==================== wfg_wishbone_master
### Cell placement, wfg_wishbone_master

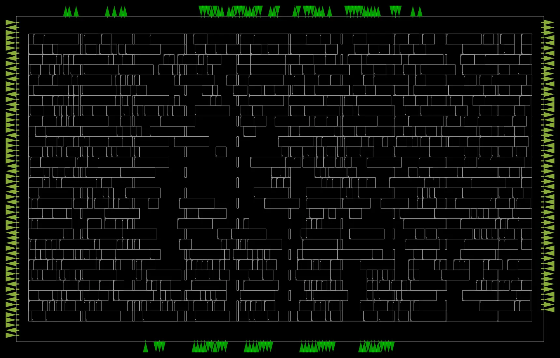
### Where the registers sit, wfg_wishbone_master

Other sequential cells in the stronger gray, the rest of the logic in the fainter gray.
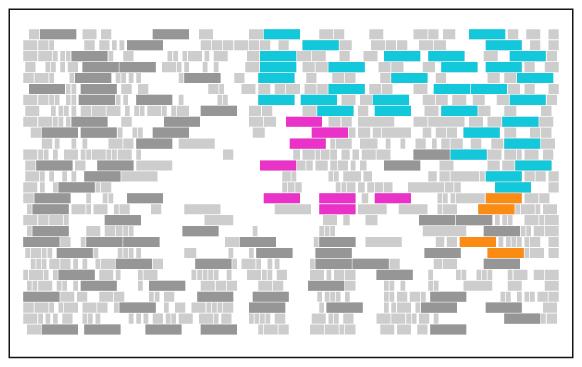
### Wire density map, wfg_wishbone_master

Scale bar: 50 microns. The die is cut into 28 by 17 equal tiles; dark purple is low, yellow is high, scaled to the fullest tile. Values are wire area over tile area, all layers added.
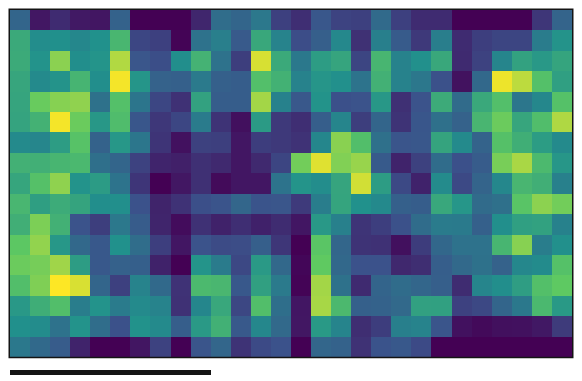
--- src/rtl/wfg_wishbone_master.sv ---
`default_nettype none
// ============================================================================
//  Module   : wfg_wishbone_master
//  Brief    : Single-outstanding Wishbone classic master. Turns one
//             valid/ready command into one bus cycle and returns the read
//             data, or a timeout error, on a valid/ready response channel.
//  Revision : 1.0 - initial release
// ============================================================================
module wfg_wishbone_master #(
   parameter int BUSW    = 32,
   parameter int TIMEOUT = 16
) (
   input  logic                clk,
   input  logic                rst_n,
   // command channel
   input  logic                cmd_valid_i,
   output logic                cmd_ready_o,
   input  logic                cmd_we_i,
   input  logic [BUSW-1:0]     cmd_adr_i,
   input  logic [BUSW-1:0]     cmd_dat_i,
   input  logic [BUSW/8-1:0]   cmd_sel_i,
   // response channel
   output logic                rsp_valid_o,
   input  logic                rsp_ready_i,
   output logic [BUSW-1:0]     rsp_dat_o,
   output logic                rsp_err_o,
   // Wishbone master side
   output logic                wbm_cyc_o,
   output logic                wbm_stb_o,
   output logic                wbm_we_o,
   output logic [BUSW-1:0]     wbm_adr_o,
   output logic [BUSW-1:0]     wbm_dat_o,
   output logic [BUSW/8-1:0]   wbm_sel_o,
   input  logic [BUSW-1:0]     wbm_dat_i,
   input  logic                wbm_ack_i
);

   // Last counter value before the cycle is abandoned.
   localparam logic [7:0] C_TO_LAST = 8'(TIMEOUT - 1);

   typedef enum logic [1:0] {
      IDLE = 2'd0,
      BUS  = 2'd1,
      RESP = 2'd2
   } state_t;

   state_t             r_state;
   state_t             w_state_nxt;
   logic [7:0]         r_cnt;
   logic               r_we;
   logic [BUSW-1:0]    r_adr;
   logic [BUSW-1:0]    r_dat;
   logic [BUSW/8-1:0]  r_sel;
   logic [BUSW-1:0]    r_rsp_dat;
   logic               r_rsp_err;
   logic               w_in_bus;
   logic               w_timeout;

   assign w_in_bus  = (r_state == BUS);
   assign w_timeout = (r_cnt == C_TO_LAST);

   // State register; asynchronous reset drops the bus cycle immediately.
   always_ff @(posedge clk or negedge rst_n) begin
      if (!rst_n) begin
         r_state <= IDLE;
      end else begin
         r_state <= w_state_nxt;
      end
   end

   // Next-state decode; ack takes priority over the timeout condition.
   always_comb begin
      w_state_nxt = r_state;
      case (r_state)
         IDLE:    if (cmd_valid_i) w_state_nxt = BUS;
         BUS:     if (wbm_ack_i || w_timeout) w_state_nxt = RESP;
         RESP:    if (rsp_ready_i) w_state_nxt = IDLE;
         default: w_state_nxt = IDLE;
      endcase
   end

   // Command capture, timeout counting and response capture.
   always_ff @(posedge clk or negedge rst_n) begin
      if (!rst_n) begin
         r_cnt     <= 8'd0;
         r_we      <= 1'b0;
         r_adr     <= '0;
         r_dat     <= '0;
         r_sel     <= '0;
         r_rsp_dat <= '0;
         r_rsp_err <= 1'b0;
      end else begin
         case (r_state)
            IDLE: begin
               if (cmd_valid_i) begin
                  r_we  <= cmd_we_i;
                  r_adr <= cmd_adr_i;
                  r_dat <= cmd_dat_i;
                  r_sel <= cmd_sel_i;
                  r_cnt <= 8'd0;
               end
            end
            BUS: begin
               if (wbm_ack_i) begin
                  r_rsp_dat <= r_we ? '0 : wbm_dat_i;
                  r_rsp_err <= 1'b0;
               end else if (w_timeout) begin
                  r_rsp_dat <= '0;
                  r_rsp_err <= 1'b1;
               end else begin
                  r_cnt <= r_cnt + 8'd1;
               end
            end
            default: begin
               // RESP: response registers hold until consumed.
            end
         endcase
      end
   end

   // Ready only in IDLE and only once reset has been released.
   assign cmd_ready_o = (r_state == IDLE) && rst_n;
   assign rsp_valid_o = (r_state == RESP);
   assign rsp_dat_o   = r_rsp_dat;
   assign rsp_err_o   = r_rsp_err;

   assign wbm_cyc_o   = w_in_bus;
   assign wbm_stb_o   = w_in_bus;
   assign wbm_we_o    = r_we && w_in_bus;
   assign wbm_adr_o   = r_adr;
   assign wbm_dat_o   = r_dat;
   assign wbm_sel_o   = r_sel;

endmodule
`default_nettype wire

--- config.mk ---
export PLATFORM = sky130hd
export DESIGN_NAME = wfg_wishbone_master
export DESIGN_NICKNAME = d
export VERILOG_FILES = /design/src/rtl/wfg_wishbone_master.sv
export SDC_FILE = /design/constraint.sdc
export NUM_CORES = 1
export LEC_CHECK = 0
export CORE_ASPECT_RATIO = 0.6
export CORE_MARGIN = 3
export CORE_UTILIZATION = 40
export DETAILED_ROUTE_END_ITERATION = 8
export HOLD_SLACK_MARGIN = 0.03
export PLACE_DENSITY = 0.8
export SLEW_MARGIN = 10
export SYNTH_ARGS = -nofsm -noshare
export SYNTH_HDL_FRONTEND = slang
export SYNTH_SLANG_ARGS = --single-unit
--- constraint.sdc ---
create_clock -name clk -period 2.4 [get_ports clk]
set_input_delay 0.24 -clock clk [delete_from_list [all_inputs] [get_ports clk]]
set_output_delay 0.24 -clock clk [all_outputs]
set_load 0.1 [all_outputs]
==> run summary <==
run metrics: status finished clean, placed cell count 759, Setup Skew 0.0123 ns, Non-clock buffers 218, post-CTS sizing 0, Flop Count 112, Final WS setup 0.400 ns, vias in the first global route 3719, std cell rows 28, slowest stage cell on the critical path or4_4, Setup TNS Final 0 ns, initial antenna violation count 0, Critical Path Stages 4, first-pass GRT wire length 18.9 mm, Max Cap Viol 0, CTS clk-pin slew, worst paths 0.07 ns, tool warnings 28, Mapped Nets 536, fmax 500 MHz, MI comb cells 288, Vias per Instance 4.82, Yosys reg bits 112, reg2reg start r_cnt[4], # diodes 0, Top Layer Used met4
About 'Cell placement' of wfg_wishbone_master:
Layout Utilization: 65.4%
FILL cells: 817
non-filler cells, final: 775

About 'Where the registers sit' of wfg_wishbone_master:
color	name in the netlist	placed flops
orange	`wbm_sel_o`	4
cyan	`rsp_dat_o`	32
magenta	`r_cnt`	8
not colored	68
Seq. cell area: 2800 sq um
sequential share of cell area: 42.2%

About 'Wire density map' of wfg_wishbone_master:
tiles over half the peak	31%
nearly empty tiles	5.0%
fullest tile	0.42
mean over tiles	0.16
total track usage: 19.4%
Post-Route WL: 11.8 mm


==================== regfile_mp
### Clock network drawn from the DEF, regfile_mp

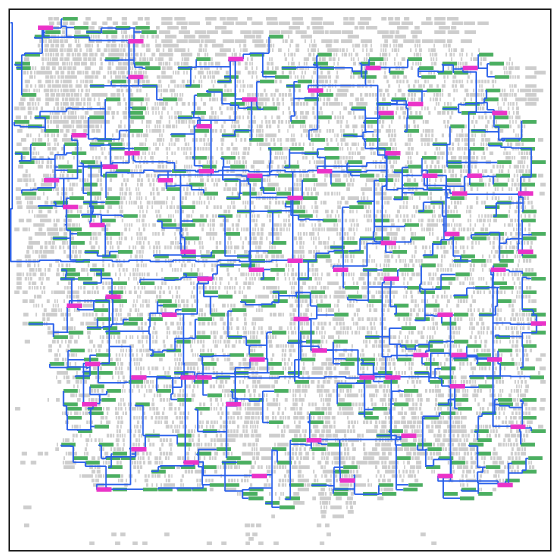
### Met4 routing, regfile_mp

Scale bar: 100 microns. Supply wires on this layer in gray.
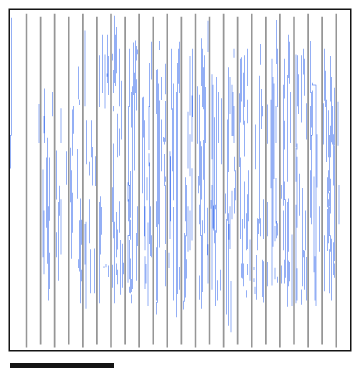
### Where the registers sit, regfile_mp

Other sequential cells in the stronger gray, the rest of the logic in the fainter gray.
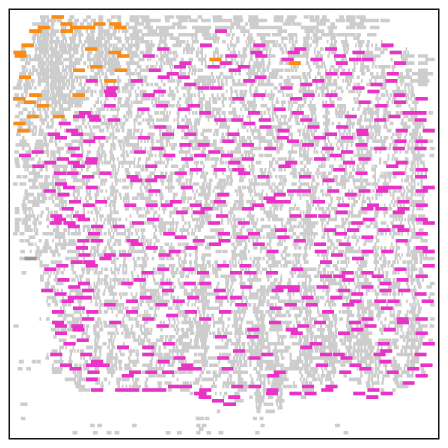
<file path="config.mk">
export PLATFORM = sky130hd
export DESIGN_NAME = regfile_mp
export DESIGN_NICKNAME = d
export VERILOG_FILES = /design/src/rtl/regfile_pkg.sv /design/src/rtl/regfile_pc_ctr.sv /design/src/rtl/regfile_mp.sv
export SDC_FILE = /design/constraint.sdc
export NUM_CORES = 2
export LEC_CHECK = 0
export ABC_AREA = 1
export CAP_MARGIN = 40
export CORE_MARGIN = 2
export CORE_UTILIZATION = 35
export DETAILED_ROUTE_END_ITERATION = 6
export GPL_ROUTABILITY_DRIVEN = 0
export PLACE_DENSITY = 0.52
export SLEW_MARGIN = 5
export SYNTH_ARGS = -nofsm -noshare
export SYNTH_HDL_FRONTEND = slang
export SYNTH_SLANG_ARGS = --single-unit
</file>
<file path="constraint.sdc">
create_clock -name CLK -period 2.4 [get_ports CLK]
set_input_delay 0.24 -clock CLK [delete_from_list [all_inputs] [get_ports CLK]]
set_output_delay 0.24 -clock CLK [all_outputs]
set_load 0.05 [all_outputs]
</file>
<file path="src/rtl/regfile_pkg.sv">
// Shared defaults, address-width helper and write-port bundle
// for the multi-port register file.
package regfile_pkg;

   localparam int DATA_W_DEF      = 32;
   localparam int NUM_REGS_DEF    = 16;
   localparam int PC_IDX_DEF      = 15;
   localparam int PC_INC_DEF      = 4;
   localparam int PC_READ_OFS_DEF = 8;

   function automatic int clog2(input int n);
      int r;
      r = 0;
      for (int i = 0; i < 31; i++) begin
         if ((1 << i) < n) r = i + 1;
      end
      return r;
   endfunction

   localparam int AW_DEF = clog2(NUM_REGS_DEF);

   typedef struct packed {
      logic              we;
      logic [AW_DEF-1:0] addr;
      logic [DATA_W_DEF-1:0] data;
   } wport_t;

endpackage

</file>
<file path="src/rtl/regfile_pc_ctr.sv">
// Program-counter register: port write beats auto-increment,
// auto-increment beats hold; wraps silently.
module regfile_pc_ctr
   import regfile_pkg::*;
#(
   parameter int DATA_W = DATA_W_DEF,
   parameter int PC_INC = PC_INC_DEF
) (
   input  logic              clk,
   input  logic              rst_n,
   input  logic              we,
   input  logic [DATA_W-1:0] wdata,
   input  logic              le,
   output logic [DATA_W-1:0] pc
);

   always_ff @(posedge clk or negedge rst_n) begin
      if (!rst_n) begin
         pc <= '0;
      end else if (we) begin
         pc <= wdata;
      end else if (le) begin
         pc <= pc + DATA_W'(PC_INC);
      end
   end

endmodule

</file>
<file path="src/rtl/regfile_mp.sv">
// Multi-port register file: NUM_RD read ports, 2 prioritised write
// ports, self-incrementing PC. Optional forwarding: REGFILE_BYPASS_EN.
module regfile_mp
   import regfile_pkg::*;
#(
   parameter int DATA_W      = DATA_W_DEF,
   parameter int NUM_REGS    = NUM_REGS_DEF,
   parameter int NUM_RD      = 3,
   parameter int PC_IDX      = PC_IDX_DEF,
   parameter int PC_INC      = PC_INC_DEF,
   parameter int PC_READ_OFS = PC_READ_OFS_DEF,
   parameter int AW          = clog2(NUM_REGS)
) (
   input  logic                     CLK,
   input  logic                     RST_N,
   input  logic                     E0,
   input  logic [AW-1:0]            RW0,
   input  logic [DATA_W-1:0]        PW0,
   input  logic                     E1,
   input  logic [AW-1:0]            RW1,
   input  logic [DATA_W-1:0]        PW1,
   input  logic                     PC_LE,
   input  logic [NUM_RD*AW-1:0]     RA,
   output logic [NUM_RD*DATA_W-1:0] PA,
   output logic [DATA_W-1:0]        PC_OUT,
   output logic                     COLLIDE
);

   localparam logic [DATA_W-1:0] OFS = DATA_W'(PC_READ_OFS);

   logic [NUM_REGS*DATA_W-1:0] rv;
   logic [NUM_REGS*DATA_W-1:0] rview;
   logic                       collide_q;

   for (genvar i = 0; i < NUM_REGS; i++) begin : g_reg
      logic              we0;
      logic              we1;
      logic              we;
      logic [DATA_W-1:0] wd;
      logic [DATA_W-1:0] q;
      logic [DATA_W-1:0] v;

      // port 0 wins a same-address dual write
      assign we0 = E0 && (RW0 == AW'(i));
      assign we1 = E1 && (RW1 == AW'(i)) && !we0;
      assign we  = we0 || we1;
      assign wd  = we0 ? PW0 : PW1;

      if (i == PC_IDX) begin : g_pc
         regfile_pc_ctr #(
            .DATA_W (DATA_W),
            .PC_INC (PC_INC)
         ) u_pc (
            .clk   (CLK),
            .rst_n (RST_N),
            .we    (we),
            .wdata (wd),
            .le    (PC_LE),
            .pc    (q)
         );
      end else begin : g_gpr
         always_ff @(posedge CLK or negedge RST_N) begin
            if (!RST_N) begin
               q <= '0;
            end else if (we) begin
               q <= wd;
            end
         end
      end

`ifdef REGFILE_BYPASS_EN
      assign v = we ? wd : q;
`else
      assign v = q;
`endif

      assign rv[i*DATA_W +: DATA_W]    = q;
      assign rview[i*DATA_W +: DATA_W] = (i == PC_IDX) ? v + OFS : v;
   end

   for (genvar k = 0; k < NUM_RD; k++) begin : g_rd
      logic [AW-1:0]     ra;
      logic [DATA_W-1:0] rd;

      assign ra = RA[k*AW +: AW];

      // unmatched (out-of-range) addresses read as zero
      always_comb begin
         rd = '0;
         for (int i = 0; i < NUM_REGS; i++) begin
            if (ra == AW'(i)) rd = rview[i*DATA_W +: DATA_W];
         end
      end

      assign PA[k*DATA_W +: DATA_W] = rd;
   end

   always_ff @(posedge CLK or negedge RST_N) begin
      if (!RST_N) begin
         collide_q <= 1'b0;
      end else begin
         collide_q <= E0 && E1 && (RW0 == RW1);
      end
   end

   assign PC_OUT  = rv[PC_IDX*DATA_W +: DATA_W];
   assign COLLIDE = collide_q;

endmodule

</file>
==> run summary <==
run metrics: status complete, but fails checks, violated checks negative setup slack, Top Layer Used met4, Setup TNS Final -36.43 ns, core area 104000 sq um, total track usage 38.2%, Final WS setup -0.612 ns, RSZ-0062 raised after global routing true, FILL cells 10400, hold_buf cts 1, port bufs 217, Cell Type Count 45, first-pass GRT wire length 302 mm, endpoints failing setup 97, crit path DAT 2.77 ns, largest net degree at the start of global routing 64, final hold vios 0, met2 wire len 92.4 mm, logic share of the area 43.5%
About 'Clock network drawn from the DEF' of regfile_mp:
[green] flip-flops | count: 513
[blue] clock wires | length: 9220 microns
[magenta] clock-net drivers | count: 68
flops lie	widely spread
routed clock nets	69
clock network fraction of design power: 27.5%
Setup Skew: 0.0119 ns

About 'Met4 routing' of regfile_mp:
nets with wire on the layer	248
share of all routed wire	7.6%
longest straight run	224 microns
main direction	vertical
Post-Route WL: 210 mm
Via Count: 46900

About 'Where the registers sit' of regfile_mp:
color	name in the netlist	placed flops	where
magenta	`g_reg.q`	480	widely spread
orange	`g_reg.g_pc.u_pc.pc`	32	north-west
Flop+latch power: 13.0 mW
Seq. cell area: 12900 sq um
Layout Utilization: 49.9%
sequential share of cell area: 24.9%


==================== pc_push_unit
### Cell placement, pc_push_unit

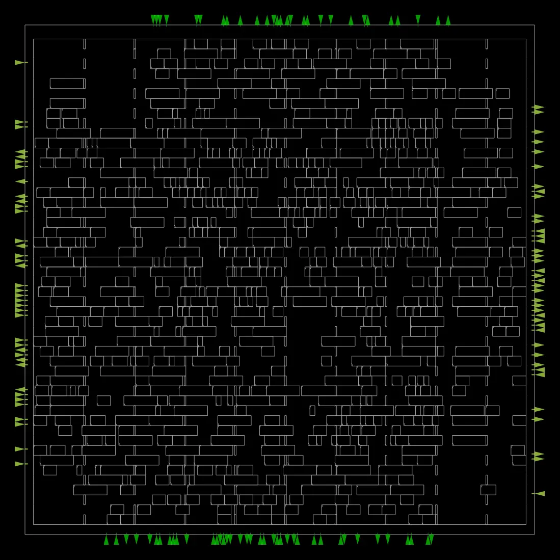
### Where the registers sit, pc_push_unit

Other sequential cells in the stronger gray, the rest of the logic in the fainter gray.
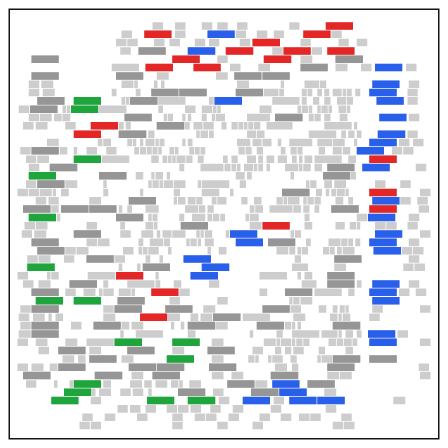
[src/rtl/pc_push_unit_pkg.sv]
// Shared processor definitions for the PC push sequencer: state encoding,
// word counts, default memory geometry and stack-pointer arithmetic.
package pc_push_unit_pkg;

    localparam int unsigned PUSH_ADDR_W_DEFAULT = 20;
    localparam int unsigned PUSH_DATA_W_DEFAULT = 16;
    localparam int unsigned PUSH_FLAGS_W        = 4;

    // Words pushed for a plain CALL and for interrupt entry (PC + flags)
    localparam int unsigned PUSH_WORDS_PC       = 2;
    localparam int unsigned PUSH_WORDS_PC_FLAGS = 3;

    typedef enum logic [2:0] {
        ST_IDLE    = 3'd0,
        ST_PUSH_HI = 3'd1,
        ST_PUSH_LO = 3'd2,
        ST_PUSH_FL = 3'd3,
        ST_FINISH  = 3'd4
    } push_state_e;

    // Stack grows downward; arithmetic wraps modulo 2^32
    function automatic logic [31:0] sp_minus(input logic [31:0] sp_val,
                                             input int unsigned words);
        return sp_val - 32'(words);
    endfunction

endpackage

[src/rtl/pc_push_unit.sv]
// PC push sequencer: writes a 32-bit return address (and optionally the CCR
// flags) onto the downward-growing data stack, one word per cycle, then
// strobes the updated stack pointer back to the SP register.
module pc_push_unit
    import pc_push_unit_pkg::*;
#(
    parameter int unsigned ADDR_W = PUSH_ADDR_W_DEFAULT,
    parameter int unsigned DATA_W = PUSH_DATA_W_DEFAULT
) (
    input  logic                    clk,
    input  logic                    rst,
    input  logic                    push_req,
    input  logic                    push_flags,
    input  logic [2*DATA_W-1:0]     push_addr,
    input  logic [PUSH_FLAGS_W-1:0] flags_in,
    input  logic [31:0]             sp,
    output logic                    mem_wr,
    output logic [ADDR_W-1:0]       mem_addr,
    output logic [DATA_W-1:0]       mem_data,
    output logic                    sp_wr,
    output logic [31:0]             sp_new,
    output logic                    busy,
    output logic                    done
);

    push_state_e state, state_next;

    // Request operands captured at acceptance
    logic [2*DATA_W-1:0]     addr_l;
    logic [PUSH_FLAGS_W-1:0] flags_l;
    logic                    with_flags_l;
    logic [31:0]             sp_l;

    // Next values for the registered outputs
    logic                    mem_wr_d;
    logic [ADDR_W-1:0]       mem_addr_d;
    logic [DATA_W-1:0]       mem_data_d;
    logic                    sp_wr_d;
    logic [31:0]             sp_new_d;
    logic                    busy_d;
    logic                    done_d;

    logic accept;

    assign accept = (state == ST_IDLE) && push_req;

    // State register and operand capture; requests outside IDLE are dropped
    always_ff @(posedge clk or negedge rst) begin
        if (!rst) begin
            state        <= ST_IDLE;
            addr_l       <= '0;
            flags_l      <= '0;
            with_flags_l <= 1'b0;
            sp_l         <= '0;
        end else begin
            state <= state_next;
            if (accept) begin
                addr_l       <= push_addr;
                flags_l      <= flags_in;
                with_flags_l <= push_flags;
                sp_l         <= sp;
            end
        end
    end

    // Next-state and output decode of the current state
    always_comb begin
        state_next = state;
        mem_wr_d   = 1'b0;
        mem_addr_d = '0;
        mem_data_d = '0;
        sp_wr_d    = 1'b0;
        sp_new_d   = '0;
        busy_d     = (state != ST_IDLE);
        done_d     = 1'b0;

        case (state)
            ST_IDLE: begin
                if (push_req) begin
                    state_next = ST_PUSH_HI;
                end
            end
            ST_PUSH_HI: begin
                mem_wr_d   = 1'b1;
                mem_addr_d = sp_l[ADDR_W-1:0];
                mem_data_d = addr_l[2*DATA_W-1:DATA_W];
                state_next = ST_PUSH_LO;
            end
            ST_PUSH_LO: begin
                mem_wr_d   = 1'b1;
                mem_addr_d = sp_l[ADDR_W-1:0] - ADDR_W'(1);
                mem_data_d = addr_l[DATA_W-1:0];
                state_next = with_flags_l ? ST_PUSH_FL : ST_FINISH;
            end
            ST_PUSH_FL: begin
                mem_wr_d   = 1'b1;
                mem_addr_d = sp_l[ADDR_W-1:0] - ADDR_W'(2);
                mem_data_d = DATA_W'(flags_l);
                state_next = ST_FINISH;
            end
            ST_FINISH: begin
                done_d     = 1'b1;
                sp_wr_d    = 1'b1;
                sp_new_d   = sp_minus(sp_l, with_flags_l ? PUSH_WORDS_PC_FLAGS
                                                         : PUSH_WORDS_PC);
                state_next = ST_IDLE;
            end
            default: begin
                state_next = ST_IDLE;
            end
        endcase
    end

    // Registered Moore outputs: each strobe trails its state by one clock,
    // so a request sampled at edge N writes its first word at edge N+2
    always_ff @(posedge clk or negedge rst) begin
        if (!rst) begin
            mem_wr   <= 1'b0;
            mem_addr <= '0;
            mem_data <= '0;
            sp_wr    <= 1'b0;
            sp_new   <= '0;
            busy     <= 1'b0;
            done     <= 1'b0;
        end else begin
            mem_wr   <= mem_wr_d;
            mem_addr <= mem_addr_d;
            mem_data <= mem_data_d;
            sp_wr    <= sp_wr_d;
            sp_new   <= sp_new_d;
            busy     <= busy_d;
            done     <= done_d;
        end
    end

endmodule

[config.mk]
export PLATFORM = sky130hd
export DESIGN_NAME = pc_push_unit
export DESIGN_NICKNAME = d
export VERILOG_FILES = /design/src/rtl/pc_push_unit_pkg.sv /design/src/rtl/pc_push_unit.sv
export SDC_FILE = /design/constraint.sdc
export NUM_CORES = 1
export LEC_CHECK = 0
export CORE_MARGIN = 2
export CORE_UTILIZATION = 35
export CTS_CLUSTER_SIZE = 24
export DETAILED_ROUTE_END_ITERATION = 10
export PLACE_DENSITY_LB_ADDON = 0.08
export SLEW_MARGIN = 25
export SYNTH_ARGS = -nofsm -noshare
export SYNTH_HDL_FRONTEND = slang
export SYNTH_SLANG_ARGS = --single-unit
[constraint.sdc]
create_clock -name clk -period 6.3 [get_ports clk]
set_input_delay 1.26 -clock clk [delete_from_list [all_inputs] [get_ports clk]]
set_output_delay 1.26 -clock clk [all_outputs]
set_load 0.02 [all_outputs]
==> run summary <==
run metrics: status finished clean, Reg2Reg Capture Point sp_l[21], logic share of the area 30.8%, most common cell in the netlist dfrtp_1, CTS tree built, clock network fraction of design power 21.4%, TritonCTS Buffers 17, RSZ-0062 raised after global routing false, Post-Route WL 17.1 mm, P_int 2.58 mW, Via Count 4983, MUX area fraction 12.9%, Adder Area Share 0.968%, tool warnings 27, Syn. warnings 0, switching portion of total power 38.6%, cells after synthesis 565, NonClk Buf Share 17.4%, Clock Path Buffers 2, most used logic cell in the final layout dfrtp_1, Hold Path End addr_l[27], M3 GR Usage 5.20%, CTS sink count 143, main logic family after synthesis simple AND/OR/NAND/NOR gates, Top cells excl fill/tap dfrtp_1 (143), clkdlybuf4s50_1 (142), mux2_2 (59), placed cell count 905, core area 18000 sq um, crit path capture sp_l[21]
About 'Cell placement' of pc_push_unit:
num tapcells: 229
Flop Count: 143
sequential share of cell area: 41.7%
FILL cells: 1670

About 'Where the registers sit' of pc_push_unit:
color	name in the netlist	placed flops
blue	`sp_new`	32
green	`mem_data`	16
red	`mem_addr`	20
Flop+latch power: 1.65 mW
Layout Utilization: 47.6%


==================== acquisition_sequencer
### Cell placement, acquisition_sequencer

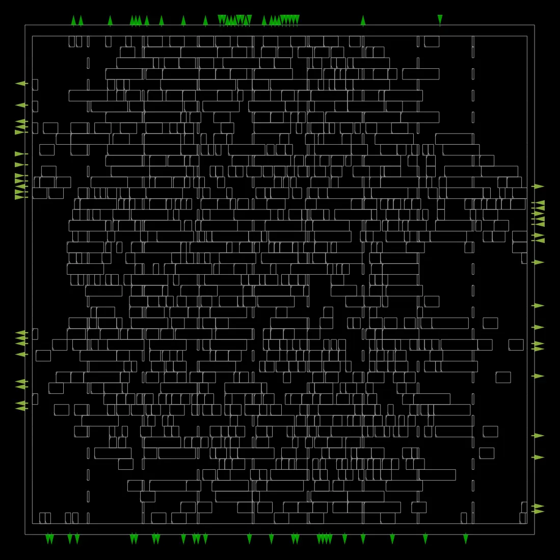
### Met4 routing, acquisition_sequencer

Scale bar: 50 microns. Supply wires on this layer in gray.
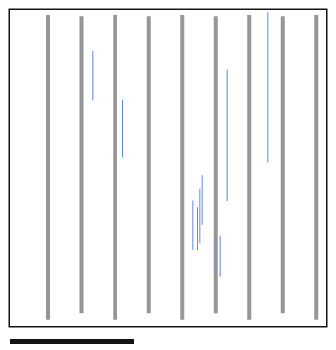
### config.mk
export PLATFORM = sky130hd
export DESIGN_NAME = acquisition_sequencer
export DESIGN_NICKNAME = d
export VERILOG_FILES = /design/src/rtl/acq_pkg.sv /design/src/rtl/integ_timer.sv /design/src/rtl/acquisition_sequencer.sv
export SDC_FILE = /design/constraint.sdc
export NUM_CORES = 1
export LEC_CHECK = 0
export CAP_MARGIN = 10
export CELL_PAD_IN_SITES_DETAIL_PLACEMENT = 0
export CELL_PAD_IN_SITES_GLOBAL_PLACEMENT = 1
export CORE_MARGIN = 1.5
export CORE_UTILIZATION = 42
export DETAILED_ROUTE_END_ITERATION = 10
export PLACE_DENSITY = 0.9
export SLEW_MARGIN = 15
export SYNTH_ARGS = -nofsm -noshare
export SYNTH_HDL_FRONTEND = slang
export SYNTH_SLANG_ARGS = --single-unit
### constraint.sdc
create_clock -name clk_in -period 4.54 [get_ports clk_in]
set_input_delay 0.681 -clock clk_in [delete_from_list [all_inputs] [get_ports clk_in]]
set_output_delay 0.681 -clock clk_in [all_outputs]
set_load 0.01 [all_outputs]
### src/rtl/acq_pkg.sv
// ---------------------------------------------------------------------------
// acq_pkg
// Shared definitions for the acquisition sequencer slice.
//   - default parameter values used by the top level
//   - opcode encodings of the USB command word (3-bit opcode field)
//   - FSM state encoding (2 bits)
//   - valWidth(): derives the width of the command value field
// ---------------------------------------------------------------------------
package acq_pkg;

    localparam int CMD_WIDTH_DEF     = 16;
    localparam int OP_WIDTH_DEF      = 3;
    localparam int NUM_CH_DEF        = 4;
    localparam int CNT_WIDTH_DEF     = 32;
    localparam int INTEG_SHIFT_DEF   = 2;
    localparam int DEFAULT_INTEG_DEF = 5000;

    localparam logic [2:0] OP_NOOP       = 3'd0;
    localparam logic [2:0] OP_START      = 3'd1;
    localparam logic [2:0] OP_STOP       = 3'd2;
    localparam logic [2:0] OP_SET_INTEG  = 3'd3;
    localparam logic [2:0] OP_SET_FRAMES = 3'd4;
    localparam logic [2:0] OP_SET_MASK   = 3'd5;
    localparam logic [2:0] OP_SINGLE     = 3'd6;
    localparam logic [2:0] OP_CLR_ERR    = 3'd7;

    typedef enum logic [1:0] {
        ST_IDLE      = 2'd0,
        ST_INTEGRATE = 2'd1,
        ST_READOUT   = 2'd2
    } acqState_t;

    // The value field is whatever is left of the command word below the opcode.
    function automatic int valWidth(input int cmdWidth, input int opWidth);
        return cmdWidth - opWidth;
    endfunction

endpackage

### src/rtl/integ_timer.sv
// ---------------------------------------------------------------------------
// integ_timer
// Loadable down-counter that times the integration window.
// Ports:
//   clk_i        system clock
//   reset_i      asynchronous active-high reset
//   load_i       load loadValue_i into the counter (has priority)
//   enable_i     decrement the counter this cycle
//   loadValue_i  integration length in clock cycles
//   terminal_o   high while enabled and the counter holds 1, i.e. the last
//                integration cycle
// ---------------------------------------------------------------------------
module integ_timer #(
    parameter int CNT_WIDTH = 32
) (
    input  logic                 clk_i,
    input  logic                 reset_i,
    input  logic                 load_i,
    input  logic                 enable_i,
    input  logic [CNT_WIDTH-1:0] loadValue_i,
    output logic                 terminal_o
);

    logic [CNT_WIDTH-1:0] count_q;

    // Load wins over decrement so a frame can be re-armed in the same cycle
    // the previous one finishes; the counter parks at zero instead of wrapping.
    always_ff @(posedge clk_i or posedge reset_i) begin
        if (reset_i) begin
            count_q <= '0;
        end else if (load_i) begin
            count_q <= loadValue_i;
        end else if (enable_i && (count_q != '0)) begin
            count_q <= count_q - CNT_WIDTH'(1);
        end
    end

    // The terminal flag marks the cycle in which the owner must leave the
    // integration phase, so it is only meaningful while counting.
    always_comb begin
        terminal_o = enable_i && (count_q == CNT_WIDTH'(1));
    end

endmodule

### src/rtl/acquisition_sequencer.sv
// ---------------------------------------------------------------------------
// acquisition_sequencer
// Decodes opcode/value command words from the USB controller, holds the
// integration/frame configuration and sequences integrate -> readout frames
// over NUM_CH readout channels (single-shot, finite-count, continuous).
// Ports:
//   clk_in        system clock
//   reset         asynchronous active-high reset
//   cmd_word      {opcode, value}; opcode in the OP_WIDTH MSBs
//   cmd_valid     single-cycle strobe qualifying cmd_word
//   readout_done  per-channel done pulse from the readout controllers
//   start_ch      one-cycle start pulse per enabled channel
//   running       high whenever the sequencer is not idle
//   integ_count   current integration length in clock cycles
//   frame_count   frames completed since the last START/SINGLE (saturating)
//   cmd_error     sticky illegal-command flag
// ---------------------------------------------------------------------------
module acquisition_sequencer
    import acq_pkg::*;
#(
    parameter int CMD_WIDTH     = CMD_WIDTH_DEF,
    parameter int OP_WIDTH      = OP_WIDTH_DEF,
    parameter int NUM_CH        = NUM_CH_DEF,
    parameter int CNT_WIDTH     = CNT_WIDTH_DEF,
    parameter int INTEG_SHIFT   = INTEG_SHIFT_DEF,
    parameter int DEFAULT_INTEG = DEFAULT_INTEG_DEF
) (
    input  logic                 clk_in,
    input  logic                 reset,
    input  logic [CMD_WIDTH-1:0] cmd_word,
    input  logic                 cmd_valid,
    input  logic [NUM_CH-1:0]    readout_done,
    output logic [NUM_CH-1:0]    start_ch,
    output logic                 running,
    output logic [CNT_WIDTH-1:0] integ_count,
    output logic [CNT_WIDTH-1:0] frame_count,
    output logic                 cmd_error
);

    localparam int VAL_WIDTH = valWidth(CMD_WIDTH, OP_WIDTH);

    acqState_t            state_q;
    logic [NUM_CH-1:0]    startCh_q;
    logic                 running_q;
    logic [CNT_WIDTH-1:0] integCount_q;
    logic [CNT_WIDTH-1:0] frameCount_q;
    logic                 cmdError_q;
    logic [NUM_CH-1:0]    chMask_q;
    logic [CNT_WIDTH-1:0] frameTarget_q;
    logic                 continuous_q;
    logic [NUM_CH-1:0]    pending_q;
    logic                 stopReq_q;

    logic [OP_WIDTH-1:0]  opcode;
    logic [VAL_WIDTH-1:0] cmdValue;
    logic isStart, isStop, isSetInteg, isSetFrames, isSetMask, isSingle, isClrErr;

    logic [CNT_WIDTH-1:0] integShifted;
    logic [CNT_WIDTH-1:0] integCount_d;
    logic [CNT_WIDTH-1:0] frameCount_d;
    logic [NUM_CH-1:0]    pending_d;
    logic                 cmdError_d;
    logic                 frameDone;
    logic                 moreFrames;
    logic                 continueFrame;
    logic                 startOk;
    logic                 timerLoad;
    logic                 timerDone;

    assign opcode   = cmd_word[CMD_WIDTH-1 -: OP_WIDTH];
    assign cmdValue = cmd_word[VAL_WIDTH-1:0];

    // One-hot command strobes; nothing is decoded unless cmd_valid qualifies it.
    always_comb begin
        isStart     = 1'b0;
        isStop      = 1'b0;
        isSetInteg  = 1'b0;
        isSetFrames = 1'b0;
        isSetMask   = 1'b0;
        isSingle    = 1'b0;
        isClrErr    = 1'b0;
        if (cmd_valid) begin
            case (opcode)
                OP_WIDTH'(OP_NOOP):       ;
                OP_WIDTH'(OP_START):      isStart     = 1'b1;
                OP_WIDTH'(OP_STOP):       isStop      = 1'b1;
                OP_WIDTH'(OP_SET_INTEG):  isSetInteg  = 1'b1;
                OP_WIDTH'(OP_SET_FRAMES): isSetFrames = 1'b1;
                OP_WIDTH'(OP_SET_MASK):   isSetMask   = 1'b1;
                OP_WIDTH'(OP_SINGLE):     isSingle    = 1'b1;
                OP_WIDTH'(OP_CLR_ERR):    isClrErr    = 1'b1;
                default:                  ;
            endcase
        end
    end

    // Next-value helpers shared by the FSM and the timer control. A zero
    // integration length would never reach the terminal count, so it is
    // clamped to one cycle. The frame-target test is done one bit wider so
    // that frame_count+1 cannot wrap when the count is saturated. Errors win
    // over CLR_ERR arriving in the same cycle.
    always_comb begin
        integShifted = CNT_WIDTH'(cmdValue) << INTEG_SHIFT;
        integCount_d = (integShifted == '0) ? CNT_WIDTH'(1) : integShifted;
        frameCount_d = (frameCount_q == '1) ? frameCount_q : frameCount_q + CNT_WIDTH'(1);
        pending_d    = pending_q & ~readout_done;
        frameDone    = (state_q == ST_READOUT) && (pending_d == '0);
        moreFrames   = (frameTarget_q == '0) ||
                       (({1'b0, frameCount_q} + (CNT_WIDTH+1)'(1)) < {1'b0, frameTarget_q});
        continueFrame = frameDone && continuous_q && !(stopReq_q || isStop) && moreFrames;
        startOk      = (state_q == ST_IDLE) && (isStart || isSingle) && (chMask_q != '0);
        timerLoad    = startOk || continueFrame;

        cmdError_d = cmdError_q;
        if (isClrErr) begin
            cmdError_d = 1'b0;
        end
        if (((state_q != ST_IDLE) && (isSetInteg || isSetFrames || isSetMask || isStart || isSingle)) ||
            ((state_q == ST_IDLE) && (isStart || isSingle) && (chMask_q == '0))) begin
            cmdError_d = 1'b1;
        end
    end

    integ_timer #(
        .CNT_WIDTH (CNT_WIDTH)
    ) u_integ_timer (
        .clk_i       (clk_in),
        .reset_i     (reset),
        .load_i      (timerLoad),
        .enable_i    (state_q == ST_INTEGRATE),
        .loadValue_i (integCount_q),
        .terminal_o  (timerDone)
    );

    // Main sequencer. Configuration writes are only accepted while idle.
    // In INTEGRATE a STOP beats the terminal count, so no start pulse is
    // issued. In READOUT a STOP is only latched: the frame in flight still
    // finishes and counts before returning to idle. The start pulse is
    // cleared every cycle and only set on the INTEGRATE -> READOUT edge.
    always_ff @(posedge clk_in or posedge reset) begin
        if (reset) begin
            state_q       <= ST_IDLE;
            startCh_q     <= '0;
            running_q     <= 1'b0;
            integCount_q  <= CNT_WIDTH'(DEFAULT_INTEG);
            frameCount_q  <= '0;
            cmdError_q    <= 1'b0;
            chMask_q      <= '1;
            frameTarget_q <= '0;
            continuous_q  <= 1'b0;
            pending_q     <= '0;
            stopReq_q     <= 1'b0;
        end else begin
            startCh_q  <= '0;
            cmdError_q <= cmdError_d;
            case (state_q)
                ST_IDLE: begin
                    if (isSetInteg) begin
                        integCount_q <= integCount_d;
                    end
                    if (isSetFrames) begin
                        frameTarget_q <= CNT_WIDTH'(cmdValue);
                    end
                    if (isSetMask) begin
                        chMask_q <= cmdValue[NUM_CH-1:0];
                    end
                    if (startOk) begin
                        state_q      <= ST_INTEGRATE;
                        running_q    <= 1'b1;
                        frameCount_q <= '0;
                        pending_q    <= '0;
                        continuous_q <= isStart;
                        stopReq_q    <= 1'b0;
                    end
                end
                ST_INTEGRATE: begin
                    if (isStop) begin
                        state_q   <= ST_IDLE;
                        running_q <= 1'b0;
                    end else if (timerDone) begin
                        state_q   <= ST_READOUT;
                        startCh_q <= chMask_q;
                        pending_q <= chMask_q;
                    end
                end
                ST_READOUT: begin
                    pending_q <= pending_d;
                    if (isStop) begin
                        stopReq_q <= 1'b1;
                    end
                    if (frameDone) begin
                        frameCount_q <= frameCount_d;
                        if (continueFrame) begin
                            state_q <= ST_INTEGRATE;
                        end else begin
                            state_q   <= ST_IDLE;
                            running_q <= 1'b0;
                            stopReq_q <= 1'b0;
                        end
                    end
                end
                default: begin
                    state_q   <= ST_IDLE;
                    running_q <= 1'b0;
                end
            endcase
        end
    end

    assign start_ch    = startCh_q;
    assign running     = running_q;
    assign integ_count = integCount_q;
    assign frame_count = frameCount_q;
    assign cmd_error   = cmdError_q;

endmodule

==> run summary <==
run metrics: status finished clean, total power 3.69 mW, # diodes 1, Reg2Reg Capture Point u_integ_timer.count_q[3], FF-to-FF path depth 13, sequential share of cell area 35.6%, HP Class flop to flop, non-filler cells, final 973, H-Tree Depth 3, Post-synth EDFFs 0, gpl congestion 0.921, Starting DRT DRC Count 337, Yosys reg bits 109, MI comb cells 540, met3 routed WL 709 microns, FP Util 43.1%, Antenna Nets Post-Route 0, cell taking the most area after synthesis dfrtp_1, CP Cell Sequence ha_1 > nand4_1 > nor2_1 > nand3_1 > xnor2_1 > ha_1 > a21o_1 > a21o_1 > a211oi_1 > o311ai_0 > nor4_1 > a31o_4 > mux2_2, endpoints failing setup 0, core area 15200 sq um, layout cells sized above 1 10.7%, I/O Pins 93, final hold vios 0, first-pass GRT wire length 26.6 mm, Design Area, Final 7680 sq um
About 'Cell placement' of acquisition_sequencer:
Layout Utilization: 50.6%
num tapcells: 188
std cell rows: 45

About 'Met4 routing' of acquisition_sequencer:
main direction	vertical
share of all routed wire	1.5%
Post-Route WL: 16.4 mm
Via Count: 5522


==================== qbert_jump_ctrl
`src/rtl/qbert_jump_ctrl.sv`:
```
// Q*bert jump command controller: turns PIO direction edges into held jump codes,
// tracks the cube position on the pyramid, and manages lives, falls and the move watchdog.
module qbert_jump_ctrl #(
  parameter int NB_ROWS    = 7,
  parameter int LIVES_INIT = 3,
  parameter int TIMEOUT    = 1 << 24
) (
  input  logic       clk,
  input  logic       reset,
  input  logic       nios_start_qbert,
  input  logic [3:0] dir_req,
  input  logic       done_move,
  output logic [2:0] qbert_jump,
  output logic       bad_jump,
  output logic [2:0] cube_row,
  output logic [2:0] cube_col,
  output logic [4:0] cube_idx,
  output logic       land_pulse,
  output logic       fall_pulse,
  output logic [1:0] lives,
  output logic       game_over,
  output logic       busy,
  output logic       timeout_err
);

  localparam int CW = $clog2(TIMEOUT + 1);
  localparam logic [CW-1:0] WD_LAST = CW'(TIMEOUT - 1);
  localparam logic signed [3:0] MAX_ROW = 4'(NB_ROWS - 1);
  localparam logic [1:0] LIVES_RST = 2'(LIVES_INIT);

  typedef enum logic [2:0] {IDLE, ISSUE, MOVE, SETTLE, OVER} state_t;

  state_t            state_reg;
  logic [3:0]        dir_reg;
  logic [3:0]        dir_prev_reg;
  logic [3:0]        dir_edge;
  logic [2:0]        jump_reg;
  logic              bad_reg;
  logic [2:0]        row_reg;
  logic [2:0]        col_reg;
  logic [2:0]        tgt_row_reg;
  logic [2:0]        tgt_col_reg;
  logic [1:0]        lives_reg;
  logic [1:0]        lives_next;
  logic              game_over_reg;
  logic              timeout_reg;
  logic              land_reg;
  logic              fall_reg;
  logic [CW-1:0]     wd_cnt_reg;

  logic [2:0]        req_code;
  logic signed [3:0] req_dr;
  logic signed [3:0] req_dc;
  logic signed [3:0] tgt_row;
  logic signed [3:0] tgt_col;
  logic              tgt_legal;
  logic [5:0]        row_base;

  assign dir_edge = dir_reg & ~dir_prev_reg;

  // Lowest set edge bit wins: DR > DL > UR > UL.
  always_comb begin
    req_code = 3'd0;
    req_dr   = 4'sd0;
    req_dc   = 4'sd0;
    if (dir_edge[0]) begin
      req_code = 3'd1; req_dr = 4'sd1;  req_dc = 4'sd1;
    end else if (dir_edge[1]) begin
      req_code = 3'd2; req_dr = 4'sd1;  req_dc = 4'sd0;
    end else if (dir_edge[2]) begin
      req_code = 3'd3; req_dr = -4'sd1; req_dc = 4'sd0;
    end else if (dir_edge[3]) begin
      req_code = 3'd4; req_dr = -4'sd1; req_dc = -4'sd1;
    end
  end

  // Signed 4-bit target so that moving up from row 0 or left from column 0 goes negative.
  assign tgt_row   = signed'({1'b0, row_reg}) + req_dr;
  assign tgt_col   = signed'({1'b0, col_reg}) + req_dc;
  assign tgt_legal = (tgt_row >= 4'sd0) && (tgt_row <= MAX_ROW) &&
                     (tgt_col >= 4'sd0) && (tgt_col <= tgt_row);

  assign lives_next = (lives_reg == 2'd0) ? 2'd0 : lives_reg - 2'd1;

  always_ff @(posedge clk) begin
    if (reset) begin
      state_reg     <= IDLE;
      dir_reg       <= 4'd0;
      dir_prev_reg  <= 4'd0;
      jump_reg      <= 3'd0;
      bad_reg       <= 1'b0;
      row_reg       <= 3'd0;
      col_reg       <= 3'd0;
      tgt_row_reg   <= 3'd0;
      tgt_col_reg   <= 3'd0;
      lives_reg     <= LIVES_RST;
      game_over_reg <= 1'b0;
      timeout_reg   <= 1'b0;
      land_reg      <= 1'b0;
      fall_reg      <= 1'b0;
      wd_cnt_reg    <= '0;
    end else begin
      land_reg     <= 1'b0;
      fall_reg     <= 1'b0;
      dir_reg      <= dir_req;
      dir_prev_reg <= dir_reg;
      if (nios_start_qbert) begin
        // Seed edge history with the live buttons so held ones do not fire.
        dir_reg       <= dir_req;
        dir_prev_reg  <= dir_req;
        state_reg     <= IDLE;
        jump_reg      <= 3'd0;
        bad_reg       <= 1'b0;
        row_reg       <= 3'd0;
        col_reg       <= 3'd0;
        lives_reg     <= LIVES_RST;
        game_over_reg <= 1'b0;
        timeout_reg   <= 1'b0;
      end else begin
        case (state_reg)
          IDLE: begin
            if (|dir_edge) begin
              jump_reg    <= req_code;
              bad_reg     <= ~tgt_legal;
              tgt_row_reg <= tgt_row[2:0];
              tgt_col_reg <= tgt_col[2:0];
              wd_cnt_reg  <= '0;
              state_reg   <= ISSUE;
            end
          end
          ISSUE, MOVE: begin
            if (wd_cnt_reg == WD_LAST) begin
              timeout_reg <= 1'b1;
              jump_reg    <= 3'd0;
              bad_reg     <= 1'b0;
              state_reg   <= IDLE;
            end else begin
              wd_cnt_reg <= wd_cnt_reg + 1'b1;
              if (state_reg == ISSUE) begin
                if (!done_move) state_reg <= MOVE;
              end else if (done_move) begin
                jump_reg  <= 3'd0;
                state_reg <= SETTLE;
                if (bad_reg) begin
                  row_reg       <= 3'd0;
                  col_reg       <= 3'd0;
                  lives_reg     <= lives_next;
                  game_over_reg <= (lives_next == 2'd0);
                  fall_reg      <= 1'b1;
                end else begin
                  row_reg  <= tgt_row_reg;
                  col_reg  <= tgt_col_reg;
                  land_reg <= 1'b1;
                end
              end
            end
          end
          SETTLE: begin
            bad_reg   <= 1'b0;
            state_reg <= game_over_reg ? OVER : IDLE;
          end
          OVER: ;
          default: state_reg <= IDLE;
        endcase
      end
    end
  end

  // Triangular row base r*(r+1)/2; 7*8 = 56 fits in six bits.
  assign row_base = ({3'd0, row_reg} * ({3'd0, row_reg} + 6'd1)) >> 1;
  assign cube_idx = 5'(row_base + {3'd0, col_reg});

  assign qbert_jump  = jump_reg;
  assign bad_jump    = bad_reg;
  assign cube_row    = row_reg;
  assign cube_col    = col_reg;
  assign land_pulse  = land_reg;
  assign fall_pulse  = fall_reg;
  assign lives       = lives_reg;
  assign game_over   = game_over_reg;
  assign busy        = (state_reg != IDLE);
  assign timeout_err = timeout_reg;

endmodule

```
`config.mk`:
```
export PLATFORM = sky130hd
export DESIGN_NAME = qbert_jump_ctrl
export DESIGN_NICKNAME = d
export VERILOG_FILES = /design/src/rtl/qbert_jump_ctrl.sv
export SDC_FILE = /design/constraint.sdc
export NUM_CORES = 1
export LEC_CHECK = 0
export CAP_MARGIN = 10
export CORE_ASPECT_RATIO = 0.9
export CORE_UTILIZATION = 48
export CTS_BUF_LIST = sky130_fd_sc_hd__clkbuf_16
export DETAILED_ROUTE_END_ITERATION = 6
export HOLD_SLACK_MARGIN = 0.02
export PLACE_DENSITY = 0.77
export SETUP_SLACK_MARGIN = 0.5
export SYNTH_ARGS = -nofsm -noshare
export SYNTH_HDL_FRONTEND = slang
export SYNTH_SLANG_ARGS = --single-unit
```
`constraint.sdc`:
```
create_clock -name clk -period 3.35 [get_ports clk]
set_input_delay 0.67 -clock clk [delete_from_list [all_inputs] [get_ports clk]]
set_output_delay 0.67 -clock clk [all_outputs]
set_load 0.03 [all_outputs]
```
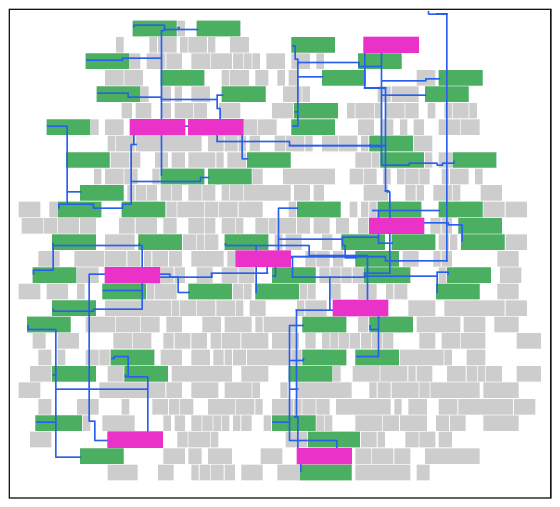
*Clock network drawn from the DEF, qbert_jump_ctrl*
[magenta] clock-net drivers | count: 9
[green] flip-flops | count: 58
[blue] clock wires | length: 856 microns
routed clock nets	10
clk ins delay skew pair: 0.33 ns
clock network fraction of design power: 54.8%
Setup Skew: 0.00632 ns
P_clk: 1.09 mW

==> run summary <==
run metrics: status complete, but fails checks, violated checks negative setup slack, combinational group share of total power 9.1%, Die W 89.3 microns, Leakage 1.69 nW, tool warnings 32, Max Cap Viol 0, initial antenna violation count 0, Setup TNS Final -0.877 ns, kind of critical path flop to primary output, Clock Path Buffers 2, logic share of the area 50.1%, DRT met1 WL 3.52 mm, Post-Syn Area per Cell 8.64 sq um, hold_buf cts 0, core area 6590 sq um, nonclk inv count 17, Post-synth ARST share 0%, CTS sink count 58, Vias per Instance 5.56, most frequent cells after synthesis dfxtp_1 (58), nor2_1 (54), a21oi_1 (24), # diodes 0, clkbuf count 10, crit path DAT 3.03 ns, Yosys reg bits 58, endpoints failing setup 3, cells after synthesis 381, Final WS setup -0.350 ns, ao+oa area frac 15.4%, RSZ-0062 raised after global routing true

==================== spi_master_flat
### Wire density map, spi_master_flat

Scale bar: 20 microns. The die is cut into 11 by 11 equal tiles; dark purple is low, yellow is high, scaled to the fullest tile. Values are wire area over tile area, all layers added.
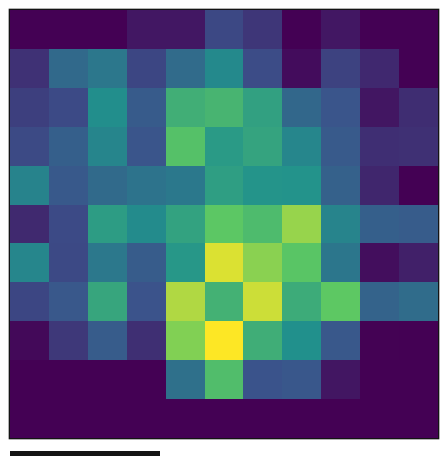
### config.mk
export PLATFORM = sky130hd
export DESIGN_NAME = spi_master_flat
export DESIGN_NICKNAME = d
export VERILOG_FILES = /design/src/rtl/spi_pkg.sv /design/src/rtl/spi_master_if.sv /design/src/rtl/spi_half_period_tick.sv /design/src/rtl/spi_master.sv /design/src/flat_wrapper.sv
export SDC_FILE = /design/constraint.sdc
export NUM_CORES = 1
export LEC_CHECK = 0
export CAP_MARGIN = 0
export CORE_MARGIN = 4
export CORE_UTILIZATION = 54
export DETAILED_ROUTE_END_ITERATION = 12
export GPL_TIMING_DRIVEN = 0
export PLACE_DENSITY = 0.81
export SLEW_MARGIN = 25
export SYNTH_ARGS = -nofsm -noshare
export SYNTH_HDL_FRONTEND = slang
export SYNTH_SLANG_ARGS = --single-unit
### constraint.sdc
create_clock -name writeClk -period 3.4 [get_ports writeClk]
set_input_delay 0.34 -clock writeClk [delete_from_list [all_inputs] [get_ports writeClk]]
set_output_delay 0.34 -clock writeClk [all_outputs]
set_load 0.01 [all_outputs]
### src/rtl/spi_pkg.sv
`default_nettype none
// ============================================================================
//  Module   : spi_pkg
//  Brief    : Shared SPI definitions: FSM state encoding, fixed bus mode
//             (CPOL/CPHA) and default master parameters. The peer slave
//             imports the same mode constants.
//  Revision : 1.0 - initial release
// ============================================================================
package spi_pkg;

  // Master sequencer states
  typedef enum logic [1:0] {
    ST_IDLE  = 2'd0,
    ST_SETUP = 2'd1,
    ST_HIGH  = 2'd2,
    ST_LOW   = 2'd3
  } spi_state_e;

  // Bus mode: sclk idles low, data launched on rising edge, sampled on falling
  localparam logic CPOL = 1'b0;
  localparam logic CPHA = 1'b1;

  // Default master configuration
  localparam int DEFAULT_DATA_WIDTH = 8;
  localparam int DEFAULT_CLK_DIV    = 2;

endpackage
`default_nettype wire

### src/rtl/spi_master_if.sv
`default_nettype none
// ============================================================================
//  Module   : spi_master_if
//  Brief    : Host handshake plus serial pins of the SPI master, with
//             master (the DUT side) and slave (the user side) modports.
//  Revision : 1.0 - initial release
// ============================================================================
interface spi_master_if
  import spi_pkg::*;
#(
  parameter int DATA_WIDTH = DEFAULT_DATA_WIDTH
);
  logic                  start;
  logic [DATA_WIDTH-1:0] txData;
  logic [DATA_WIDTH-1:0] rxData;
  logic                  busy;
  logic                  done;
  logic                  sclk;
  logic                  mosi;
  logic                  miso;
  logic                  csN;

  modport master (
    input  start, txData, miso,
    output rxData, busy, done, sclk, mosi, csN
  );

  modport slave (
    output start, txData, miso,
    input  rxData, busy, done, sclk, mosi, csN
  );
endinterface
`default_nettype wire

### src/rtl/spi_half_period_tick.sv
`default_nettype none
// ============================================================================
//  Module   : spi_half_period_tick
//  Brief    : Divider counter running 0..CLK_DIV-1; emits a one-cycle tick
//             on the last count of each sclk half-period. i_clear holds it
//             at zero so every state starts with a full half-period.
//  Revision : 1.0 - initial release
// ============================================================================
module spi_half_period_tick #(
  parameter int CLK_DIV = 2
) (
  input  logic clk,
  input  logic rst,
  input  logic i_clear,
  output logic o_tick
);

  localparam int               CNT_W  = (CLK_DIV > 2) ? $clog2(CLK_DIV) : 1;
  localparam logic [CNT_W-1:0] C_LAST = CNT_W'(CLK_DIV - 1);

  logic [CNT_W-1:0] r_cnt;

  // Count up, wrapping on terminal count or when cleared
  always_ff @(posedge clk or posedge rst) begin
    if (rst) begin
      r_cnt <= '0;
    end else if (i_clear || o_tick) begin
      r_cnt <= '0;
    end else begin
      r_cnt <= r_cnt + 1'b1;
    end
  end

  assign o_tick = (r_cnt == C_LAST);

endmodule
`default_nettype wire

### src/rtl/spi_master.sv
`default_nettype none
// ============================================================================
//  Module   : spi_master
//  Brief    : Mode-1 (CPOL=0, CPHA=1) MSB-first SPI master. Shifts one word
//             out on mosi while shifting one word in from miso. All outputs
//             are registered.
//  Revision : 1.0 - initial release
// ============================================================================
module spi_master
  import spi_pkg::*;
#(
  parameter int DATA_WIDTH = DEFAULT_DATA_WIDTH,
  parameter int CLK_DIV    = DEFAULT_CLK_DIV
) (
  input  logic         writeClk,
  input  logic         reset,
  spi_master_if.master bus
);

  localparam int BCNT_W = $clog2(DATA_WIDTH + 1);
  localparam logic [BCNT_W-1:0] C_LAST_BIT = BCNT_W'(DATA_WIDTH);

  // Each sclk level must last at least two system clocks for the peer slave;
  // the sequencing below also only implements the fixed mode.
  if (CLK_DIV < 2) begin : g_bad_clk_div
    $error("spi_master: CLK_DIV must be 2 or more");
  end
  if (CPOL != 1'b0 || CPHA != 1'b1) begin : g_bad_mode
    $error("spi_master: only CPOL=0, CPHA=1 is implemented");
  end

  spi_state_e            r_state,  w_state_nxt;
  logic [DATA_WIDTH-1:0] r_shift,  w_shift_nxt;
  logic [BCNT_W-1:0]     r_bitcnt, w_bitcnt_nxt;
  logic [DATA_WIDTH-1:0] r_rxData, w_rxData_nxt;
  logic                  r_csN,    w_csN_nxt;
  logic                  r_sclk,   w_sclk_nxt;
  logic                  r_mosi,   w_mosi_nxt;
  logic                  r_busy,   w_busy_nxt;
  logic                  r_done,   w_done_nxt;
  logic                  w_tick;
  logic                  w_div_clear;

  // Divider stays cleared while idle so SETUP starts from count zero
  assign w_div_clear = (r_state == ST_IDLE);

  spi_half_period_tick #(
    .CLK_DIV (CLK_DIV)
  ) u_tick (
    .clk     (writeClk),
    .rst     (reset),
    .i_clear (w_div_clear),
    .o_tick  (w_tick)
  );

  // State and output registers
  always_ff @(posedge writeClk or posedge reset) begin
    if (reset) begin
      r_state  <= ST_IDLE;
      r_shift  <= '0;
      r_bitcnt <= '0;
      r_rxData <= '0;
      r_csN    <= 1'b1;
      r_sclk   <= CPOL;
      r_mosi   <= 1'b0;
      r_busy   <= 1'b0;
      r_done   <= 1'b0;
    end else begin
      r_state  <= w_state_nxt;
      r_shift  <= w_shift_nxt;
      r_bitcnt <= w_bitcnt_nxt;
      r_rxData <= w_rxData_nxt;
      r_csN    <= w_csN_nxt;
      r_sclk   <= w_sclk_nxt;
      r_mosi   <= w_mosi_nxt;
      r_busy   <= w_busy_nxt;
      r_done   <= w_done_nxt;
    end
  end

  // Next-state and next-output decode; everything holds unless a tick fires
  always_comb begin
    w_state_nxt  = r_state;
    w_shift_nxt  = r_shift;
    w_bitcnt_nxt = r_bitcnt;
    w_rxData_nxt = r_rxData;
    w_csN_nxt    = r_csN;
    w_sclk_nxt   = r_sclk;
    w_mosi_nxt   = r_mosi;
    w_busy_nxt   = r_busy;
    w_done_nxt   = 1'b0;

    case (r_state)
      ST_IDLE: begin
        if (bus.start) begin
          w_shift_nxt  = bus.txData;
          w_bitcnt_nxt = '0;
          w_csN_nxt    = 1'b0;
          w_busy_nxt   = 1'b1;
          w_state_nxt  = ST_SETUP;
        end
      end
      ST_SETUP: begin
        if (w_tick) begin
          w_sclk_nxt  = 1'b1;
          w_mosi_nxt  = r_shift[DATA_WIDTH-1];
          w_state_nxt = ST_HIGH;
        end
      end
      ST_HIGH: begin
        // Falling sclk: capture miso into the LSB as the word moves up
        if (w_tick) begin
          w_sclk_nxt   = 1'b0;
          w_shift_nxt  = {r_shift[DATA_WIDTH-2:0], bus.miso};
          w_bitcnt_nxt = r_bitcnt + 1'b1;
          w_state_nxt  = ST_LOW;
        end
      end
      ST_LOW: begin
        if (w_tick) begin
          if (r_bitcnt == C_LAST_BIT) begin
            w_csN_nxt    = 1'b1;
            w_mosi_nxt   = 1'b0;
            w_busy_nxt   = 1'b0;
            w_rxData_nxt = r_shift;
            w_done_nxt   = 1'b1;
            w_state_nxt  = ST_IDLE;
          end else begin
            w_sclk_nxt  = 1'b1;
            w_mosi_nxt  = r_shift[DATA_WIDTH-1];
            w_state_nxt = ST_HIGH;
          end
        end
      end
      default: begin
        w_state_nxt = ST_IDLE;
      end
    endcase
  end

  assign bus.rxData = r_rxData;
  assign bus.busy   = r_busy;
  assign bus.done   = r_done;
  assign bus.sclk   = r_sclk;
  assign bus.mosi   = r_mosi;
  assign bus.csN    = r_csN;

endmodule
`default_nettype wire

### src/flat_wrapper.sv
// flat-port wrapper written by rule: the top's interface ports become plain ports
module spi_master_flat import spi_pkg::*;
#(
  parameter int DATA_WIDTH = DEFAULT_DATA_WIDTH,
  parameter int CLK_DIV    = DEFAULT_CLK_DIV
)
  (writeClk, reset, bus_start, bus_txData, bus_miso, bus_rxData, bus_busy, bus_done, bus_sclk, bus_mosi, bus_csN);
  spi_master_if #(.DATA_WIDTH(DATA_WIDTH)) bus_i ();
  input  logic writeClk;
  input  logic reset;
  input wire logic [$bits(bus_i.start)-1:0] bus_start;
  input wire logic [$bits(bus_i.txData)-1:0] bus_txData;
  input wire logic [$bits(bus_i.miso)-1:0] bus_miso;
  output wire logic [$bits(bus_i.rxData)-1:0] bus_rxData;
  output wire logic [$bits(bus_i.busy)-1:0] bus_busy;
  output wire logic [$bits(bus_i.done)-1:0] bus_done;
  output wire logic [$bits(bus_i.sclk)-1:0] bus_sclk;
  output wire logic [$bits(bus_i.mosi)-1:0] bus_mosi;
  output wire logic [$bits(bus_i.csN)-1:0] bus_csN;
  assign bus_i.start = bus_start;
  assign bus_i.txData = bus_txData;
  assign bus_i.miso = bus_miso;
  assign bus_rxData = bus_i.rxData;
  assign bus_busy = bus_i.busy;
  assign bus_done = bus_i.done;
  assign bus_sclk = bus_i.sclk;
  assign bus_mosi = bus_i.mosi;
  assign bus_csN = bus_i.csN;
  spi_master #(.DATA_WIDTH(DATA_WIDTH), .CLK_DIV(CLK_DIV)) u_core (.writeClk(writeClk), .reset(reset), .bus(bus_i));
endmodule
==> run summary <==
run metrics: status finished clean, nonclk inv count 5, Max Cap Viol 0, logic area 546 sq um, Antenna Nets Post-Route 0, Yosys Instances 101, total power 1.51 mW, switching portion of total power 32.9%, Final WS setup 1.66 ns, first-pass GRT wire length 4.19 mm, Mapped Nets 115, Die W 56.9 microns, Reg2Reg Capture Point u_core.bus.rxData[7], WHS 0.356 ns, logic share of the area 33.6%, chip area 3240 sq um, Syn. warnings 0, # diodes 0, Post-synth ARST share 100%, post-CTS sizing 0, Worst setup SP type flop, WP data required 3.06 ns, Yosys reg bits 28, port bufs 24, Mapped Area 1290 sq um
## Picture notes: 'Wire density map' of spi_master_flat
densest ninth of the die	center
emptiest ninth of the die	south-west
mean over tiles	0.12
fullest tile	0.38
Via Count: 868
Post-Route WL: 2.38 mm
total track usage: 16.4%


==================== uart_rx_ctrl
### Where the registers sit, uart_rx_ctrl

Other sequential cells in the stronger gray, the rest of the logic in the fainter gray.
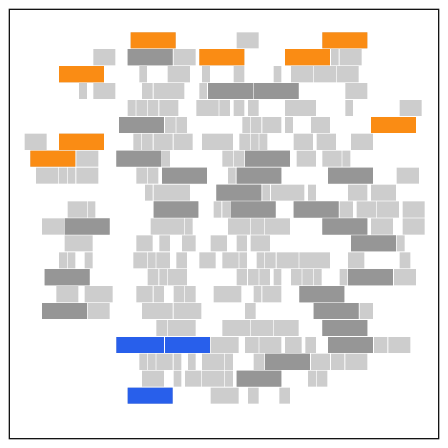
### Clock network drawn from the DEF, uart_rx_ctrl

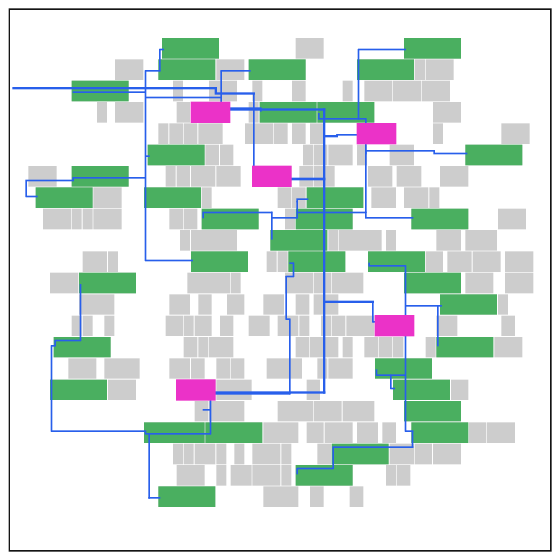
<file path="config.mk">
export PLATFORM = sky130hd
export DESIGN_NAME = uart_rx_ctrl
export DESIGN_NICKNAME = d
export VERILOG_FILES = /design/src/rtl/uart_rx_pkg.sv /design/src/rtl/uart_rx_edge_bit_cnt.sv /design/src/rtl/uart_rx_ctrl.sv
export SDC_FILE = /design/constraint.sdc
export NUM_CORES = 1
export LEC_CHECK = 0
export CORE_MARGIN = 2
export CORE_UTILIZATION = 40
export DETAILED_ROUTE_END_ITERATION = 10
export GPL_TIMING_DRIVEN = 0
export HOLD_SLACK_MARGIN = 0.02
export SYNTH_ARGS = -nofsm -noshare
export SYNTH_HDL_FRONTEND = slang
export SYNTH_SLANG_ARGS = --single-unit
</file>
<file path="constraint.sdc">
create_clock -name CLK -period 2 [get_ports CLK]
set_input_delay 0.3 -clock CLK [delete_from_list [all_inputs] [get_ports CLK]]
set_output_delay 0.3 -clock CLK [all_outputs]
set_load 0.05 [all_outputs]
</file>
<file path="src/rtl/uart_rx_pkg.sv">
// rtl/uart_rx_pkg.sv - shared state type, stop-check constants and sampling-edge rules for the UART receiver
package uart_rx_pkg;

  typedef enum logic [2:0] {
    IDLE,
    START,
    DATA,
    PARITY,
    STOP
  } rx_state_e;

  // stp_err polarity from the stop-check stage, and the idle/stop line level
  localparam logic NO_ERROR = 1'b1;
  localparam logic ERROR    = 1'b0;
  localparam logic STOP_BIT = 1'b1;

  // H: middle of the bit; the vote lands at H+1, so decisions are taken at H+2
  function automatic int half_edge(input int prescale);
    return prescale / 2;
  endfunction

  function automatic int decision_edge(input int prescale);
    return prescale / 2 + 2;
  endfunction

endpackage

</file>
<file path="src/rtl/uart_rx_edge_bit_cnt.sv">
// rtl/uart_rx_edge_bit_cnt.sv - oversampling edge counter and data-bit counter driven by the receive FSM
module uart_rx_edge_bit_cnt #(
  parameter int PRESCALE = 8,
  parameter int DATA_W   = 8,
  localparam int EW = $clog2(PRESCALE),
  localparam int BW = (DATA_W > 1) ? $clog2(DATA_W) : 1
) (
  input  logic          CLK,
  input  logic          RST,
  input  logic          i_en,
  input  logic          i_clr,
  input  logic          i_bit_clr,
  input  logic          i_bit_inc,
  output logic [EW-1:0] o_edge_cnt,
  output logic [BW-1:0] o_bit_cnt,
  output logic          o_edge_last
);

  logic [EW-1:0] r_edge_cnt;
  logic [BW-1:0] r_bit_cnt;
  logic          w_edge_last;

  assign w_edge_last = (r_edge_cnt == EW'(PRESCALE - 1));

  always_ff @(posedge CLK) begin
    if (RST || i_clr) begin
      r_edge_cnt <= '0;
    end else if (i_en) begin
      r_edge_cnt <= w_edge_last ? '0 : r_edge_cnt + 1'b1;
    end
  end

  always_ff @(posedge CLK) begin
    if (RST || i_bit_clr) begin
      r_bit_cnt <= '0;
    end else if (i_bit_inc) begin
      r_bit_cnt <= r_bit_cnt + 1'b1;
    end
  end

  assign o_edge_cnt  = r_edge_cnt;
  assign o_bit_cnt   = r_bit_cnt;
  assign o_edge_last = w_edge_last;

endmodule

</file>
<file path="src/rtl/uart_rx_ctrl.sv">
// rtl/uart_rx_ctrl.sv - UART receive front end: synchroniser, 3-sample vote, frame sequencer and result pulses
module uart_rx_ctrl #(
  parameter int PRESCALE = 8,
  parameter int DATA_W   = 8
) (
  input  logic              CLK,
  input  logic              RST,
  input  logic              RX_IN,
  input  logic              PAR_EN,
  input  logic              PAR_TYP,
  input  logic              stp_err,
  output logic              stp_chk_en,
  output logic              sampled_bit,
  output logic [DATA_W-1:0] P_DATA,
  output logic              data_valid,
  output logic              par_err,
  output logic              frm_err,
  output logic              busy
);

  import uart_rx_pkg::*;

  localparam int EW = $clog2(PRESCALE);
  localparam int BW = (DATA_W > 1) ? $clog2(DATA_W) : 1;
  localparam int H  = half_edge(PRESCALE);
  localparam int D  = decision_edge(PRESCALE);

  localparam logic [EW-1:0] E_S0   = EW'(H - 1);
  localparam logic [EW-1:0] E_S1   = EW'(H);
  localparam logic [EW-1:0] E_VOTE = EW'(H + 1);
  localparam logic [EW-1:0] E_DEC  = EW'(D);
  localparam logic [BW-1:0] B_LAST = BW'(DATA_W - 1);

  rx_state_e r_state;
  rx_state_e w_next_state;

  logic              r_sync1;
  logic              r_rx_s;
  logic              r_s0;
  logic              r_s1;
  logic              r_sampled;
  logic              r_par_en;
  logic              r_par_typ;
  logic              r_par_bad;
  logic [DATA_W-1:0] r_shift;
  logic [DATA_W-1:0] r_p_data;
  logic              r_data_valid;
  logic              r_par_err;
  logic              r_frm_err;

  logic [EW-1:0]     w_edge_cnt;
  logic [BW-1:0]     w_bit_cnt;
  logic              w_edge_last;
  logic              w_at_dec;
  logic              w_vote;
  logic              w_par_exp;

  logic              w_cnt_en;
  logic              w_cnt_clr;
  logic              w_bit_clr;
  logic              w_bit_inc;
  logic              w_latch_cfg;
  logic              w_par_clr;
  logic              w_par_chk;
  logic              w_shift_en;
  logic              w_stop_dec;

  uart_rx_edge_bit_cnt #(
    .PRESCALE (PRESCALE),
    .DATA_W   (DATA_W)
  ) u_cnt (
    .CLK         (CLK),
    .RST         (RST),
    .i_en        (w_cnt_en),
    .i_clr       (w_cnt_clr),
    .i_bit_clr   (w_bit_clr),
    .i_bit_inc   (w_bit_inc),
    .o_edge_cnt  (w_edge_cnt),
    .o_bit_cnt   (w_bit_cnt),
    .o_edge_last (w_edge_last)
  );

  // Flops reset to the idle line level so reset never looks like a start bit
  always_ff @(posedge CLK) begin
    if (RST) begin
      r_sync1 <= STOP_BIT;
      r_rx_s  <= STOP_BIT;
    end else begin
      r_sync1 <= RX_IN;
      r_rx_s  <= r_sync1;
    end
  end

  assign w_at_dec  = (w_edge_cnt == E_DEC);
  assign w_vote    = (r_s0 & r_s1) | (r_s0 & r_rx_s) | (r_s1 & r_rx_s);
  assign w_par_exp = (^r_shift) ^ r_par_typ;

  always_ff @(posedge CLK) begin
    if (RST) begin
      r_s0      <= STOP_BIT;
      r_s1      <= STOP_BIT;
      r_sampled <= STOP_BIT;
    end else if (r_state != IDLE) begin
      if (w_edge_cnt == E_S0) r_s0 <= r_rx_s;
      if (w_edge_cnt == E_S1) r_s1 <= r_rx_s;
      if (w_edge_cnt == E_VOTE) r_sampled <= w_vote;
    end
  end

  always_ff @(posedge CLK) begin
    if (RST) r_state <= IDLE;
    else     r_state <= w_next_state;
  end

  always_comb begin
    w_next_state = r_state;
    w_cnt_en     = 1'b0;
    w_cnt_clr    = 1'b0;
    w_bit_clr    = 1'b0;
    w_bit_inc    = 1'b0;
    w_latch_cfg  = 1'b0;
    w_par_clr    = 1'b0;
    w_par_chk    = 1'b0;
    w_shift_en   = 1'b0;
    w_stop_dec   = 1'b0;
    unique case (r_state)
      IDLE: begin
        // The detection cycle itself is edge 0 of the start bit
        if (r_rx_s == 1'b0) begin
          w_next_state = START;
          w_cnt_en     = 1'b1;
          w_latch_cfg  = 1'b1;
          w_par_clr    = 1'b1;
        end
      end
      START: begin
        w_cnt_en = 1'b1;
        if (w_at_dec && r_sampled) begin
          w_next_state = IDLE;
          w_cnt_clr    = 1'b1;
        end else if (w_edge_last) begin
          w_next_state = DATA;
          w_bit_clr    = 1'b1;
        end
      end
      DATA: begin
        w_cnt_en   = 1'b1;
        w_shift_en = w_at_dec;
        if (w_edge_last) begin
          if (w_bit_cnt == B_LAST) w_next_state = r_par_en ? PARITY : STOP;
          else                     w_bit_inc    = 1'b1;
        end
      end
      PARITY: begin
        w_cnt_en  = 1'b1;
        w_par_chk = w_at_dec;
        if (w_edge_last) w_next_state = STOP;
      end
      STOP: begin
        w_cnt_en = 1'b1;
        // Leave at the decision edge so a back-to-back start bit is not missed
        if (w_at_dec) begin
          w_stop_dec   = 1'b1;
          w_next_state = IDLE;
          w_cnt_clr    = 1'b1;
        end
      end
      default: begin
        w_next_state = IDLE;
        w_cnt_clr    = 1'b1;
      end
    endcase
  end

  always_ff @(posedge CLK) begin
    if (RST) begin
      r_par_en     <= 1'b0;
      r_par_typ    <= 1'b0;
      r_par_bad    <= 1'b0;
      r_shift      <= '0;
      r_p_data     <= '0;
      r_data_valid <= 1'b0;
      r_par_err    <= 1'b0;
      r_frm_err    <= 1'b0;
    end else begin
      r_data_valid <= 1'b0;
      r_par_err    <= 1'b0;
      r_frm_err    <= 1'b0;
      if (w_latch_cfg) begin
        r_par_en  <= PAR_EN;
        r_par_typ <= PAR_TYP;
      end
      if (w_par_clr)      r_par_bad <= 1'b0;
      else if (w_par_chk) r_par_bad <= (r_sampled != w_par_exp);
      if (w_shift_en) begin
        r_shift <= (r_shift >> 1) | (DATA_W'(r_sampled) << (DATA_W - 1));
      end
      if (w_stop_dec) begin
        if (r_par_bad) begin
          r_par_err <= 1'b1;
        end else if (stp_err != NO_ERROR) begin
          r_frm_err <= 1'b1;
        end else begin
          r_data_valid <= 1'b1;
          r_p_data     <= r_shift;
        end
      end
    end
  end

  assign stp_chk_en  = w_stop_dec;
  assign sampled_bit = r_sampled;
  assign P_DATA      = r_p_data;
  assign data_valid  = r_data_valid;
  assign par_err     = r_par_err;
  assign frm_err     = r_frm_err;
  assign busy        = (r_state != IDLE);

endmodule

</file>
==> run summary <==
run metrics: CP max FO 5, Cell Area, Placed 1930 sq um, Vias per Instance 5.18, FP Util 41.7%, status finished clean, total power 1.29 mW, switching power total 0.296 mW, Hold Startpoint r_sync1, met3 routed WL 161 microns, logic share of the area 43.9%, Yosys reg bits 36, Slew @ Worst Pin 0.502 ns, Dominant flop cell dfxtp_1, router iterations before antenna repair 4, sequential share of power 56.8%, Hold Crit Depth 1, Post-synth EDFFs 0, logic area 878 sq um, Die W 68.8 microns
Notes on 'Where the registers sit' of uart_rx_ctrl above:
color	name in the netlist	placed flops
orange	`P_DATA`	8
blue	`u_cnt.o_edge_cnt`	3
Seq. cell area: 722 sq um
Layout Utilization: 49.7%
sequential share of cell area: 36.1%
Flop+latch power: 0.732 mW

Notes on 'Clock network drawn from the DEF' of uart_rx_ctrl above:
[green] flip-flops | count: 36
[magenta] clock-net drivers | count: 5
[blue] clock wires | length: 457 microns
routed clock nets	6
flops lie	widely spread
Setup Skew: 0.00434 ns
P_clk: 0.486 mW
clock network fraction of design power: 37.7%


==================== dmem_arbiter
### Met4 routing, dmem_arbiter

Scale bar: 50 microns. Supply wires on this layer in gray.
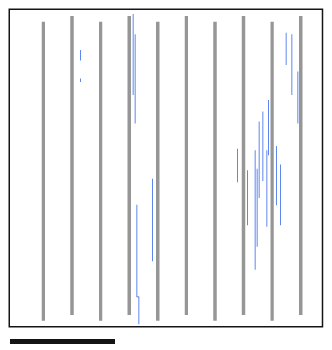
### Cell placement, dmem_arbiter

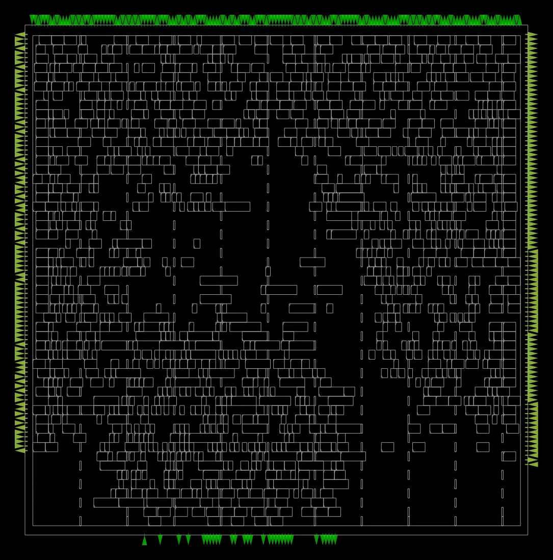
### Clock network drawn from the DEF, dmem_arbiter

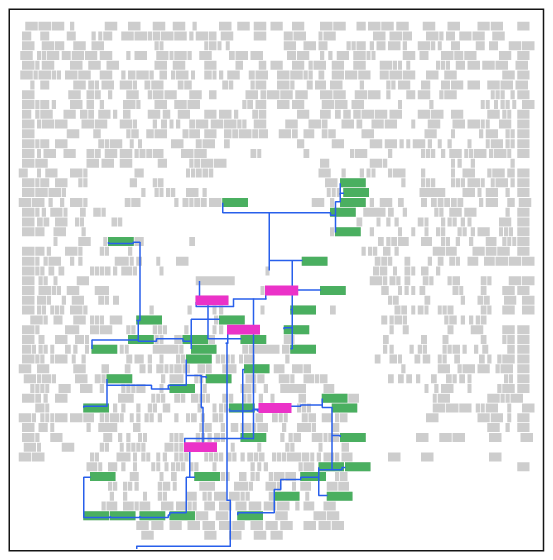
## src/rtl/dmem_arbiter.sv

```systemverilog
// dmem_arbiter
//   Round-robin arbiter and access controller sitting in front of the single
//   data BRAM. Port 0 is the core load/store unit and port 1 is the
//   debug/program loader. Byte-addressed RV32 loads/stores (byte, half, word)
//   become word-indexed BRAM accesses with byte write enables. Read data is
//   lane-aligned and sign/zero-extended one cycle after acceptance.
//   Misaligned, out-of-range and illegal-size requests are accepted but never
//   issued; they come back as error responses.
//
// Ports
//   clk, rst                 clock, synchronous active-high reset
//   pN_req_valid/ready       request handshake (ready is combinational grant)
//   pN_req_we/size/unsigned  access kind: store flag, size (0 B, 1 H, 2 W),
//                            zero-extend flag for loads
//   pN_req_addr/wdata        byte address, right-justified store data
//   pN_resp_valid/err/rdata  one-cycle response pulse, error flag,
//                            formatted load data (0 for stores and errors)
//   bram_w_enable            byte write enables
//   bram_r_addr/bram_w_addr  word index of the granted request
//   bram_w_data              lane-replicated store data
//   bram_row_addr            byte address of the granted request (trace)
//   bram_r_data              BRAM read data, one cycle after the address
//   conflict_cnt             saturating count of cycles with both ports valid
module dmem_arbiter #(
  parameter int MEM_WORDS = 32768,
  parameter int IDX_W     = 15
) (
  input  logic             clk,
  input  logic             rst,

  input  logic             p0_req_valid,
  output logic             p0_req_ready,
  input  logic             p0_req_we,
  input  logic [1:0]       p0_req_size,
  input  logic             p0_req_unsigned,
  input  logic [31:0]      p0_req_addr,
  input  logic [31:0]      p0_req_wdata,
  output logic             p0_resp_valid,
  output logic             p0_resp_err,
  output logic [31:0]      p0_resp_rdata,

  input  logic             p1_req_valid,
  output logic             p1_req_ready,
  input  logic             p1_req_we,
  input  logic [1:0]       p1_req_size,
  input  logic             p1_req_unsigned,
  input  logic [31:0]      p1_req_addr,
  input  logic [31:0]      p1_req_wdata,
  output logic             p1_resp_valid,
  output logic             p1_resp_err,
  output logic [31:0]      p1_resp_rdata,

  output logic [3:0]       bram_w_enable,
  output logic [IDX_W-1:0] bram_r_addr,
  output logic [IDX_W-1:0] bram_w_addr,
  output logic [31:0]      bram_w_data,
  output logic [31:0]      bram_row_addr,
  input  logic [31:0]      bram_r_data,

  output logic [31:0]      conflict_cnt
);

  // First byte address past the end of memory; 34 bits so it cannot wrap.
  localparam logic [33:0] ADDR_LIMIT = 34'(MEM_WORDS) << 2;

  logic        prio;
  logic        both_valid;
  logic        grant_any;
  logic        grant_port;

  logic        sel_we;
  logic [1:0]  sel_size;
  logic        sel_uns;
  logic [31:0] sel_addr;
  logic [31:0] sel_wdata;
  logic [1:0]  lane;

  logic        misaligned;
  logic        out_of_range;
  logic        illegal_size;
  logic        req_err;
  logic [3:0]  lane_mask;
  logic [31:0] lane_wdata;

  logic        rsp_valid;
  logic        rsp_port;
  logic [1:0]  rsp_lane;
  logic [1:0]  rsp_size;
  logic        rsp_uns;
  logic        rsp_we;
  logic        rsp_err;

  logic [31:0] shifted;
  logic [31:0] load_data;
  logic [31:0] resp_data;

  // Arbitration: a lone requester always wins; on a conflict prio decides.
  assign both_valid   = p0_req_valid && p1_req_valid;
  assign grant_any    = (p0_req_valid || p1_req_valid) && !rst;
  assign grant_port   = both_valid ? prio : p1_req_valid;
  assign p0_req_ready = grant_any && !grant_port;
  assign p1_req_ready = grant_any && grant_port;

  assign sel_we    = grant_port ? p1_req_we       : p0_req_we;
  assign sel_size  = grant_port ? p1_req_size     : p0_req_size;
  assign sel_uns   = grant_port ? p1_req_unsigned : p0_req_unsigned;
  assign sel_addr  = grant_port ? p1_req_addr     : p0_req_addr;
  assign sel_wdata = grant_port ? p1_req_wdata    : p0_req_wdata;
  assign lane      = sel_addr[1:0];

  assign misaligned   = ((sel_size == 2'd1) && sel_addr[0]) ||
                        ((sel_size == 2'd2) && (sel_addr[1:0] != 2'b00));
  assign out_of_range = {2'b00, sel_addr} >= ADDR_LIMIT;
  assign illegal_size = (sel_size == 2'd3);
  assign req_err      = misaligned || out_of_range || illegal_size;

  // Store data is replicated across lanes so the enables alone pick the bytes.
  always_comb begin
    lane_mask  = 4'b1111;
    lane_wdata = sel_wdata;
    case (sel_size)
      2'd0: begin
        lane_mask  = 4'b0001 << lane;
        lane_wdata = {4{sel_wdata[7:0]}};
      end
      2'd1: begin
        lane_mask  = 4'b0011 << lane;
        lane_wdata = {2{sel_wdata[15:0]}};
      end
      default: begin
        lane_mask  = 4'b1111;
        lane_wdata = sel_wdata;
      end
    endcase
  end

  // grant_any already includes !rst, which suppresses writes during reset.
  assign bram_w_enable = (grant_any && sel_we && !req_err) ? lane_mask : 4'b0000;
  assign bram_w_data   = lane_wdata;
  assign bram_r_addr   = sel_addr[IDX_W+1:2];
  assign bram_w_addr   = sel_addr[IDX_W+1:2];
  assign bram_row_addr = sel_addr;

  always_ff @(posedge clk) begin
    if (rst) begin
      prio         <= 1'b0;
      rsp_valid    <= 1'b0;
      rsp_port     <= 1'b0;
      rsp_lane     <= 2'b00;
      rsp_size     <= 2'b00;
      rsp_uns      <= 1'b0;
      rsp_we       <= 1'b0;
      rsp_err      <= 1'b0;
      conflict_cnt <= 32'h0;
    end else begin
      if (grant_any) begin
        prio <= !grant_port;
      end
      rsp_valid <= grant_any;
      rsp_port  <= grant_port;
      rsp_lane  <= lane;
      rsp_size  <= sel_size;
      rsp_uns   <= sel_uns;
      rsp_we    <= sel_we;
      rsp_err   <= req_err;
      if (both_valid && (conflict_cnt != 32'hFFFF_FFFF)) begin
        conflict_cnt <= conflict_cnt + 32'd1;
      end
    end
  end

  // Response formatting: shift the addressed lane down to bit 0, then extend.
  assign shifted = bram_r_data >> {rsp_lane, 3'b000};

  always_comb begin
    load_data = bram_r_data;
    case (rsp_size)
      2'd0: load_data = rsp_uns ? {24'h0, shifted[7:0]}
                                : {{24{shifted[7]}}, shifted[7:0]};
      2'd1: load_data = rsp_uns ? {16'h0, shifted[15:0]}
                                : {{16{shifted[15]}}, shifted[15:0]};
      default: load_data = bram_r_data;
    endcase
  end

  assign resp_data = (rsp_we || rsp_err) ? 32'h0 : load_data;

  assign p0_resp_valid = rsp_valid && !rsp_port;
  assign p1_resp_valid = rsp_valid && rsp_port;
  assign p0_resp_err   = p0_resp_valid && rsp_err;
  assign p1_resp_err   = p1_resp_valid && rsp_err;
  assign p0_resp_rdata = p0_resp_valid ? resp_data : 32'h0;
  assign p1_resp_rdata = p1_resp_valid ? resp_data : 32'h0;

endmodule

```

## config.mk

```make
export PLATFORM = sky130hd
export DESIGN_NAME = dmem_arbiter
export DESIGN_NICKNAME = d
export VERILOG_FILES = /design/src/rtl/dmem_arbiter.sv
export SDC_FILE = /design/constraint.sdc
export NUM_CORES = 1
export LEC_CHECK = 0
export ABC_AREA = 1
export CAP_MARGIN = 30
export CORE_AREA = 2 2 146 148
export CTS_CLUSTER_SIZE = 14
export DETAILED_ROUTE_END_ITERATION = 6
export DIE_AREA = 0 0 148 150
export GPL_TIMING_DRIVEN = 0
export PLACE_DENSITY = 0.64
export SLEW_MARGIN = 20
export SYNTH_ARGS = -nofsm -noshare
export SYNTH_HDL_FRONTEND = slang
export SYNTH_SLANG_ARGS = --single-unit
```

## constraint.sdc

```tcl
create_clock -name clk -period 4.5 [get_ports clk]
set_clock_uncertainty 0.15 [all_clocks]
set_input_delay 0.675 -clock clk [delete_from_list [all_inputs] [get_ports clk]]
set_output_delay 0.675 -clock clk [all_outputs]
set_load 0.005 [all_outputs]
```

==> run summary <==
run metrics: status finished clean, longest individual stage delay on the worst path 0.56 ns, crit path DAT 3.26 ns, combinational group share of total power 51.1%, FP Util 25.3%, CTS root buffer clkbuf_16, CP max FO 10, Reg2Reg Capture Point conflict_cnt[2], Top Layer Used met5, Vias per Instance 4.62, ao+oa area frac 14.7%, XOR Share, Synth 2.51%, final hold vios 0, Slew @ Worst Pin 0.773 ns, WL/cell 16.9 microns, Yosys Instances 922, kind of critical path primary input to primary output, nonclk inv count 78, Pwr Density 172 nW/um^2, most frequent cells after synthesis nand2_1 (303), nor2_1 (146), inv_1 (71), Leading cell kind buffers, most used logic cell in the final layout clkdlybuf4s50_1
Notes on 'Met4 routing' of dmem_arbiter above:
wire length on this layer	572 microns
main direction	vertical
longest straight run	56.4 microns
Post-Route WL: 26.7 mm
Via Count: 7271

Notes on 'Cell placement' of dmem_arbiter above:
FILL cells: 2235
Flop Count: 42
non-filler cells, final: 1575
std cell rows: 53

Notes on 'Clock network drawn from the DEF' of dmem_arbiter above:
[green] flip-flops | count: 42
[blue] clock wires | length: 667 microns
[magenta] clock-net drivers | count: 5
routed clock nets	6
clk ins delay skew pair: 0.29 ns
P_clk: 0.412 mW
clock network fraction of design power: 25.3%


==================== dmem_arbiter_flat
### Wire density map, dmem_arbiter_flat

Scale bar: 20 microns. The die is cut into 15 by 26 equal tiles; dark purple is low, yellow is high, scaled to the fullest tile. Values are wire area over tile area, all layers added.
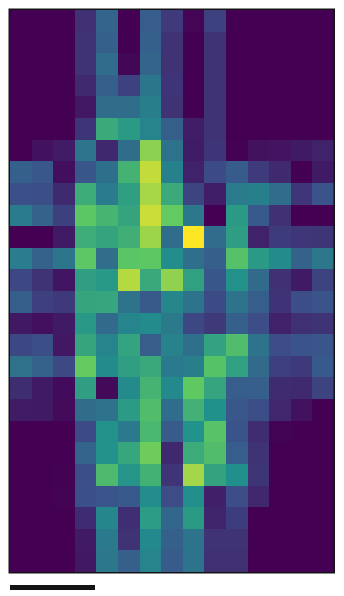
### Where the registers sit, dmem_arbiter_flat

Other sequential cells in the stronger gray, the rest of the logic in the fainter gray.
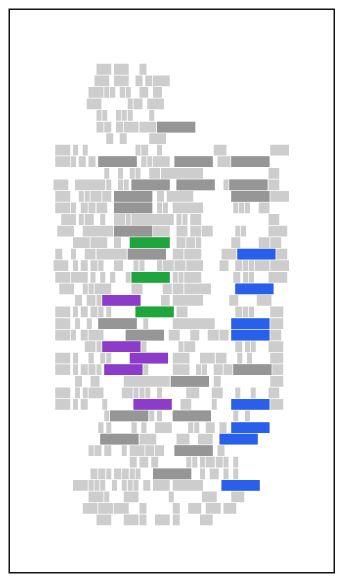
### Cell placement, dmem_arbiter_flat

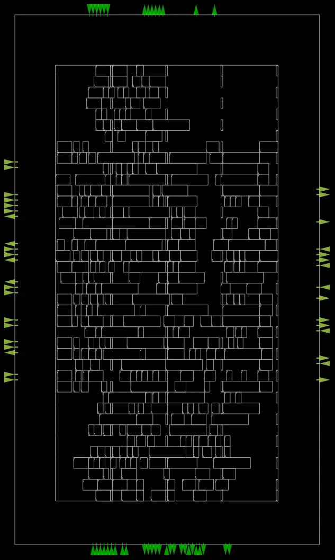
$ cat src/rtl/dmem_arbiter_if.sv
// -----------------------------------------------------------------------------
// dmem_arbiter_if
//
// Purpose:
//    Bundles every handshake and memory-bus signal of the data-memory arbiter
//    so that the arbiter, the two requesters and the memory model share one
//    port object. Clock and reset stay outside the bundle as plain ports.
//
// Parameters:
//    DATA_WIDTH  data word width
//    ADDR_BITS   memory address width
//
// Signals (direction given from the arbiter's point of view, modport slave):
//    req0/req1         in   request strobe of port 0 (CU) / port 1 (loader)
//    w_r0/w_r1         in   direction, 1=write, 0=read
//    addr0/addr1       in   requested word address
//    wdata0/wdata1     in   write data
//    gnt0/gnt1         out  grant pulse, high during the memory access cycle
//    ack0/ack1         out  completion pulse, one cycle
//    rdata0/rdata1     out  read data, updated only by that port's read ack
//    mem_en            out  memory access strobe
//    mem_w_r           out  memory write enable, 1=write
//    mem_addr          out  memory address
//    mem_din           out  memory write data
//    mem_dout          in   memory read data, valid the cycle after mem_en
//    busy              out  arbiter is not idle
//
// Modports:
//    slave   the arbiter itself
//    master  the environment: requesters plus the memory
// -----------------------------------------------------------------------------
interface dmem_arbiter_if #(
   parameter int DATA_WIDTH = 8,
   parameter int ADDR_BITS  = 5
);

   // Port 0 (CU load/store datapath)
   logic                  req0;
   logic                  w_r0;
   logic [ADDR_BITS-1:0]  addr0;
   logic [DATA_WIDTH-1:0] wdata0;
   logic                  gnt0;
   logic                  ack0;
   logic [DATA_WIDTH-1:0] rdata0;

   // Port 1 (debug / program loader)
   logic                  req1;
   logic                  w_r1;
   logic [ADDR_BITS-1:0]  addr1;
   logic [DATA_WIDTH-1:0] wdata1;
   logic                  gnt1;
   logic                  ack1;
   logic [DATA_WIDTH-1:0] rdata1;

   // Single-port synchronous memory
   logic                  mem_en;
   logic                  mem_w_r;
   logic [ADDR_BITS-1:0]  mem_addr;
   logic [DATA_WIDTH-1:0] mem_din;
   logic [DATA_WIDTH-1:0] mem_dout;

   // Status
   logic                  busy;

   // The arbiter consumes requests and memory read data and produces the rest.
   modport slave (
      input  req0, w_r0, addr0, wdata0,
      output gnt0, ack0, rdata0,
      input  req1, w_r1, addr1, wdata1,
      output gnt1, ack1, rdata1,
      output mem_en, mem_w_r, mem_addr, mem_din,
      input  mem_dout,
      output busy
   );

   // The environment drives requests and memory read data and observes the rest.
   modport master (
      output req0, w_r0, addr0, wdata0,
      input  gnt0, ack0, rdata0,
      output req1, w_r1, addr1, wdata1,
      input  gnt1, ack1, rdata1,
      input  mem_en, mem_w_r, mem_addr, mem_din,
      output mem_dout,
      input  busy
   );

endinterface

$ cat src/rtl/dmem_arbiter.sv
// -----------------------------------------------------------------------------
// dmem_arbiter
//
// Purpose:
//    Shares a single-port, synchronous-read data memory between two
//    requesters: port 0 is the CU load/store datapath, port 1 is the
//    debug/program-loader port. Only one transaction is in flight at a time
//    and every transaction takes exactly three cycles:
//
//       edge E0 : request sampled in IDLE, command latched     -> ACCESS
//       E0..E1  : gnt[sel] and mem_en high, command on the bus
//       edge E1 : memory performs the access                   -> RESP
//       edge E2 : ack[sel] and (on a read) rdata[sel] latched  -> IDLE
//       E2..E3  : ack visible; a request seen here is taken at E3
//
//    Simultaneous requests are resolved round-robin by default.
//
// Configuration:
//    `define DMEM_ARB_FIXED_PRIO_EN  port 0 always wins simultaneous requests
//                                    and the round-robin pointer stays at 0.
//
// Ports:
//    clk     in   system clock, all state on the rising edge
//    rst     in   asynchronous active-high reset
//    bus_io  dmem_arbiter_if.slave, carrying both requester ports, the
//            memory bus and the busy flag (see dmem_arbiter_if.sv)
// -----------------------------------------------------------------------------
module dmem_arbiter #(
   parameter int DATA_WIDTH = 8,
   parameter int ADDR_BITS  = 5
) (
   input  logic          clk,
   input  logic          rst,
   dmem_arbiter_if.slave bus_io
);

   // One-hot so that every decoded output depends on a single flop bit plus
   // stable command registers, which keeps the combinational outputs clean.
   typedef enum logic [2:0] {
      IDLE   = 3'b001,
      ACCESS = 3'b010,
      RESP   = 3'b100
   } state_e;

   state_e                state_q;
   state_e                state_d;

   // Port that wins the next tie; flips to the other port after every access.
   logic                  rrPtr_q;
   logic                  rrPtr_d;

   // Command register: which port owns the transaction and what it asked for.
   logic                  sel_q;
   logic                  sel_d;
   logic                  cmdWr_q;
   logic                  cmdWr_d;
   logic [ADDR_BITS-1:0]  cmdAddr_q;
   logic [ADDR_BITS-1:0]  cmdAddr_d;
   logic [DATA_WIDTH-1:0] cmdData_q;
   logic [DATA_WIDTH-1:0] cmdData_d;

   // Registered completion outputs.
   logic                  ack0_q;
   logic                  ack0_d;
   logic                  ack1_q;
   logic                  ack1_d;
   logic [DATA_WIDTH-1:0] rdata0_q;
   logic [DATA_WIDTH-1:0] rdata0_d;
   logic [DATA_WIDTH-1:0] rdata1_q;
   logic [DATA_WIDTH-1:0] rdata1_d;

   // Arbitration helpers.
   logic                  anyReq;
   logic                  winner;
   logic                  inAccess;

   // Winner selection for the current IDLE cycle. A lone request wins
   // outright; a tie goes to the port named by the round-robin pointer. In
   // the fixed-priority build the pointer is pinned to 0, so the same
   // expression hands every tie to the CU port.
   assign anyReq = bus_io.req0 | bus_io.req1;

   always_comb begin
      winner = 1'b0;
      if (bus_io.req0 && bus_io.req1) begin
         winner = rrPtr_q;
      end else if (bus_io.req1) begin
         winner = 1'b1;
      end
   end

   // State and datapath register bank. The asynchronous reset drops the FSM
   // straight back to IDLE, which removes mem_en in the same instant, so a
   // write whose memory edge has not happened yet never lands, and an
   // in-flight transaction is abandoned without an ack.
   always_ff @(posedge clk or posedge rst) begin
      if (rst) begin
         state_q   <= IDLE;
         rrPtr_q   <= 1'b0;
         sel_q     <= 1'b0;
         cmdWr_q   <= 1'b0;
         cmdAddr_q <= '0;
         cmdData_q <= '0;
         ack0_q    <= 1'b0;
         ack1_q    <= 1'b0;
         rdata0_q  <= '0;
         rdata1_q  <= '0;
      end else begin
         state_q   <= state_d;
         rrPtr_q   <= rrPtr_d;
         sel_q     <= sel_d;
         cmdWr_q   <= cmdWr_d;
         cmdAddr_q <= cmdAddr_d;
         cmdData_q <= cmdData_d;
         ack0_q    <= ack0_d;
         ack1_q    <= ack1_d;
         rdata0_q  <= rdata0_d;
         rdata1_q  <= rdata1_d;
      end
   end

   // Next-state logic. Everything holds by default and acks default low so
   // they pulse for exactly one cycle. Requester inputs are only looked at
   // in IDLE; once the command is latched the ports may change freely.
   always_comb begin
      state_d   = state_q;
      rrPtr_d   = rrPtr_q;
      sel_d     = sel_q;
      cmdWr_d   = cmdWr_q;
      cmdAddr_d = cmdAddr_q;
      cmdData_d = cmdData_q;
      ack0_d    = 1'b0;
      ack1_d    = 1'b0;
      rdata0_d  = rdata0_q;
      rdata1_d  = rdata1_q;

      case (state_q)
         IDLE: begin
            if (anyReq) begin
               sel_d     = winner;
               cmdWr_d   = winner ? bus_io.w_r1   : bus_io.w_r0;
               cmdAddr_d = winner ? bus_io.addr1  : bus_io.addr0;
               cmdData_d = winner ? bus_io.wdata1 : bus_io.wdata0;
               state_d   = ACCESS;
            end
         end

         ACCESS: begin
            state_d = RESP;
         end

         RESP: begin
            // Memory read data is valid now, one cycle after the access edge.
            // Only the owning port's read register is touched, so the other
            // port's last read result survives any number of foreign accesses.
            if (sel_q) begin
               ack1_d = 1'b1;
               if (!cmdWr_q) begin
                  rdata1_d = bus_io.mem_dout;
               end
            end else begin
               ack0_d = 1'b1;
               if (!cmdWr_q) begin
                  rdata0_d = bus_io.mem_dout;
               end
            end
`ifdef DMEM_ARB_FIXED_PRIO_EN
            rrPtr_d = 1'b0;
`else
            rrPtr_d = ~sel_q;
`endif
            state_d = IDLE;
         end

         default: begin
            state_d = IDLE;
         end
      endcase
   end

   // Decoded outputs. Grant and the memory strobe exist only in ACCESS; the
   // bus fields are forced to zero elsewhere so the memory never sees stale
   // commands and everything reads 0 straight out of reset.
   assign inAccess        = (state_q == ACCESS);

   assign bus_io.gnt0     = inAccess & ~sel_q;
   assign bus_io.gnt1     = inAccess &  sel_q;

   assign bus_io.mem_en   = inAccess;
   assign bus_io.mem_w_r  = inAccess & cmdWr_q;
   assign bus_io.mem_addr = inAccess ? cmdAddr_q : '0;
   assign bus_io.mem_din  = inAccess ? cmdData_q : '0;

   assign bus_io.busy     = (state_q != IDLE);

   // Registered outputs.
   assign bus_io.ack0     = ack0_q;
   assign bus_io.ack1     = ack1_q;
   assign bus_io.rdata0   = rdata0_q;
   assign bus_io.rdata1   = rdata1_q;

endmodule

$ cat src/flat_wrapper.sv
// flat-port wrapper written by rule: the top's interface ports become plain ports
module dmem_arbiter_flat 
#(
   parameter int DATA_WIDTH = 8,
   parameter int ADDR_BITS  = 5
)
  (clk, rst, bus_io_req0, bus_io_w_r0, bus_io_addr0, bus_io_wdata0, bus_io_gnt0, bus_io_ack0, bus_io_rdata0, bus_io_req1, bus_io_w_r1, bus_io_addr1, bus_io_wdata1, bus_io_gnt1, bus_io_ack1, bus_io_rdata1, bus_io_mem_en, bus_io_mem_w_r, bus_io_mem_addr, bus_io_mem_din, bus_io_mem_dout, bus_io_busy);
  dmem_arbiter_if #(.DATA_WIDTH(DATA_WIDTH), .ADDR_BITS(ADDR_BITS)) bus_io_i ();
  input  logic clk;
  input  logic rst;
  input wire logic [$bits(bus_io_i.req0)-1:0] bus_io_req0;
  input wire logic [$bits(bus_io_i.w_r0)-1:0] bus_io_w_r0;
  input wire logic [$bits(bus_io_i.addr0)-1:0] bus_io_addr0;
  input wire logic [$bits(bus_io_i.wdata0)-1:0] bus_io_wdata0;
  output wire logic [$bits(bus_io_i.gnt0)-1:0] bus_io_gnt0;
  output wire logic [$bits(bus_io_i.ack0)-1:0] bus_io_ack0;
  output wire logic [$bits(bus_io_i.rdata0)-1:0] bus_io_rdata0;
  input wire logic [$bits(bus_io_i.req1)-1:0] bus_io_req1;
  input wire logic [$bits(bus_io_i.w_r1)-1:0] bus_io_w_r1;
  input wire logic [$bits(bus_io_i.addr1)-1:0] bus_io_addr1;
  input wire logic [$bits(bus_io_i.wdata1)-1:0] bus_io_wdata1;
  output wire logic [$bits(bus_io_i.gnt1)-1:0] bus_io_gnt1;
  output wire logic [$bits(bus_io_i.ack1)-1:0] bus_io_ack1;
  output wire logic [$bits(bus_io_i.rdata1)-1:0] bus_io_rdata1;
  output wire logic [$bits(bus_io_i.mem_en)-1:0] bus_io_mem_en;
  output wire logic [$bits(bus_io_i.mem_w_r)-1:0] bus_io_mem_w_r;
  output wire logic [$bits(bus_io_i.mem_addr)-1:0] bus_io_mem_addr;
  output wire logic [$bits(bus_io_i.mem_din)-1:0] bus_io_mem_din;
  input wire logic [$bits(bus_io_i.mem_dout)-1:0] bus_io_mem_dout;
  output wire logic [$bits(bus_io_i.busy)-1:0] bus_io_busy;
  assign bus_io_i.req0 = bus_io_req0;
  assign bus_io_i.w_r0 = bus_io_w_r0;
  assign bus_io_i.addr0 = bus_io_addr0;
  assign bus_io_i.wdata0 = bus_io_wdata0;
  assign bus_io_gnt0 = bus_io_i.gnt0;
  assign bus_io_ack0 = bus_io_i.ack0;
  assign bus_io_rdata0 = bus_io_i.rdata0;
  assign bus_io_i.req1 = bus_io_req1;
  assign bus_io_i.w_r1 = bus_io_w_r1;
  assign bus_io_i.addr1 = bus_io_addr1;
  assign bus_io_i.wdata1 = bus_io_wdata1;
  assign bus_io_gnt1 = bus_io_i.gnt1;
  assign bus_io_ack1 = bus_io_i.ack1;
  assign bus_io_rdata1 = bus_io_i.rdata1;
  assign bus_io_mem_en = bus_io_i.mem_en;
  assign bus_io_mem_w_r = bus_io_i.mem_w_r;
  assign bus_io_mem_addr = bus_io_i.mem_addr;
  assign bus_io_mem_din = bus_io_i.mem_din;
  assign bus_io_i.mem_dout = bus_io_mem_dout;
  assign bus_io_busy = bus_io_i.busy;
  dmem_arbiter #(.DATA_WIDTH(DATA_WIDTH), .ADDR_BITS(ADDR_BITS)) u_core (.clk(clk), .rst(rst), .bus_io(bus_io_i));
endmodule
$ cat config.mk
export PLATFORM = sky130hd
export DESIGN_NAME = dmem_arbiter_flat
export DESIGN_NICKNAME = d
export VERILOG_FILES = /design/src/rtl/dmem_arbiter_if.sv /design/src/rtl/dmem_arbiter.sv /design/src/flat_wrapper.sv
export SDC_FILE = /design/constraint.sdc
export NUM_CORES = 1
export LEC_CHECK = 0
export ABC_AREA = 1
export CAP_MARGIN = 20
export CORE_ASPECT_RATIO = 2
export CORE_MARGIN = 10
export CORE_UTILIZATION = 30
export CTS_BUF_LIST = sky130_fd_sc_hd__clkbuf_4
export CTS_CLUSTER_SIZE = 14
export DETAILED_ROUTE_END_ITERATION = 6
export PLACE_DENSITY = 0.65
export SETUP_SLACK_MARGIN = 0.15
export SYNTH_ARGS = -nofsm -noshare
export SYNTH_HDL_FRONTEND = slang
export SYNTH_SLANG_ARGS = --single-unit
$ cat constraint.sdc
create_clock -name clk -period 1.7 [get_ports clk]
set_input_delay 0.34 -clock clk [delete_from_list [all_inputs] [get_ports clk]]
set_output_delay 0.34 -clock clk [all_outputs]
set_load 0.005 [all_outputs]
==> run summary <==
run metrics: Cell Area, Placed 2810 sq um, HP Class primary input to async pin, cell taking the most area after synthesis dfrtp_1, endpoints failing setup 17, Setup Skew 0.0113 ns, core area 6060 sq um, Top Layer Used met4, final net count 403, Yosys Instances 251, Flop Count 37, WP data required 1.36 ns, synth-to-layout area growth 71.9%, ao+oa area frac 0.529%, Seq share, synth 49.0%, TritonCTS Buffers 5, status complete, but fails checks, fmax 553 MHz, clkbuf count 5, DRT met1 WL 1.98 mm, switching power total 1.81 mW, vias in the first global route 2048, violated checks negative setup slack, Final WS setup -0.108 ns, first-pass GRT wire length 9.50 mm
About 'Wire density map' of dmem_arbiter_flat:
nearly empty tiles	28%
emptiest ninth of the die	north-east
fullest tile	0.36
tiles over half the peak	17%
mean over tiles	0.090
total track usage: 11.4%
WL/cell: 13.0 microns
Post-Route WL: 5.82 mm
Via Count: 1932

About 'Where the registers sit' of dmem_arbiter_flat:
color	name in the netlist	placed flops
blue	`u_core.bus_io.rdata0`	8
purple	`u_core.cmdAddr_q`	5
green	`u_core.state_q`	3
sequential share of cell area: 28.5%
Seq. cell area: 927 sq um
Layout Utilization: 53.7%

About 'Cell placement' of dmem_arbiter_flat:
non-filler cells, final: 449
num tapcells: 84


==================== price_table_writer
[src/rtl/price_table_writer.sv]
// Write side of the vending machine price table: eight live price registers
// updated by single writes or by atomic 8-entry bulk loads through a shadow bank.
module price_table_writer #(
   parameter int WIDTH = 6,
   parameter logic [WIDTH-1:0] DEFAULT_PRICE = WIDTH'(10)
) (
   input  logic             clk,
   input  logic             rst_n,
   input  logic             wr_valid,
   output logic             wr_ready,
   input  logic             wr_mode,
   input  logic [2:0]       wr_sel,
   input  logic [WIDTH-1:0] wr_price,
   input  logic             lock,
   output logic [WIDTH-1:0] price_I7,
   output logic [WIDTH-1:0] price_I6,
   output logic [WIDTH-1:0] price_I5,
   output logic [WIDTH-1:0] price_I4,
   output logic [WIDTH-1:0] price_I3,
   output logic [WIDTH-1:0] price_I2,
   output logic [WIDTH-1:0] price_I1,
   output logic [WIDTH-1:0] price_I0,
   output logic             bulk_busy,
   output logic             load_done,
   output logic             err_zero
);

   typedef enum logic [1:0] {
      IDLE   = 2'd0,
      BULK   = 2'd1,
      COMMIT = 2'd2
   } state_t;

   state_t           state;
   state_t           next_state;
   logic [WIDTH-1:0] live   [8];
   logic [WIDTH-1:0] shadow [8];
   logic [2:0]       count;
   logic             accept;
   logic             price_zero;

   // Indexed by product number; the mux input for product n is I(7-n).
   assign price_I7 = live[0];
   assign price_I6 = live[1];
   assign price_I5 = live[2];
   assign price_I4 = live[3];
   assign price_I3 = live[4];
   assign price_I2 = live[5];
   assign price_I1 = live[6];
   assign price_I0 = live[7];

   assign wr_ready   = rst_n & ~lock & (state != COMMIT);
   assign accept     = wr_valid & wr_ready;
   assign price_zero = (wr_price == '0);

   always_ff @(posedge clk or negedge rst_n) begin
      if (!rst_n) begin
         state <= IDLE;
      end else begin
         state <= next_state;
      end
   end

   always_comb begin
      next_state = state;
      bulk_busy  = 1'b0;
      case (state)
         IDLE: begin
            if (accept && wr_mode) begin
               next_state = BULK;
            end
         end
         BULK: begin
            bulk_busy = 1'b1;
            if (accept && (count == 3'd7)) begin
               next_state = COMMIT;
            end
         end
         COMMIT: begin
            next_state = IDLE;
         end
         default: begin
            next_state = IDLE;
         end
      endcase
   end

   // Zero-price beats complete the handshake but leave their target entry untouched.
   always_ff @(posedge clk or negedge rst_n) begin
      if (!rst_n) begin
         for (int i = 0; i < 8; i++) begin
            live[i]   <= DEFAULT_PRICE;
            shadow[i] <= DEFAULT_PRICE;
         end
         count     <= 3'd0;
         load_done <= 1'b0;
         err_zero  <= 1'b0;
      end else begin
         load_done <= 1'b0;
         err_zero  <= 1'b0;
         case (state)
            IDLE: begin
               if (accept) begin
                  err_zero <= price_zero;
                  if (!wr_mode) begin
                     if (!price_zero) begin
                        live[wr_sel] <= wr_price;
                     end
                     load_done <= 1'b1;
                  end else begin
                     for (int i = 0; i < 8; i++) begin
                        shadow[i] <= live[i];
                     end
                     if (!price_zero) begin
                        shadow[0] <= wr_price;
                     end
                     count <= 3'd1;
                  end
               end
            end
            BULK: begin
               if (accept) begin
                  err_zero <= price_zero;
                  if (!price_zero) begin
                     shadow[count] <= wr_price;
                  end
                  count <= count + 3'd1;
               end
            end
            COMMIT: begin
               for (int i = 0; i < 8; i++) begin
                  live[i] <= shadow[i];
               end
               load_done <= 1'b1;
               count     <= 3'd0;
            end
            default: begin
               count <= 3'd0;
            end
         endcase
      end
   end

endmodule
[config.mk]
export PLATFORM = sky130hd
export DESIGN_NAME = price_table_writer
export DESIGN_NICKNAME = d
export VERILOG_FILES = /design/src/rtl/price_table_writer.sv
export SDC_FILE = /design/constraint.sdc
export NUM_CORES = 1
export LEC_CHECK = 0
export ABC_CLOCK_PERIOD_IN_PS = 3350
export CAP_MARGIN = 20
export CORE_AREA = 2 2 98 100
export CTS_BUF_LIST = sky130_fd_sc_hd__clkbuf_8
export DETAILED_ROUTE_END_ITERATION = 10
export DIE_AREA = 0 0 100 102
export PLACE_DENSITY = 0.88
export SETUP_SLACK_MARGIN = 0.5
export SLEW_MARGIN = 20
export SYNTH_ARGS = -nofsm -noshare
export SYNTH_HDL_FRONTEND = slang
export SYNTH_SLANG_ARGS = --single-unit
[constraint.sdc]
create_clock -name clk -period 3.35 [get_ports clk]
set_clock_uncertainty 0.2 [all_clocks]
set_input_delay 0.8375 -clock clk [delete_from_list [all_inputs] [get_ports clk]]
set_output_delay 0.8375 -clock clk [all_outputs]
set_load 0.02 [all_outputs]
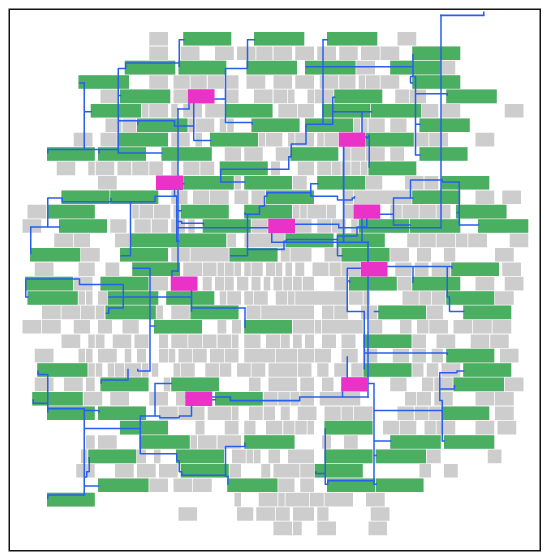
*Clock network drawn from the DEF, price_table_writer*
[blue] clock wires | length: 1120 microns
[magenta] clock-net drivers | count: 9
[green] flip-flops | count: 103
flops lie	widely spread
routed clock nets	10
P_clk: 0.812 mW
clk ins delay skew pair: 0.38 ns
clock network fraction of design power: 20.3%

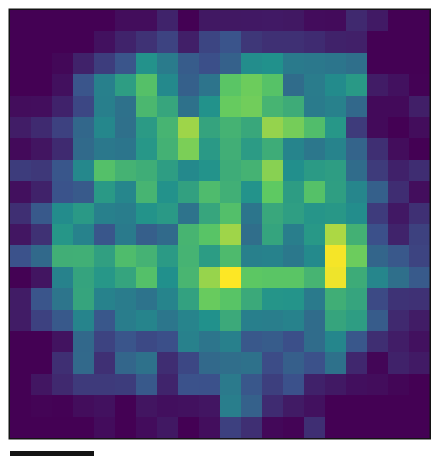
*Wire density map, price_table_writer*
Scale bar: 20 microns. The die is cut into 20 by 20 equal tiles; dark purple is low, yellow is high, scaled to the fullest tile. Values are wire area over tile area, all layers added.
densest ninth of the die	center
tiles over half the peak	27%
mean over tiles	0.24
nearly empty tiles	14%
fullest tile	0.76
Via Count: 4481
Post-Route WL: 14.3 mm
WL/cell: 22.8 microns
total track usage: 28.5%

==> run summary <==
run metrics: status finished clean, Leading cell kind registers, Flop+latch power 1.96 mW, DRC Markers 0, # diodes 0, WHS 0.280 ns, initial antenna violation count 0, Most Used Layer, Global Route met2, Leakage 2.41 nW, Max Cap Viol 0, WP data required 3.41 ns, longest individual stage delay on the worst path 0.59 ns, Reg with most FFs shadow, first-pass GRT wire length 22.7 mm, num tapcells 111

==================== fifo_wr_arbiter
### Clock network drawn from the DEF, fifo_wr_arbiter

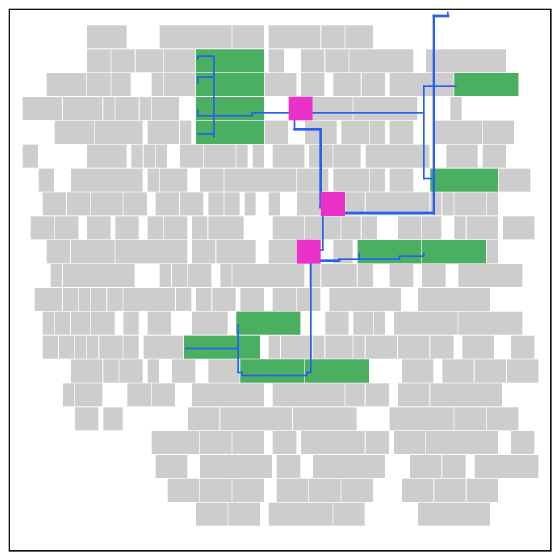
### Cell placement, fifo_wr_arbiter

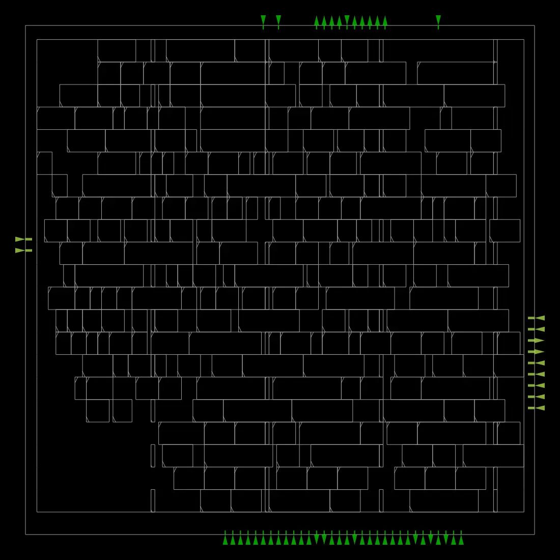
[src/rtl/fifo_wr_arbiter_pkg.sv]
// rtl/fifo_wr_arbiter_pkg.sv - shared types and constants for the FIFO write arbiter
// Purpose: state encoding, default data width shared with the FIFO, burst
// counter width helper.
package fifo_wr_arbiter_pkg;

    localparam int DW_DEFAULT        = 8;
    localparam int MAX_BURST_DEFAULT = 4;

    typedef enum logic {
        IDLE = 1'b0,
        BUSY = 1'b1
    } state_t;

    // Counter must hold 0..MAX_BURST.
    function automatic int burst_w(input int max_burst);
        return $clog2(max_burst + 1);
    endfunction

    localparam int BURST_W_DEFAULT = $clog2(MAX_BURST_DEFAULT + 1);

endpackage

[src/rtl/fifo_wr_arbiter_rr_pick.sv]
// rtl/fifo_wr_arbiter_rr_pick.sv - combinational round-robin priority picker
// Purpose: first set bit of req searching upward from last+1, wrapping.
// Ports: req (requests), last (previous winner), onehot/index (winner), any.
module fifo_wr_arbiter_rr_pick #(
    parameter int N_REQ = 4,
    parameter int IDX_W = 2
) (
    input  logic [N_REQ-1:0] req,
    input  logic [IDX_W-1:0] last,
    output logic [N_REQ-1:0] onehot,
    output logic [IDX_W-1:0] index,
    output logic             any
);

    logic [IDX_W-1:0] idx;

    always_comb begin
        onehot = '0;
        index  = '0;
        any    = 1'b0;
        idx    = '0;
        // k=N_REQ visits last itself, so it has lowest priority.
        for (int k = 1; k <= N_REQ; k++) begin
            idx = IDX_W'((int'(last) + k) % N_REQ);
            if (!any && req[idx]) begin
                any         = 1'b1;
                onehot[idx] = 1'b1;
                index       = idx;
            end
        end
    end

endmodule

[src/rtl/fifo_wr_arbiter.sv]
// rtl/fifo_wr_arbiter.sv - round-robin arbiter for the shared FIFO write port
// Purpose: grants one producer at a time for up to MAX_BURST words and
// forwards its data to the FIFO, never writing while fifo_full.
// Ports: clk/rst (sync active-high), req/din_bus from producers, gnt/ack to
// producers, fifo_full from FIFO, fifo_wr/fifo_din to FIFO.
module fifo_wr_arbiter
    import fifo_wr_arbiter_pkg::*;
#(
    parameter int N_REQ     = 4,
    parameter int DW        = DW_DEFAULT,
    parameter int MAX_BURST = MAX_BURST_DEFAULT
) (
    input  logic                clk,
    input  logic                rst,
    input  logic [N_REQ-1:0]    req,
    input  logic [N_REQ*DW-1:0] din_bus,
    output logic [N_REQ-1:0]    gnt,
    output logic [N_REQ-1:0]    ack,
    input  logic                fifo_full,
    output logic                fifo_wr,
    output logic [DW-1:0]       fifo_din
);

    localparam int IDX_W   = (N_REQ > 1) ? $clog2(N_REQ) : 1;
    localparam int BURST_W = burst_w(MAX_BURST);
    localparam logic [BURST_W-1:0] LAST_CNT = BURST_W'(MAX_BURST - 1);

    state_t             state_q, state_d;
    logic [N_REQ-1:0]   gnt_q, gnt_d;
    logic [IDX_W-1:0]   owner_q, owner_d;
    logic [IDX_W-1:0]   last_q, last_d;
    logic [BURST_W-1:0] burst_cnt_q, burst_cnt_d;

    logic               busy;
    logic               final_word;
    logic               release_now;
    logic [DW-1:0]      din_sel;
    logic [N_REQ-1:0]   pick_req;
    logic [IDX_W-1:0]   pick_last;
    logic [N_REQ-1:0]   pick_oh;
    logic [IDX_W-1:0]   pick_idx;
    logic               pick_any;

    always_comb begin
        din_sel = '0;
        for (int i = 0; i < N_REQ; i++) begin
            if (owner_q == IDX_W'(i)) din_sel = din_bus[i*DW +: DW];
        end
    end

    assign busy        = (state_q == BUSY);
    assign fifo_wr     = busy & req[owner_q] & ~fifo_full;
    assign ack         = gnt_q & {N_REQ{fifo_wr}};
    assign fifo_din    = busy ? din_sel : '0;
    assign gnt         = gnt_q;
    assign final_word  = fifo_wr && (burst_cnt_q == LAST_CNT);
    assign release_now = busy && (!req[owner_q] || final_word);

    // An owner that just finished its burst is masked so others go first;
    // a lone requester therefore passes through IDLE for one cycle.
    assign pick_req  = final_word ? (req & ~gnt_q) : req;
    assign pick_last = busy ? owner_q : last_q;

    fifo_wr_arbiter_rr_pick #(
        .N_REQ(N_REQ),
        .IDX_W(IDX_W)
    ) u_pick (
        .req   (pick_req),
        .last  (pick_last),
        .onehot(pick_oh),
        .index (pick_idx),
        .any   (pick_any)
    );

    always_comb begin
        state_d     = state_q;
        gnt_d       = gnt_q;
        owner_d     = owner_q;
        last_d      = last_q;
        burst_cnt_d = burst_cnt_q;
        unique case (state_q)
            IDLE: begin
                if (pick_any) begin
                    state_d     = BUSY;
                    gnt_d       = pick_oh;
                    owner_d     = pick_idx;
                    burst_cnt_d = '0;
                end
            end
            BUSY: begin
                if (release_now) begin
                    last_d      = owner_q;
                    burst_cnt_d = '0;
                    if (pick_any) begin
                        gnt_d   = pick_oh;
                        owner_d = pick_idx;
                    end else begin
                        gnt_d   = '0;
                        state_d = IDLE;
                    end
                end else if (fifo_wr) begin
                    burst_cnt_d = burst_cnt_q + 1'b1;
                end
            end
            default: state_d = IDLE;
        endcase
    end

    always_ff @(posedge clk) begin
        if (rst) begin
            state_q     <= IDLE;
            gnt_q       <= '0;
            owner_q     <= '0;
            last_q      <= IDX_W'(N_REQ - 1);
            burst_cnt_q <= '0;
        end else begin
            state_q     <= state_d;
            gnt_q       <= gnt_d;
            owner_q     <= owner_d;
            last_q      <= last_d;
            burst_cnt_q <= burst_cnt_d;
        end
    end

endmodule
[config.mk]
export PLATFORM = sky130hd
export DESIGN_NAME = fifo_wr_arbiter
export DESIGN_NICKNAME = d
export VERILOG_FILES = /design/src/rtl/fifo_wr_arbiter_pkg.sv /design/src/rtl/fifo_wr_arbiter_rr_pick.sv /design/src/rtl/fifo_wr_arbiter.sv
export SDC_FILE = /design/constraint.sdc
export NUM_CORES = 1
export LEC_CHECK = 0
export CAP_MARGIN = 20
export CORE_UTILIZATION = 39
export CTS_CLUSTER_DIAMETER = 150
export DETAILED_ROUTE_END_ITERATION = 10
export PLACE_DENSITY = 0.75
export SLEW_MARGIN = 20
export SYNTH_ARGS = -nofsm -noshare
export SYNTH_HDL_FRONTEND = slang
export SYNTH_SLANG_ARGS = --single-unit
[constraint.sdc]
create_clock -name clk -period 2.5 [get_ports clk]
set_clock_uncertainty 0.1 [all_clocks]
set_input_delay 0.5 -clock clk [delete_from_list [all_inputs] [get_ports clk]]
set_output_delay 0.5 -clock clk [all_outputs]
set_load 0.1 [all_outputs]
==> run summary <==
run metrics: status complete, but fails checks, violated checks negative setup slack, DIE HEIGHT 61.5 microns, main logic family after synthesis multiplexers, Leading cell kind multi-input combinational cells, FILL cells 239, Slew @ Worst Pin 0.354 ns, Cell Type Count 35, CP Cell Sequence clkdlybuf4s15_1 > mux4_2 > a21o_1 > mux4_2 > o211ai_1 > a311oi_2 > a221o_1, # diodes 0, logic area 1210 sq um, endpoints failing setup 4, total track usage 27.3%, MUX area fraction 26.6%, crit path time final 2.56 ns, max reg flops 4, clkbuf count 3, Mapped Nets 203, CP bufs+invs 1, Post-Syn Area per Cell 8.92 sq um, Final WS setup -0.0555 ns
Notes on 'Clock network drawn from the DEF' of fifo_wr_arbiter above:
[magenta] clock-net drivers | count: 3
[green] flip-flops | count: 12
[blue] clock wires | length: 167 microns
routed clock nets	4
clock network fraction of design power: 6.6%
clk ins delay skew pair: 0.27 ns
P_clk: 0.118 mW

Notes on 'Cell placement' of fifo_wr_arbiter above:
non-filler cells, final: 288
num tapcells: 46


==================== scroll_engine
## src/rtl/scroll_engine_pkg.sv

```systemverilog
// Shared types and constants for the console scroll engine.
//   Scrolling_t    : scroll request from cursor control (dir, step, top, bottom)
//   ScrollState_t  : scroll engine FSM states
//   line_is_copy() : decides whether a destination line is copied or blanked
package scroll_engine_pkg;

    localparam int CONSOLE_LINES   = 24;
    localparam int CONSOLE_COLUMNS = 80;
    localparam int TEXT_ADDR_W     = 12;
    localparam int TEXT_CELL_W     = 16;

    localparam logic [TEXT_CELL_W-1:0] BLANK_CELL_DEFAULT = 16'h0720;

    // dir: 0 = up, 1 = down
    typedef struct packed {
        logic       dir;
        logic [7:0] step;
        logic [7:0] top;
        logic [7:0] bottom;
    } Scrolling_t;

    typedef enum logic [2:0] {
        IDLE,
        SETUP,
        COPY,
        FILL,
        DONE
    } ScrollState_t;

    // Destination line l takes its content from l+step (up) or l-step (down)
    // when that source still lies inside the region; otherwise it is blanked.
    // 9-bit sums keep line+step from wrapping.
    function automatic logic line_is_copy(
        input logic       dir,
        input logic [7:0] line,
        input logic [7:0] top,
        input logic [7:0] bottom,
        input logic [8:0] estep
    );
        if (!dir) begin
            return ({1'b0, line} + estep) <= {1'b0, bottom};
        end
        return {1'b0, line} >= ({1'b0, top} + estep);
    endfunction

endpackage

```

## src/rtl/scroll_engine_slot.sv

```systemverilog
// One-entry pending buffer for scroll requests arriving while the engine is busy.
//   clk_i, rst_n_i : clock, synchronous active-low reset
//   push_i, data_i : store a request
//   pop_i          : release the stored request (may coincide with push_i)
//   full_o, data_o : slot status and stored request
//   dropped_o      : one-cycle pulse when a push hits a full slot that is not popping
module scroll_req_slot
    import scroll_engine_pkg::*;
(
    input  logic       clk_i,
    input  logic       rst_n_i,
    input  logic       push_i,
    input  Scrolling_t data_i,
    input  logic       pop_i,
    output logic       full_o,
    output Scrolling_t data_o,
    output logic       dropped_o
);

    logic       full_q, full_d;
    Scrolling_t data_q, data_d;
    logic       dropped_q, dropped_d;

    always_comb begin
        full_d    = full_q;
        data_d    = data_q;
        dropped_d = 1'b0;
        if (pop_i) begin
            full_d = 1'b0;
        end
        if (push_i) begin
            if (full_q && !pop_i) begin
                dropped_d = 1'b1;
            end else begin
                full_d = 1'b1;
                data_d = data_i;
            end
        end
    end

    always_ff @(posedge clk_i) begin
        if (!rst_n_i) begin
            full_q    <= 1'b0;
            data_q    <= '0;
            dropped_q <= 1'b0;
        end else begin
            full_q    <= full_d;
            data_q    <= data_d;
            dropped_q <= dropped_d;
        end
    end

    assign full_o    = full_q;
    assign data_o    = data_q;
    assign dropped_o = dropped_q;

endmodule

```

## src/rtl/scroll_engine.sv

```systemverilog
// Scroll engine: shifts a line region of the text RAM up or down by `step`
// lines and blanks the vacated lines, using a dedicated single RAM port.
//   clk_i, rst_n_i            : clock, synchronous active-low reset
//   req_valid_i, req_i        : single-cycle scroll request
//   ram_addr_o/we_o/wdata_o   : text RAM port (line*COLUMNS+col)
//   ram_rdata_i               : read data, one cycle after a read address
//   busy_o                    : request executing or pending
//   done_o                    : one-cycle pulse at request completion
//   dropped_o                 : one-cycle pulse when a request is lost
//
// state | meaning
// IDLE  | waiting for a request
// SETUP | validate request, clip step, pick first destination line
// COPY  | even phase reads source cell, odd phase writes destination cell
// FILL  | write BLANK_CELL across the destination line
// DONE  | done pulse; launch pending request or return to IDLE
module scroll_engine
    import scroll_engine_pkg::*;
#(
    parameter int                LINES      = CONSOLE_LINES,
    parameter int                COLUMNS    = CONSOLE_COLUMNS,
    parameter int                CELL_W     = TEXT_CELL_W,
    parameter int                ADDR_W     = TEXT_ADDR_W,
    parameter logic [CELL_W-1:0] BLANK_CELL = BLANK_CELL_DEFAULT
) (
    input  logic              clk_i,
    input  logic              rst_n_i,
    input  logic              req_valid_i,
    input  Scrolling_t        req_i,
    output logic [ADDR_W-1:0] ram_addr_o,
    output logic              ram_we_o,
    output logic [CELL_W-1:0] ram_wdata_o,
    input  logic [CELL_W-1:0] ram_rdata_i,
    output logic              busy_o,
    output logic              done_o,
    output logic              dropped_o
);

    localparam logic [8:0]        LINES_9  = 9'(LINES);
    localparam logic [7:0]        COL_LAST = 8'(COLUMNS - 1);
    localparam logic [ADDR_W-1:0] COLS_A   = ADDR_W'(COLUMNS);

    function automatic logic [ADDR_W-1:0] cell_addr(input logic [7:0] line, input logic [7:0] col);
        return ADDR_W'(line) * COLS_A + ADDR_W'(col);
    endfunction

    ScrollState_t state_q, state_d;
    logic         dir_q, dir_d;
    logic [7:0]   top_q, top_d;
    logic [7:0]   bot_q, bot_d;
    logic [7:0]   step_q, step_d;
    logic [8:0]   estep_q, estep_d;
    logic [7:0]   line_q, line_d;
    logic [7:0]   col_q, col_d;
    logic         ph_q, ph_d;

    logic         slot_push, slot_pop, slot_full;
    Scrolling_t   slot_data, launch;
    logic         do_load, line_end;

    logic [8:0]   height, step_clip;
    logic         req_ok, last_col, last_line;
    logic [7:0]   src_line, next_line, first_line;

    assign height     = {1'b0, bot_q} - {1'b0, top_q} + 9'd1;
    assign step_clip  = ({1'b0, step_q} > height) ? height : {1'b0, step_q};
    assign req_ok     = (top_q <= bot_q) && ({1'b0, bot_q} < LINES_9) && (step_q != 8'd0);
    assign first_line = dir_q ? bot_q : top_q;
    // A copied line always has its source inside the region, so 8 bits suffice.
    assign src_line   = dir_q ? (line_q - estep_q[7:0]) : (line_q + estep_q[7:0]);
    assign next_line  = dir_q ? (line_q - 8'd1) : (line_q + 8'd1);
    assign last_col   = (col_q == COL_LAST);
    assign last_line  = dir_q ? (line_q == top_q) : (line_q == bot_q);

    // A request landing in DONE with an empty slot is launched directly instead.
    assign slot_push = req_valid_i && (state_q != IDLE) && !((state_q == DONE) && !slot_full);

    scroll_req_slot u_slot (
        .clk_i     (clk_i),
        .rst_n_i   (rst_n_i),
        .push_i    (slot_push),
        .data_i    (req_i),
        .pop_i     (slot_pop),
        .full_o    (slot_full),
        .data_o    (slot_data),
        .dropped_o (dropped_o)
    );

    always_comb begin
        state_d     = state_q;
        dir_d       = dir_q;
        top_d       = top_q;
        bot_d       = bot_q;
        step_d      = step_q;
        estep_d     = estep_q;
        line_d      = line_q;
        col_d       = col_q;
        ph_d        = ph_q;
        launch      = req_i;
        do_load     = 1'b0;
        slot_pop    = 1'b0;
        line_end    = 1'b0;
        ram_addr_o  = '0;
        ram_we_o    = 1'b0;
        ram_wdata_o = '0;
        done_o      = 1'b0;

        case (state_q)
            IDLE: begin
                if (req_valid_i) begin
                    do_load = 1'b1;
                end
            end
            SETUP: begin
                if (!req_ok) begin
                    state_d = DONE;
                end else begin
                    estep_d = step_clip;
                    line_d  = first_line;
                    state_d = line_is_copy(dir_q, first_line, top_q, bot_q, step_clip) ? COPY : FILL;
                end
            end
            COPY: begin
                if (!ph_q) begin
                    ram_addr_o = cell_addr(src_line, col_q);
                    ph_d       = 1'b1;
                end else begin
                    ram_addr_o  = cell_addr(line_q, col_q);
                    ram_we_o    = 1'b1;
                    ram_wdata_o = ram_rdata_i;
                    ph_d        = 1'b0;
                    line_end    = last_col;
                    col_d       = col_q + 8'd1;
                end
            end
            FILL: begin
                ram_addr_o  = cell_addr(line_q, col_q);
                ram_we_o    = 1'b1;
                ram_wdata_o = BLANK_CELL;
                line_end    = last_col;
                col_d       = col_q + 8'd1;
            end
            DONE: begin
                done_o = 1'b1;
                if (slot_full) begin
                    do_load  = 1'b1;
                    launch   = slot_data;
                    slot_pop = 1'b1;
                end else if (req_valid_i) begin
                    do_load = 1'b1;
                end else begin
                    state_d = IDLE;
                end
            end
            default: state_d = IDLE;
        endcase

        if (line_end) begin
            col_d = '0;
            if (last_line) begin
                state_d = DONE;
            end else begin
                line_d  = next_line;
                state_d = line_is_copy(dir_q, next_line, top_q, bot_q, estep_q) ? COPY : FILL;
            end
        end

        if (do_load) begin
            state_d = SETUP;
            dir_d   = launch.dir;
            step_d  = launch.step;
            top_d   = launch.top;
            bot_d   = launch.bottom;
            col_d   = '0;
            ph_d    = 1'b0;
        end
    end

    always_ff @(posedge clk_i) begin
        if (!rst_n_i) begin
            state_q <= IDLE;
            dir_q   <= 1'b0;
            top_q   <= '0;
            bot_q   <= '0;
            step_q  <= '0;
            estep_q <= '0;
            line_q  <= '0;
            col_q   <= '0;
            ph_q    <= 1'b0;
        end else begin
            state_q <= state_d;
            dir_q   <= dir_d;
            top_q   <= top_d;
            bot_q   <= bot_d;
            step_q  <= step_d;
            estep_q <= estep_d;
            line_q  <= line_d;
            col_q   <= col_d;
            ph_q    <= ph_d;
        end
    end

    assign busy_o = (state_q != IDLE) || slot_full;

endmodule
```

## config.mk

```make
export PLATFORM = sky130hd
export DESIGN_NAME = scroll_engine
export DESIGN_NICKNAME = d
export VERILOG_FILES = /design/src/rtl/scroll_engine_pkg.sv /design/src/rtl/scroll_engine_slot.sv /design/src/rtl/scroll_engine.sv
export SDC_FILE = /design/constraint.sdc
export NUM_CORES = 1
export LEC_CHECK = 0
export ABC_CLOCK_PERIOD_IN_PS = 9200
export CELL_PAD_IN_SITES_DETAIL_PLACEMENT = 0
export CELL_PAD_IN_SITES_GLOBAL_PLACEMENT = 1
export CORE_AREA = 2 2 170 172
export CTS_CLUSTER_DIAMETER = 60
export DETAILED_ROUTE_END_ITERATION = 8
export DIE_AREA = 0 0 172 174
export HOLD_SLACK_MARGIN = 0.03
export PLACE_DENSITY = 0.56
export SYNTH_ARGS = -nofsm -noshare
export SYNTH_HDL_FRONTEND = slang
export SYNTH_HIERARCHICAL = 1
export SYNTH_SLANG_ARGS = --single-unit
```

## constraint.sdc

```tcl
create_clock -name clk_i -period 9.2 [get_ports clk_i]
set_clock_uncertainty 0.15 [all_clocks]
set_input_delay 0.92 -clock clk_i [delete_from_list [all_inputs] [get_ports clk_i]]
set_output_delay 0.92 -clock clk_i [all_outputs]
set_load 0.005 [all_outputs]
```

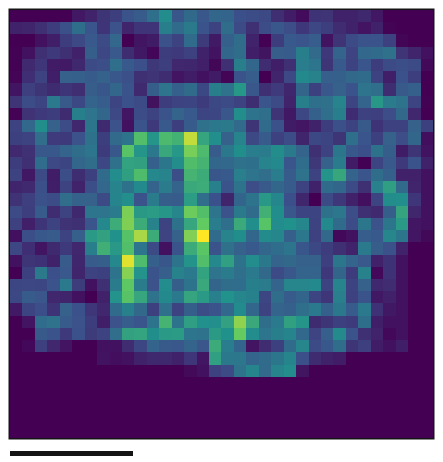
*Wire density map, scroll_engine*
Scale bar: 50 microns. The die is cut into 34 by 35 equal tiles; dark purple is low, yellow is high, scaled to the fullest tile. Values are wire area over tile area, all layers added.
tiles over half the peak	7.6%
fullest tile	0.56
nearly empty tiles	23%
Post-Route WL: 24.7 mm
total track usage: 17.0%
WL/cell: 17.3 microns
Via Count: 6899

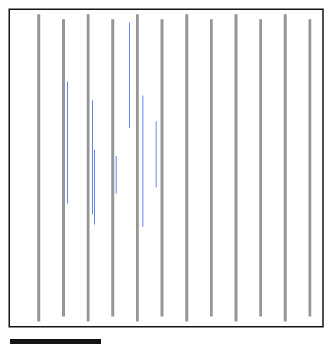
*Met4 routing, scroll_engine*
Scale bar: 50 microns. Supply wires on this layer in gray.
share of all routed wire	1.4%
wire length on this layer	356 microns
longest straight run	72.1 microns

==> run summary <==
run metrics: status finished clean, first-pass GRT wire length 39.2 mm, setup bufs post-CTS 0, num tapcells 384, switching portion of total power 40.6%, synth-to-layout area growth 17.2%, Pins Over Slew Limit 0, M3 GR Usage 1.57%, max reg flops 25, Syn. warnings 6, I/O Pins 76, gpl congestion 0.821, Area contributors post-synth ha_1 (20%), dfxtp_1 (20%), mux2i_1 (8.0%), clk cell area share 3.40%, Seq share, synth 19.6%, DRT met1 WL 12.1 mm, DRC Markers 0, Slew @ Worst Pin 1.02 ns, CTS clk-pin slew, worst paths 0.07 ns, FP Util 29.4%, Clock Path Buffers 2, Dominant flop cell dfxtp_1

==================== switch_word_scheduler
### Wire density map, switch_word_scheduler

Scale bar: 20 microns. The die is cut into 21 by 13 equal tiles; dark purple is low, yellow is high, scaled to the fullest tile. Values are wire area over tile area, all layers added.
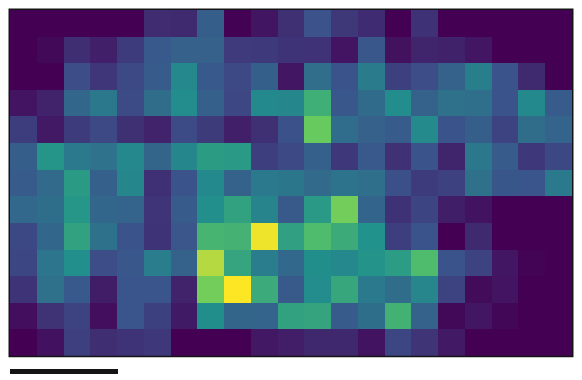
### Clock network drawn from the DEF, switch_word_scheduler

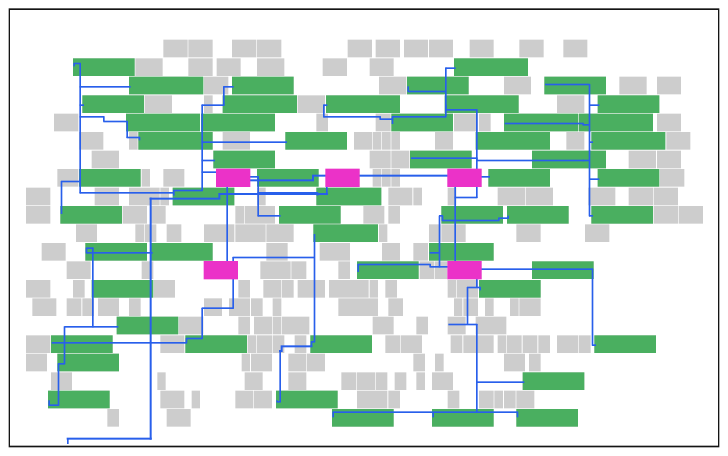
### Sizing map, switch_word_scheduler

Scale bar: 20 microns.
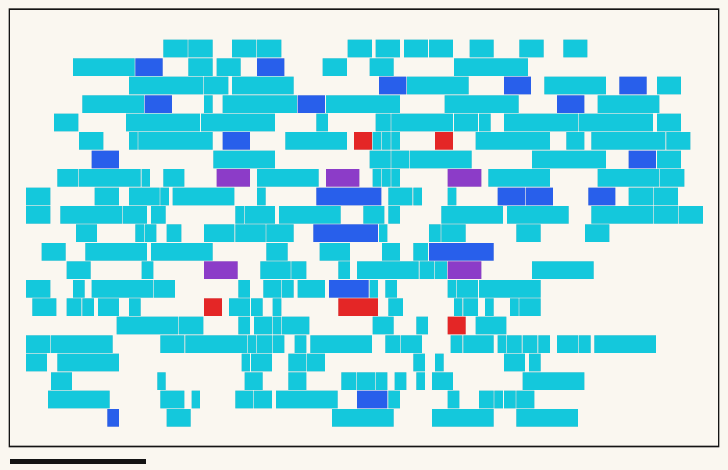
[src/rtl/switch_word_scheduler.sv]
// -----------------------------------------------------------------------------
// switch_word_scheduler
//
// Sequences switch-word updates into a datapath. A host word is buffered in a
// one-entry pending register, then launched from IDLE: W is loaded, dp_reset is
// pulsed for RST_CYCLES cycles, the block waits (up to TIMEOUT cycles) for the
// decoder to report completion, and finally holds the decoded word for DWELL
// cycles before returning to IDLE. Leaving reset runs the same sequence for W=0.
//
// Ports
//   clk          in   core clock, rising edge
//   reset        in   asynchronous active-low reset
//   W_in[12:0]   in   host switch word
//   W_valid      in   host word present
//   W_ready      out  pending register empty, word can be accepted
//   decoderDone  in   datapath decoder finished for the current W
//   clear_err    in   clears the sticky timeout flag
//   W[12:0]      out  word driven to the datapath
//   dp_reset     out  active-high datapath reset
//   en           out  datapath enable (low while a timeout is flagged)
//   busy         out  high whenever the sequencer is not IDLE
//   err_range    out  one-cycle pulse when an out-of-range word is dropped
//   err_timeout  out  sticky decoder timeout flag
//   update_count out  completed decodes, wraps modulo 256
// -----------------------------------------------------------------------------
module switch_word_scheduler #(
    parameter int RST_CYCLES = 3,
    parameter int TIMEOUT    = 1024,
    parameter int DWELL      = 2048,
    parameter int W_MAX      = 6479
) (
    input  logic        clk,
    input  logic        reset,
    input  logic [12:0] W_in,
    input  logic        W_valid,
    output logic        W_ready,
    input  logic        decoderDone,
    input  logic        clear_err,
    output logic [12:0] W,
    output logic        dp_reset,
    output logic        en,
    output logic        busy,
    output logic        err_range,
    output logic        err_timeout,
    output logic [7:0]  update_count
);

    // One counter serves all three timed states, so size it for the longest.
    localparam int CNT_M1  = (RST_CYCLES > TIMEOUT) ? RST_CYCLES : TIMEOUT;
    localparam int CNT_MAX = (CNT_M1 > DWELL) ? CNT_M1 : DWELL;
    localparam int CNT_W   = $clog2(CNT_MAX + 1);

    localparam logic [CNT_W-1:0] RST_LAST     = CNT_W'(RST_CYCLES - 1);
    localparam logic [CNT_W-1:0] TIMEOUT_LAST = CNT_W'(TIMEOUT - 1);
    localparam logic [CNT_W-1:0] DWELL_LAST   = CNT_W'(DWELL - 1);
    localparam logic [12:0]      W_LIM        = 13'(W_MAX);

    typedef enum logic [1:0] {
        PULSE     = 2'd0,
        WAIT_DONE = 2'd1,
        HOLD      = 2'd2,
        IDLE      = 2'd3
    } state_t;

    state_t           state_q;
    logic [CNT_W-1:0] cnt_q;
    logic [12:0]      w_q;
    logic [12:0]      pend_w_q;
    logic             pend_valid_q;
    logic             w_ready_q;
    logic             dp_reset_q;
    logic             busy_q;
    logic             err_range_q;
    logic             err_timeout_q;
    logic [7:0]       update_count_q;

    logic accept_d;
    logic in_range_d;
    logic launch_d;

    // Acceptance needs the pending slot empty, launch needs it full, so the two
    // can never fire on the same edge.
    always_comb begin
        accept_d   = W_valid && w_ready_q;
        in_range_d = (W_in <= W_LIM);
        launch_d   = (state_q == IDLE) && pend_valid_q;
    end

    // Pending word payload; only meaningful while pend_valid_q is set.
    always_ff @(posedge clk) begin
        if (accept_d && in_range_d) begin
            pend_w_q <= W_in;
        end
    end

    always_ff @(posedge clk or negedge reset) begin
        if (!reset) begin
            state_q        <= PULSE;
            cnt_q          <= '0;
            w_q            <= '0;
            pend_valid_q   <= 1'b0;
            w_ready_q      <= 1'b1;
            dp_reset_q     <= 1'b1;
            busy_q         <= 1'b1;
            err_range_q    <= 1'b0;
            err_timeout_q  <= 1'b0;
            update_count_q <= '0;
        end else begin
            err_range_q <= accept_d && !in_range_d;

            if (launch_d) begin
                pend_valid_q <= 1'b0;
                w_ready_q    <= 1'b1;
            end else if (accept_d && in_range_d) begin
                pend_valid_q <= 1'b1;
                w_ready_q    <= 1'b0;
            end

            // A timeout detected below overrides this clear on the same edge.
            if (clear_err) begin
                err_timeout_q <= 1'b0;
            end

            case (state_q)
                PULSE: begin
                    if (cnt_q == RST_LAST) begin
                        dp_reset_q <= 1'b0;
                        cnt_q      <= '0;
                        state_q    <= WAIT_DONE;
                    end else begin
                        cnt_q <= cnt_q + CNT_W'(1);
                    end
                end
                WAIT_DONE: begin
                    if (decoderDone) begin
                        update_count_q <= update_count_q + 8'd1;
                        cnt_q          <= '0;
                        state_q        <= HOLD;
                    end else if (cnt_q == TIMEOUT_LAST) begin
                        err_timeout_q <= 1'b1;
                        cnt_q         <= '0;
                        state_q       <= HOLD;
                    end else begin
                        cnt_q <= cnt_q + CNT_W'(1);
                    end
                end
                HOLD: begin
                    if (cnt_q == DWELL_LAST) begin
                        busy_q  <= 1'b0;
                        cnt_q   <= '0;
                        state_q <= IDLE;
                    end else begin
                        cnt_q <= cnt_q + CNT_W'(1);
                    end
                end
                IDLE: begin
                    if (pend_valid_q) begin
                        w_q        <= pend_w_q;
                        dp_reset_q <= 1'b1;
                        busy_q     <= 1'b1;
                        cnt_q      <= '0;
                        state_q    <= PULSE;
                    end
                end
                default: begin
                    state_q <= IDLE;
                end
            endcase
        end
    end

    assign W            = w_q;
    assign W_ready      = w_ready_q;
    assign dp_reset     = dp_reset_q;
    assign busy         = busy_q;
    assign err_range    = err_range_q;
    assign err_timeout  = err_timeout_q;
    assign update_count = update_count_q;
    assign en           = !err_timeout_q;

endmodule
[config.mk]
export PLATFORM = sky130hd
export DESIGN_NAME = switch_word_scheduler
export DESIGN_NICKNAME = d
export VERILOG_FILES = /design/src/rtl/switch_word_scheduler.sv
export SDC_FILE = /design/constraint.sdc
export NUM_CORES = 1
export LEC_CHECK = 0
export ABC_CLOCK_PERIOD_IN_PS = 3400
export CAP_MARGIN = 20
export CORE_ASPECT_RATIO = 0.6
export CORE_MARGIN = 2
export CORE_UTILIZATION = 40
export DETAILED_ROUTE_END_ITERATION = 10
export HOLD_SLACK_MARGIN = 0.08
export PLACE_DENSITY_LB_ADDON = 0.15
export SYNTH_ARGS = -nofsm -noshare
export SYNTH_HDL_FRONTEND = slang
export SYNTH_SLANG_ARGS = --single-unit
export TNS_END_PERCENT = 30
[constraint.sdc]
create_clock -name clk -period 3.4 [get_ports clk]
set_clock_uncertainty 0.2 [all_clocks]
set_input_delay 1.02 -clock clk [delete_from_list [all_inputs] [get_ports clk]]
set_output_delay 1.02 -clock clk [all_outputs]
set_load 0.03 [all_outputs]
==> run summary <==
run metrics: sequential share of power 41.0%, Syn. warnings 0, first-pass GRT wire length 8.29 mm, Cell Area, Placed 2940 sq um, cycle use final 81.3%, FF-to-FF path depth 5, Starting DRT DRC Count 95, logic area 935 sq um, hold_buf cts 0, switching power total 0.903 mW, met2 usage 21.2%, Final WS setup 0.635 ns, status finished clean, final net count 268, Worst slew margin 40.4%
About 'Wire density map' of switch_word_scheduler:
mean over tiles	0.11
fullest tile	0.44
tiles over half the peak	11%
nearly empty tiles	15%
Post-Route WL: 4.87 mm
WL/cell: 15.0 microns
total track usage: 15.7%
Via Count: 1652

About 'Clock network drawn from the DEF' of switch_word_scheduler:
[blue] clock wires | length: 660 microns
[green] flip-flops | count: 54
[magenta] clock-net drivers | count: 5
routed clock nets	6
clk ins delay skew pair: 0.30 ns
P_clk: 0.356 mW
clock network fraction of design power: 15.3%

About 'Sizing map' of switch_word_scheduler:
color	size	cells
cyan	x1 and smaller	214
red	x3 and x4	5
blue	x2	20
purple	x6 and larger	5
Design Area, Final: 3030 sq um
Non-clock buffers: 46
synth-to-layout area growth: 25.6%


==================== ahbl_master_arbiter
### Cell placement, ahbl_master_arbiter

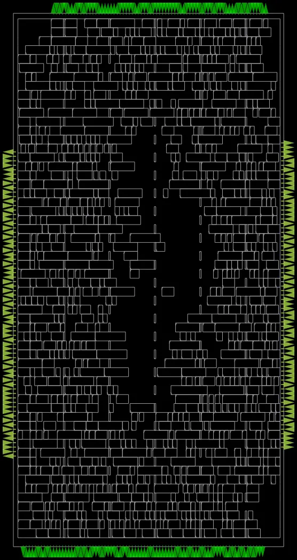
### Wire density map, ahbl_master_arbiter

Scale bar: 20 microns. The die is cut into 16 by 32 equal tiles; dark purple is low, yellow is high, scaled to the fullest tile. Values are wire area over tile area, all layers added.
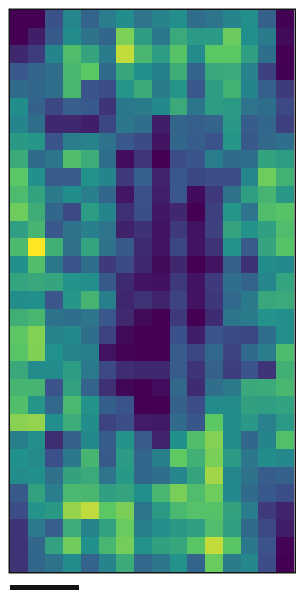
### Clock network drawn from the DEF, ahbl_master_arbiter

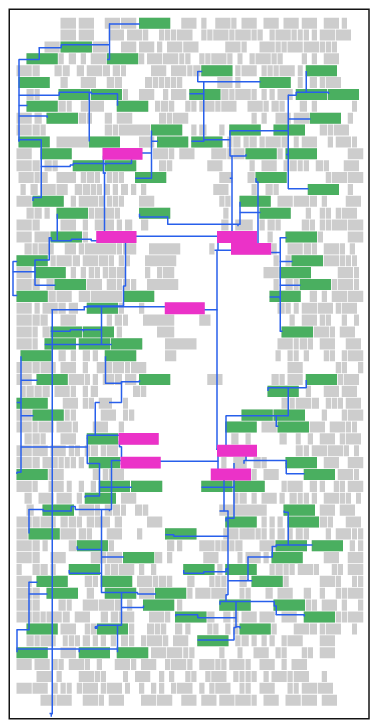
===== src/rtl/ahbl_pkg.sv =====
`default_nettype none
// ============================================================================
// Module  : ahbl_pkg
// Purpose : Shared AHB-Lite encodings, arbiter FSM state type and limits for
//           the ahbl_master_arbiter block and its round-robin picker.
// Ports   : none (package)
// Revision: 1.0 - initial release
// ============================================================================
package ahbl_pkg;

    localparam int MAX_REQ = 4;

    localparam logic [1:0] HTRANS_IDLE   = 2'b00;
    localparam logic [1:0] HTRANS_NONSEQ = 2'b10;

    localparam logic [2:0] HBURST_SINGLE = 3'b000;

    localparam logic [2:0] HSIZE_BYTE = 3'b000;
    localparam logic [2:0] HSIZE_HALF = 3'b001;
    localparam logic [2:0] HSIZE_WORD = 3'b010;

    typedef enum logic [1:0] {
        ST_IDLE = 2'd0,
        ST_ADDR = 2'd1,
        ST_DATA = 2'd2,
        ST_RESP = 2'd3
    } arb_state_t;

    // Sizes above a word are not supported on a 32-bit bus; saturate to word.
    function automatic logic [2:0] clamp_size(input logic [2:0] size);
        return (size > HSIZE_WORD) ? HSIZE_WORD : size;
    endfunction

endpackage
`default_nettype wire


===== src/rtl/rr_picker.sv =====
`default_nettype none
// ============================================================================
// Module  : rr_picker
// Purpose : Combinational round-robin selector. Scans the request vector
//           starting at index ptr and wrapping modulo NUM_REQ; the first
//           active request wins.
// Ports   : req   in  NUM_REQ  request vector
//           ptr   in  2        highest-priority index (must be < NUM_REQ)
//           gnt   out NUM_REQ  one-hot grant (all zero when no request)
//           idx   out 2        index of the granted request
//           found out 1        at least one request is active
// Revision: 1.0 - initial release
// ============================================================================
module rr_picker
    import ahbl_pkg::*;
#(
    parameter int NUM_REQ = 2
) (
    input  logic [NUM_REQ-1:0] req,
    input  logic [1:0]         ptr,
    output logic [NUM_REQ-1:0] gnt,
    output logic [1:0]         idx,
    output logic               found
);

    // Work on 4-bit copies so a 2-bit index always addresses exactly.
    logic [MAX_REQ-1:0] req_ext;
    logic [MAX_REQ-1:0] gnt_ext;
    logic [1:0]         cand;

    always_comb begin
        req_ext                = '0;
        req_ext[NUM_REQ-1:0]   = req;
    end

    always_comb begin
        gnt_ext = '0;
        idx     = '0;
        found   = 1'b0;
        cand    = '0;
        for (int k = 0; k < NUM_REQ; k++) begin
            cand = 2'((int'(ptr) + k) % NUM_REQ);
            if (!found && req_ext[cand]) begin
                found         = 1'b1;
                idx           = cand;
                gnt_ext[cand] = 1'b1;
            end
        end
    end

    assign gnt = gnt_ext[NUM_REQ-1:0];

endmodule
`default_nettype wire


===== src/rtl/ahbl_master_arbiter.sv =====
`default_nettype none
// ============================================================================
// Module  : ahbl_master_arbiter
// Purpose : Round-robin arbiter sharing one AHB-Lite master port between up
//           to four request/response clients. Each accepted command becomes a
//           single NONSEQ transfer; the data-phase result is returned to the
//           granted client as a one-cycle RSP_VALID pulse.
// Config  : AHBL_ARB_LOCK_EN - adds REQ_LOCK; a locked command drives
//           HMASTLOCK in its address phase and pins arbitration to that
//           client until it issues an unlocked command.
// Ports   : HCLK/HRESET        clock, synchronous active-high reset
//           REQ_* / RSP_*      client command and response channels
//           H* outputs         AHB-Lite master address/data phase (registered)
//           HRDATA/HREADY/HRESP slave returns
// Revision: 1.0 - initial release
// ============================================================================
module ahbl_master_arbiter
    import ahbl_pkg::*;
#(
    parameter int         NUM_REQ   = 2,
    parameter logic [3:0] HPROT_VAL = 4'b0011
) (
    input  logic                    HCLK,
    input  logic                    HRESET,
    input  logic [NUM_REQ-1:0]      REQ_VALID,
    output logic [NUM_REQ-1:0]      REQ_READY,
    input  logic [NUM_REQ-1:0]      REQ_WRITE,
    input  logic [32*NUM_REQ-1:0]   REQ_ADDR,
    input  logic [32*NUM_REQ-1:0]   REQ_WDATA,
    input  logic [3*NUM_REQ-1:0]    REQ_SIZE,
`ifdef AHBL_ARB_LOCK_EN
    input  logic [NUM_REQ-1:0]      REQ_LOCK,
`endif
    output logic [NUM_REQ-1:0]      RSP_VALID,
    output logic [31:0]             RSP_RDATA,
    output logic                    RSP_ERR,
    output logic [31:0]             HADDR,
    output logic                    HWRITE,
    output logic [2:0]              HSIZE,
    output logic [2:0]              HBURST,
    output logic [3:0]              HPROT,
    output logic [1:0]              HTRANS,
    output logic                    HMASTLOCK,
    output logic [31:0]             HWDATA,
    input  logic [31:0]             HRDATA,
    input  logic                    HREADY,
    input  logic                    HRESP
);

    localparam logic [1:0] LAST_IDX = 2'(NUM_REQ - 1);

    arb_state_t         state, state_nxt;
    logic [1:0]         ptr;
    logic [1:0]         next_ptr;
    logic [NUM_REQ-1:0] owner;       // one-hot client of the transfer in flight
    logic [NUM_REQ-1:0] pick_req;
    logic [NUM_REQ-1:0] gnt;
    logic [1:0]         win_idx;
    logic               found;

    // Per-client fields unpacked to 4-entry arrays so a 2-bit index is exact.
    logic [31:0]        addr_arr  [MAX_REQ];
    logic [31:0]        wdata_arr [MAX_REQ];
    logic [2:0]         size_arr  [MAX_REQ];
    logic [MAX_REQ-1:0] write_ext;

    generate
        for (genvar g = 0; g < MAX_REQ; g++) begin : g_unpack
            if (g < NUM_REQ) begin : g_used
                assign addr_arr[g]  = REQ_ADDR[32*g +: 32];
                assign wdata_arr[g] = REQ_WDATA[32*g +: 32];
                assign size_arr[g]  = REQ_SIZE[3*g +: 3];
                assign write_ext[g] = REQ_WRITE[g];
            end else begin : g_unused
                assign addr_arr[g]  = '0;
                assign wdata_arr[g] = '0;
                assign size_arr[g]  = '0;
                assign write_ext[g] = 1'b0;
            end
        end
    endgenerate

`ifdef AHBL_ARB_LOCK_EN
    logic               lock_held;
    logic [NUM_REQ-1:0] ptr_oh;
    logic [MAX_REQ-1:0] lock_ext;

    generate
        for (genvar g = 0; g < MAX_REQ; g++) begin : g_lock
            if (g < NUM_REQ) begin : g_used
                assign lock_ext[g] = REQ_LOCK[g];
                assign ptr_oh[g]   = (ptr == 2'(g));
            end else begin : g_unused
                assign lock_ext[g] = 1'b0;
            end
        end
    endgenerate

    // While a lock is held only the pinned client is visible to the picker.
    assign pick_req = lock_held ? (REQ_VALID & ptr_oh) : REQ_VALID;
`else
    assign pick_req  = REQ_VALID;
    assign HMASTLOCK = 1'b0;
`endif

    rr_picker #(
        .NUM_REQ (NUM_REQ)
    ) u_picker (
        .req   (pick_req),
        .ptr   (ptr),
        .gnt   (gnt),
        .idx   (win_idx),
        .found (found)
    );

    assign next_ptr = (win_idx == LAST_IDX) ? 2'd0 : win_idx + 2'd1;
    assign HBURST   = HBURST_SINGLE;
    assign HPROT    = HPROT_VAL;

    // ---------------------------------------------------------------- FSM
    always_ff @(posedge HCLK) begin
        if (HRESET) begin
            state <= ST_IDLE;
        end else begin
            state <= state_nxt;
        end
    end

    always_comb begin
        state_nxt = state;
        REQ_READY = '0;
        case (state)
            ST_IDLE: begin
                if (found) begin
                    state_nxt = ST_ADDR;
                end
                // Masked in reset so no command is acknowledged and then lost.
                if (!HRESET) begin
                    REQ_READY = gnt;
                end
            end
            ST_ADDR: if (HREADY) state_nxt = ST_DATA;
            ST_DATA: if (HREADY) state_nxt = ST_RESP;
            ST_RESP: state_nxt = ST_IDLE;
            default: state_nxt = ST_IDLE;
        endcase
    end

    // ----------------------------------------------------------- datapath
    always_ff @(posedge HCLK) begin
        if (HRESET) begin
            HADDR     <= '0;
            HWRITE    <= 1'b0;
            HSIZE     <= HSIZE_BYTE;
            HWDATA    <= '0;
            HTRANS    <= HTRANS_IDLE;
            RSP_VALID <= '0;
            RSP_RDATA <= '0;
            RSP_ERR   <= 1'b0;
            ptr       <= '0;
            owner     <= '0;
`ifdef AHBL_ARB_LOCK_EN
            lock_held <= 1'b0;
            HMASTLOCK <= 1'b0;
`endif
        end else begin
            RSP_VALID <= '0;
            case (state)
                ST_IDLE: begin
                    if (found) begin
                        HADDR  <= addr_arr[win_idx];
                        HWRITE <= write_ext[win_idx];
                        HSIZE  <= clamp_size(size_arr[win_idx]);
                        HWDATA <= wdata_arr[win_idx];
                        HTRANS <= HTRANS_NONSEQ;
                        owner  <= gnt;
`ifdef AHBL_ARB_LOCK_EN
                        if (lock_ext[win_idx]) begin
                            lock_held <= 1'b1;
                            ptr       <= win_idx;
                            HMASTLOCK <= 1'b1;
                        end else begin
                            lock_held <= 1'b0;
                            ptr       <= next_ptr;
                            HMASTLOCK <= 1'b0;
                        end
`else
                        ptr    <= next_ptr;
`endif
                    end
                end
                ST_ADDR: begin
                    if (HREADY) begin
                        HTRANS    <= HTRANS_IDLE;
`ifdef AHBL_ARB_LOCK_EN
                        HMASTLOCK <= 1'b0;
`endif
                    end
                end
                ST_DATA: begin
                    // HRESP with HREADY low is the first error cycle: just wait.
                    if (HREADY) begin
                        RSP_ERR   <= HRESP;
                        RSP_RDATA <= (HRESP || HWRITE) ? 32'd0 : HRDATA;
                        RSP_VALID <= owner;
                    end
                end
                default: ;
            endcase
        end
    end

endmodule
`default_nettype wire


===== config.mk =====
export PLATFORM = sky130hd
export DESIGN_NAME = ahbl_master_arbiter
export DESIGN_NICKNAME = d
export VERILOG_FILES = /design/src/rtl/ahbl_pkg.sv /design/src/rtl/rr_picker.sv /design/src/rtl/ahbl_master_arbiter.sv
export SDC_FILE = /design/constraint.sdc
export NUM_CORES = 1
export LEC_CHECK = 0
export ABC_AREA = 1
export CORE_ASPECT_RATIO = 2
export CORE_UTILIZATION = 38
export DETAILED_ROUTE_END_ITERATION = 8
export GPL_ROUTABILITY_DRIVEN = 0
export PLACE_DENSITY = 0.81
export SYNTH_ARGS = -nofsm -noshare
export SYNTH_HDL_FRONTEND = slang
export SYNTH_HIERARCHICAL = 1
export SYNTH_SLANG_ARGS = --single-unit

===== constraint.sdc =====
create_clock -name HCLK -period 2 [get_ports HCLK]
set_clock_uncertainty 0.1 [all_clocks]
set_input_delay 0.2 -clock HCLK [delete_from_list [all_inputs] [get_ports HCLK]]
set_output_delay 0.2 -clock HCLK [all_outputs]
set_load 0.05 [all_outputs]

==> run summary <==
run metrics: Largest regs HADDR (32), HWDATA (32), RSP_RDATA (32), combinational group share of total power 45.2%, nonclk inv count 14, post-CTS sizing 0, met2 wire len 8.46 mm, # diodes 0, Leading cell kind buffers, CP endpoint kind primary output, clk cell area share 3.79%, DIE HEIGHT 162 microns, pre-CTS WS 0.120 ns, Final WS setup 0.160 ns, placed cell count 1126, Starting DRT DRC Count 184, CP bufs+invs 1, Hold Path End RSP_RDATA[12], total track usage 23.9%, logic area 2340 sq um, logic share of the area 29.0%, status finished clean, chip area 13300 sq um, Clock Path Buffers 2, slowest stage cell on the critical path clkdlybuf4s50_1, Syn. warnings 6, Flop+latch power 2.63 mW, Post-Syn Area per Cell 6.63 sq um, Hold Startpoint HRESET, cycle use final 92.0%
Notes on 'Cell placement' of ahbl_master_arbiter above:
Layout Utilization: 64.4%
Flop Count: 109
sequential share of cell area: 27.0%
core area: 12600 sq um
std cell rows: 58

Notes on 'Wire density map' of ahbl_master_arbiter above:
fullest tile	0.50
tiles over half the peak	33%
emptiest ninth of the die	center
Post-Route WL: 16.0 mm
WL/cell: 14.0 microns

Notes on 'Clock network drawn from the DEF' of ahbl_master_arbiter above:
[magenta] clock-net drivers | count: 9
[blue] clock wires | length: 1300 microns
[green] flip-flops | count: 109
flops lie	widely spread
P_clk: 1.84 mW
clk ins delay skew pair: 0.34 ns
clock network fraction of design power: 22.6%


==================== serial_subtractor_ctrl
### Sizing map, serial_subtractor_ctrl

Scale bar: 20 microns.
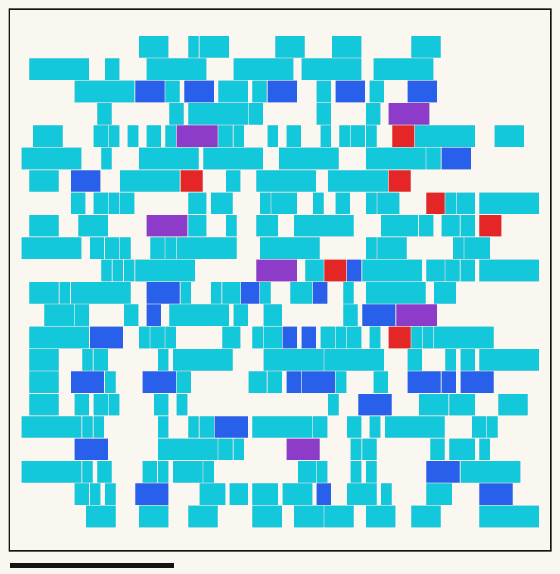
### Where the registers sit, serial_subtractor_ctrl

Other sequential cells in the stronger gray, the rest of the logic in the fainter gray.
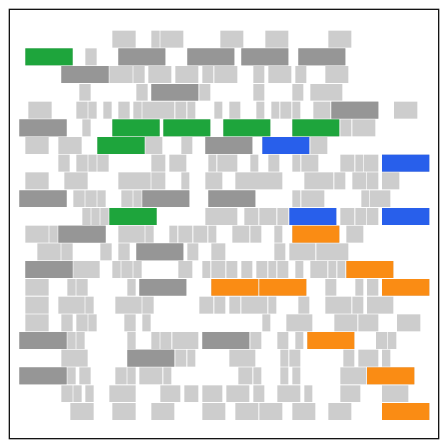
### Cell placement, serial_subtractor_ctrl

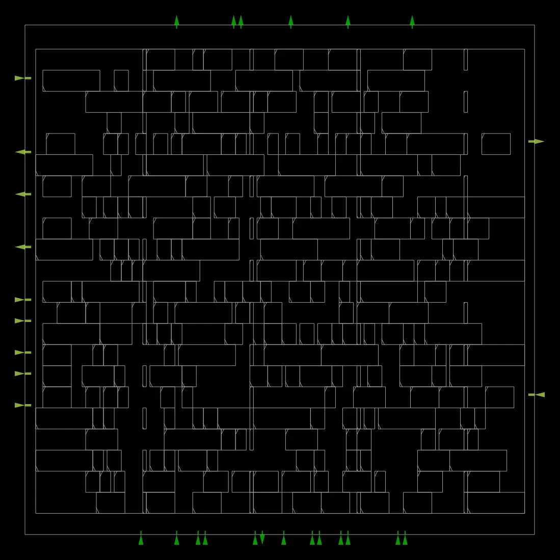
--- config.mk ---
export PLATFORM = sky130hd
export DESIGN_NAME = serial_subtractor_ctrl
export DESIGN_NICKNAME = d
export VERILOG_FILES = /design/src/rtl/serial_subtractor_ctrl.sv
export SDC_FILE = /design/constraint.sdc
export NUM_CORES = 1
export LEC_CHECK = 0
export CORE_UTILIZATION = 45
export CTS_CLUSTER_DIAMETER = 200
export DETAILED_ROUTE_END_ITERATION = 8
export GPL_TIMING_DRIVEN = 0
export PLACE_DENSITY = 0.69
export SYNTH_ARGS = -nofsm -noshare
export SYNTH_HDL_FRONTEND = slang
export SYNTH_SLANG_ARGS = --single-unit
--- constraint.sdc ---
create_clock -name clk -period 2.2 [get_ports clk]
set_clock_uncertainty 0.1 [all_clocks]
set_input_delay 0.44 -clock clk [delete_from_list [all_inputs] [get_ports clk]]
set_output_delay 0.44 -clock clk [all_outputs]
set_load 0.02 [all_outputs]
--- src/rtl/serial_subtractor_ctrl.sv ---
// Bit-serial unsigned subtractor: one bit per clock, LSB first.
// Result and final borrow are registered and held until the next completion.
module serial_subtractor_ctrl #(
    parameter int WIDTH = 8
) (
    input  logic             clk,
    input  logic             rst,
    input  logic             start,
    input  logic [WIDTH-1:0] A,
    input  logic [WIDTH-1:0] B,
    output logic             busy,
    output logic             done,
    output logic [WIDTH-1:0] Diff,
    output logic             Borrow
);

    localparam int CW = $clog2(WIDTH + 1);

    typedef enum logic [1:0] {
        IDLE,
        SHIFT,
        DONE
    } state_t;

    state_t state;
    state_t state_next;

    logic [WIDTH-1:0] a_sr;
    logic [WIDTH-1:0] b_sr;
    logic [WIDTH-1:0] res_sr;
    logic [WIDTH-1:0] res_next;
    logic [CW-1:0]    cnt;
    logic             br;

    logic a0;
    logic b0;
    logic d1;
    logic bw1;
    logic d;
    logic bw2;
    logic br_next;
    logic last;

    // Two cascaded half-subtractor cells; the cell borrows are ORed.
    assign a0      = a_sr[0];
    assign b0      = b_sr[0];
    assign d1      = a0 ^ b0;
    assign bw1     = ~a0 & b0;
    assign d       = d1 ^ br;
    assign bw2     = ~d1 & br;
    assign br_next = bw1 | bw2;
    assign last    = (cnt == CW'(WIDTH - 1));

    always_comb begin
        res_next            = res_sr >> 1;
        res_next[WIDTH-1]   = d;
    end

    always_ff @(posedge clk) begin
        if (rst) begin
            state <= IDLE;
        end else begin
            state <= state_next;
        end
    end

    always_comb begin
        state_next = state;
        busy       = 1'b0;
        done       = 1'b0;
        case (state)
            IDLE: begin
                if (start) begin
                    state_next = SHIFT;
                end
            end
            SHIFT: begin
                busy = 1'b1;
                if (last) begin
                    state_next = DONE;
                end
            end
            DONE: begin
                done       = 1'b1;
                state_next = IDLE;
            end
            default: begin
                state_next = IDLE;
            end
        endcase
    end

    always_ff @(posedge clk) begin
        if (rst) begin
            a_sr   <= '0;
            b_sr   <= '0;
            res_sr <= '0;
            cnt    <= '0;
            br     <= 1'b0;
            Diff   <= '0;
            Borrow <= 1'b0;
        end else begin
            case (state)
                IDLE: begin
                    if (start) begin
                        a_sr <= A;
                        b_sr <= B;
                        br   <= 1'b0;
                        cnt  <= '0;
                    end
                end
                SHIFT: begin
                    a_sr   <= a_sr >> 1;
                    b_sr   <= b_sr >> 1;
                    res_sr <= res_next;
                    br     <= br_next;
                    cnt    <= cnt + CW'(1);
                    // Last bit: publish the completed result as DONE is entered.
                    if (last) begin
                        Diff   <= res_next;
                        Borrow <= br_next;
                    end
                end
                default: begin
                end
            endcase
        end
    end

endmodule

==> run summary <==
run metrics: MI comb cells 145, largest net degree at the start of global routing 20, Dominant flop cell dfxtp_1, FP Util 48.4%, Max-area cell share 42.8%, kind of critical path flop to primary output, TritonCTS Buffers 5, switching portion of total power 26.8%, Via Count 1590, Worst setup SP type flop, met2 usage 33.5%, met1 Use GR 30.1%, logic share of the area 39.1%, Worst R2R Setup Slack 0.63 ns, met2 wire len 1.78 mm, Area contributors post-synth dfxtp_1 (43%), a21oi_1 (12%), o221a_2 (8.6%), status finished clean, Adder Area Share 1.78%, I/O Pins 30, post-CTS sizing 5, DRT met1 WL 2.12 mm, endpoints failing setup 0, Hold Crit Depth 2, Post-synth EDFFs 0, Post-synth ARST share 0%, P_clk 0.485 mW, crit path DAT 1.46 ns
Notes on 'Sizing map' of serial_subtractor_ctrl above:
color	size	cells
red	x3 and x4	7
purple	x6 and larger	6
cyan	x1 and smaller	211
blue	x2	30
Final WS setup: 0.201 ns
Non-clock buffers: 46
synth-to-layout area growth: 23.8%
Design Area, Final: 2260 sq um

Notes on 'Where the registers sit' of serial_subtractor_ctrl above:
color	name in the netlist	placed flops
green	`res_sr`	7
orange	`b_sr`	8
blue	`cnt`	4
not colored	20
Layout Utilization: 59.9%
Flop+latch power: 0.761 mW
sequential share of cell area: 34.6%
Seq. cell area: 781 sq um

Notes on 'Cell placement' of serial_subtractor_ctrl above:
core area: 3770 sq um
FILL cells: 346
std cell rows: 22
Flop Count: 39


==================== fifo_sync_ctrl_flat
### Sizing map, fifo_sync_ctrl_flat

Scale bar: 10 microns.
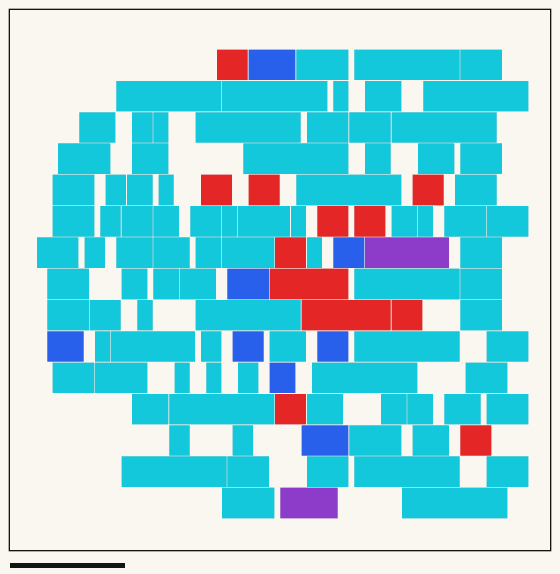
### Clock network drawn from the DEF, fifo_sync_ctrl_flat

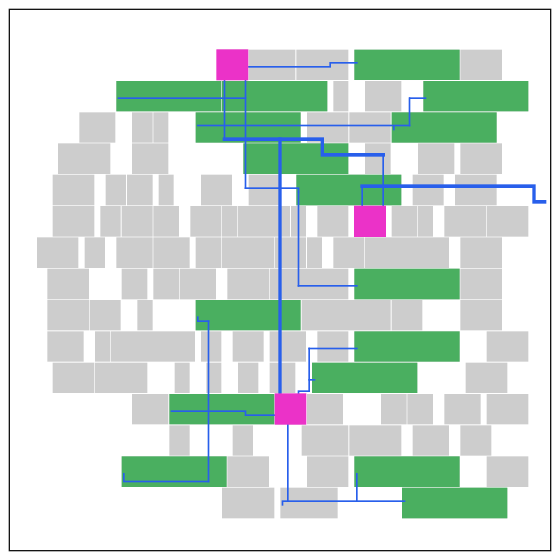
### Where the registers sit, fifo_sync_ctrl_flat

Other sequential cells in the stronger gray, the rest of the logic in the fainter gray.
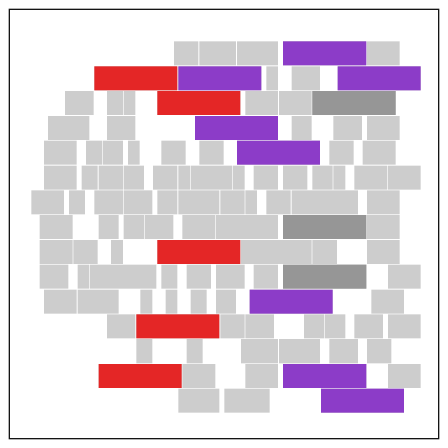
`config.mk`:
```
export PLATFORM = sky130hd
export DESIGN_NAME = fifo_sync_ctrl_flat
export DESIGN_NICKNAME = d
export VERILOG_FILES = /design/src/rtl/fifo_pkg.sv /design/src/rtl/fifo_sync_ctrl_if.sv /design/src/rtl/fifo_ptr.sv /design/src/rtl/fifo_sync_ctrl.sv /design/src/flat_wrapper.sv
export SDC_FILE = /design/constraint.sdc
export NUM_CORES = 1
export LEC_CHECK = 0
export CAP_MARGIN = 20
export CORE_MARGIN = 1.5
export CORE_UTILIZATION = 45
export DETAILED_ROUTE_END_ITERATION = 8
export PLACE_DENSITY = 0.88
export SLEW_MARGIN = 20
export SYNTH_ARGS = -nofsm -noshare
export SYNTH_HDL_FRONTEND = slang
export SYNTH_SLANG_ARGS = --single-unit
```
`constraint.sdc`:
```
create_clock -name clk -period 3.2 [get_ports clk]
set_clock_uncertainty 0.2 [all_clocks]
set_input_delay 0.64 -clock clk [delete_from_list [all_inputs] [get_ports clk]]
set_output_delay 0.64 -clock clk [all_outputs]
set_load 0.05 [all_outputs]
```
`src/rtl/fifo_pkg.sv`:
```
// Shared sizing helpers and default thresholds for the synchronous FIFO controller.
package fifo_pkg;

    localparam int DEFAULT_ADDR_WIDTH    = 4;
    localparam int DEFAULT_AEMPTY_THRESH = 2;

    function automatic int depth_of(input int addr_width);
        return 1 << addr_width;
    endfunction

    // Pointers carry one extra wrap bit so that full and empty can be told apart.
    function automatic int ptr_width(input int addr_width);
        return addr_width + 1;
    endfunction

    function automatic int default_afull(input int addr_width);
        return depth_of(addr_width) - 2;
    endfunction

endpackage

```
`src/rtl/fifo_sync_ctrl_if.sv`:
```
// Request, RAM-control and status bundle between a FIFO user and the FIFO controller.
interface fifo_sync_ctrl_if
    import fifo_pkg::*;
#(
    parameter int ADDR_WIDTH = DEFAULT_ADDR_WIDTH
);
    logic                              wr_req;
    logic                              rd_req;
    logic                              ram_w_en;
    logic [ADDR_WIDTH-1:0]             ram_w_addr;
    logic                              ram_r_en;
    logic [ADDR_WIDTH-1:0]             ram_r_addr;
    logic                              rd_valid;
    logic                              full;
    logic                              empty;
    logic                              almost_full;
    logic                              almost_empty;
    logic [ptr_width(ADDR_WIDTH)-1:0]  count;
    logic                              overflow;
    logic                              underflow;

    modport master (
        output wr_req, rd_req,
        input  ram_w_en, ram_w_addr, ram_r_en, ram_r_addr, rd_valid,
        input  full, empty, almost_full, almost_empty, count, overflow, underflow
    );

    modport slave (
        input  wr_req, rd_req,
        output ram_w_en, ram_w_addr, ram_r_en, ram_r_addr, rd_valid,
        output full, empty, almost_full, almost_empty, count, overflow, underflow
    );

endinterface

```
`src/rtl/fifo_ptr.sv`:
```
// Wrapping FIFO pointer with an extra MSB wrap bit; exposes only the RAM address slice.
module fifo_ptr
    import fifo_pkg::*;
#(
    parameter int ADDR_WIDTH = DEFAULT_ADDR_WIDTH
) (
    input  logic                  clk,
    input  logic                  rst_n,
    input  logic                  inc,
    output logic [ADDR_WIDTH-1:0] addr
);
    localparam int PW = ptr_width(ADDR_WIDTH);

    logic [PW-1:0] ptr_reg;
    logic [PW-1:0] ptr_next;

    // Natural binary overflow wraps 2**PW-1 back to 0.
    always_comb begin
        ptr_next = ptr_reg;
        if (inc) begin
            ptr_next = ptr_reg + 1'b1;
        end
    end

    always_ff @(posedge clk or negedge rst_n) begin
        if (!rst_n) begin
            ptr_reg <= '0;
        end else begin
            ptr_reg <= ptr_next;
        end
    end

    assign addr = ptr_reg[ADDR_WIDTH-1:0];

endmodule

```
`src/rtl/fifo_sync_ctrl.sv`:
```
// Single-clock FIFO controller sequencing a pseudo dual-port RAM with 1-cycle read latency.
module fifo_sync_ctrl
    import fifo_pkg::*;
#(
    parameter int ADDR_WIDTH    = DEFAULT_ADDR_WIDTH,
    parameter int AFULL_THRESH  = default_afull(ADDR_WIDTH),
    parameter int AEMPTY_THRESH = DEFAULT_AEMPTY_THRESH
) (
    input  logic             clk,
    input  logic             rst_n,
    fifo_sync_ctrl_if.slave  bus
);
    localparam int            PW       = ptr_width(ADDR_WIDTH);
    localparam logic [PW-1:0] DEPTH_C  = PW'(depth_of(ADDR_WIDTH));
    localparam logic [PW-1:0] AFULL_C  = PW'(AFULL_THRESH);
    localparam logic [PW-1:0] AEMPTY_C = PW'(AEMPTY_THRESH);

    logic [PW-1:0]         count_reg;
    logic [PW-1:0]         count_next;
    logic                  rd_valid_reg;
    logic                  overflow_reg;
    logic                  underflow_reg;
    logic                  full;
    logic                  empty;
    logic                  wr_acc;
    logic                  rd_acc;
    logic [1:0]            inc_vec;
    logic [ADDR_WIDTH-1:0] addr_vec [2];

    assign full  = (count_reg == DEPTH_C);
    assign empty = (count_reg == '0);

    // Write acceptance is also held off while reset is asserted so the RAM never sees a stray write.
    assign wr_acc  = bus.wr_req & ~full & rst_n;
    assign rd_acc  = bus.rd_req & ~empty;
    assign inc_vec = {rd_acc, wr_acc};

    // Index 0 is the write pointer, index 1 the read pointer.
    generate
        for (genvar gi = 0; gi < 2; gi++) begin : g_ptr
            fifo_ptr #(
                .ADDR_WIDTH (ADDR_WIDTH)
            ) u_ptr (
                .clk   (clk),
                .rst_n (rst_n),
                .inc   (inc_vec[gi]),
                .addr  (addr_vec[gi])
            );
        end
    endgenerate

    always_comb begin
        count_next = count_reg;
        unique case ({wr_acc, rd_acc})
            2'b10:   count_next = count_reg + 1'b1;
            2'b01:   count_next = count_reg - 1'b1;
            default: count_next = count_reg;
        endcase
    end

    always_ff @(posedge clk or negedge rst_n) begin
        if (!rst_n) begin
            count_reg     <= '0;
            rd_valid_reg  <= 1'b0;
            overflow_reg  <= 1'b0;
            underflow_reg <= 1'b0;
        end else begin
            count_reg     <= count_next;
            rd_valid_reg  <= rd_acc;
            overflow_reg  <= bus.wr_req & full;
            underflow_reg <= bus.rd_req & empty;
        end
    end

    assign bus.ram_w_en     = wr_acc;
    assign bus.ram_w_addr   = addr_vec[0];
    assign bus.ram_r_en     = rd_acc;
    assign bus.ram_r_addr   = addr_vec[1];
    assign bus.rd_valid     = rd_valid_reg;
    assign bus.full         = full;
    assign bus.empty        = empty;
    assign bus.almost_full  = (count_reg >= AFULL_C);
    assign bus.almost_empty = (count_reg <= AEMPTY_C);
    assign bus.count        = count_reg;
    assign bus.overflow     = overflow_reg;
    assign bus.underflow    = underflow_reg;

endmodule

```
`src/flat_wrapper.sv`:
```
// flat-port wrapper written by rule: the top's interface ports become plain ports
module fifo_sync_ctrl_flat import fifo_pkg::*;
#(
    parameter int ADDR_WIDTH    = DEFAULT_ADDR_WIDTH,
    parameter int AFULL_THRESH  = default_afull(ADDR_WIDTH),
    parameter int AEMPTY_THRESH = DEFAULT_AEMPTY_THRESH
)
  (clk, rst_n, bus_wr_req, bus_rd_req, bus_ram_w_en, bus_ram_w_addr, bus_ram_r_en, bus_ram_r_addr, bus_rd_valid, bus_full, bus_empty, bus_almost_full, bus_almost_empty, bus_count, bus_overflow, bus_underflow);
  fifo_sync_ctrl_if #(.ADDR_WIDTH(ADDR_WIDTH)) bus_i ();
  input  logic clk;
  input  logic rst_n;
  input wire logic [$bits(bus_i.wr_req)-1:0] bus_wr_req;
  input wire logic [$bits(bus_i.rd_req)-1:0] bus_rd_req;
  output wire logic [$bits(bus_i.ram_w_en)-1:0] bus_ram_w_en;
  output wire logic [$bits(bus_i.ram_w_addr)-1:0] bus_ram_w_addr;
  output wire logic [$bits(bus_i.ram_r_en)-1:0] bus_ram_r_en;
  output wire logic [$bits(bus_i.ram_r_addr)-1:0] bus_ram_r_addr;
  output wire logic [$bits(bus_i.rd_valid)-1:0] bus_rd_valid;
  output wire logic [$bits(bus_i.full)-1:0] bus_full;
  output wire logic [$bits(bus_i.empty)-1:0] bus_empty;
  output wire logic [$bits(bus_i.almost_full)-1:0] bus_almost_full;
  output wire logic [$bits(bus_i.almost_empty)-1:0] bus_almost_empty;
  output wire logic [$bits(bus_i.count)-1:0] bus_count;
  output wire logic [$bits(bus_i.overflow)-1:0] bus_overflow;
  output wire logic [$bits(bus_i.underflow)-1:0] bus_underflow;
  assign bus_i.wr_req = bus_wr_req;
  assign bus_i.rd_req = bus_rd_req;
  assign bus_ram_w_en = bus_i.ram_w_en;
  assign bus_ram_w_addr = bus_i.ram_w_addr;
  assign bus_ram_r_en = bus_i.ram_r_en;
  assign bus_ram_r_addr = bus_i.ram_r_addr;
  assign bus_rd_valid = bus_i.rd_valid;
  assign bus_full = bus_i.full;
  assign bus_empty = bus_i.empty;
  assign bus_almost_full = bus_i.almost_full;
  assign bus_almost_empty = bus_i.almost_empty;
  assign bus_count = bus_i.count;
  assign bus_overflow = bus_i.overflow;
  assign bus_underflow = bus_i.underflow;
  fifo_sync_ctrl #(.ADDR_WIDTH(ADDR_WIDTH), .AFULL_THRESH(AFULL_THRESH), .AEMPTY_THRESH(AEMPTY_THRESH)) u_core (.clk(clk), .rst_n(rst_n), .bus(bus_i));
endmodule
```
==> run summary <==
run metrics: status finished clean, logic area 452 sq um, hold_buf cts 0, WP data required 2.36 ns, gpl congestion 0.840, M3 GR Usage 3.85%, Yosys Instances 77, reg2reg start u_core.bus.count[2], largest net degree at the start of global routing 17, std cell rows 15, cells after synthesis 77, I/O Pins 26, logic share of the area 36.3%, CP endpoint kind primary output
Notes on 'Sizing map' of fifo_sync_ctrl_flat above:
color	size	cells
red	x3 and x4	12
purple	x6 and larger	2
blue	x2	8
cyan	x1 and smaller	89
synth-to-layout area growth: 43.2%
Non-clock buffers: 31
Final WS setup: 0.136 ns
Design Area, Final: 1240 sq um

Notes on 'Clock network drawn from the DEF' of fifo_sync_ctrl_flat above:
[blue] clock wires | length: 206 microns
[magenta] clock-net drivers | count: 3
[green] flip-flops | count: 16
routed clock nets	4
clk ins delay skew pair: 0.30 ns

Notes on 'Where the registers sit' of fifo_sync_ctrl_flat above:
color	name in the netlist	placed flops
purple	`u_core.g_ptr.u_ptr.ptr_reg`	8
red	`u_core.bus.count`	5
not colored	3
sequential share of cell area: 32.2%
Seq. cell area: 400 sq um
Layout Utilization: 70.5%


==================== seg7_capture
### Wire density map, seg7_capture

Scale bar: 20 microns. The die is cut into 24 by 24 equal tiles; dark purple is low, yellow is high, scaled to the fullest tile. Values are wire area over tile area, all layers added.
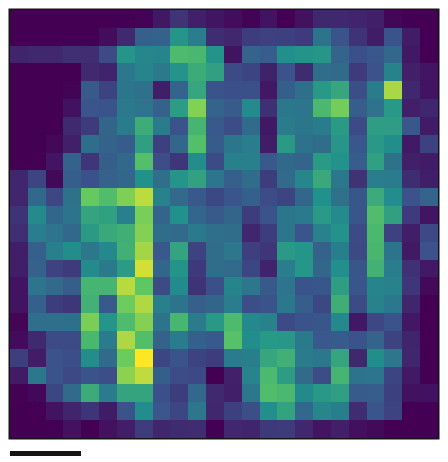
### Met4 routing, seg7_capture

Scale bar: 20 microns. Supply wires on this layer in gray.
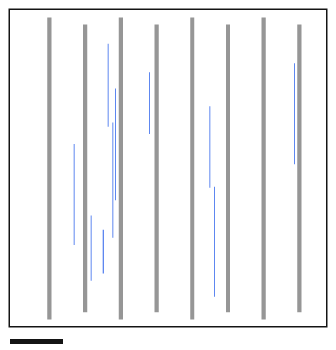
**src/rtl/seg7_capture.sv**
```systemverilog
// Passive decoder for a multiplexed 4-digit active-low 7-segment bus.
// Recovers settled digit glyphs, assembles frames and publishes a stable binary value.
module seg7_capture #(
    parameter int SETTLE_CYCLES = 4,
    parameter int STABLE_FRAMES = 2
) (
    input  logic        clk,
    input  logic        reset,
    input  logic [6:0]  seg,
    input  logic [3:0]  an,
    output logic [13:0] value,
    output logic        value_valid,
    output logic        error_shown,
    output logic        glyph_fault
);
    localparam int CW = $clog2(SETTLE_CYCLES + 1);
    localparam int MW = $clog2(STABLE_FRAMES + 1);
    localparam logic [CW-1:0] CNT_LAST = CW'(SETTLE_CYCLES - 1);
    localparam logic [MW-1:0] MATCH_TOP = MW'(STABLE_FRAMES);
    localparam logic [3:0] DIG_E = 4'hE;

    typedef enum logic [1:0] {S_WAIT, S_SETTLE, S_SAMPLED} state_t;

    state_t          r_state;
    logic [3:0]      r_an;
    logic [CW-1:0]   r_cnt;
    logic            r_samp_v;
    logic [6:0]      r_samp_seg;
    logic [1:0]      r_samp_idx;

    logic [3:0]      w_low;
    logic            w_an_valid;
    logic [1:0]      w_an_idx;

    assign w_low      = ~an;
    assign w_an_valid = (w_low != 4'd0) && ((w_low & (w_low - 4'd1)) == 4'd0);

    always_comb begin
        w_an_idx = 2'd0;
        case (w_low)
            4'b0010: w_an_idx = 2'd1;
            4'b0100: w_an_idx = 2'd2;
            4'b1000: w_an_idx = 2'd3;
            default: w_an_idx = 2'd0;
        endcase
    end

    // Stage 0: wait for a stable single-anode selection, then grab seg once.
    always_ff @(posedge clk) begin
        if (reset) begin
            r_state    <= S_WAIT;
            r_an       <= 4'hF;
            r_cnt      <= '0;
            r_samp_v   <= 1'b0;
            r_samp_seg <= 7'h7F;
            r_samp_idx <= 2'd0;
        end else begin
            r_samp_v <= 1'b0;
            if (r_state != S_WAIT && an == r_an) begin
                if (r_state == S_SETTLE) begin
                    if (r_cnt == CNT_LAST) begin
                        r_samp_v   <= 1'b1;
                        r_samp_seg <= seg;
                        r_state    <= S_SAMPLED;
                    end else begin
                        r_cnt <= r_cnt + 1'b1;
                    end
                end
            end else if (w_an_valid) begin
                r_state    <= S_SETTLE;
                r_an       <= an;
                r_cnt      <= '0;
                r_samp_idx <= w_an_idx;
            end else begin
                r_state <= S_WAIT;
                r_an    <= 4'hF;
                r_cnt   <= '0;
            end
        end
    end

    // Glyph decode on the lit set {a..g}.
    logic [6:0] w_lit;
    logic [3:0] w_dig;
    logic       w_bad;

    assign w_lit = ~r_samp_seg;

    always_comb begin
        w_dig = 4'd0;
        w_bad = 1'b0;
        case (w_lit)
            7'b0000000: w_dig = 4'd0;
            7'b1111110: w_dig = 4'd0;
            7'b0110000: w_dig = 4'd1;
            7'b1101101: w_dig = 4'd2;
            7'b1111001: w_dig = 4'd3;
            7'b0110011: w_dig = 4'd4;
            7'b1011011: w_dig = 4'd5;
            7'b1011111: w_dig = 4'd6;
            7'b1110000: w_dig = 4'd7;
            7'b1111111: w_dig = 4'd8;
            7'b1111011: w_dig = 4'd9;
            7'b1001111: w_dig = DIG_E;
            default:    w_bad = 1'b1;
        endcase
    end

    // Stage 1: frame assembly; an "E" is stored as digit code 14.
    logic [3:0]  r_dig [4];
    logic [3:0]  r_mask;
    logic        r_frame_v;
    logic        r_frame_err;
    logic [13:0] r_frame_val;

    logic [3:0]  w_d [4];
    logic [3:0]  w_mask_next;
    logic        w_err;
    logic [13:0] w_t0, w_t1, w_t2, w_t3, w_sum;

    for (genvar gi = 0; gi < 4; gi++) begin : g_dig
        assign w_d[gi] = (r_samp_idx == 2'(gi)) ? w_dig : r_dig[gi];
    end

    assign w_mask_next = r_mask | (4'd1 << r_samp_idx);
    assign w_err = (w_d[0] == DIG_E) || (w_d[1] == DIG_E) ||
                   (w_d[2] == DIG_E) || (w_d[3] == DIG_E);
    assign w_t0  = {10'd0, w_d[0]};
    assign w_t1  = {10'd0, w_d[1]};
    assign w_t2  = {10'd0, w_d[2]};
    assign w_t3  = {10'd0, w_d[3]};
    assign w_sum = (w_t3 << 10) - (w_t3 << 4) - (w_t3 << 3)
                 + (w_t2 << 6) + (w_t2 << 5) + (w_t2 << 2)
                 + (w_t1 << 3) + (w_t1 << 1) + w_t0;

    always_ff @(posedge clk) begin
        if (reset) begin
            for (int i = 0; i < 4; i++) r_dig[i] <= 4'd0;
            r_mask      <= 4'd0;
            r_frame_v   <= 1'b0;
            r_frame_err <= 1'b0;
            r_frame_val <= 14'd0;
            glyph_fault <= 1'b0;
        end else begin
            r_frame_v   <= 1'b0;
            glyph_fault <= 1'b0;
            if (r_samp_v) begin
                if (w_bad) begin
                    glyph_fault <= 1'b1;
                    r_mask      <= 4'd0;
                end else begin
                    r_dig[r_samp_idx] <= w_dig;
                    if (w_mask_next == 4'hF) begin
                        r_mask      <= 4'd0;
                        r_frame_v   <= 1'b1;
                        r_frame_err <= w_err;
                        r_frame_val <= w_err ? 14'd0 : w_sum;
                    end else begin
                        r_mask <= w_mask_next;
                    end
                end
            end
        end
    end

    // Stage 2: stability filter and publish.
    logic            r_prev_v;
    logic            r_prev_err;
    logic [13:0]     r_prev_val;
    logic [MW-1:0]   r_match;
    logic            r_published;

    logic            w_same;
    logic            w_differs;
    logic [MW-1:0]   w_match_next;

    assign w_same    = r_prev_v && (r_prev_err == r_frame_err) && (r_prev_val == r_frame_val);
    assign w_differs = !r_published || (r_frame_err != error_shown) ||
                       (!r_frame_err && (r_frame_val != value));
    assign w_match_next = !w_same ? MW'(1) :
                          (r_match == MATCH_TOP) ? r_match : r_match + 1'b1;

    always_ff @(posedge clk) begin
        if (reset) begin
            r_prev_v    <= 1'b0;
            r_prev_err  <= 1'b0;
            r_prev_val  <= 14'd0;
            r_match     <= '0;
            r_published <= 1'b0;
            value       <= 14'd0;
            value_valid <= 1'b0;
            error_shown <= 1'b0;
        end else begin
            value_valid <= 1'b0;
            if (r_frame_v) begin
                r_prev_v   <= 1'b1;
                r_prev_err <= r_frame_err;
                r_prev_val <= r_frame_val;
                r_match    <= w_match_next;
                if (w_match_next == MATCH_TOP && w_differs) begin
                    value_valid <= 1'b1;
                    error_shown <= r_frame_err;
                    r_published <= 1'b1;
                    if (!r_frame_err) value <= r_frame_val;
                end
            end
        end
    end
endmodule

```
**config.mk**
```make
export PLATFORM = sky130hd
export DESIGN_NAME = seg7_capture
export DESIGN_NICKNAME = d
export VERILOG_FILES = /design/src/rtl/seg7_capture.sv
export SDC_FILE = /design/constraint.sdc
export NUM_CORES = 1
export LEC_CHECK = 0
export CAP_MARGIN = 20
export CELL_PAD_IN_SITES_DETAIL_PLACEMENT = 2
export CELL_PAD_IN_SITES_GLOBAL_PLACEMENT = 2
export CORE_UTILIZATION = 39
export CTS_CLUSTER_DIAMETER = 150
export DETAILED_ROUTE_END_ITERATION = 7
export GPL_TIMING_DRIVEN = 0
export PLACE_DENSITY = 0.82
export SYNTH_ARGS = -nofsm -noshare
export SYNTH_HDL_FRONTEND = slang
export SYNTH_SLANG_ARGS = --single-unit
```
**constraint.sdc**
```tcl
create_clock -name clk -period 5.7 [get_ports clk]
set_input_delay 1.71 -clock clk [delete_from_list [all_inputs] [get_ports clk]]
set_output_delay 1.71 -clock clk [all_outputs]
set_load 0.01 [all_outputs]
```
==> run summary <==
run metrics: MI comb cells 403, # diodes 0, Adder Area Share 12.7%, Die W 120 microns, status finished clean, Cell Area, Placed 5890 sq um, NonClk Buf Share 6.21%, XOR Share, Synth 7.58%, gpl congestion 0.762, WHS 0.516 ns, I/O Pins 30, Non-clock buffers 51, MUX area fraction 6.82%, CTS sink count 91, final hold vios 0, yosys simple share 16.4%, CTS clk-pin slew, worst paths 0.07 ns, Mapped Area 5430 sq um, Max-area cell share 27.6%
## Picture notes: 'Wire density map' of seg7_capture
mean over tiles	0.16
densest ninth of the die	west
emptiest ninth of the die	north-west
tiles over half the peak	18%
fullest tile	0.52
nearly empty tiles	10%
total track usage: 22.4%
Via Count: 4302

## Picture notes: 'Met4 routing' of seg7_capture
nets with wire on the layer	7
wire length on this layer	329 microns
main direction	vertical
longest straight run	43.5 microns
share of all routed wire	2.2%
Post-Route WL: 15.0 mm


==================== divider
### Met4 routing, divider

Scale bar: 50 microns. Supply wires on this layer in gray.
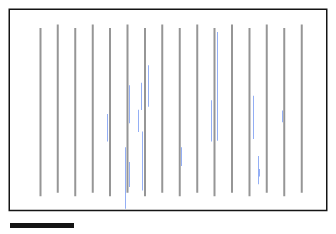
### Clock network drawn from the DEF, divider

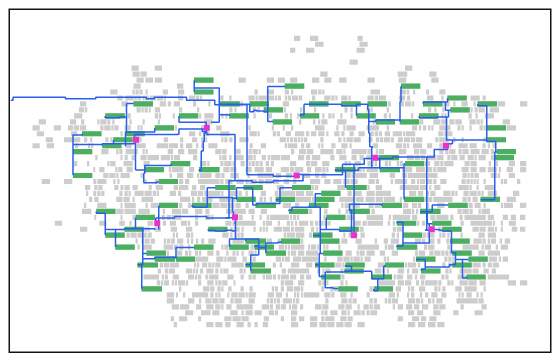
--- src/rtl/divider_pkg.sv ---
`default_nettype none
// ============================================================================
// Module   : divider_pkg
// Purpose  : Shared CPU definitions for the iterative divider.
//            Holds the datapath width, the counter width and the state
//            encoding.
// Revision : 1.0 - initial release
// ============================================================================
package divider_pkg;

  localparam int DATA_WIDTH = 32;
  localparam int CNT_WIDTH  = 5;

  // Counter value of the final RUN step (32 steps numbered 0..31)
  localparam logic [CNT_WIDTH-1:0] CNT_LAST = 5'd31;

  typedef enum logic [1:0] {
    S_IDLE = 2'd0,
    S_ZERO = 2'd1,
    S_RUN  = 2'd2,
    S_END  = 2'd3
  } div_state_e;

endpackage
`default_nettype wire

--- src/rtl/divider.sv ---
`default_nettype none
// ============================================================================
// Module   : divider
// Purpose  : Multi-cycle restoring radix-2 divider for DIV / DIVU.
//            Produces {remainder, quotient} with a one-cycle done pulse.
//            The computation runs on operand magnitudes, and signs are
//            applied at the output.
// Revision : 1.0 - initial release
// ============================================================================
module divider
  import divider_pkg::*;
(
  input  logic                    clk_i,
  input  logic                    rst_ni,
  input  logic                    start_i,
  input  logic                    signed_div_i,
  input  logic [DATA_WIDTH-1:0]   dividend_i,
  input  logic [DATA_WIDTH-1:0]   divisor_i,
  input  logic                    annul_i,
  output logic                    busy_o,
  output logic                    done_o,
  output logic [2*DATA_WIDTH-1:0] result_o
);

  localparam int W = DATA_WIDTH;

  div_state_e           state_q, state_d;
  logic [CNT_WIDTH-1:0] cnt_q, cnt_d;
  // {partial remainder[32:0], quotient / remaining dividend bits[31:0]}
  logic [2*W:0]         pr_q, pr_d;
  logic [W-1:0]         dvsr_q, dvsr_d;
  logic                 qneg_q, qneg_d;
  logic                 rneg_q, rneg_d;

  logic [W-1:0]         a_mag, b_mag;
  logic [W+1:0]         rem_sh;
  logic [W+1:0]         diff;
  logic [2*W:0]         pr_step;
  logic [W-1:0]         quo_fix, rem_fix;

  // Operand magnitudes; in unsigned mode the raw value is used as-is
  assign a_mag = (signed_div_i && dividend_i[W-1]) ? (~dividend_i + 1'b1) : dividend_i;
  assign b_mag = (signed_div_i && divisor_i[W-1])  ? (~divisor_i + 1'b1)  : divisor_i;

  // One restoring step: shift the next dividend bit into the remainder, then
  // keep the difference only if it did not go negative
  assign rem_sh  = {pr_q[2*W:W], pr_q[W-1]};
  assign diff    = rem_sh - {2'b00, dvsr_q};
  assign pr_step = diff[W+1] ? {rem_sh[W:0], pr_q[W-2:0], 1'b0}
                             : {diff[W:0],   pr_q[W-2:0], 1'b1};

  // Sign correction applied only to the presented result
  assign quo_fix = qneg_q ? (~pr_q[W-1:0] + 1'b1)    : pr_q[W-1:0];
  assign rem_fix = rneg_q ? (~pr_q[2*W-1:W] + 1'b1)  : pr_q[2*W-1:W];

  // State and datapath registers; reset clears every stored operand
  always_ff @(posedge clk_i or negedge rst_ni) begin
    if (!rst_ni) begin
      state_q <= S_IDLE;
      cnt_q   <= '0;
      pr_q    <= '0;
      dvsr_q  <= '0;
      qneg_q  <= 1'b0;
      rneg_q  <= 1'b0;
    end else begin
      state_q <= state_d;
      cnt_q   <= cnt_d;
      pr_q    <= pr_d;
      dvsr_q  <= dvsr_d;
      qneg_q  <= qneg_d;
      rneg_q  <= rneg_d;
    end
  end

  // Next-state, operand capture and iteration control
  always_comb begin
    state_d = state_q;
    cnt_d   = cnt_q;
    pr_d    = pr_q;
    dvsr_d  = dvsr_q;
    qneg_d  = qneg_q;
    rneg_d  = rneg_q;

    if (annul_i) begin
      state_d = S_IDLE;
    end else begin
      case (state_q)
        S_IDLE: begin
          if (start_i) begin
            state_d = (divisor_i == '0) ? S_ZERO : S_RUN;
            cnt_d   = '0;
            dvsr_d  = b_mag;
            // A zero divisor loads an all-zero register so the result is 0
            pr_d    = (divisor_i == '0) ? '0 : {{(W+1){1'b0}}, a_mag};
            qneg_d  = signed_div_i & (dividend_i[W-1] ^ divisor_i[W-1]);
            rneg_d  = signed_div_i & dividend_i[W-1];
          end
        end
        S_RUN: begin
          pr_d  = pr_step;
          cnt_d = cnt_q + 1'b1;
          if (cnt_q == CNT_LAST) begin
            state_d = S_END;
          end
        end
        S_ZERO:  state_d = S_END;
        S_END:   state_d = S_IDLE;
        default: state_d = S_IDLE;
      endcase
    end
  end

  // Outputs: result is visible only during the done pulse
  always_comb begin
    busy_o   = (state_q != S_IDLE);
    done_o   = (state_q == S_END) && !annul_i;
    result_o = '0;
    if (done_o) begin
      result_o = {rem_fix, quo_fix};
    end
  end

endmodule
`default_nettype wire

--- config.mk ---
export PLATFORM = sky130hd
export DESIGN_NAME = divider
export DESIGN_NICKNAME = d
export VERILOG_FILES = /design/src/rtl/divider_pkg.sv /design/src/rtl/divider.sv
export SDC_FILE = /design/constraint.sdc
export NUM_CORES = 1
export LEC_CHECK = 0
export CAP_MARGIN = 0
export CORE_ASPECT_RATIO = 0.6
export CORE_MARGIN = 10
export CORE_UTILIZATION = 30
export CTS_BUF_LIST = sky130_fd_sc_hd__clkbuf_4
export CTS_CLUSTER_SIZE = 25
export DETAILED_ROUTE_END_ITERATION = 8
export GPL_TIMING_DRIVEN = 0
export SYNTH_ARGS = -nofsm -noshare
export SYNTH_HDL_FRONTEND = slang
export SYNTH_SLANG_ARGS = --single-unit
--- constraint.sdc ---
create_clock -name clk_i -period 3.25 [get_ports clk_i]
set_input_delay 0.65 -clock clk_i [delete_from_list [all_inputs] [get_ports clk_i]]
set_output_delay 0.65 -clock clk_i [all_outputs]
set_load 0.02 [all_outputs]
==> run summary <==
run metrics: Worst setup startpoint pr_q[32], chip area 38300 sq um, Mapped Area 9210 sq um, met3 routed WL 2.80 mm, Slew @ Worst Pin 1.29 ns, Seq. cell area 2680 sq um, Reg2Reg Capture Point pr_q[50], switching portion of total power 50.0%, violated checks negative setup slack, Vias per Instance 5.43, Comb. pwr 8.93 mW, endpoints failing setup 72, Final WS setup -0.855 ns, status complete, but fails checks, logic area 6840 sq um, clkbuf count 9
## Picture notes: 'Met4 routing' of divider
share of all routed wire	1.2%
main direction	vertical
Via Count: 9882
Post-Route WL: 36.2 mm

## Picture notes: 'Clock network drawn from the DEF' of divider
[green] flip-flops | count: 106
[blue] clock wires | length: 1690 microns
[magenta] clock-net drivers | count: 9
routed clock nets	10
clock network fraction of design power: 6.5%
clk ins delay skew pair: 0.56 ns
P_clk: 0.796 mW
Setup Skew: 0.0267 ns


==================== load_store_unit
$ cat src/rtl/load_store_unit.sv
// rtl/load_store_unit.sv - RV32I memory-stage load/store unit with req/ack data bus
// Formats stores onto byte lanes, extends loads, stalls while a bus transaction is in flight.
module load_store_unit #(
  parameter int unsigned TIMEOUT = 16
) (
  input  logic        clk,
  input  logic        rst,
  input  logic        mem_valid,
  input  logic        mem_we,
  input  logic [2:0]  funct3,
  input  logic [31:0] alu_out,
  input  logic [31:0] store_data,
  output logic        dbus_req,
  output logic        dbus_we,
  output logic [31:0] dbus_addr,
  output logic [31:0] dbus_wdata,
  output logic [3:0]  dbus_wstrb,
  input  logic [31:0] dbus_rdata,
  input  logic        dbus_ack,
  output logic [31:0] data_memory_output,
  output logic        lsu_stall,
  output logic        lsu_done,
  output logic        misalign_err,
  output logic        bus_err
);

  typedef enum logic [1:0] {IDLE, BUSY, DONE} state_t;

  localparam logic [31:0] TO_LAST = (TIMEOUT == 0) ? 32'd0 : 32'(TIMEOUT - 1);

  state_t      state;
  logic [2:0]  f3_q;
  logic [1:0]  off_q;
  logic [31:0] cnt;

  logic        is_byte, is_half, aligned, timeout_hit;
  logic [31:0] st_wdata;
  logic [3:0]  st_wstrb;
  logic [7:0]  ld_byte;
  logic [15:0] ld_half;
  logic [31:0] ld_fmt;

  // Undefined funct3 encodings fall through to word size.
  always_comb begin
    is_byte = (funct3 == 3'b000) || (funct3 == 3'b100);
    is_half = (funct3 == 3'b001) || (funct3 == 3'b101);
    aligned = is_byte || (is_half && !alu_out[0]) ||
              (!is_byte && !is_half && (alu_out[1:0] == 2'b00));
  end

  always_comb begin
    st_wdata = store_data;
    st_wstrb = 4'b1111;
    if (is_byte) begin
      st_wdata = {4{store_data[7:0]}};
      st_wstrb = 4'b0001 << alu_out[1:0];
    end else if (is_half) begin
      st_wdata = {2{store_data[15:0]}};
      st_wstrb = alu_out[1] ? 4'b1100 : 4'b0011;
    end
  end

  always_comb begin
    case (off_q)
      2'd0:    ld_byte = dbus_rdata[7:0];
      2'd1:    ld_byte = dbus_rdata[15:8];
      2'd2:    ld_byte = dbus_rdata[23:16];
      default: ld_byte = dbus_rdata[31:24];
    endcase
    ld_half = off_q[1] ? dbus_rdata[31:16] : dbus_rdata[15:0];
    case (f3_q)
      3'b000:  ld_fmt = {{24{ld_byte[7]}}, ld_byte};
      3'b100:  ld_fmt = {24'd0, ld_byte};
      3'b001:  ld_fmt = {{16{ld_half[15]}}, ld_half};
      3'b101:  ld_fmt = {16'd0, ld_half};
      default: ld_fmt = dbus_rdata;
    endcase
  end

  assign timeout_hit = (TIMEOUT != 0) && (cnt == TO_LAST);
  assign lsu_stall   = ((state == IDLE) && mem_valid && aligned) || (state == BUSY);

  always_ff @(posedge clk or posedge rst) begin
    if (rst) begin
      state              <= IDLE;
      dbus_req           <= 1'b0;
      dbus_we            <= 1'b0;
      dbus_addr          <= 32'd0;
      dbus_wdata         <= 32'd0;
      dbus_wstrb         <= 4'd0;
      data_memory_output <= 32'd0;
      lsu_done           <= 1'b0;
      misalign_err       <= 1'b0;
      bus_err            <= 1'b0;
      cnt                <= 32'd0;
      f3_q               <= 3'd0;
      off_q              <= 2'd0;
    end else begin
      lsu_done     <= 1'b0;
      misalign_err <= 1'b0;
      bus_err      <= 1'b0;
      case (state)
        IDLE: begin
          if (mem_valid && aligned) begin
            dbus_req   <= 1'b1;
            dbus_we    <= mem_we;
            dbus_addr  <= {alu_out[31:2], 2'b00};
            dbus_wdata <= st_wdata;
            dbus_wstrb <= mem_we ? st_wstrb : 4'd0;
            f3_q       <= funct3;
            off_q      <= alu_out[1:0];
            cnt        <= 32'd0;
            state      <= BUSY;
          end else if (mem_valid) begin
            misalign_err <= 1'b1;
          end
        end
        BUSY: begin
          cnt <= cnt + 32'd1;
          if (dbus_ack) begin
            if (!dbus_we) data_memory_output <= ld_fmt;
            dbus_req   <= 1'b0;
            dbus_we    <= 1'b0;
            dbus_wstrb <= 4'd0;
            lsu_done   <= 1'b1;
            state      <= DONE;
          end else if (timeout_hit) begin
            data_memory_output <= 32'd0;
            bus_err    <= 1'b1;
            dbus_req   <= 1'b0;
            dbus_we    <= 1'b0;
            dbus_wstrb <= 4'd0;
            lsu_done   <= 1'b1;
            state      <= DONE;
          end
        end
        // mem_valid here still belongs to the instruction that just completed.
        DONE:    state <= IDLE;
        default: state <= IDLE;
      endcase
    end
  end

endmodule

$ cat config.mk
export PLATFORM = sky130hd
export DESIGN_NAME = load_store_unit
export DESIGN_NICKNAME = d
export VERILOG_FILES = /design/src/rtl/load_store_unit.sv
export SDC_FILE = /design/constraint.sdc
export NUM_CORES = 1
export LEC_CHECK = 0
export CAP_MARGIN = 10
export CORE_ASPECT_RATIO = 1.2
export CORE_MARGIN = 8
export CORE_UTILIZATION = 25
export DETAILED_ROUTE_END_ITERATION = 6
export SLEW_MARGIN = 30
export SYNTH_ARGS = -nofsm -noshare
export SYNTH_HDL_FRONTEND = slang
export SYNTH_SLANG_ARGS = --single-unit
$ cat constraint.sdc
create_clock -name clk -period 4.7 [get_ports clk]
set_input_delay 0.94 -clock clk [delete_from_list [all_inputs] [get_ports clk]]
set_output_delay 0.94 -clock clk [all_outputs]
set_load 0.05 [all_outputs]
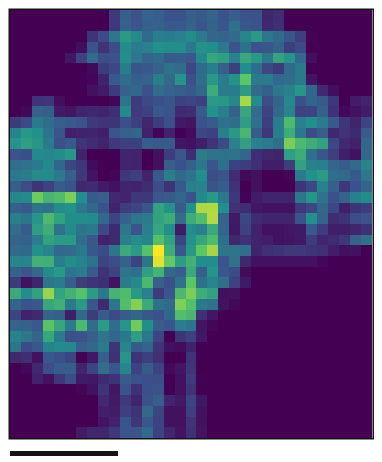
*Wire density map, load_store_unit*
Scale bar: 50 microns. The die is cut into 33 by 40 equal tiles; dark purple is low, yellow is high, scaled to the fullest tile. Values are wire area over tile area, all layers added.
emptiest ninth of the die	south-east
tiles over half the peak	9.5%
fullest tile	0.53
nearly empty tiles	31%
mean over tiles	0.11
WL/cell: 17.9 microns
Post-Route WL: 23.1 mm
total track usage: 13.8%
Via Count: 6080

==> run summary <==
run metrics: status finished clean, main logic family after synthesis simple AND/OR/NAND/NOR gates, FP Util 25.3%, ao+oa area frac 11.3%, Pins Over Slew Limit 0, MUX area fraction 8.26%, Mapped Area 6860 sq um, gpl congestion 0.783, sequential share of cell area 36.3%, chip area 33000 sq um, met2 usage 23.1%, Setup TNS Final 0 ns, cells after synthesis 753, hold_buf cts 0, nonclk inv count 8, Reg2Reg Capture Point dbus_wstrb[2], TritonCTS Buffers 17

==================== module_reg_seq_flat
### Wire density map, module_reg_seq_flat

Scale bar: 20 microns. The die is cut into 17 by 17 equal tiles; dark purple is low, yellow is high, scaled to the fullest tile. Values are wire area over tile area, all layers added.
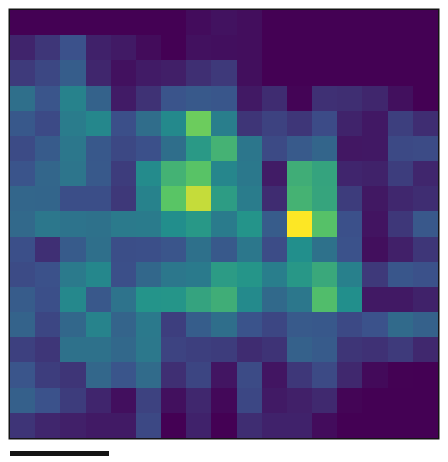
### Cell placement, module_reg_seq_flat

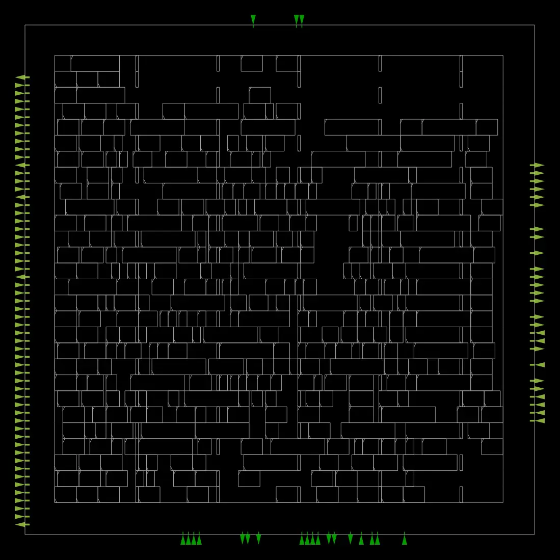
File: src/rtl/module_reg_seq_if.sv
// Command and register-bank bundle between the control unit, module_reg_seq and the Module_RegF bank.
// master = sequencer side; slave = the control unit / register bank side.
`timescale 1ns/1ps
interface module_reg_seq_if #(
  parameter int NREG = 6,
  parameter int W    = 8
);
  logic                cmd_valid;
  logic                cmd_ready;
  logic [2:0]          cmd_op;
  logic [2:0]          cmd_dst;
  logic [2:0]          cmd_src;
  logic [W-1:0]        cmd_imm;
  logic [W-1:0]        BusOut;
  logic [NREG-1:0]     Wen;
  logic [NREG-1:0]     INC;
  logic [NREG-1:0]     RegRST;
  logic [NREG*W-1:0]   dout_all;
  logic [NREG-1:0]     z;
  logic                done;
  logic                rsp_z;
  logic                err;

  modport master (
    input  cmd_valid, cmd_op, cmd_dst, cmd_src, cmd_imm, dout_all, z,
    output cmd_ready, BusOut, Wen, INC, RegRST, done, rsp_z, err
  );

  modport slave (
    output cmd_valid, cmd_op, cmd_dst, cmd_src, cmd_imm, dout_all, z,
    input  cmd_ready, BusOut, Wen, INC, RegRST, done, rsp_z, err
  );
endinterface

File: src/rtl/module_reg_seq.sv
// Register-bank command sequencer: turns commands into one-cycle Wen/INC/RegRST strobes plus BusOut.
// Optional macro REGSEQ_ABORT_EN adds an abort input that ends an INCN repeat early with err.
//
// state    | meaning
// ---------+---------------------------------------------------------
// S_IDLE   | cmd_ready=1, waiting for a command
// S_READ   | MOV: capture source register onto the bus register
// S_STROBE | single Wen/INC/RegRST strobe cycle
// S_REPEAT | INCN: INC[dst] held while the down-counter runs out
// S_DONE   | done pulse, rsp_z/err reported
`timescale 1ns/1ps
module module_reg_seq #(
  parameter int NREG = 6,
  parameter int W    = 8
) (
  input  logic Clk,
  input  logic RST,
`ifdef REGSEQ_ABORT_EN
  input  logic abort,
`endif
  module_reg_seq_if.master bus
);

  typedef enum logic [2:0] {S_IDLE, S_READ, S_STROBE, S_REPEAT, S_DONE} state_t;

  localparam logic [2:0] OP_NOP  = 3'd0;
  localparam logic [2:0] OP_LDI  = 3'd1;
  localparam logic [2:0] OP_MOV  = 3'd2;
  localparam logic [2:0] OP_INC  = 3'd3;
  localparam logic [2:0] OP_CLR  = 3'd4;
  localparam logic [2:0] OP_INCN = 3'd5;

  state_t          state_q, state_d;
  logic [2:0]      dst_q, dst_d, src_q, src_d;
  logic [W-1:0]    bus_q, bus_d;
  logic [W-1:0]    cnt_q, cnt_d;
  logic [NREG-1:0] wen_q, wen_d, inc_q, inc_d, rrst_q, rrst_d;
  logic            done_q, done_d, err_q, err_d;
  logic            abort_hit;
  logic            cmd_bad;

`ifdef REGSEQ_ABORT_EN
  assign abort_hit = abort;
`else
  assign abort_hit = 1'b0;
`endif

  function automatic logic [NREG-1:0] onehot(input logic [2:0] idx);
    onehot = '0;
    for (int i = 0; i < NREG; i++)
      if (idx == 3'(i)) onehot[i] = 1'b1;
  endfunction

  function automatic logic in_rng(input logic [2:0] idx);
    in_rng = ({1'b0, idx} < 4'(NREG));
  endfunction

  function automatic logic [W-1:0] pick_reg(input logic [NREG*W-1:0] v, input logic [2:0] idx);
    pick_reg = '0;
    for (int i = 0; i < NREG; i++)
      if (idx == 3'(i)) pick_reg = v[i*W +: W];
  endfunction

  assign cmd_bad = (bus.cmd_op > OP_INCN) || !in_rng(bus.cmd_dst) ||
                   ((bus.cmd_op == OP_MOV) && !in_rng(bus.cmd_src));

  always_comb begin
    state_d = state_q;
    dst_d   = dst_q;
    src_d   = src_q;
    bus_d   = '0;
    cnt_d   = cnt_q;
    wen_d   = '0;
    inc_d   = '0;
    rrst_d  = '0;
    err_d   = 1'b0;
    case (state_q)
      S_IDLE: begin
        if (bus.cmd_valid) begin
          dst_d = bus.cmd_dst;
          src_d = bus.cmd_src;
          if (cmd_bad) begin
            state_d = S_DONE;
            err_d   = 1'b1;
          end else begin
            case (bus.cmd_op)
              OP_LDI: begin
                state_d = S_STROBE;
                wen_d   = onehot(bus.cmd_dst);
                bus_d   = bus.cmd_imm;
              end
              OP_MOV: state_d = S_READ;
              OP_INC: begin
                state_d = S_STROBE;
                inc_d   = onehot(bus.cmd_dst);
              end
              OP_CLR: begin
                state_d = S_STROBE;
                rrst_d  = onehot(bus.cmd_dst);
              end
              OP_INCN: begin
                if (bus.cmd_imm == '0) begin
                  state_d = S_DONE;
                end else begin
                  state_d = S_REPEAT;
                  cnt_d   = bus.cmd_imm - W'(1);
                  inc_d   = onehot(bus.cmd_dst);
                end
              end
              default: state_d = S_DONE;
            endcase
          end
        end
      end
      S_READ: begin
        state_d = S_STROBE;
        bus_d   = pick_reg(bus.dout_all, src_q);
        wen_d   = onehot(dst_q);
      end
      S_STROBE: state_d = S_DONE;
      S_REPEAT: begin
        // counter holds the INC cycles still owed after the current one
        if (abort_hit) begin
          state_d = S_DONE;
          err_d   = 1'b1;
        end else if (cnt_q == '0) begin
          state_d = S_DONE;
        end else begin
          cnt_d = cnt_q - W'(1);
          inc_d = onehot(dst_q);
        end
      end
      S_DONE:  state_d = S_IDLE;
      default: state_d = S_IDLE;
    endcase
    done_d = (state_d == S_DONE);
  end

  always_ff @(posedge Clk or negedge RST) begin
    if (!RST) begin
      state_q <= S_IDLE;
      dst_q   <= '0;
      src_q   <= '0;
      bus_q   <= '0;
      cnt_q   <= '0;
      wen_q   <= '0;
      inc_q   <= '0;
      rrst_q  <= '0;
      done_q  <= 1'b0;
      err_q   <= 1'b0;
    end else begin
      state_q <= state_d;
      dst_q   <= dst_d;
      src_q   <= src_d;
      bus_q   <= bus_d;
      cnt_q   <= cnt_d;
      wen_q   <= wen_d;
      inc_q   <= inc_d;
      rrst_q  <= rrst_d;
      done_q  <= done_d;
      err_q   <= err_d;
    end
  end

  assign bus.cmd_ready = (state_q == S_IDLE);
  assign bus.BusOut    = bus_q;
  assign bus.Wen       = wen_q;
  // abort must cut INC within the cycle it is raised, so it gates the registered strobe
  assign bus.INC       = inc_q & ~{NREG{abort_hit && (state_q == S_REPEAT)}};
  assign bus.RegRST    = rrst_q;
  assign bus.done      = done_q;
  assign bus.err       = err_q;
  // z is sampled live: the register has absorbed the strobe by the done cycle
  assign bus.rsp_z     = done_q && !err_q && |(bus.z & onehot(dst_q));

endmodule

File: src/flat_wrapper.sv
// flat-port wrapper written by rule: the top's interface ports become plain ports
module module_reg_seq_flat 
#(
  parameter int NREG = 6,
  parameter int W    = 8
)
  (Clk, RST, bus_cmd_valid, bus_cmd_op, bus_cmd_dst, bus_cmd_src, bus_cmd_imm, bus_dout_all, bus_z, bus_cmd_ready, bus_BusOut, bus_Wen, bus_INC, bus_RegRST, bus_done, bus_rsp_z, bus_err);
  module_reg_seq_if #(.NREG(NREG), .W(W)) bus_i ();
  input  logic Clk;
  input  logic RST;
  input wire logic [$bits(bus_i.cmd_valid)-1:0] bus_cmd_valid;
  input wire logic [$bits(bus_i.cmd_op)-1:0] bus_cmd_op;
  input wire logic [$bits(bus_i.cmd_dst)-1:0] bus_cmd_dst;
  input wire logic [$bits(bus_i.cmd_src)-1:0] bus_cmd_src;
  input wire logic [$bits(bus_i.cmd_imm)-1:0] bus_cmd_imm;
  input wire logic [$bits(bus_i.dout_all)-1:0] bus_dout_all;
  input wire logic [$bits(bus_i.z)-1:0] bus_z;
  output wire logic [$bits(bus_i.cmd_ready)-1:0] bus_cmd_ready;
  output wire logic [$bits(bus_i.BusOut)-1:0] bus_BusOut;
  output wire logic [$bits(bus_i.Wen)-1:0] bus_Wen;
  output wire logic [$bits(bus_i.INC)-1:0] bus_INC;
  output wire logic [$bits(bus_i.RegRST)-1:0] bus_RegRST;
  output wire logic [$bits(bus_i.done)-1:0] bus_done;
  output wire logic [$bits(bus_i.rsp_z)-1:0] bus_rsp_z;
  output wire logic [$bits(bus_i.err)-1:0] bus_err;
  assign bus_i.cmd_valid = bus_cmd_valid;
  assign bus_i.cmd_op = bus_cmd_op;
  assign bus_i.cmd_dst = bus_cmd_dst;
  assign bus_i.cmd_src = bus_cmd_src;
  assign bus_i.cmd_imm = bus_cmd_imm;
  assign bus_i.dout_all = bus_dout_all;
  assign bus_i.z = bus_z;
  assign bus_cmd_ready = bus_i.cmd_ready;
  assign bus_BusOut = bus_i.BusOut;
  assign bus_Wen = bus_i.Wen;
  assign bus_INC = bus_i.INC;
  assign bus_RegRST = bus_i.RegRST;
  assign bus_done = bus_i.done;
  assign bus_rsp_z = bus_i.rsp_z;
  assign bus_err = bus_i.err;
  module_reg_seq #(.NREG(NREG), .W(W)) u_core (.Clk(Clk), .RST(RST), .bus(bus_i));
endmodule
File: config.mk
export PLATFORM = sky130hd
export DESIGN_NAME = module_reg_seq_flat
export DESIGN_NICKNAME = d
export VERILOG_FILES = /design/src/rtl/module_reg_seq_if.sv /design/src/rtl/module_reg_seq.sv /design/src/flat_wrapper.sv
export SDC_FILE = /design/constraint.sdc
export NUM_CORES = 1
export LEC_CHECK = 0
export CAP_MARGIN = 20
export CORE_MARGIN = 5
export CORE_UTILIZATION = 45
export CTS_BUF_LIST = sky130_fd_sc_hd__clkbuf_4
export DETAILED_ROUTE_END_ITERATION = 16
export GPL_TIMING_DRIVEN = 1
export PLACE_DENSITY = 0.86
export SLEW_MARGIN = 20
export SYNTH_ARGS = -nofsm -noshare
export SYNTH_HDL_FRONTEND = slang
export SYNTH_SLANG_ARGS = --single-unit
File: constraint.sdc
create_clock -name Clk -period 3.3 [get_ports Clk]
set_clock_uncertainty 0.2 [all_clocks]
set_input_delay 0.495 -clock Clk [delete_from_list [all_inputs] [get_ports Clk]]
set_output_delay 0.495 -clock Clk [all_outputs]
set_load 0.03 [all_outputs]
==> run summary <==
run metrics: DRT met1 WL 2.76 mm, status finished clean, FILL cells 500, clock network fraction of design power 14.5%, Final WS setup 0.223 ns, combinational group share of total power 38.2%, Reg2Reg Capture Point u_core.cnt_q[6], Setup TNS Final 0 ns, Syn. warnings 0, Hold Crit Depth 1, post-CTS sizing 0, logic share of the area 37.8%, crit path DAT 3.12 ns, Flop+latch power 0.809 mW, clk cell area share 1.32%, yosys simple share 22.9%, Most Used Layer, Global Route met2, CP max FO 9, YS chip area 2650 sq um, reg2reg start u_core.state_q[0], Hold Startpoint u_core.cnt_q[4], clkbuf count 5, gpl congestion 0.913, nonclk inv count 6, cells after synthesis 281, main logic family after synthesis simple AND/OR/NAND/NOR gates, Yosys reg bits 45, Pwr Density 452 nW/um^2, CTS tree built, clk ins delay skew pair 0.35 ns
Notes on 'Wire density map' of module_reg_seq_flat above:
fullest tile	0.76
emptiest ninth of the die	north-east
densest ninth of the die	center
Via Count: 2677
Post-Route WL: 7.67 mm
total track usage: 20.6%
WL/cell: 16.9 microns

Notes on 'Cell placement' of module_reg_seq_flat above:
core area: 5820 sq um
non-filler cells, final: 453
sequential share of cell area: 29.8%
num tapcells: 75


==================== maxpool_serializer_flat
File: src/rtl/maxpool_serializer_pkg.sv
// Shared types and elaboration helpers for the max-pool output serializer.
package maxpool_ser_pkg;

  typedef enum logic [0:0] {
    StIdle,
    StShift
  } ser_state_e;

  // Number of serial slices per channel word.
  function automatic int unsigned cyc_of(input int unsigned bw_in, input int unsigned ser_bw);
    return bw_in / ser_bw;
  endfunction

  function automatic bit params_ok(input int unsigned bw_in, input int unsigned ser_bw,
                                   input int unsigned depth);
    return (ser_bw != 0) && (ser_bw <= bw_in) && ((bw_in % ser_bw) == 0) &&
           (depth >= 2) && ((depth & (depth - 1)) == 0);
  endfunction

endpackage

File: src/rtl/maxpool_serializer_if.sv
// Word-in / slice-out bundle between the pool, the serializer and the next layer.
interface maxpool_serializer_if #(
  parameter int unsigned NO_CH  = 10,
  parameter int unsigned BW_IN  = 4,
  parameter int unsigned SER_BW = 2
);
  logic                           vld_in;
  logic [NO_CH-1:0][BW_IN-1:0]    data_in;
  logic                           rdy_out;
  logic                           vld_out;
  logic [NO_CH-1:0][SER_BW-1:0]   data_out;
  logic                           sof_out;
  logic                           eow_out;
  logic                           ovf;

  modport master (
    output vld_in, data_in, rdy_out,
    input  vld_out, data_out, sof_out, eow_out, ovf
  );

  modport slave (
    input  vld_in, data_in, rdy_out,
    output vld_out, data_out, sof_out, eow_out, ovf
  );
endinterface

File: src/rtl/maxpool_ser_fifo.sv
// Word FIFO; pointers carry a wrap bit so full and occupancy fall out of the difference.
module maxpool_ser_fifo #(
  parameter int unsigned Width = 40,
  parameter int unsigned Depth = 4,
  localparam int unsigned Aw   = $clog2(Depth)
) (
  input  logic             clk,
  input  logic             rst,
  input  logic             push,
  input  logic             pop,
  input  logic [Width-1:0] wdata,
  output logic [Width-1:0] rdata,
  output logic             full,
  output logic [Aw:0]      count
);

  logic [Aw:0]      wptr_q, rptr_q;
  logic [Width-1:0] mem_q [Depth];

  assign full  = (wptr_q[Aw-1:0] == rptr_q[Aw-1:0]) && (wptr_q[Aw] != rptr_q[Aw]);
  assign count = wptr_q - rptr_q;
  assign rdata = mem_q[rptr_q[Aw-1:0]];

  always_ff @(posedge clk or negedge rst) begin
    if (!rst) begin
      wptr_q <= '0;
      rptr_q <= '0;
    end else begin
      if (push) wptr_q <= wptr_q + (Aw+1)'(1);
      if (pop)  rptr_q <= rptr_q + (Aw+1)'(1);
    end
  end

  always_ff @(posedge clk) begin
    if (push) mem_q[wptr_q[Aw-1:0]] <= wdata;
  end

endmodule

File: src/rtl/maxpool_serializer.sv
// Buffers parallel pooled words and re-emits them LSB slice first, optionally as gap-free pairs.
module maxpool_serializer
  import maxpool_ser_pkg::*;
#(
  parameter int unsigned NO_CH  = 10,
  parameter int unsigned BW_IN  = 4,
  parameter int unsigned SER_BW = 2,
  parameter int unsigned DEPTH  = 4,
  parameter int unsigned PAIR   = 1
) (
  input logic                 clk,
  input logic                 rst,
  maxpool_serializer_if.slave bus
);

  localparam int unsigned Cyc    = cyc_of(BW_IN, SER_BW);
  localparam int unsigned SliceW = (Cyc > 1) ? $clog2(Cyc) : 1;
  localparam int unsigned CntW   = $clog2(DEPTH) + 1;
  localparam int unsigned Need   = (PAIR != 0) ? 2 : 1;

  typedef logic [NO_CH-1:0][BW_IN-1:0] word_t;

  if (!params_ok(BW_IN, SER_BW, DEPTH)) begin : g_param_check
    $error("maxpool_serializer: BW_IN must be a multiple of SER_BW, DEPTH a power of two >= 2");
  end

  ser_state_e        state_q, state_d;
  logic [SliceW-1:0] slice_q, slice_d;
  logic              pair_q, pair_d;
  word_t             sreg_q, sreg_d;
  logic              ovf_q;

  logic              push, pop, full, avail, vld;
  logic [CntW-1:0]   count;
  word_t             fifo_rdata;

  // No back-pressure to the pool: a word is taken if there is room now or a pop frees it.
  assign push  = bus.vld_in && (!full || pop);
  assign avail = count >= CntW'(Need);

  maxpool_ser_fifo #(
    .Width(NO_CH * BW_IN),
    .Depth(DEPTH)
  ) u_fifo (
    .clk  (clk),
    .rst  (rst),
    .push (push),
    .pop  (pop),
    .wdata(bus.data_in),
    .rdata(fifo_rdata),
    .full (full),
    .count(count)
  );

  always_comb begin
    state_d = state_q;
    slice_d = slice_q;
    pair_d  = pair_q;
    sreg_d  = sreg_q;
    pop     = 1'b0;
    case (state_q)
      StIdle: begin
        if (avail) begin
          pop     = 1'b1;
          sreg_d  = fifo_rdata;
          slice_d = '0;
          pair_d  = 1'b0;
          state_d = StShift;
        end
      end
      StShift: begin
        if (bus.rdy_out) begin
          if (slice_q == SliceW'(Cyc - 1)) begin
            // The partner of a pair was counted in before the first word left the FIFO.
            if ((PAIR != 0) && !pair_q) begin
              pop     = 1'b1;
              sreg_d  = fifo_rdata;
              slice_d = '0;
              pair_d  = 1'b1;
            end else if (avail) begin
              pop     = 1'b1;
              sreg_d  = fifo_rdata;
              slice_d = '0;
              pair_d  = 1'b0;
            end else begin
              state_d = StIdle;
            end
          end else begin
            slice_d = slice_q + SliceW'(1);
            for (int c = 0; c < NO_CH; c++) begin
              sreg_d[c] = sreg_q[c] >> SER_BW;
            end
          end
        end
      end
      default: state_d = StIdle;
    endcase
  end

  always_ff @(posedge clk or negedge rst) begin
    if (!rst) begin
      state_q <= StIdle;
      slice_q <= '0;
      pair_q  <= 1'b0;
      sreg_q  <= '0;
      ovf_q   <= 1'b0;
    end else begin
      state_q <= state_d;
      slice_q <= slice_d;
      pair_q  <= pair_d;
      sreg_q  <= sreg_d;
      if (bus.vld_in && !push) ovf_q <= 1'b1;
    end
  end

  assign vld         = (state_q == StShift);
  assign bus.vld_out = vld;
  assign bus.sof_out = vld && (slice_q == '0) && !pair_q;
  assign bus.eow_out = vld && (slice_q == SliceW'(Cyc - 1));
  assign bus.ovf     = ovf_q;

  always_comb begin
    bus.data_out = '0;
    for (int c = 0; c < NO_CH; c++) begin
      bus.data_out[c] = vld ? sreg_q[c][SER_BW-1:0] : '0;
    end
  end

endmodule
File: src/flat_wrapper.sv
// flat-port wrapper written by rule: the top's interface ports become plain ports
module maxpool_serializer_flat import maxpool_ser_pkg::*;
#(
  parameter int unsigned NO_CH  = 10,
  parameter int unsigned BW_IN  = 4,
  parameter int unsigned SER_BW = 2,
  parameter int unsigned DEPTH  = 4,
  parameter int unsigned PAIR   = 1
)
  (clk, rst, bus_vld_in, bus_data_in, bus_rdy_out, bus_vld_out, bus_data_out, bus_sof_out, bus_eow_out, bus_ovf);
  maxpool_serializer_if #(.NO_CH(NO_CH), .BW_IN(BW_IN), .SER_BW(SER_BW)) bus_i ();
  input logic clk;
  input logic rst;
  input wire logic [$bits(bus_i.vld_in)-1:0] bus_vld_in;
  input wire logic [$bits(bus_i.data_in)-1:0] bus_data_in;
  input wire logic [$bits(bus_i.rdy_out)-1:0] bus_rdy_out;
  output wire logic [$bits(bus_i.vld_out)-1:0] bus_vld_out;
  output wire logic [$bits(bus_i.data_out)-1:0] bus_data_out;
  output wire logic [$bits(bus_i.sof_out)-1:0] bus_sof_out;
  output wire logic [$bits(bus_i.eow_out)-1:0] bus_eow_out;
  output wire logic [$bits(bus_i.ovf)-1:0] bus_ovf;
  assign bus_i.vld_in = bus_vld_in;
  assign bus_i.data_in = bus_data_in;
  assign bus_i.rdy_out = bus_rdy_out;
  assign bus_vld_out = bus_i.vld_out;
  assign bus_data_out = bus_i.data_out;
  assign bus_sof_out = bus_i.sof_out;
  assign bus_eow_out = bus_i.eow_out;
  assign bus_ovf = bus_i.ovf;
  maxpool_serializer #(.NO_CH(NO_CH), .BW_IN(BW_IN), .SER_BW(SER_BW), .DEPTH(DEPTH), .PAIR(PAIR)) u_core (.clk(clk), .rst(rst), .bus(bus_i));
endmodule
File: config.mk
export PLATFORM = sky130hd
export DESIGN_NAME = maxpool_serializer_flat
export DESIGN_NICKNAME = d
export VERILOG_FILES = /design/src/rtl/maxpool_serializer_pkg.sv /design/src/rtl/maxpool_serializer_if.sv /design/src/rtl/maxpool_ser_fifo.sv /design/src/rtl/maxpool_serializer.sv /design/src/flat_wrapper.sv
export SDC_FILE = /design/constraint.sdc
export NUM_CORES = 1
export LEC_CHECK = 0
export ABC_CLOCK_PERIOD_IN_PS = 7200
export CORE_ASPECT_RATIO = 0.9
export CORE_MARGIN = 4
export CORE_UTILIZATION = 62
export DETAILED_ROUTE_END_ITERATION = 16
export PLACE_DENSITY = 0.9
export SLEW_MARGIN = 20
export SYNTH_ARGS = -nofsm -noshare
export SYNTH_HDL_FRONTEND = slang
export SYNTH_SLANG_ARGS = --single-unit
File: constraint.sdc
create_clock -name clk -period 7.2 [get_ports clk]
set_input_delay 1.8 -clock clk [delete_from_list [all_inputs] [get_ports clk]]
set_output_delay 1.8 -clock clk [all_outputs]
set_load 0.02 [all_outputs]
==> run summary <==
run metrics: Syn. warnings 0, cycle use final 60.1%, tool warnings 30, status finished clean, most common cell in the netlist edfxtp_1, Reg2Reg Capture Point u_core.u_fifo.mem_q[1][28], WHS 0.466 ns, clk cell area share 6.62%, kind of critical path flop to primary output, Cell Area, Placed 8880 sq um, crit path capture bus_sof_out, reg2reg start u_core.u_fifo.rptr_q[1], Post-synth EDFFs 160, HPWL Detailed 8.93 mm, Worst setup startpoint u_core.bus.vld_out, # diodes 0, Area contributors post-synth edfxtp_1 (60%), dfrtp_1 (16%), mux4_2 (11%), Most Used Layer, Global Route met2, NonClk Buf Share 7.66%, CTS tree built, combinational group share of total power 34.5%, WP data required 5.40 ns, Hold Startpoint u_core.sreg_q[12], Post-Syn Area per Cell 19.2 sq um, hold_buf cts 0, pre-CTS WS 2.62 ns, Design Area, Final 9540 sq um, Worst R2R Setup Slack 3.63 ns, Hold Crit Depth 2
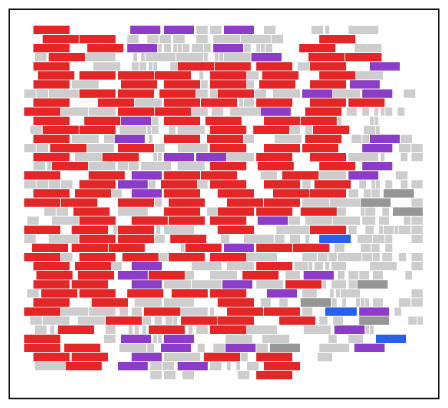
*Where the registers sit, maxpool_serializer_flat*
Other sequential cells in the stronger gray, the rest of the logic in the fainter gray.
color	name in the netlist	placed flops
red	`u_core.u_fifo.mem_q`	160
blue	`u_core.u_fifo.rptr_q`	3
purple	`u_core.sreg_q`	40
not colored	7
Layout Utilization: 75.2%
sequential share of cell area: 63.5%
Seq. cell area: 6060 sq um


==================== tcp_tx_sched_flat
### Wire density map, tcp_tx_sched_flat

Scale bar: 10 microns. The die is cut into 10 by 17 equal tiles; dark purple is low, yellow is high, scaled to the fullest tile. Values are wire area over tile area, all layers added.
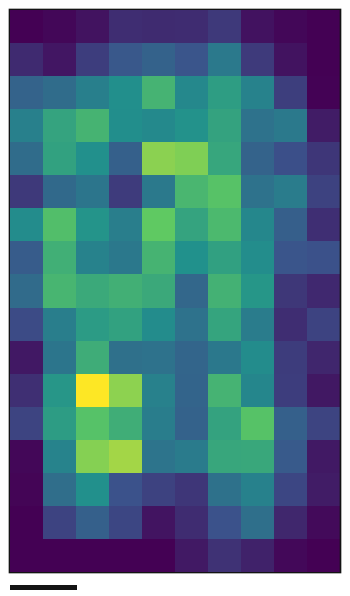
File: src/rtl/tcp_pkg.sv
// tcp_pkg: types shared across the TCP transmit path.
package tcp_pkg;

    // Control segments the TX control block knows how to build.
    typedef enum logic [1:0] {
        TX_CTRL_SEND_SYN = 2'd0,
        TX_CTRL_SEND_ACK = 2'd1,
        TX_CTRL_SEND_FIN = 2'd2,
        TX_CTRL_SEND_RST = 2'd3
    } tx_ctrl_t;

    // Transmit scheduler states, exported so checkers can observe the FSM.
    typedef enum logic [1:0] {
        SCHED_IDLE      = 2'd0,
        SCHED_ISSUE     = 2'd1,
        SCHED_WAIT_DONE = 2'd2,
        SCHED_DATA      = 2'd3
    } tx_sched_state_t;

endpackage

File: src/rtl/tcp_tx_sched_if.sv
// tcp_tx_sched_if: request, command and completion signals of the TX scheduler.
// Signal names are written from the scheduler's point of view (i_ in, o_ out).
//
// Handshake rule for every valid/ready or valid/ack pair here: the source
// raises valid and holds it, together with its payload, unchanged until the
// cycle in which the sink's ready/ack is also high; the transfer happens on
// that clock edge and nowhere else. A sink never waits for valid before
// asserting ready.
interface tcp_tx_sched_if;
    import tcp_pkg::*;

    tx_ctrl_t    i_conn_req;
    logic        i_conn_req_valid;
    logic        o_conn_req_ready;
    logic        i_ack_req;
    logic        i_data_avail;
    tx_ctrl_t    o_tx_ctrl;
    logic        o_tx_ctrl_valid;
    logic        i_tx_ctrl_ack;
    logic        o_data_grant;
    logic        i_packet_done;
    logic        o_busy;
    logic        o_timeout;
    logic [15:0] o_pkt_count;

    // The scheduler itself.
    modport slave (
        input  i_conn_req, i_conn_req_valid, i_ack_req, i_data_avail,
               i_tx_ctrl_ack, i_packet_done,
        output o_conn_req_ready, o_tx_ctrl, o_tx_ctrl_valid, o_data_grant,
               o_busy, o_timeout, o_pkt_count
    );

    // The surrounding connection FSM, RX path and TX datapath.
    modport master (
        output i_conn_req, i_conn_req_valid, i_ack_req, i_data_avail,
               i_tx_ctrl_ack, i_packet_done,
        input  o_conn_req_ready, o_tx_ctrl, o_tx_ctrl_valid, o_data_grant,
               o_busy, o_timeout, o_pkt_count
    );

endinterface

File: src/rtl/tcp_tx_sched.sv
// tcp_tx_sched: arbitrates between connection control requests, owed ACKs and
// payload packets, keeps one frame in flight at a time, and abandons a frame
// that does not complete within TIMEOUT_CYCLES.
module tcp_tx_sched
    import tcp_pkg::*;
#(
    parameter int TIMEOUT_CYCLES = 65535,
    parameter int CNT_W          = 16
) (
    input  logic            i_clk,
    input  logic            i_rst,
    tcp_tx_sched_if.slave   io_sched,
    output tx_sched_state_t o_dbg_state
);

    localparam logic [CNT_W-1:0] CNT_LAST = CNT_W'(TIMEOUT_CYCLES - 1);

    tx_sched_state_t  r_state;
    logic             r_pending_ack;
    logic             r_last_grant;   // 1: last ACK/data arbitration went to ACK
    logic [CNT_W-1:0] r_cnt;

    logic w_in_idle;
    logic w_conn_xfer;
    logic w_pick_ack;
    logic w_pick_data;
    logic w_done_now;
    logic w_expired;
    logic w_retry;
    logic w_ack_clear;
    logic w_pending_nxt;

    assign o_dbg_state = r_state;

    // Grant selection, completion/timeout detection and the pending-ACK update.
    always_comb begin
        w_in_idle   = (r_state == SCHED_IDLE);
        w_conn_xfer = w_in_idle && io_sched.i_conn_req_valid && io_sched.o_conn_req_ready;
        // With both an owed ACK and payload waiting, whichever lost last time wins.
        w_pick_ack  = w_in_idle && !w_conn_xfer && r_pending_ack &&
                      (!io_sched.i_data_avail || !r_last_grant);
        w_pick_data = w_in_idle && !w_conn_xfer && io_sched.i_data_avail &&
                      (!r_pending_ack || r_last_grant);
        // A done pulse only counts once the command was accepted, even if in the same cycle.
        w_done_now  = (((r_state == SCHED_WAIT_DONE) || (r_state == SCHED_DATA)) &&
                       io_sched.i_packet_done) ||
                      ((r_state == SCHED_ISSUE) && io_sched.i_tx_ctrl_ack &&
                       io_sched.i_packet_done);
        w_expired   = !w_in_idle && !w_done_now && (r_cnt == CNT_LAST);
        // An abandoned ACK, or data that would have carried one, must be re-owed.
        w_retry     = (r_state == SCHED_DATA) || (io_sched.o_tx_ctrl == TX_CTRL_SEND_ACK);
        // Any grant that puts an ACK on the wire discharges the owed ACK.
        w_ack_clear = w_pick_ack || w_pick_data ||
                      (w_conn_xfer && (io_sched.i_conn_req == TX_CTRL_SEND_ACK));
        if (w_expired && w_retry) begin
            w_pending_nxt = 1'b1;
        end else begin
            // A new request in the same cycle as a clear must survive.
            w_pending_nxt = (r_pending_ack && !w_ack_clear) || io_sched.i_ack_req;
        end
    end

    // Scheduler FSM with registered outputs.
    always_ff @(posedge i_clk) begin
        if (i_rst) begin
            r_state                   <= SCHED_IDLE;
            r_pending_ack             <= 1'b0;
            r_last_grant              <= 1'b0;
            r_cnt                     <= '0;
            io_sched.o_pkt_count      <= '0;
            io_sched.o_tx_ctrl        <= TX_CTRL_SEND_SYN;
            io_sched.o_tx_ctrl_valid  <= 1'b0;
            io_sched.o_data_grant     <= 1'b0;
            io_sched.o_timeout        <= 1'b0;
            io_sched.o_busy           <= 1'b0;
            io_sched.o_conn_req_ready <= 1'b1;
        end else begin
            r_pending_ack      <= w_pending_nxt;
            io_sched.o_timeout <= 1'b0;
            case (r_state)
                SCHED_IDLE: begin
                    if (w_conn_xfer || w_pick_ack || w_pick_data) begin
                        r_cnt                     <= '0;
                        io_sched.o_busy           <= 1'b1;
                        io_sched.o_conn_req_ready <= 1'b0;
                    end
                    if (w_conn_xfer) begin
                        io_sched.o_tx_ctrl       <= io_sched.i_conn_req;
                        io_sched.o_tx_ctrl_valid <= 1'b1;
                        r_state                  <= SCHED_ISSUE;
                    end else if (w_pick_ack) begin
                        io_sched.o_tx_ctrl       <= TX_CTRL_SEND_ACK;
                        io_sched.o_tx_ctrl_valid <= 1'b1;
                        r_last_grant             <= 1'b1;
                        r_state                  <= SCHED_ISSUE;
                    end else if (w_pick_data) begin
                        io_sched.o_data_grant    <= 1'b1;
                        r_last_grant             <= 1'b0;
                        r_state                  <= SCHED_DATA;
                    end
                end
                SCHED_ISSUE, SCHED_WAIT_DONE, SCHED_DATA: begin
                    r_cnt <= r_cnt + CNT_W'(1);
                    if (w_done_now || w_expired) begin
                        io_sched.o_tx_ctrl_valid  <= 1'b0;
                        io_sched.o_data_grant     <= 1'b0;
                        io_sched.o_busy           <= 1'b0;
                        io_sched.o_conn_req_ready <= 1'b1;
                        r_state                   <= SCHED_IDLE;
                        if (w_done_now) begin
                            io_sched.o_pkt_count <= io_sched.o_pkt_count + 16'd1;
                        end else begin
                            io_sched.o_timeout <= 1'b1;
                        end
                    end else if ((r_state == SCHED_ISSUE) && io_sched.i_tx_ctrl_ack) begin
                        io_sched.o_tx_ctrl_valid <= 1'b0;
                        r_state                  <= SCHED_WAIT_DONE;
                    end
                end
                default: r_state <= SCHED_IDLE;
            endcase
        end
    end

endmodule

File: src/flat_wrapper.sv
// flat-port wrapper written by rule: the top's interface ports become plain ports
module tcp_tx_sched_flat import tcp_pkg::*;
#(
    parameter int TIMEOUT_CYCLES = 65535,
    parameter int CNT_W          = 16
)
  (i_clk, i_rst, o_dbg_state, io_sched_i_conn_req, io_sched_i_conn_req_valid, io_sched_i_ack_req, io_sched_i_data_avail, io_sched_i_tx_ctrl_ack, io_sched_i_packet_done, io_sched_o_conn_req_ready, io_sched_o_tx_ctrl, io_sched_o_tx_ctrl_valid, io_sched_o_data_grant, io_sched_o_busy, io_sched_o_timeout, io_sched_o_pkt_count);
  tcp_tx_sched_if io_sched_i ();
  input  logic i_clk;
  input  logic i_rst;
  output tx_sched_state_t o_dbg_state;
  input wire logic [$bits(io_sched_i.i_conn_req)-1:0] io_sched_i_conn_req;
  input wire logic [$bits(io_sched_i.i_conn_req_valid)-1:0] io_sched_i_conn_req_valid;
  input wire logic [$bits(io_sched_i.i_ack_req)-1:0] io_sched_i_ack_req;
  input wire logic [$bits(io_sched_i.i_data_avail)-1:0] io_sched_i_data_avail;
  input wire logic [$bits(io_sched_i.i_tx_ctrl_ack)-1:0] io_sched_i_tx_ctrl_ack;
  input wire logic [$bits(io_sched_i.i_packet_done)-1:0] io_sched_i_packet_done;
  output wire logic [$bits(io_sched_i.o_conn_req_ready)-1:0] io_sched_o_conn_req_ready;
  output wire logic [$bits(io_sched_i.o_tx_ctrl)-1:0] io_sched_o_tx_ctrl;
  output wire logic [$bits(io_sched_i.o_tx_ctrl_valid)-1:0] io_sched_o_tx_ctrl_valid;
  output wire logic [$bits(io_sched_i.o_data_grant)-1:0] io_sched_o_data_grant;
  output wire logic [$bits(io_sched_i.o_busy)-1:0] io_sched_o_busy;
  output wire logic [$bits(io_sched_i.o_timeout)-1:0] io_sched_o_timeout;
  output wire logic [$bits(io_sched_i.o_pkt_count)-1:0] io_sched_o_pkt_count;
  assign io_sched_i.i_conn_req = io_sched_i_conn_req;
  assign io_sched_i.i_conn_req_valid = io_sched_i_conn_req_valid;
  assign io_sched_i.i_ack_req = io_sched_i_ack_req;
  assign io_sched_i.i_data_avail = io_sched_i_data_avail;
  assign io_sched_i.i_tx_ctrl_ack = io_sched_i_tx_ctrl_ack;
  assign io_sched_i.i_packet_done = io_sched_i_packet_done;
  assign io_sched_o_conn_req_ready = io_sched_i.o_conn_req_ready;
  assign io_sched_o_tx_ctrl = io_sched_i.o_tx_ctrl;
  assign io_sched_o_tx_ctrl_valid = io_sched_i.o_tx_ctrl_valid;
  assign io_sched_o_data_grant = io_sched_i.o_data_grant;
  assign io_sched_o_busy = io_sched_i.o_busy;
  assign io_sched_o_timeout = io_sched_i.o_timeout;
  assign io_sched_o_pkt_count = io_sched_i.o_pkt_count;
  tcp_tx_sched #(.TIMEOUT_CYCLES(TIMEOUT_CYCLES), .CNT_W(CNT_W)) u_core (.i_clk(i_clk), .i_rst(i_rst), .io_sched(io_sched_i), .o_dbg_state(o_dbg_state));
endmodule
File: config.mk
export PLATFORM = sky130hd
export DESIGN_NAME = tcp_tx_sched_flat
export DESIGN_NICKNAME = d
export VERILOG_FILES = /design/src/rtl/tcp_pkg.sv /design/src/rtl/tcp_tx_sched_if.sv /design/src/rtl/tcp_tx_sched.sv /design/src/flat_wrapper.sv
export SDC_FILE = /design/constraint.sdc
export NUM_CORES = 1
export LEC_CHECK = 0
export CORE_ASPECT_RATIO = 1.75
export CORE_MARGIN = 1.5
export CORE_UTILIZATION = 57
export DETAILED_ROUTE_END_ITERATION = 8
export PLACE_DENSITY = 0.84
export SLEW_MARGIN = 0
export SYNTH_ARGS = -nofsm -noshare
export SYNTH_HDL_FRONTEND = slang
export SYNTH_SLANG_ARGS = --single-unit
File: constraint.sdc
create_clock -name i_clk -period 2.7 [get_ports i_clk]
set_input_delay 0.54 -clock i_clk [delete_from_list [all_inputs] [get_ports i_clk]]
set_output_delay 0.54 -clock i_clk [all_outputs]
set_load 0.02 [all_outputs]
==> run summary <==
run metrics: WHS 0.473 ns, met1 Use GR 26.5%, Layout Utilization 72.7%, longest individual stage delay on the worst path 0.65 ns, crit path DAT 2.24 ns, WP data required 2.94 ns, Leakage 0.908 nW, FF-to-FF path depth 5, Leading cell kind multi-input combinational cells, status finished clean, Mapped Nets 271, P_clk 0.591 mW, Post-synth EDFFs 0, Pwr Density 595 nW/um^2, core area 3590 sq um, Area contributors post-synth dfxtp_1 (41%), a21oi_1 (5.7%), nand3_1 (4.3%), initial antenna violation count 0, cycle use final 74.0%, CP Cell Sequence ha_1 > and3_1 > nand2_1 > or4b_2 > nand3_1, Adder Area Share 1.78%
About 'Wire density map' of tcp_tx_sched_flat:
tiles over half the peak	25%
fullest tile	0.55
nearly empty tiles	8.8%
mean over tiles	0.19
densest ninth of the die	center
emptiest ninth of the die	north-east
Post-Route WL: 4.97 mm
Via Count: 2062


==================== cvxif_resp_unit
### Cell placement, cvxif_resp_unit

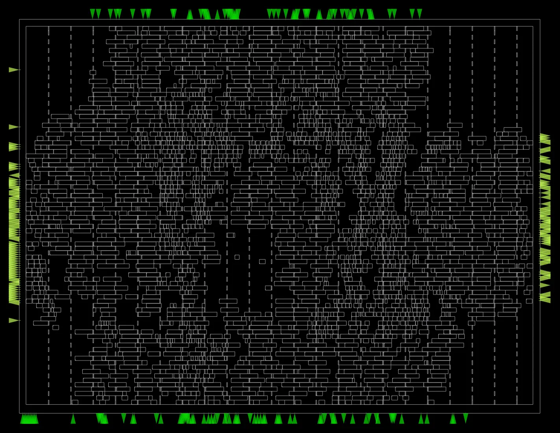
**src/rtl/cvxif_resp_pkg.sv**
```systemverilog
`default_nettype none
// ============================================================================
// Module   : cvxif_resp_pkg
// Brief    : Shared constants, types and decode for the CV-X-IF responder.
//            MUL decode is enabled by defining CVXIF_RESP_MUL_EN.
// Revision : 1.0
// ============================================================================
package cvxif_resp_pkg;

  localparam logic [6:0] OPCODE_CUSTOM0 = 7'h0B;
  localparam logic [6:0] FUNCT7_BASE    = 7'h00;
  localparam logic [2:0] F3_ADD         = 3'b000;
  localparam logic [2:0] F3_SUB         = 3'b001;
  localparam logic [2:0] F3_MUL         = 3'b010;
  localparam logic [2:0] F3_NOP         = 3'b011;

  typedef enum logic [1:0] {
    OP_ADD = 2'd0,
    OP_SUB = 2'd1,
    OP_MUL = 2'd2,
    OP_NOP = 2'd3
  } op_e;

  typedef enum logic [1:0] {
    IDLE = 2'd0,
    EXEC = 2'd1,
    RESP = 2'd2
  } fsm_e;

  typedef struct packed {
    op_e        op;
    logic [4:0] rd;
    logic       committed;
    logic       killed;
  } entry_t;

  // Returns 1 when the word is an encoding this unit executes.
  function automatic logic decode_instr(input logic [31:0] instr, output op_e op);
    logic legal;
    legal = 1'b0;
    op    = OP_NOP;
    if (instr[6:0] == OPCODE_CUSTOM0 && instr[31:25] == FUNCT7_BASE) begin
      case (instr[14:12])
        F3_ADD: begin op = OP_ADD; legal = 1'b1; end
        F3_SUB: begin op = OP_SUB; legal = 1'b1; end
`ifdef CVXIF_RESP_MUL_EN
        F3_MUL: begin op = OP_MUL; legal = 1'b1; end
`else
        F3_MUL: legal = 1'b0;
`endif
        F3_NOP: begin op = OP_NOP; legal = 1'b1; end
        default: legal = 1'b0;
      endcase
    end
    return legal;
  endfunction

endpackage
`default_nettype wire

```
**src/rtl/cvxif_resp_alu.sv**
```systemverilog
`default_nettype none
// ============================================================================
// Module   : cvxif_resp_alu
// Brief    : ADD/SUB in one cycle; MUL over MulLatency cycles when
//            CVXIF_RESP_MUL_EN is defined. Result is held until the next start.
// Revision : 1.0
// ============================================================================
module cvxif_resp_alu
  import cvxif_resp_pkg::*;
#(
  parameter int unsigned XLEN       = 64,
  parameter int unsigned MulLatency = 3
) (
  input  logic            clk_i,
  input  logic            rst_i,
  input  logic            start_i,
  input  logic [1:0]      op_i,
  input  logic [XLEN-1:0] a_i,
  input  logic [XLEN-1:0] b_i,
  output logic            done_o,
  output logic [XLEN-1:0] data_o
);

  logic [XLEN-1:0] data_q, data_d;
  logic [XLEN-1:0] sum;

  assign sum = (op_i == OP_SUB) ? (a_i - b_i) : (a_i + b_i);

`ifdef CVXIF_RESP_MUL_EN
  localparam int unsigned CntW = $clog2(MulLatency + 1);

  logic            busy_q, busy_d;
  logic [CntW-1:0] cnt_q, cnt_d;
  logic [XLEN-1:0] ma_q, mb_q;

  // done fires in the cycle before the product lands in data_q
  always_comb begin
    done_o = 1'b0;
    data_d = data_q;
    busy_d = busy_q;
    cnt_d  = cnt_q;
    if (busy_q) begin
      if (cnt_q == CntW'(1)) begin
        done_o = 1'b1;
        data_d = ma_q * mb_q;
        busy_d = 1'b0;
      end else begin
        cnt_d = cnt_q - CntW'(1);
      end
    end else if (start_i) begin
      if (op_i != OP_MUL) begin
        done_o = 1'b1;
        data_d = sum;
      end else if (MulLatency == 1) begin
        done_o = 1'b1;
        data_d = a_i * b_i;
      end else begin
        busy_d = 1'b1;
        cnt_d  = CntW'(MulLatency - 1);
      end
    end
  end

  always_ff @(posedge clk_i or posedge rst_i) begin
    if (rst_i) begin
      busy_q <= 1'b0;
      cnt_q  <= '0;
      ma_q   <= '0;
      mb_q   <= '0;
    end else begin
      busy_q <= busy_d;
      cnt_q  <= cnt_d;
      if (start_i && !busy_q) begin
        ma_q <= a_i;
        mb_q <= b_i;
      end
    end
  end
`else
  always_comb begin
    done_o = start_i;
    data_d = start_i ? sum : data_q;
  end
`endif

  always_ff @(posedge clk_i or posedge rst_i) begin
    if (rst_i) data_q <= '0;
    else       data_q <= data_d;
  end

  assign data_o = data_q;

  a_mul_latency: assert property (@(posedge clk_i) MulLatency >= 1);

endmodule
`default_nettype wire

```
**src/rtl/cvxif_resp_unit.sv**
```systemverilog
`default_nettype none
// ============================================================================
// Module   : cvxif_resp_unit
// Brief    : CV-X-IF coprocessor responder: in-order buffer, commit/kill,
//            execute and result return. MUL enabled by CVXIF_RESP_MUL_EN.
// Revision : 1.0
// ============================================================================
module cvxif_resp_unit
  import cvxif_resp_pkg::*;
#(
  parameter int unsigned XLEN       = 64,
  parameter int unsigned IdWidth    = 3,
  parameter int unsigned Depth      = 4,
  parameter int unsigned MulLatency = 3
) (
  input  logic               clk_i,
  input  logic               rst_i,
  input  logic               issue_valid_i,
  output logic               issue_ready_o,
  input  logic [31:0]        issue_instr_i,
  input  logic [XLEN-1:0]    issue_rs1_i,
  input  logic [XLEN-1:0]    issue_rs2_i,
  input  logic [IdWidth-1:0] issue_id_i,
  output logic               issue_accept_o,
  output logic               issue_writeback_o,
  input  logic               commit_valid_i,
  input  logic [IdWidth-1:0] commit_id_i,
  input  logic               commit_kill_i,
  output logic               result_valid_o,
  input  logic               result_ready_i,
  output logic [IdWidth-1:0] result_id_o,
  output logic [XLEN-1:0]    result_data_o,
  output logic [4:0]         result_rd_o,
  output logic               result_we_o
);

  localparam int unsigned PtrW = $clog2(Depth);
  localparam int unsigned CntW = PtrW + 1;

  fsm_e               state_q, state_d;
  entry_t             entries_q [Depth];
  logic [IdWidth-1:0] id_q      [Depth];
  logic [XLEN-1:0]    rs1_q     [Depth];
  logic [XLEN-1:0]    rs2_q     [Depth];
  logic [Depth-1:0]   valid_q;
  logic [PtrW-1:0]    head_q, tail_q;
  logic [CntW-1:0]    count_q;

  op_e              dec_op;
  logic             dec_legal;
  logic             push, pop, alu_start, alu_done;
  logic [Depth-1:0] hit;
  logic             head_committed, head_killed;
  logic [XLEN-1:0]  alu_data;
  entry_t           head;

  always_comb begin
    dec_op    = OP_NOP;
    dec_legal = decode_instr(issue_instr_i, dec_op);
  end

  // Ready looks only at the registered count, so a same-cycle pop never frees a slot early.
  assign issue_ready_o     = (count_q != CntW'(Depth)) && !rst_i;
  assign push              = issue_valid_i && issue_ready_o && dec_legal;
  assign issue_accept_o    = push;
  assign issue_writeback_o = push && (dec_op != OP_NOP);

  always_comb begin
    for (int i = 0; i < Depth; i++) begin
      hit[i] = commit_valid_i && valid_q[i] && (id_q[i] == commit_id_i);
    end
  end

  // Head decisions also see this cycle's strobe so ADD/SUB answer one cycle after commit.
  assign head           = entries_q[head_q];
  assign head_committed = head.committed || (hit[head_q] && !commit_kill_i);
  assign head_killed    = head.killed    || (hit[head_q] && commit_kill_i);

  always_comb begin
    state_d   = state_q;
    pop       = 1'b0;
    alu_start = 1'b0;
    case (state_q)
      IDLE: begin
        if (valid_q[head_q]) begin
          if (head_killed) begin
            pop = 1'b1;
          end else if (head_committed) begin
            if (head.op == OP_NOP) begin
              pop = 1'b1;
            end else begin
              alu_start = 1'b1;
              state_d   = alu_done ? RESP : EXEC;
            end
          end
        end
      end
      EXEC: begin
        if (alu_done) state_d = RESP;
      end
      RESP: begin
        if (result_ready_i) begin
          pop     = 1'b1;
          state_d = IDLE;
        end
      end
      default: state_d = IDLE;
    endcase
  end

  cvxif_resp_alu #(
    .XLEN       (XLEN),
    .MulLatency (MulLatency)
  ) u_alu (
    .clk_i   (clk_i),
    .rst_i   (rst_i),
    .start_i (alu_start),
    .op_i    (head.op),
    .a_i     (rs1_q[head_q]),
    .b_i     (rs2_q[head_q]),
    .done_o  (alu_done),
    .data_o  (alu_data)
  );

  always_ff @(posedge clk_i or posedge rst_i) begin
    if (rst_i) begin
      state_q <= IDLE;
      head_q  <= '0;
      tail_q  <= '0;
      count_q <= '0;
      valid_q <= '0;
    end else begin
      state_q <= state_d;
      if (push) begin
        valid_q[tail_q] <= 1'b1;
        tail_q          <= tail_q + PtrW'(1);
      end
      if (pop) begin
        valid_q[head_q] <= 1'b0;
        head_q          <= head_q + PtrW'(1);
      end
      count_q <= count_q + CntW'(push) - CntW'(pop);
    end
  end

  // Payload is qualified by valid_q and needs no reset.
  always_ff @(posedge clk_i) begin
    for (int i = 0; i < Depth; i++) begin
      if (hit[i]) begin
        if (commit_kill_i) entries_q[i].killed    <= 1'b1;
        else               entries_q[i].committed <= 1'b1;
      end
    end
    if (push) begin
      entries_q[tail_q] <= '{op: dec_op, rd: issue_instr_i[11:7], committed: 1'b0, killed: 1'b0};
      id_q[tail_q]      <= issue_id_i;
      rs1_q[tail_q]     <= issue_rs1_i;
      rs2_q[tail_q]     <= issue_rs2_i;
    end
  end

  assign result_valid_o = (state_q == RESP);
  assign result_we_o    = result_valid_o;
  assign result_id_o    = result_valid_o ? id_q[head_q] : '0;
  assign result_rd_o    = result_valid_o ? head.rd : '0;
  assign result_data_o  = result_valid_o ? alu_data : '0;

  a_commit_known: assert property (@(posedge clk_i) disable iff (rst_i)
    commit_valid_i |-> (|hit));
  a_no_issue_commit_race: assert property (@(posedge clk_i) disable iff (rst_i)
    !(commit_valid_i && push && (issue_id_i == commit_id_i)));

endmodule
`default_nettype wire

```
**config.mk**
```make
export PLATFORM = sky130hd
export DESIGN_NAME = cvxif_resp_unit
export DESIGN_NICKNAME = d
export VERILOG_FILES = /design/src/rtl/cvxif_resp_pkg.sv /design/src/rtl/cvxif_resp_alu.sv /design/src/rtl/cvxif_resp_unit.sv
export SDC_FILE = /design/constraint.sdc
export NUM_CORES = 1
export LEC_CHECK = 0
export CAP_MARGIN = 20
export CORE_ASPECT_RATIO = 0.75
export CORE_MARGIN = 4
export CORE_UTILIZATION = 39
export CTS_CLUSTER_DIAMETER = 150
export DETAILED_ROUTE_END_ITERATION = 10
export GPL_TIMING_DRIVEN = 1
export MAX_ROUTING_LAYER = met4
export PLACE_DENSITY = 0.62
export SLEW_MARGIN = 10
export SYNTH_ARGS = -nofsm -noshare
export SYNTH_HDL_FRONTEND = slang
export SYNTH_SLANG_ARGS = --single-unit
```
**constraint.sdc**
```tcl
create_clock -name clk_i -period 5.45 [get_ports clk_i]
set_input_delay 0.545 -clock clk_i [delete_from_list [all_inputs] [get_ports clk_i]]
set_output_delay 0.545 -clock clk_i [all_outputs]
set_load 0.01 [all_outputs]
```
==> run summary <==
run metrics: Worst VDD drop 216 uV, post-CTS sizing 76, Dominant flop cell edfxtp_1, nonclk inv count 31, Layout Utilization 50.6%, YS chip area 28900 sq um, most frequent cells after synthesis edfxtp_1 (552), mux4_2 (136), nand2_1 (131), HP Class primary input to async pin, Starting DRT DRC Count 1527, Flop+latch power 5.30 mW, logic area 10300 sq um, Post-Route WL 73.7 mm, reg2reg start head_q[0], cycle use final 104%, RSZ-0062 raised after global routing true, clk ins delay skew pair 0.66 ns, Cell Type Count 79, port bufs 238, largest net degree at the start of global routing 134, Final WS setup -0.235 ns, violated checks negative setup slack, status complete, but fails checks, most common cell in the netlist edfxtp_1, Adder Area Share 3.34%, endpoints failing setup 13, longest individual stage delay on the worst path 0.59 ns, CP endpoint kind flop, met1 Use GR 26.9%
Notes on 'Cell placement' of cvxif_resp_unit above:
non-filler cells, final: 3401
std cell rows: 86
core area: 73400 sq um


==================== serial_adder
### Clock network drawn from the DEF, serial_adder

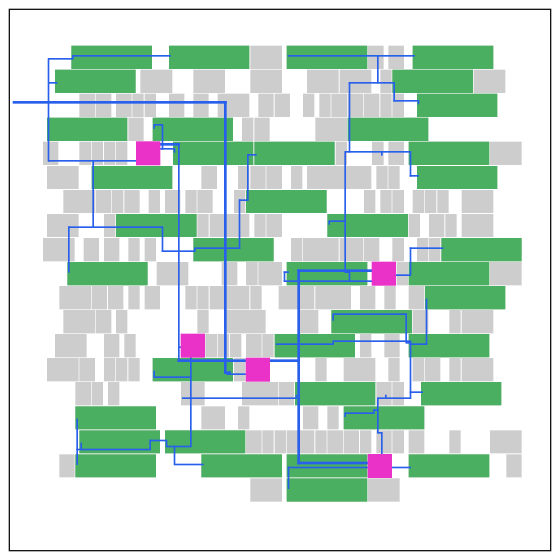
### Wire density map, serial_adder

Scale bar: 20 microns. The die is cut into 12 by 12 equal tiles; dark purple is low, yellow is high, scaled to the fullest tile. Values are wire area over tile area, all layers added.
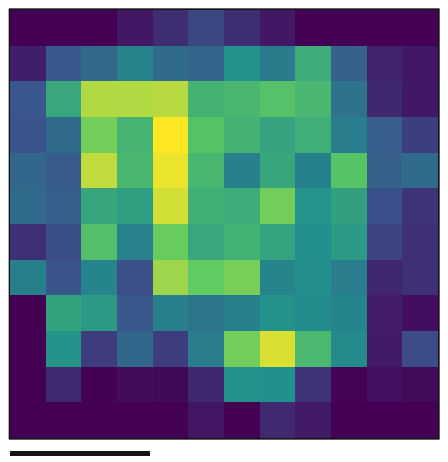
--- src/rtl/serial_adder.sv ---
// serial_adder: bit-serial WIDTH-bit adder built from one full-adder cell
// and a carry flip-flop. Operands are consumed LSB-first, one bit per clock.
// The sum bits are collected in a shift register. The result is published
// together with a one-cycle done pulse.
//
// Optional feature macro: SERIAL_ADDER_SUB_EN
//   When defined, a 'sub' input is added. With sub=1 the adder computes
//   a - b mod 2^WIDTH by loading ~b and forcing the carry-in to 1.
//   In that mode cout=1 means no borrow occurred.
//
// State table:
//   state   | meaning
//   S_IDLE  | waiting for start; operands are captured on the accepted edge
//   S_SHIFT | one full-adder step per clock; exits after WIDTH steps
module serial_adder #(
  parameter int WIDTH = 8
) (
  input  logic             clk,
  input  logic             rst_n,
  input  logic             start,
  input  logic [WIDTH-1:0] a_in,
  input  logic [WIDTH-1:0] b_in,
  input  logic             cin,
`ifdef SERIAL_ADDER_SUB_EN
  input  logic             sub,
`endif
  output logic             busy,
  output logic             done,
  output logic [WIDTH-1:0] sum_out,
  output logic             cout
);

  localparam int CW = $clog2(WIDTH);

  typedef enum logic {
    S_IDLE  = 1'b0,
    S_SHIFT = 1'b1
  } state_t;

  state_t           r_state;
  logic [WIDTH-1:0] r_a_sr;
  logic [WIDTH-1:0] r_b_sr;
  logic [WIDTH-1:0] r_sum_sr;
  logic             r_c_ff;
  logic [CW-1:0]    r_cnt;

  logic             w_s;
  logic             w_co;
  logic             w_last;
  logic [WIDTH-1:0] w_sum_next;
  logic [WIDTH-1:0] w_b_load;
  logic             w_c_load;

  // The single full-adder cell that every bit position shares.
  assign w_s  = r_a_sr[0] ^ r_b_sr[0] ^ r_c_ff;
  assign w_co = (r_a_sr[0] & r_b_sr[0]) | (r_a_sr[0] & r_c_ff) | (r_b_sr[0] & r_c_ff);

  assign w_sum_next = {w_s, r_sum_sr[WIDTH-1:1]};
  assign w_last     = (r_cnt == CW'(WIDTH - 1));

`ifdef SERIAL_ADDER_SUB_EN
  // Subtraction is two's-complement addition: invert b and add 1.
  assign w_b_load = sub ? ~b_in : b_in;
  assign w_c_load = sub ? 1'b1  : cin;
`else
  assign w_b_load = b_in;
  assign w_c_load = cin;
`endif

  // Sequencing FSM: it owns the datapath registers and the registered outputs.
  always_ff @(posedge clk or negedge rst_n) begin
    if (!rst_n) begin
      r_state  <= S_IDLE;
      r_a_sr   <= '0;
      r_b_sr   <= '0;
      r_sum_sr <= '0;
      r_c_ff   <= 1'b0;
      r_cnt    <= '0;
      busy     <= 1'b0;
      done     <= 1'b0;
      sum_out  <= '0;
      cout     <= 1'b0;
    end else begin
      done <= 1'b0;
      case (r_state)
        S_IDLE: begin
          if (start) begin
            r_a_sr   <= a_in;
            r_b_sr   <= w_b_load;
            r_c_ff   <= w_c_load;
            r_cnt    <= '0;
            r_sum_sr <= '0;
            busy     <= 1'b1;
            r_state  <= S_SHIFT;
          end
        end
        S_SHIFT: begin
          r_sum_sr <= w_sum_next;
          r_a_sr   <= r_a_sr >> 1;
          r_b_sr   <= r_b_sr >> 1;
          r_c_ff   <= w_co;
          r_cnt    <= r_cnt + CW'(1);
          if (w_last) begin
            sum_out <= w_sum_next;
            cout    <= w_co;
            done    <= 1'b1;
            busy    <= 1'b0;
            r_state <= S_IDLE;
          end
        end
        default: r_state <= S_IDLE;
      endcase
    end
  end

endmodule

--- config.mk ---
export PLATFORM = sky130hd
export DESIGN_NAME = serial_adder
export DESIGN_NICKNAME = d
export VERILOG_FILES = /design/src/rtl/serial_adder.sv
export SDC_FILE = /design/constraint.sdc
export NUM_CORES = 1
export LEC_CHECK = 0
export ABC_AREA = 1
export ABC_CLOCK_PERIOD_IN_PS = 3150
export CAP_MARGIN = 25
export CORE_MARGIN = 3
export CORE_UTILIZATION = 54
export CTS_CLUSTER_DIAMETER = 200
export DETAILED_ROUTE_END_ITERATION = 7
export GPL_TIMING_DRIVEN = 0
export HOLD_SLACK_MARGIN = 0.08
export PLACE_DENSITY = 0.81
export SYNTH_ARGS = -nofsm -noshare
export SYNTH_HDL_FRONTEND = slang
export SYNTH_SLANG_ARGS = --single-unit
export TNS_END_PERCENT = 50
--- constraint.sdc ---
create_clock -name clk -period 3.15 [get_ports clk]
set_clock_uncertainty 0.2 [all_clocks]
set_input_delay 0.63 -clock clk [delete_from_list [all_inputs] [get_ports clk]]
set_output_delay 0.63 -clock clk [all_outputs]
set_load 0.05 [all_outputs]
==> run summary <==
run metrics: Max Cap Viol 0, switching portion of total power 42.5%, FF-to-FF path depth 6, Top cells excl fill/tap nand2_1 (63), dfrtp_1 (39), nand3_1 (32), first-pass GRT wire length 5.34 mm, Antenna Nets Post-Route 0, Via Count 1297, switching power total 0.812 mW, main logic family after synthesis simple AND/OR/NAND/NOR gates, HPWL Detailed 2.35 mm, DRT met1 WL 1.40 mm, logic share of the area 27.7%, num tapcells 31, status finished clean, clk cell area share 2.67%, post-CTS sizing 0, vias in the first global route 1191, longest individual stage delay on the worst path 0.81 ns, Leading cell kind registers, CP endpoint kind primary output
Notes on 'Clock network drawn from the DEF' of serial_adder above:
[magenta] clock-net drivers | count: 5
[blue] clock wires | length: 453 microns
[green] flip-flops | count: 39
flops lie	widely spread
routed clock nets	6
clock network fraction of design power: 12.9%
P_clk: 0.247 mW

Notes on 'Wire density map' of serial_adder above:
fullest tile	0.39
tiles over half the peak	34%
densest ninth of the die	center
WL/cell: 13.7 microns
Post-Route WL: 3.35 mm



==> gallery <==
Cell placement.
Plate I
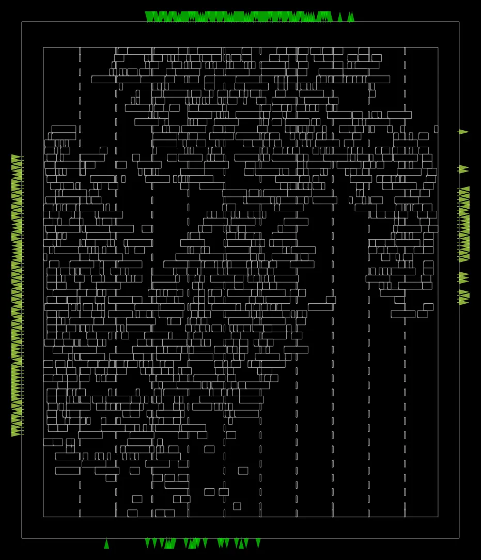
Plate II
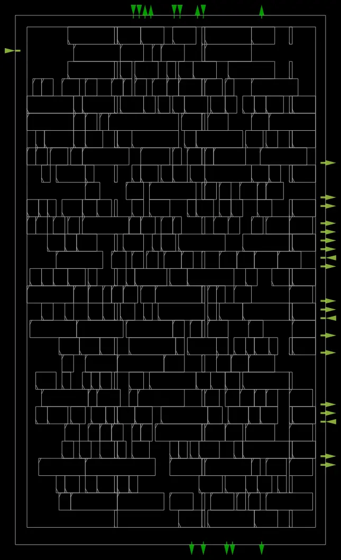
Plate III
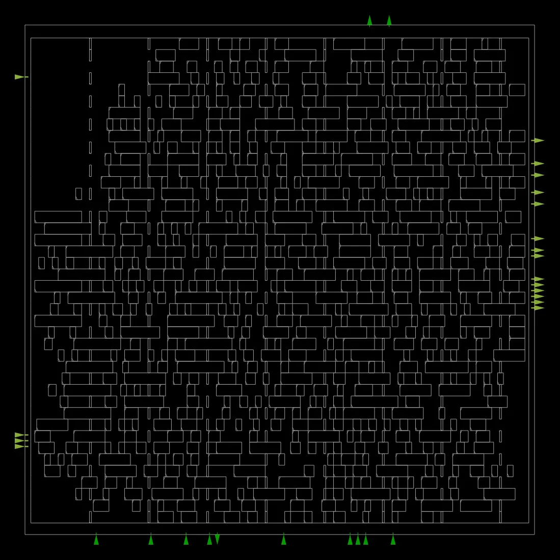
Plate IV
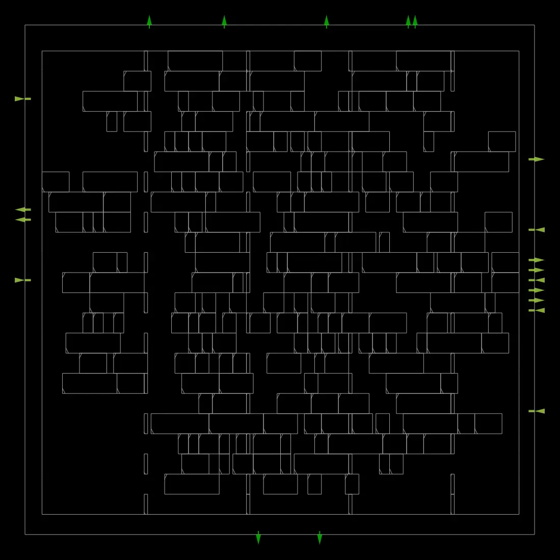
Plate V
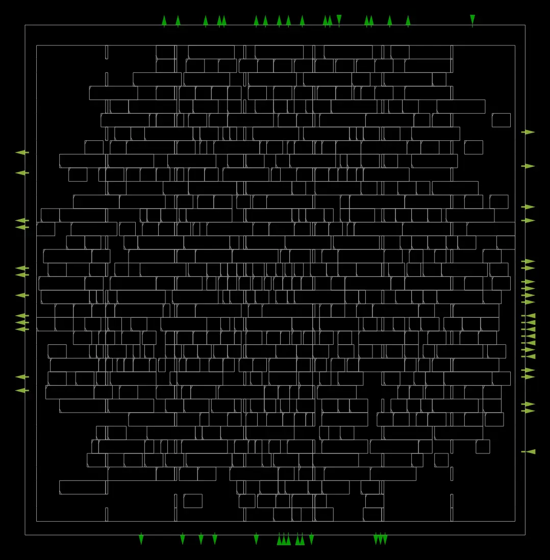
Plate VI
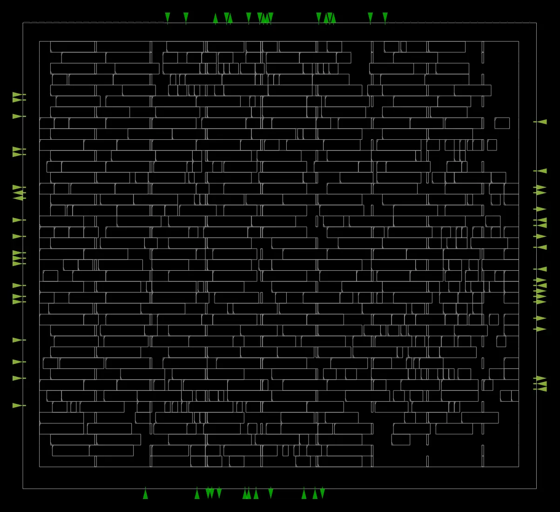
Plate II -> tcp_tx_sched_flat
Plate VI -> maxpool_serializer_flat
Plate V -> price_table_writer
Plate III -> seg7_capture
Plate I -> load_store_unit
Plate IV -> uart_rx_ctrl
- fewest cells: Plate IV
- most sequential cells: Plate VI


==> screenshots <==
Met4 routing.
image #1
Scale bar: 50 microns. Supply wires on this layer in gray.
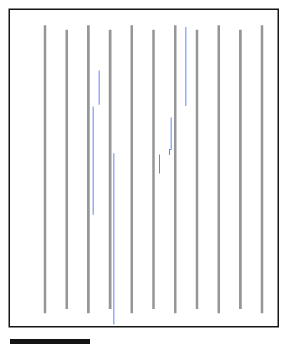
image #2
Scale bar: 20 microns. Supply wires on this layer in gray.
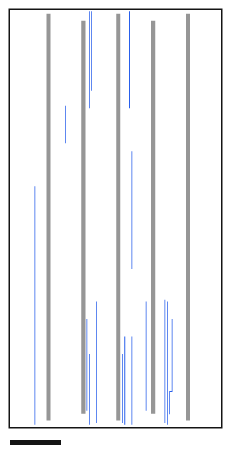
image #3
Scale bar: 50 microns. Supply wires on this layer in gray.
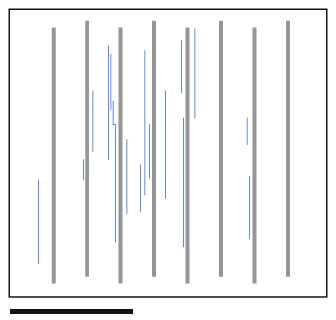
image #4
Scale bar: 20 microns. Supply wires on this layer in gray.
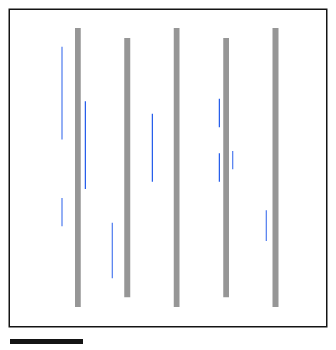
image #5
Scale bar: 10 microns. Supply wires on this layer in gray.
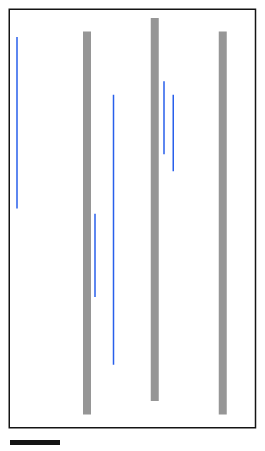
image #6
Scale bar: 50 microns. Supply wires on this layer in gray.
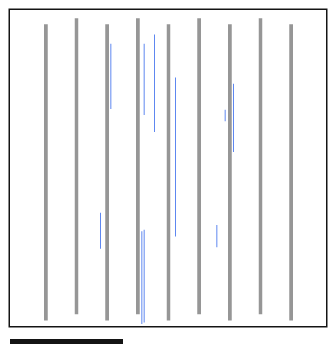
Of these, smallest die: image #5
Of these, largest die: image #1
image #1 -> load_store_unit
image #3 -> maxpool_serializer_flat
image #6 -> pc_push_unit
image #2 -> ahbl_master_arbiter
image #4 -> module_reg_seq_flat
image #5 -> tcp_tx_sched_flat

Key to image #1:
share of all routed wire	1.2%
longest straight run	107 microns
nets with wire on the layer	3
wire length on this layer	280 microns

Power figures rest on the tool's default switching activity, not on a simulated workload.
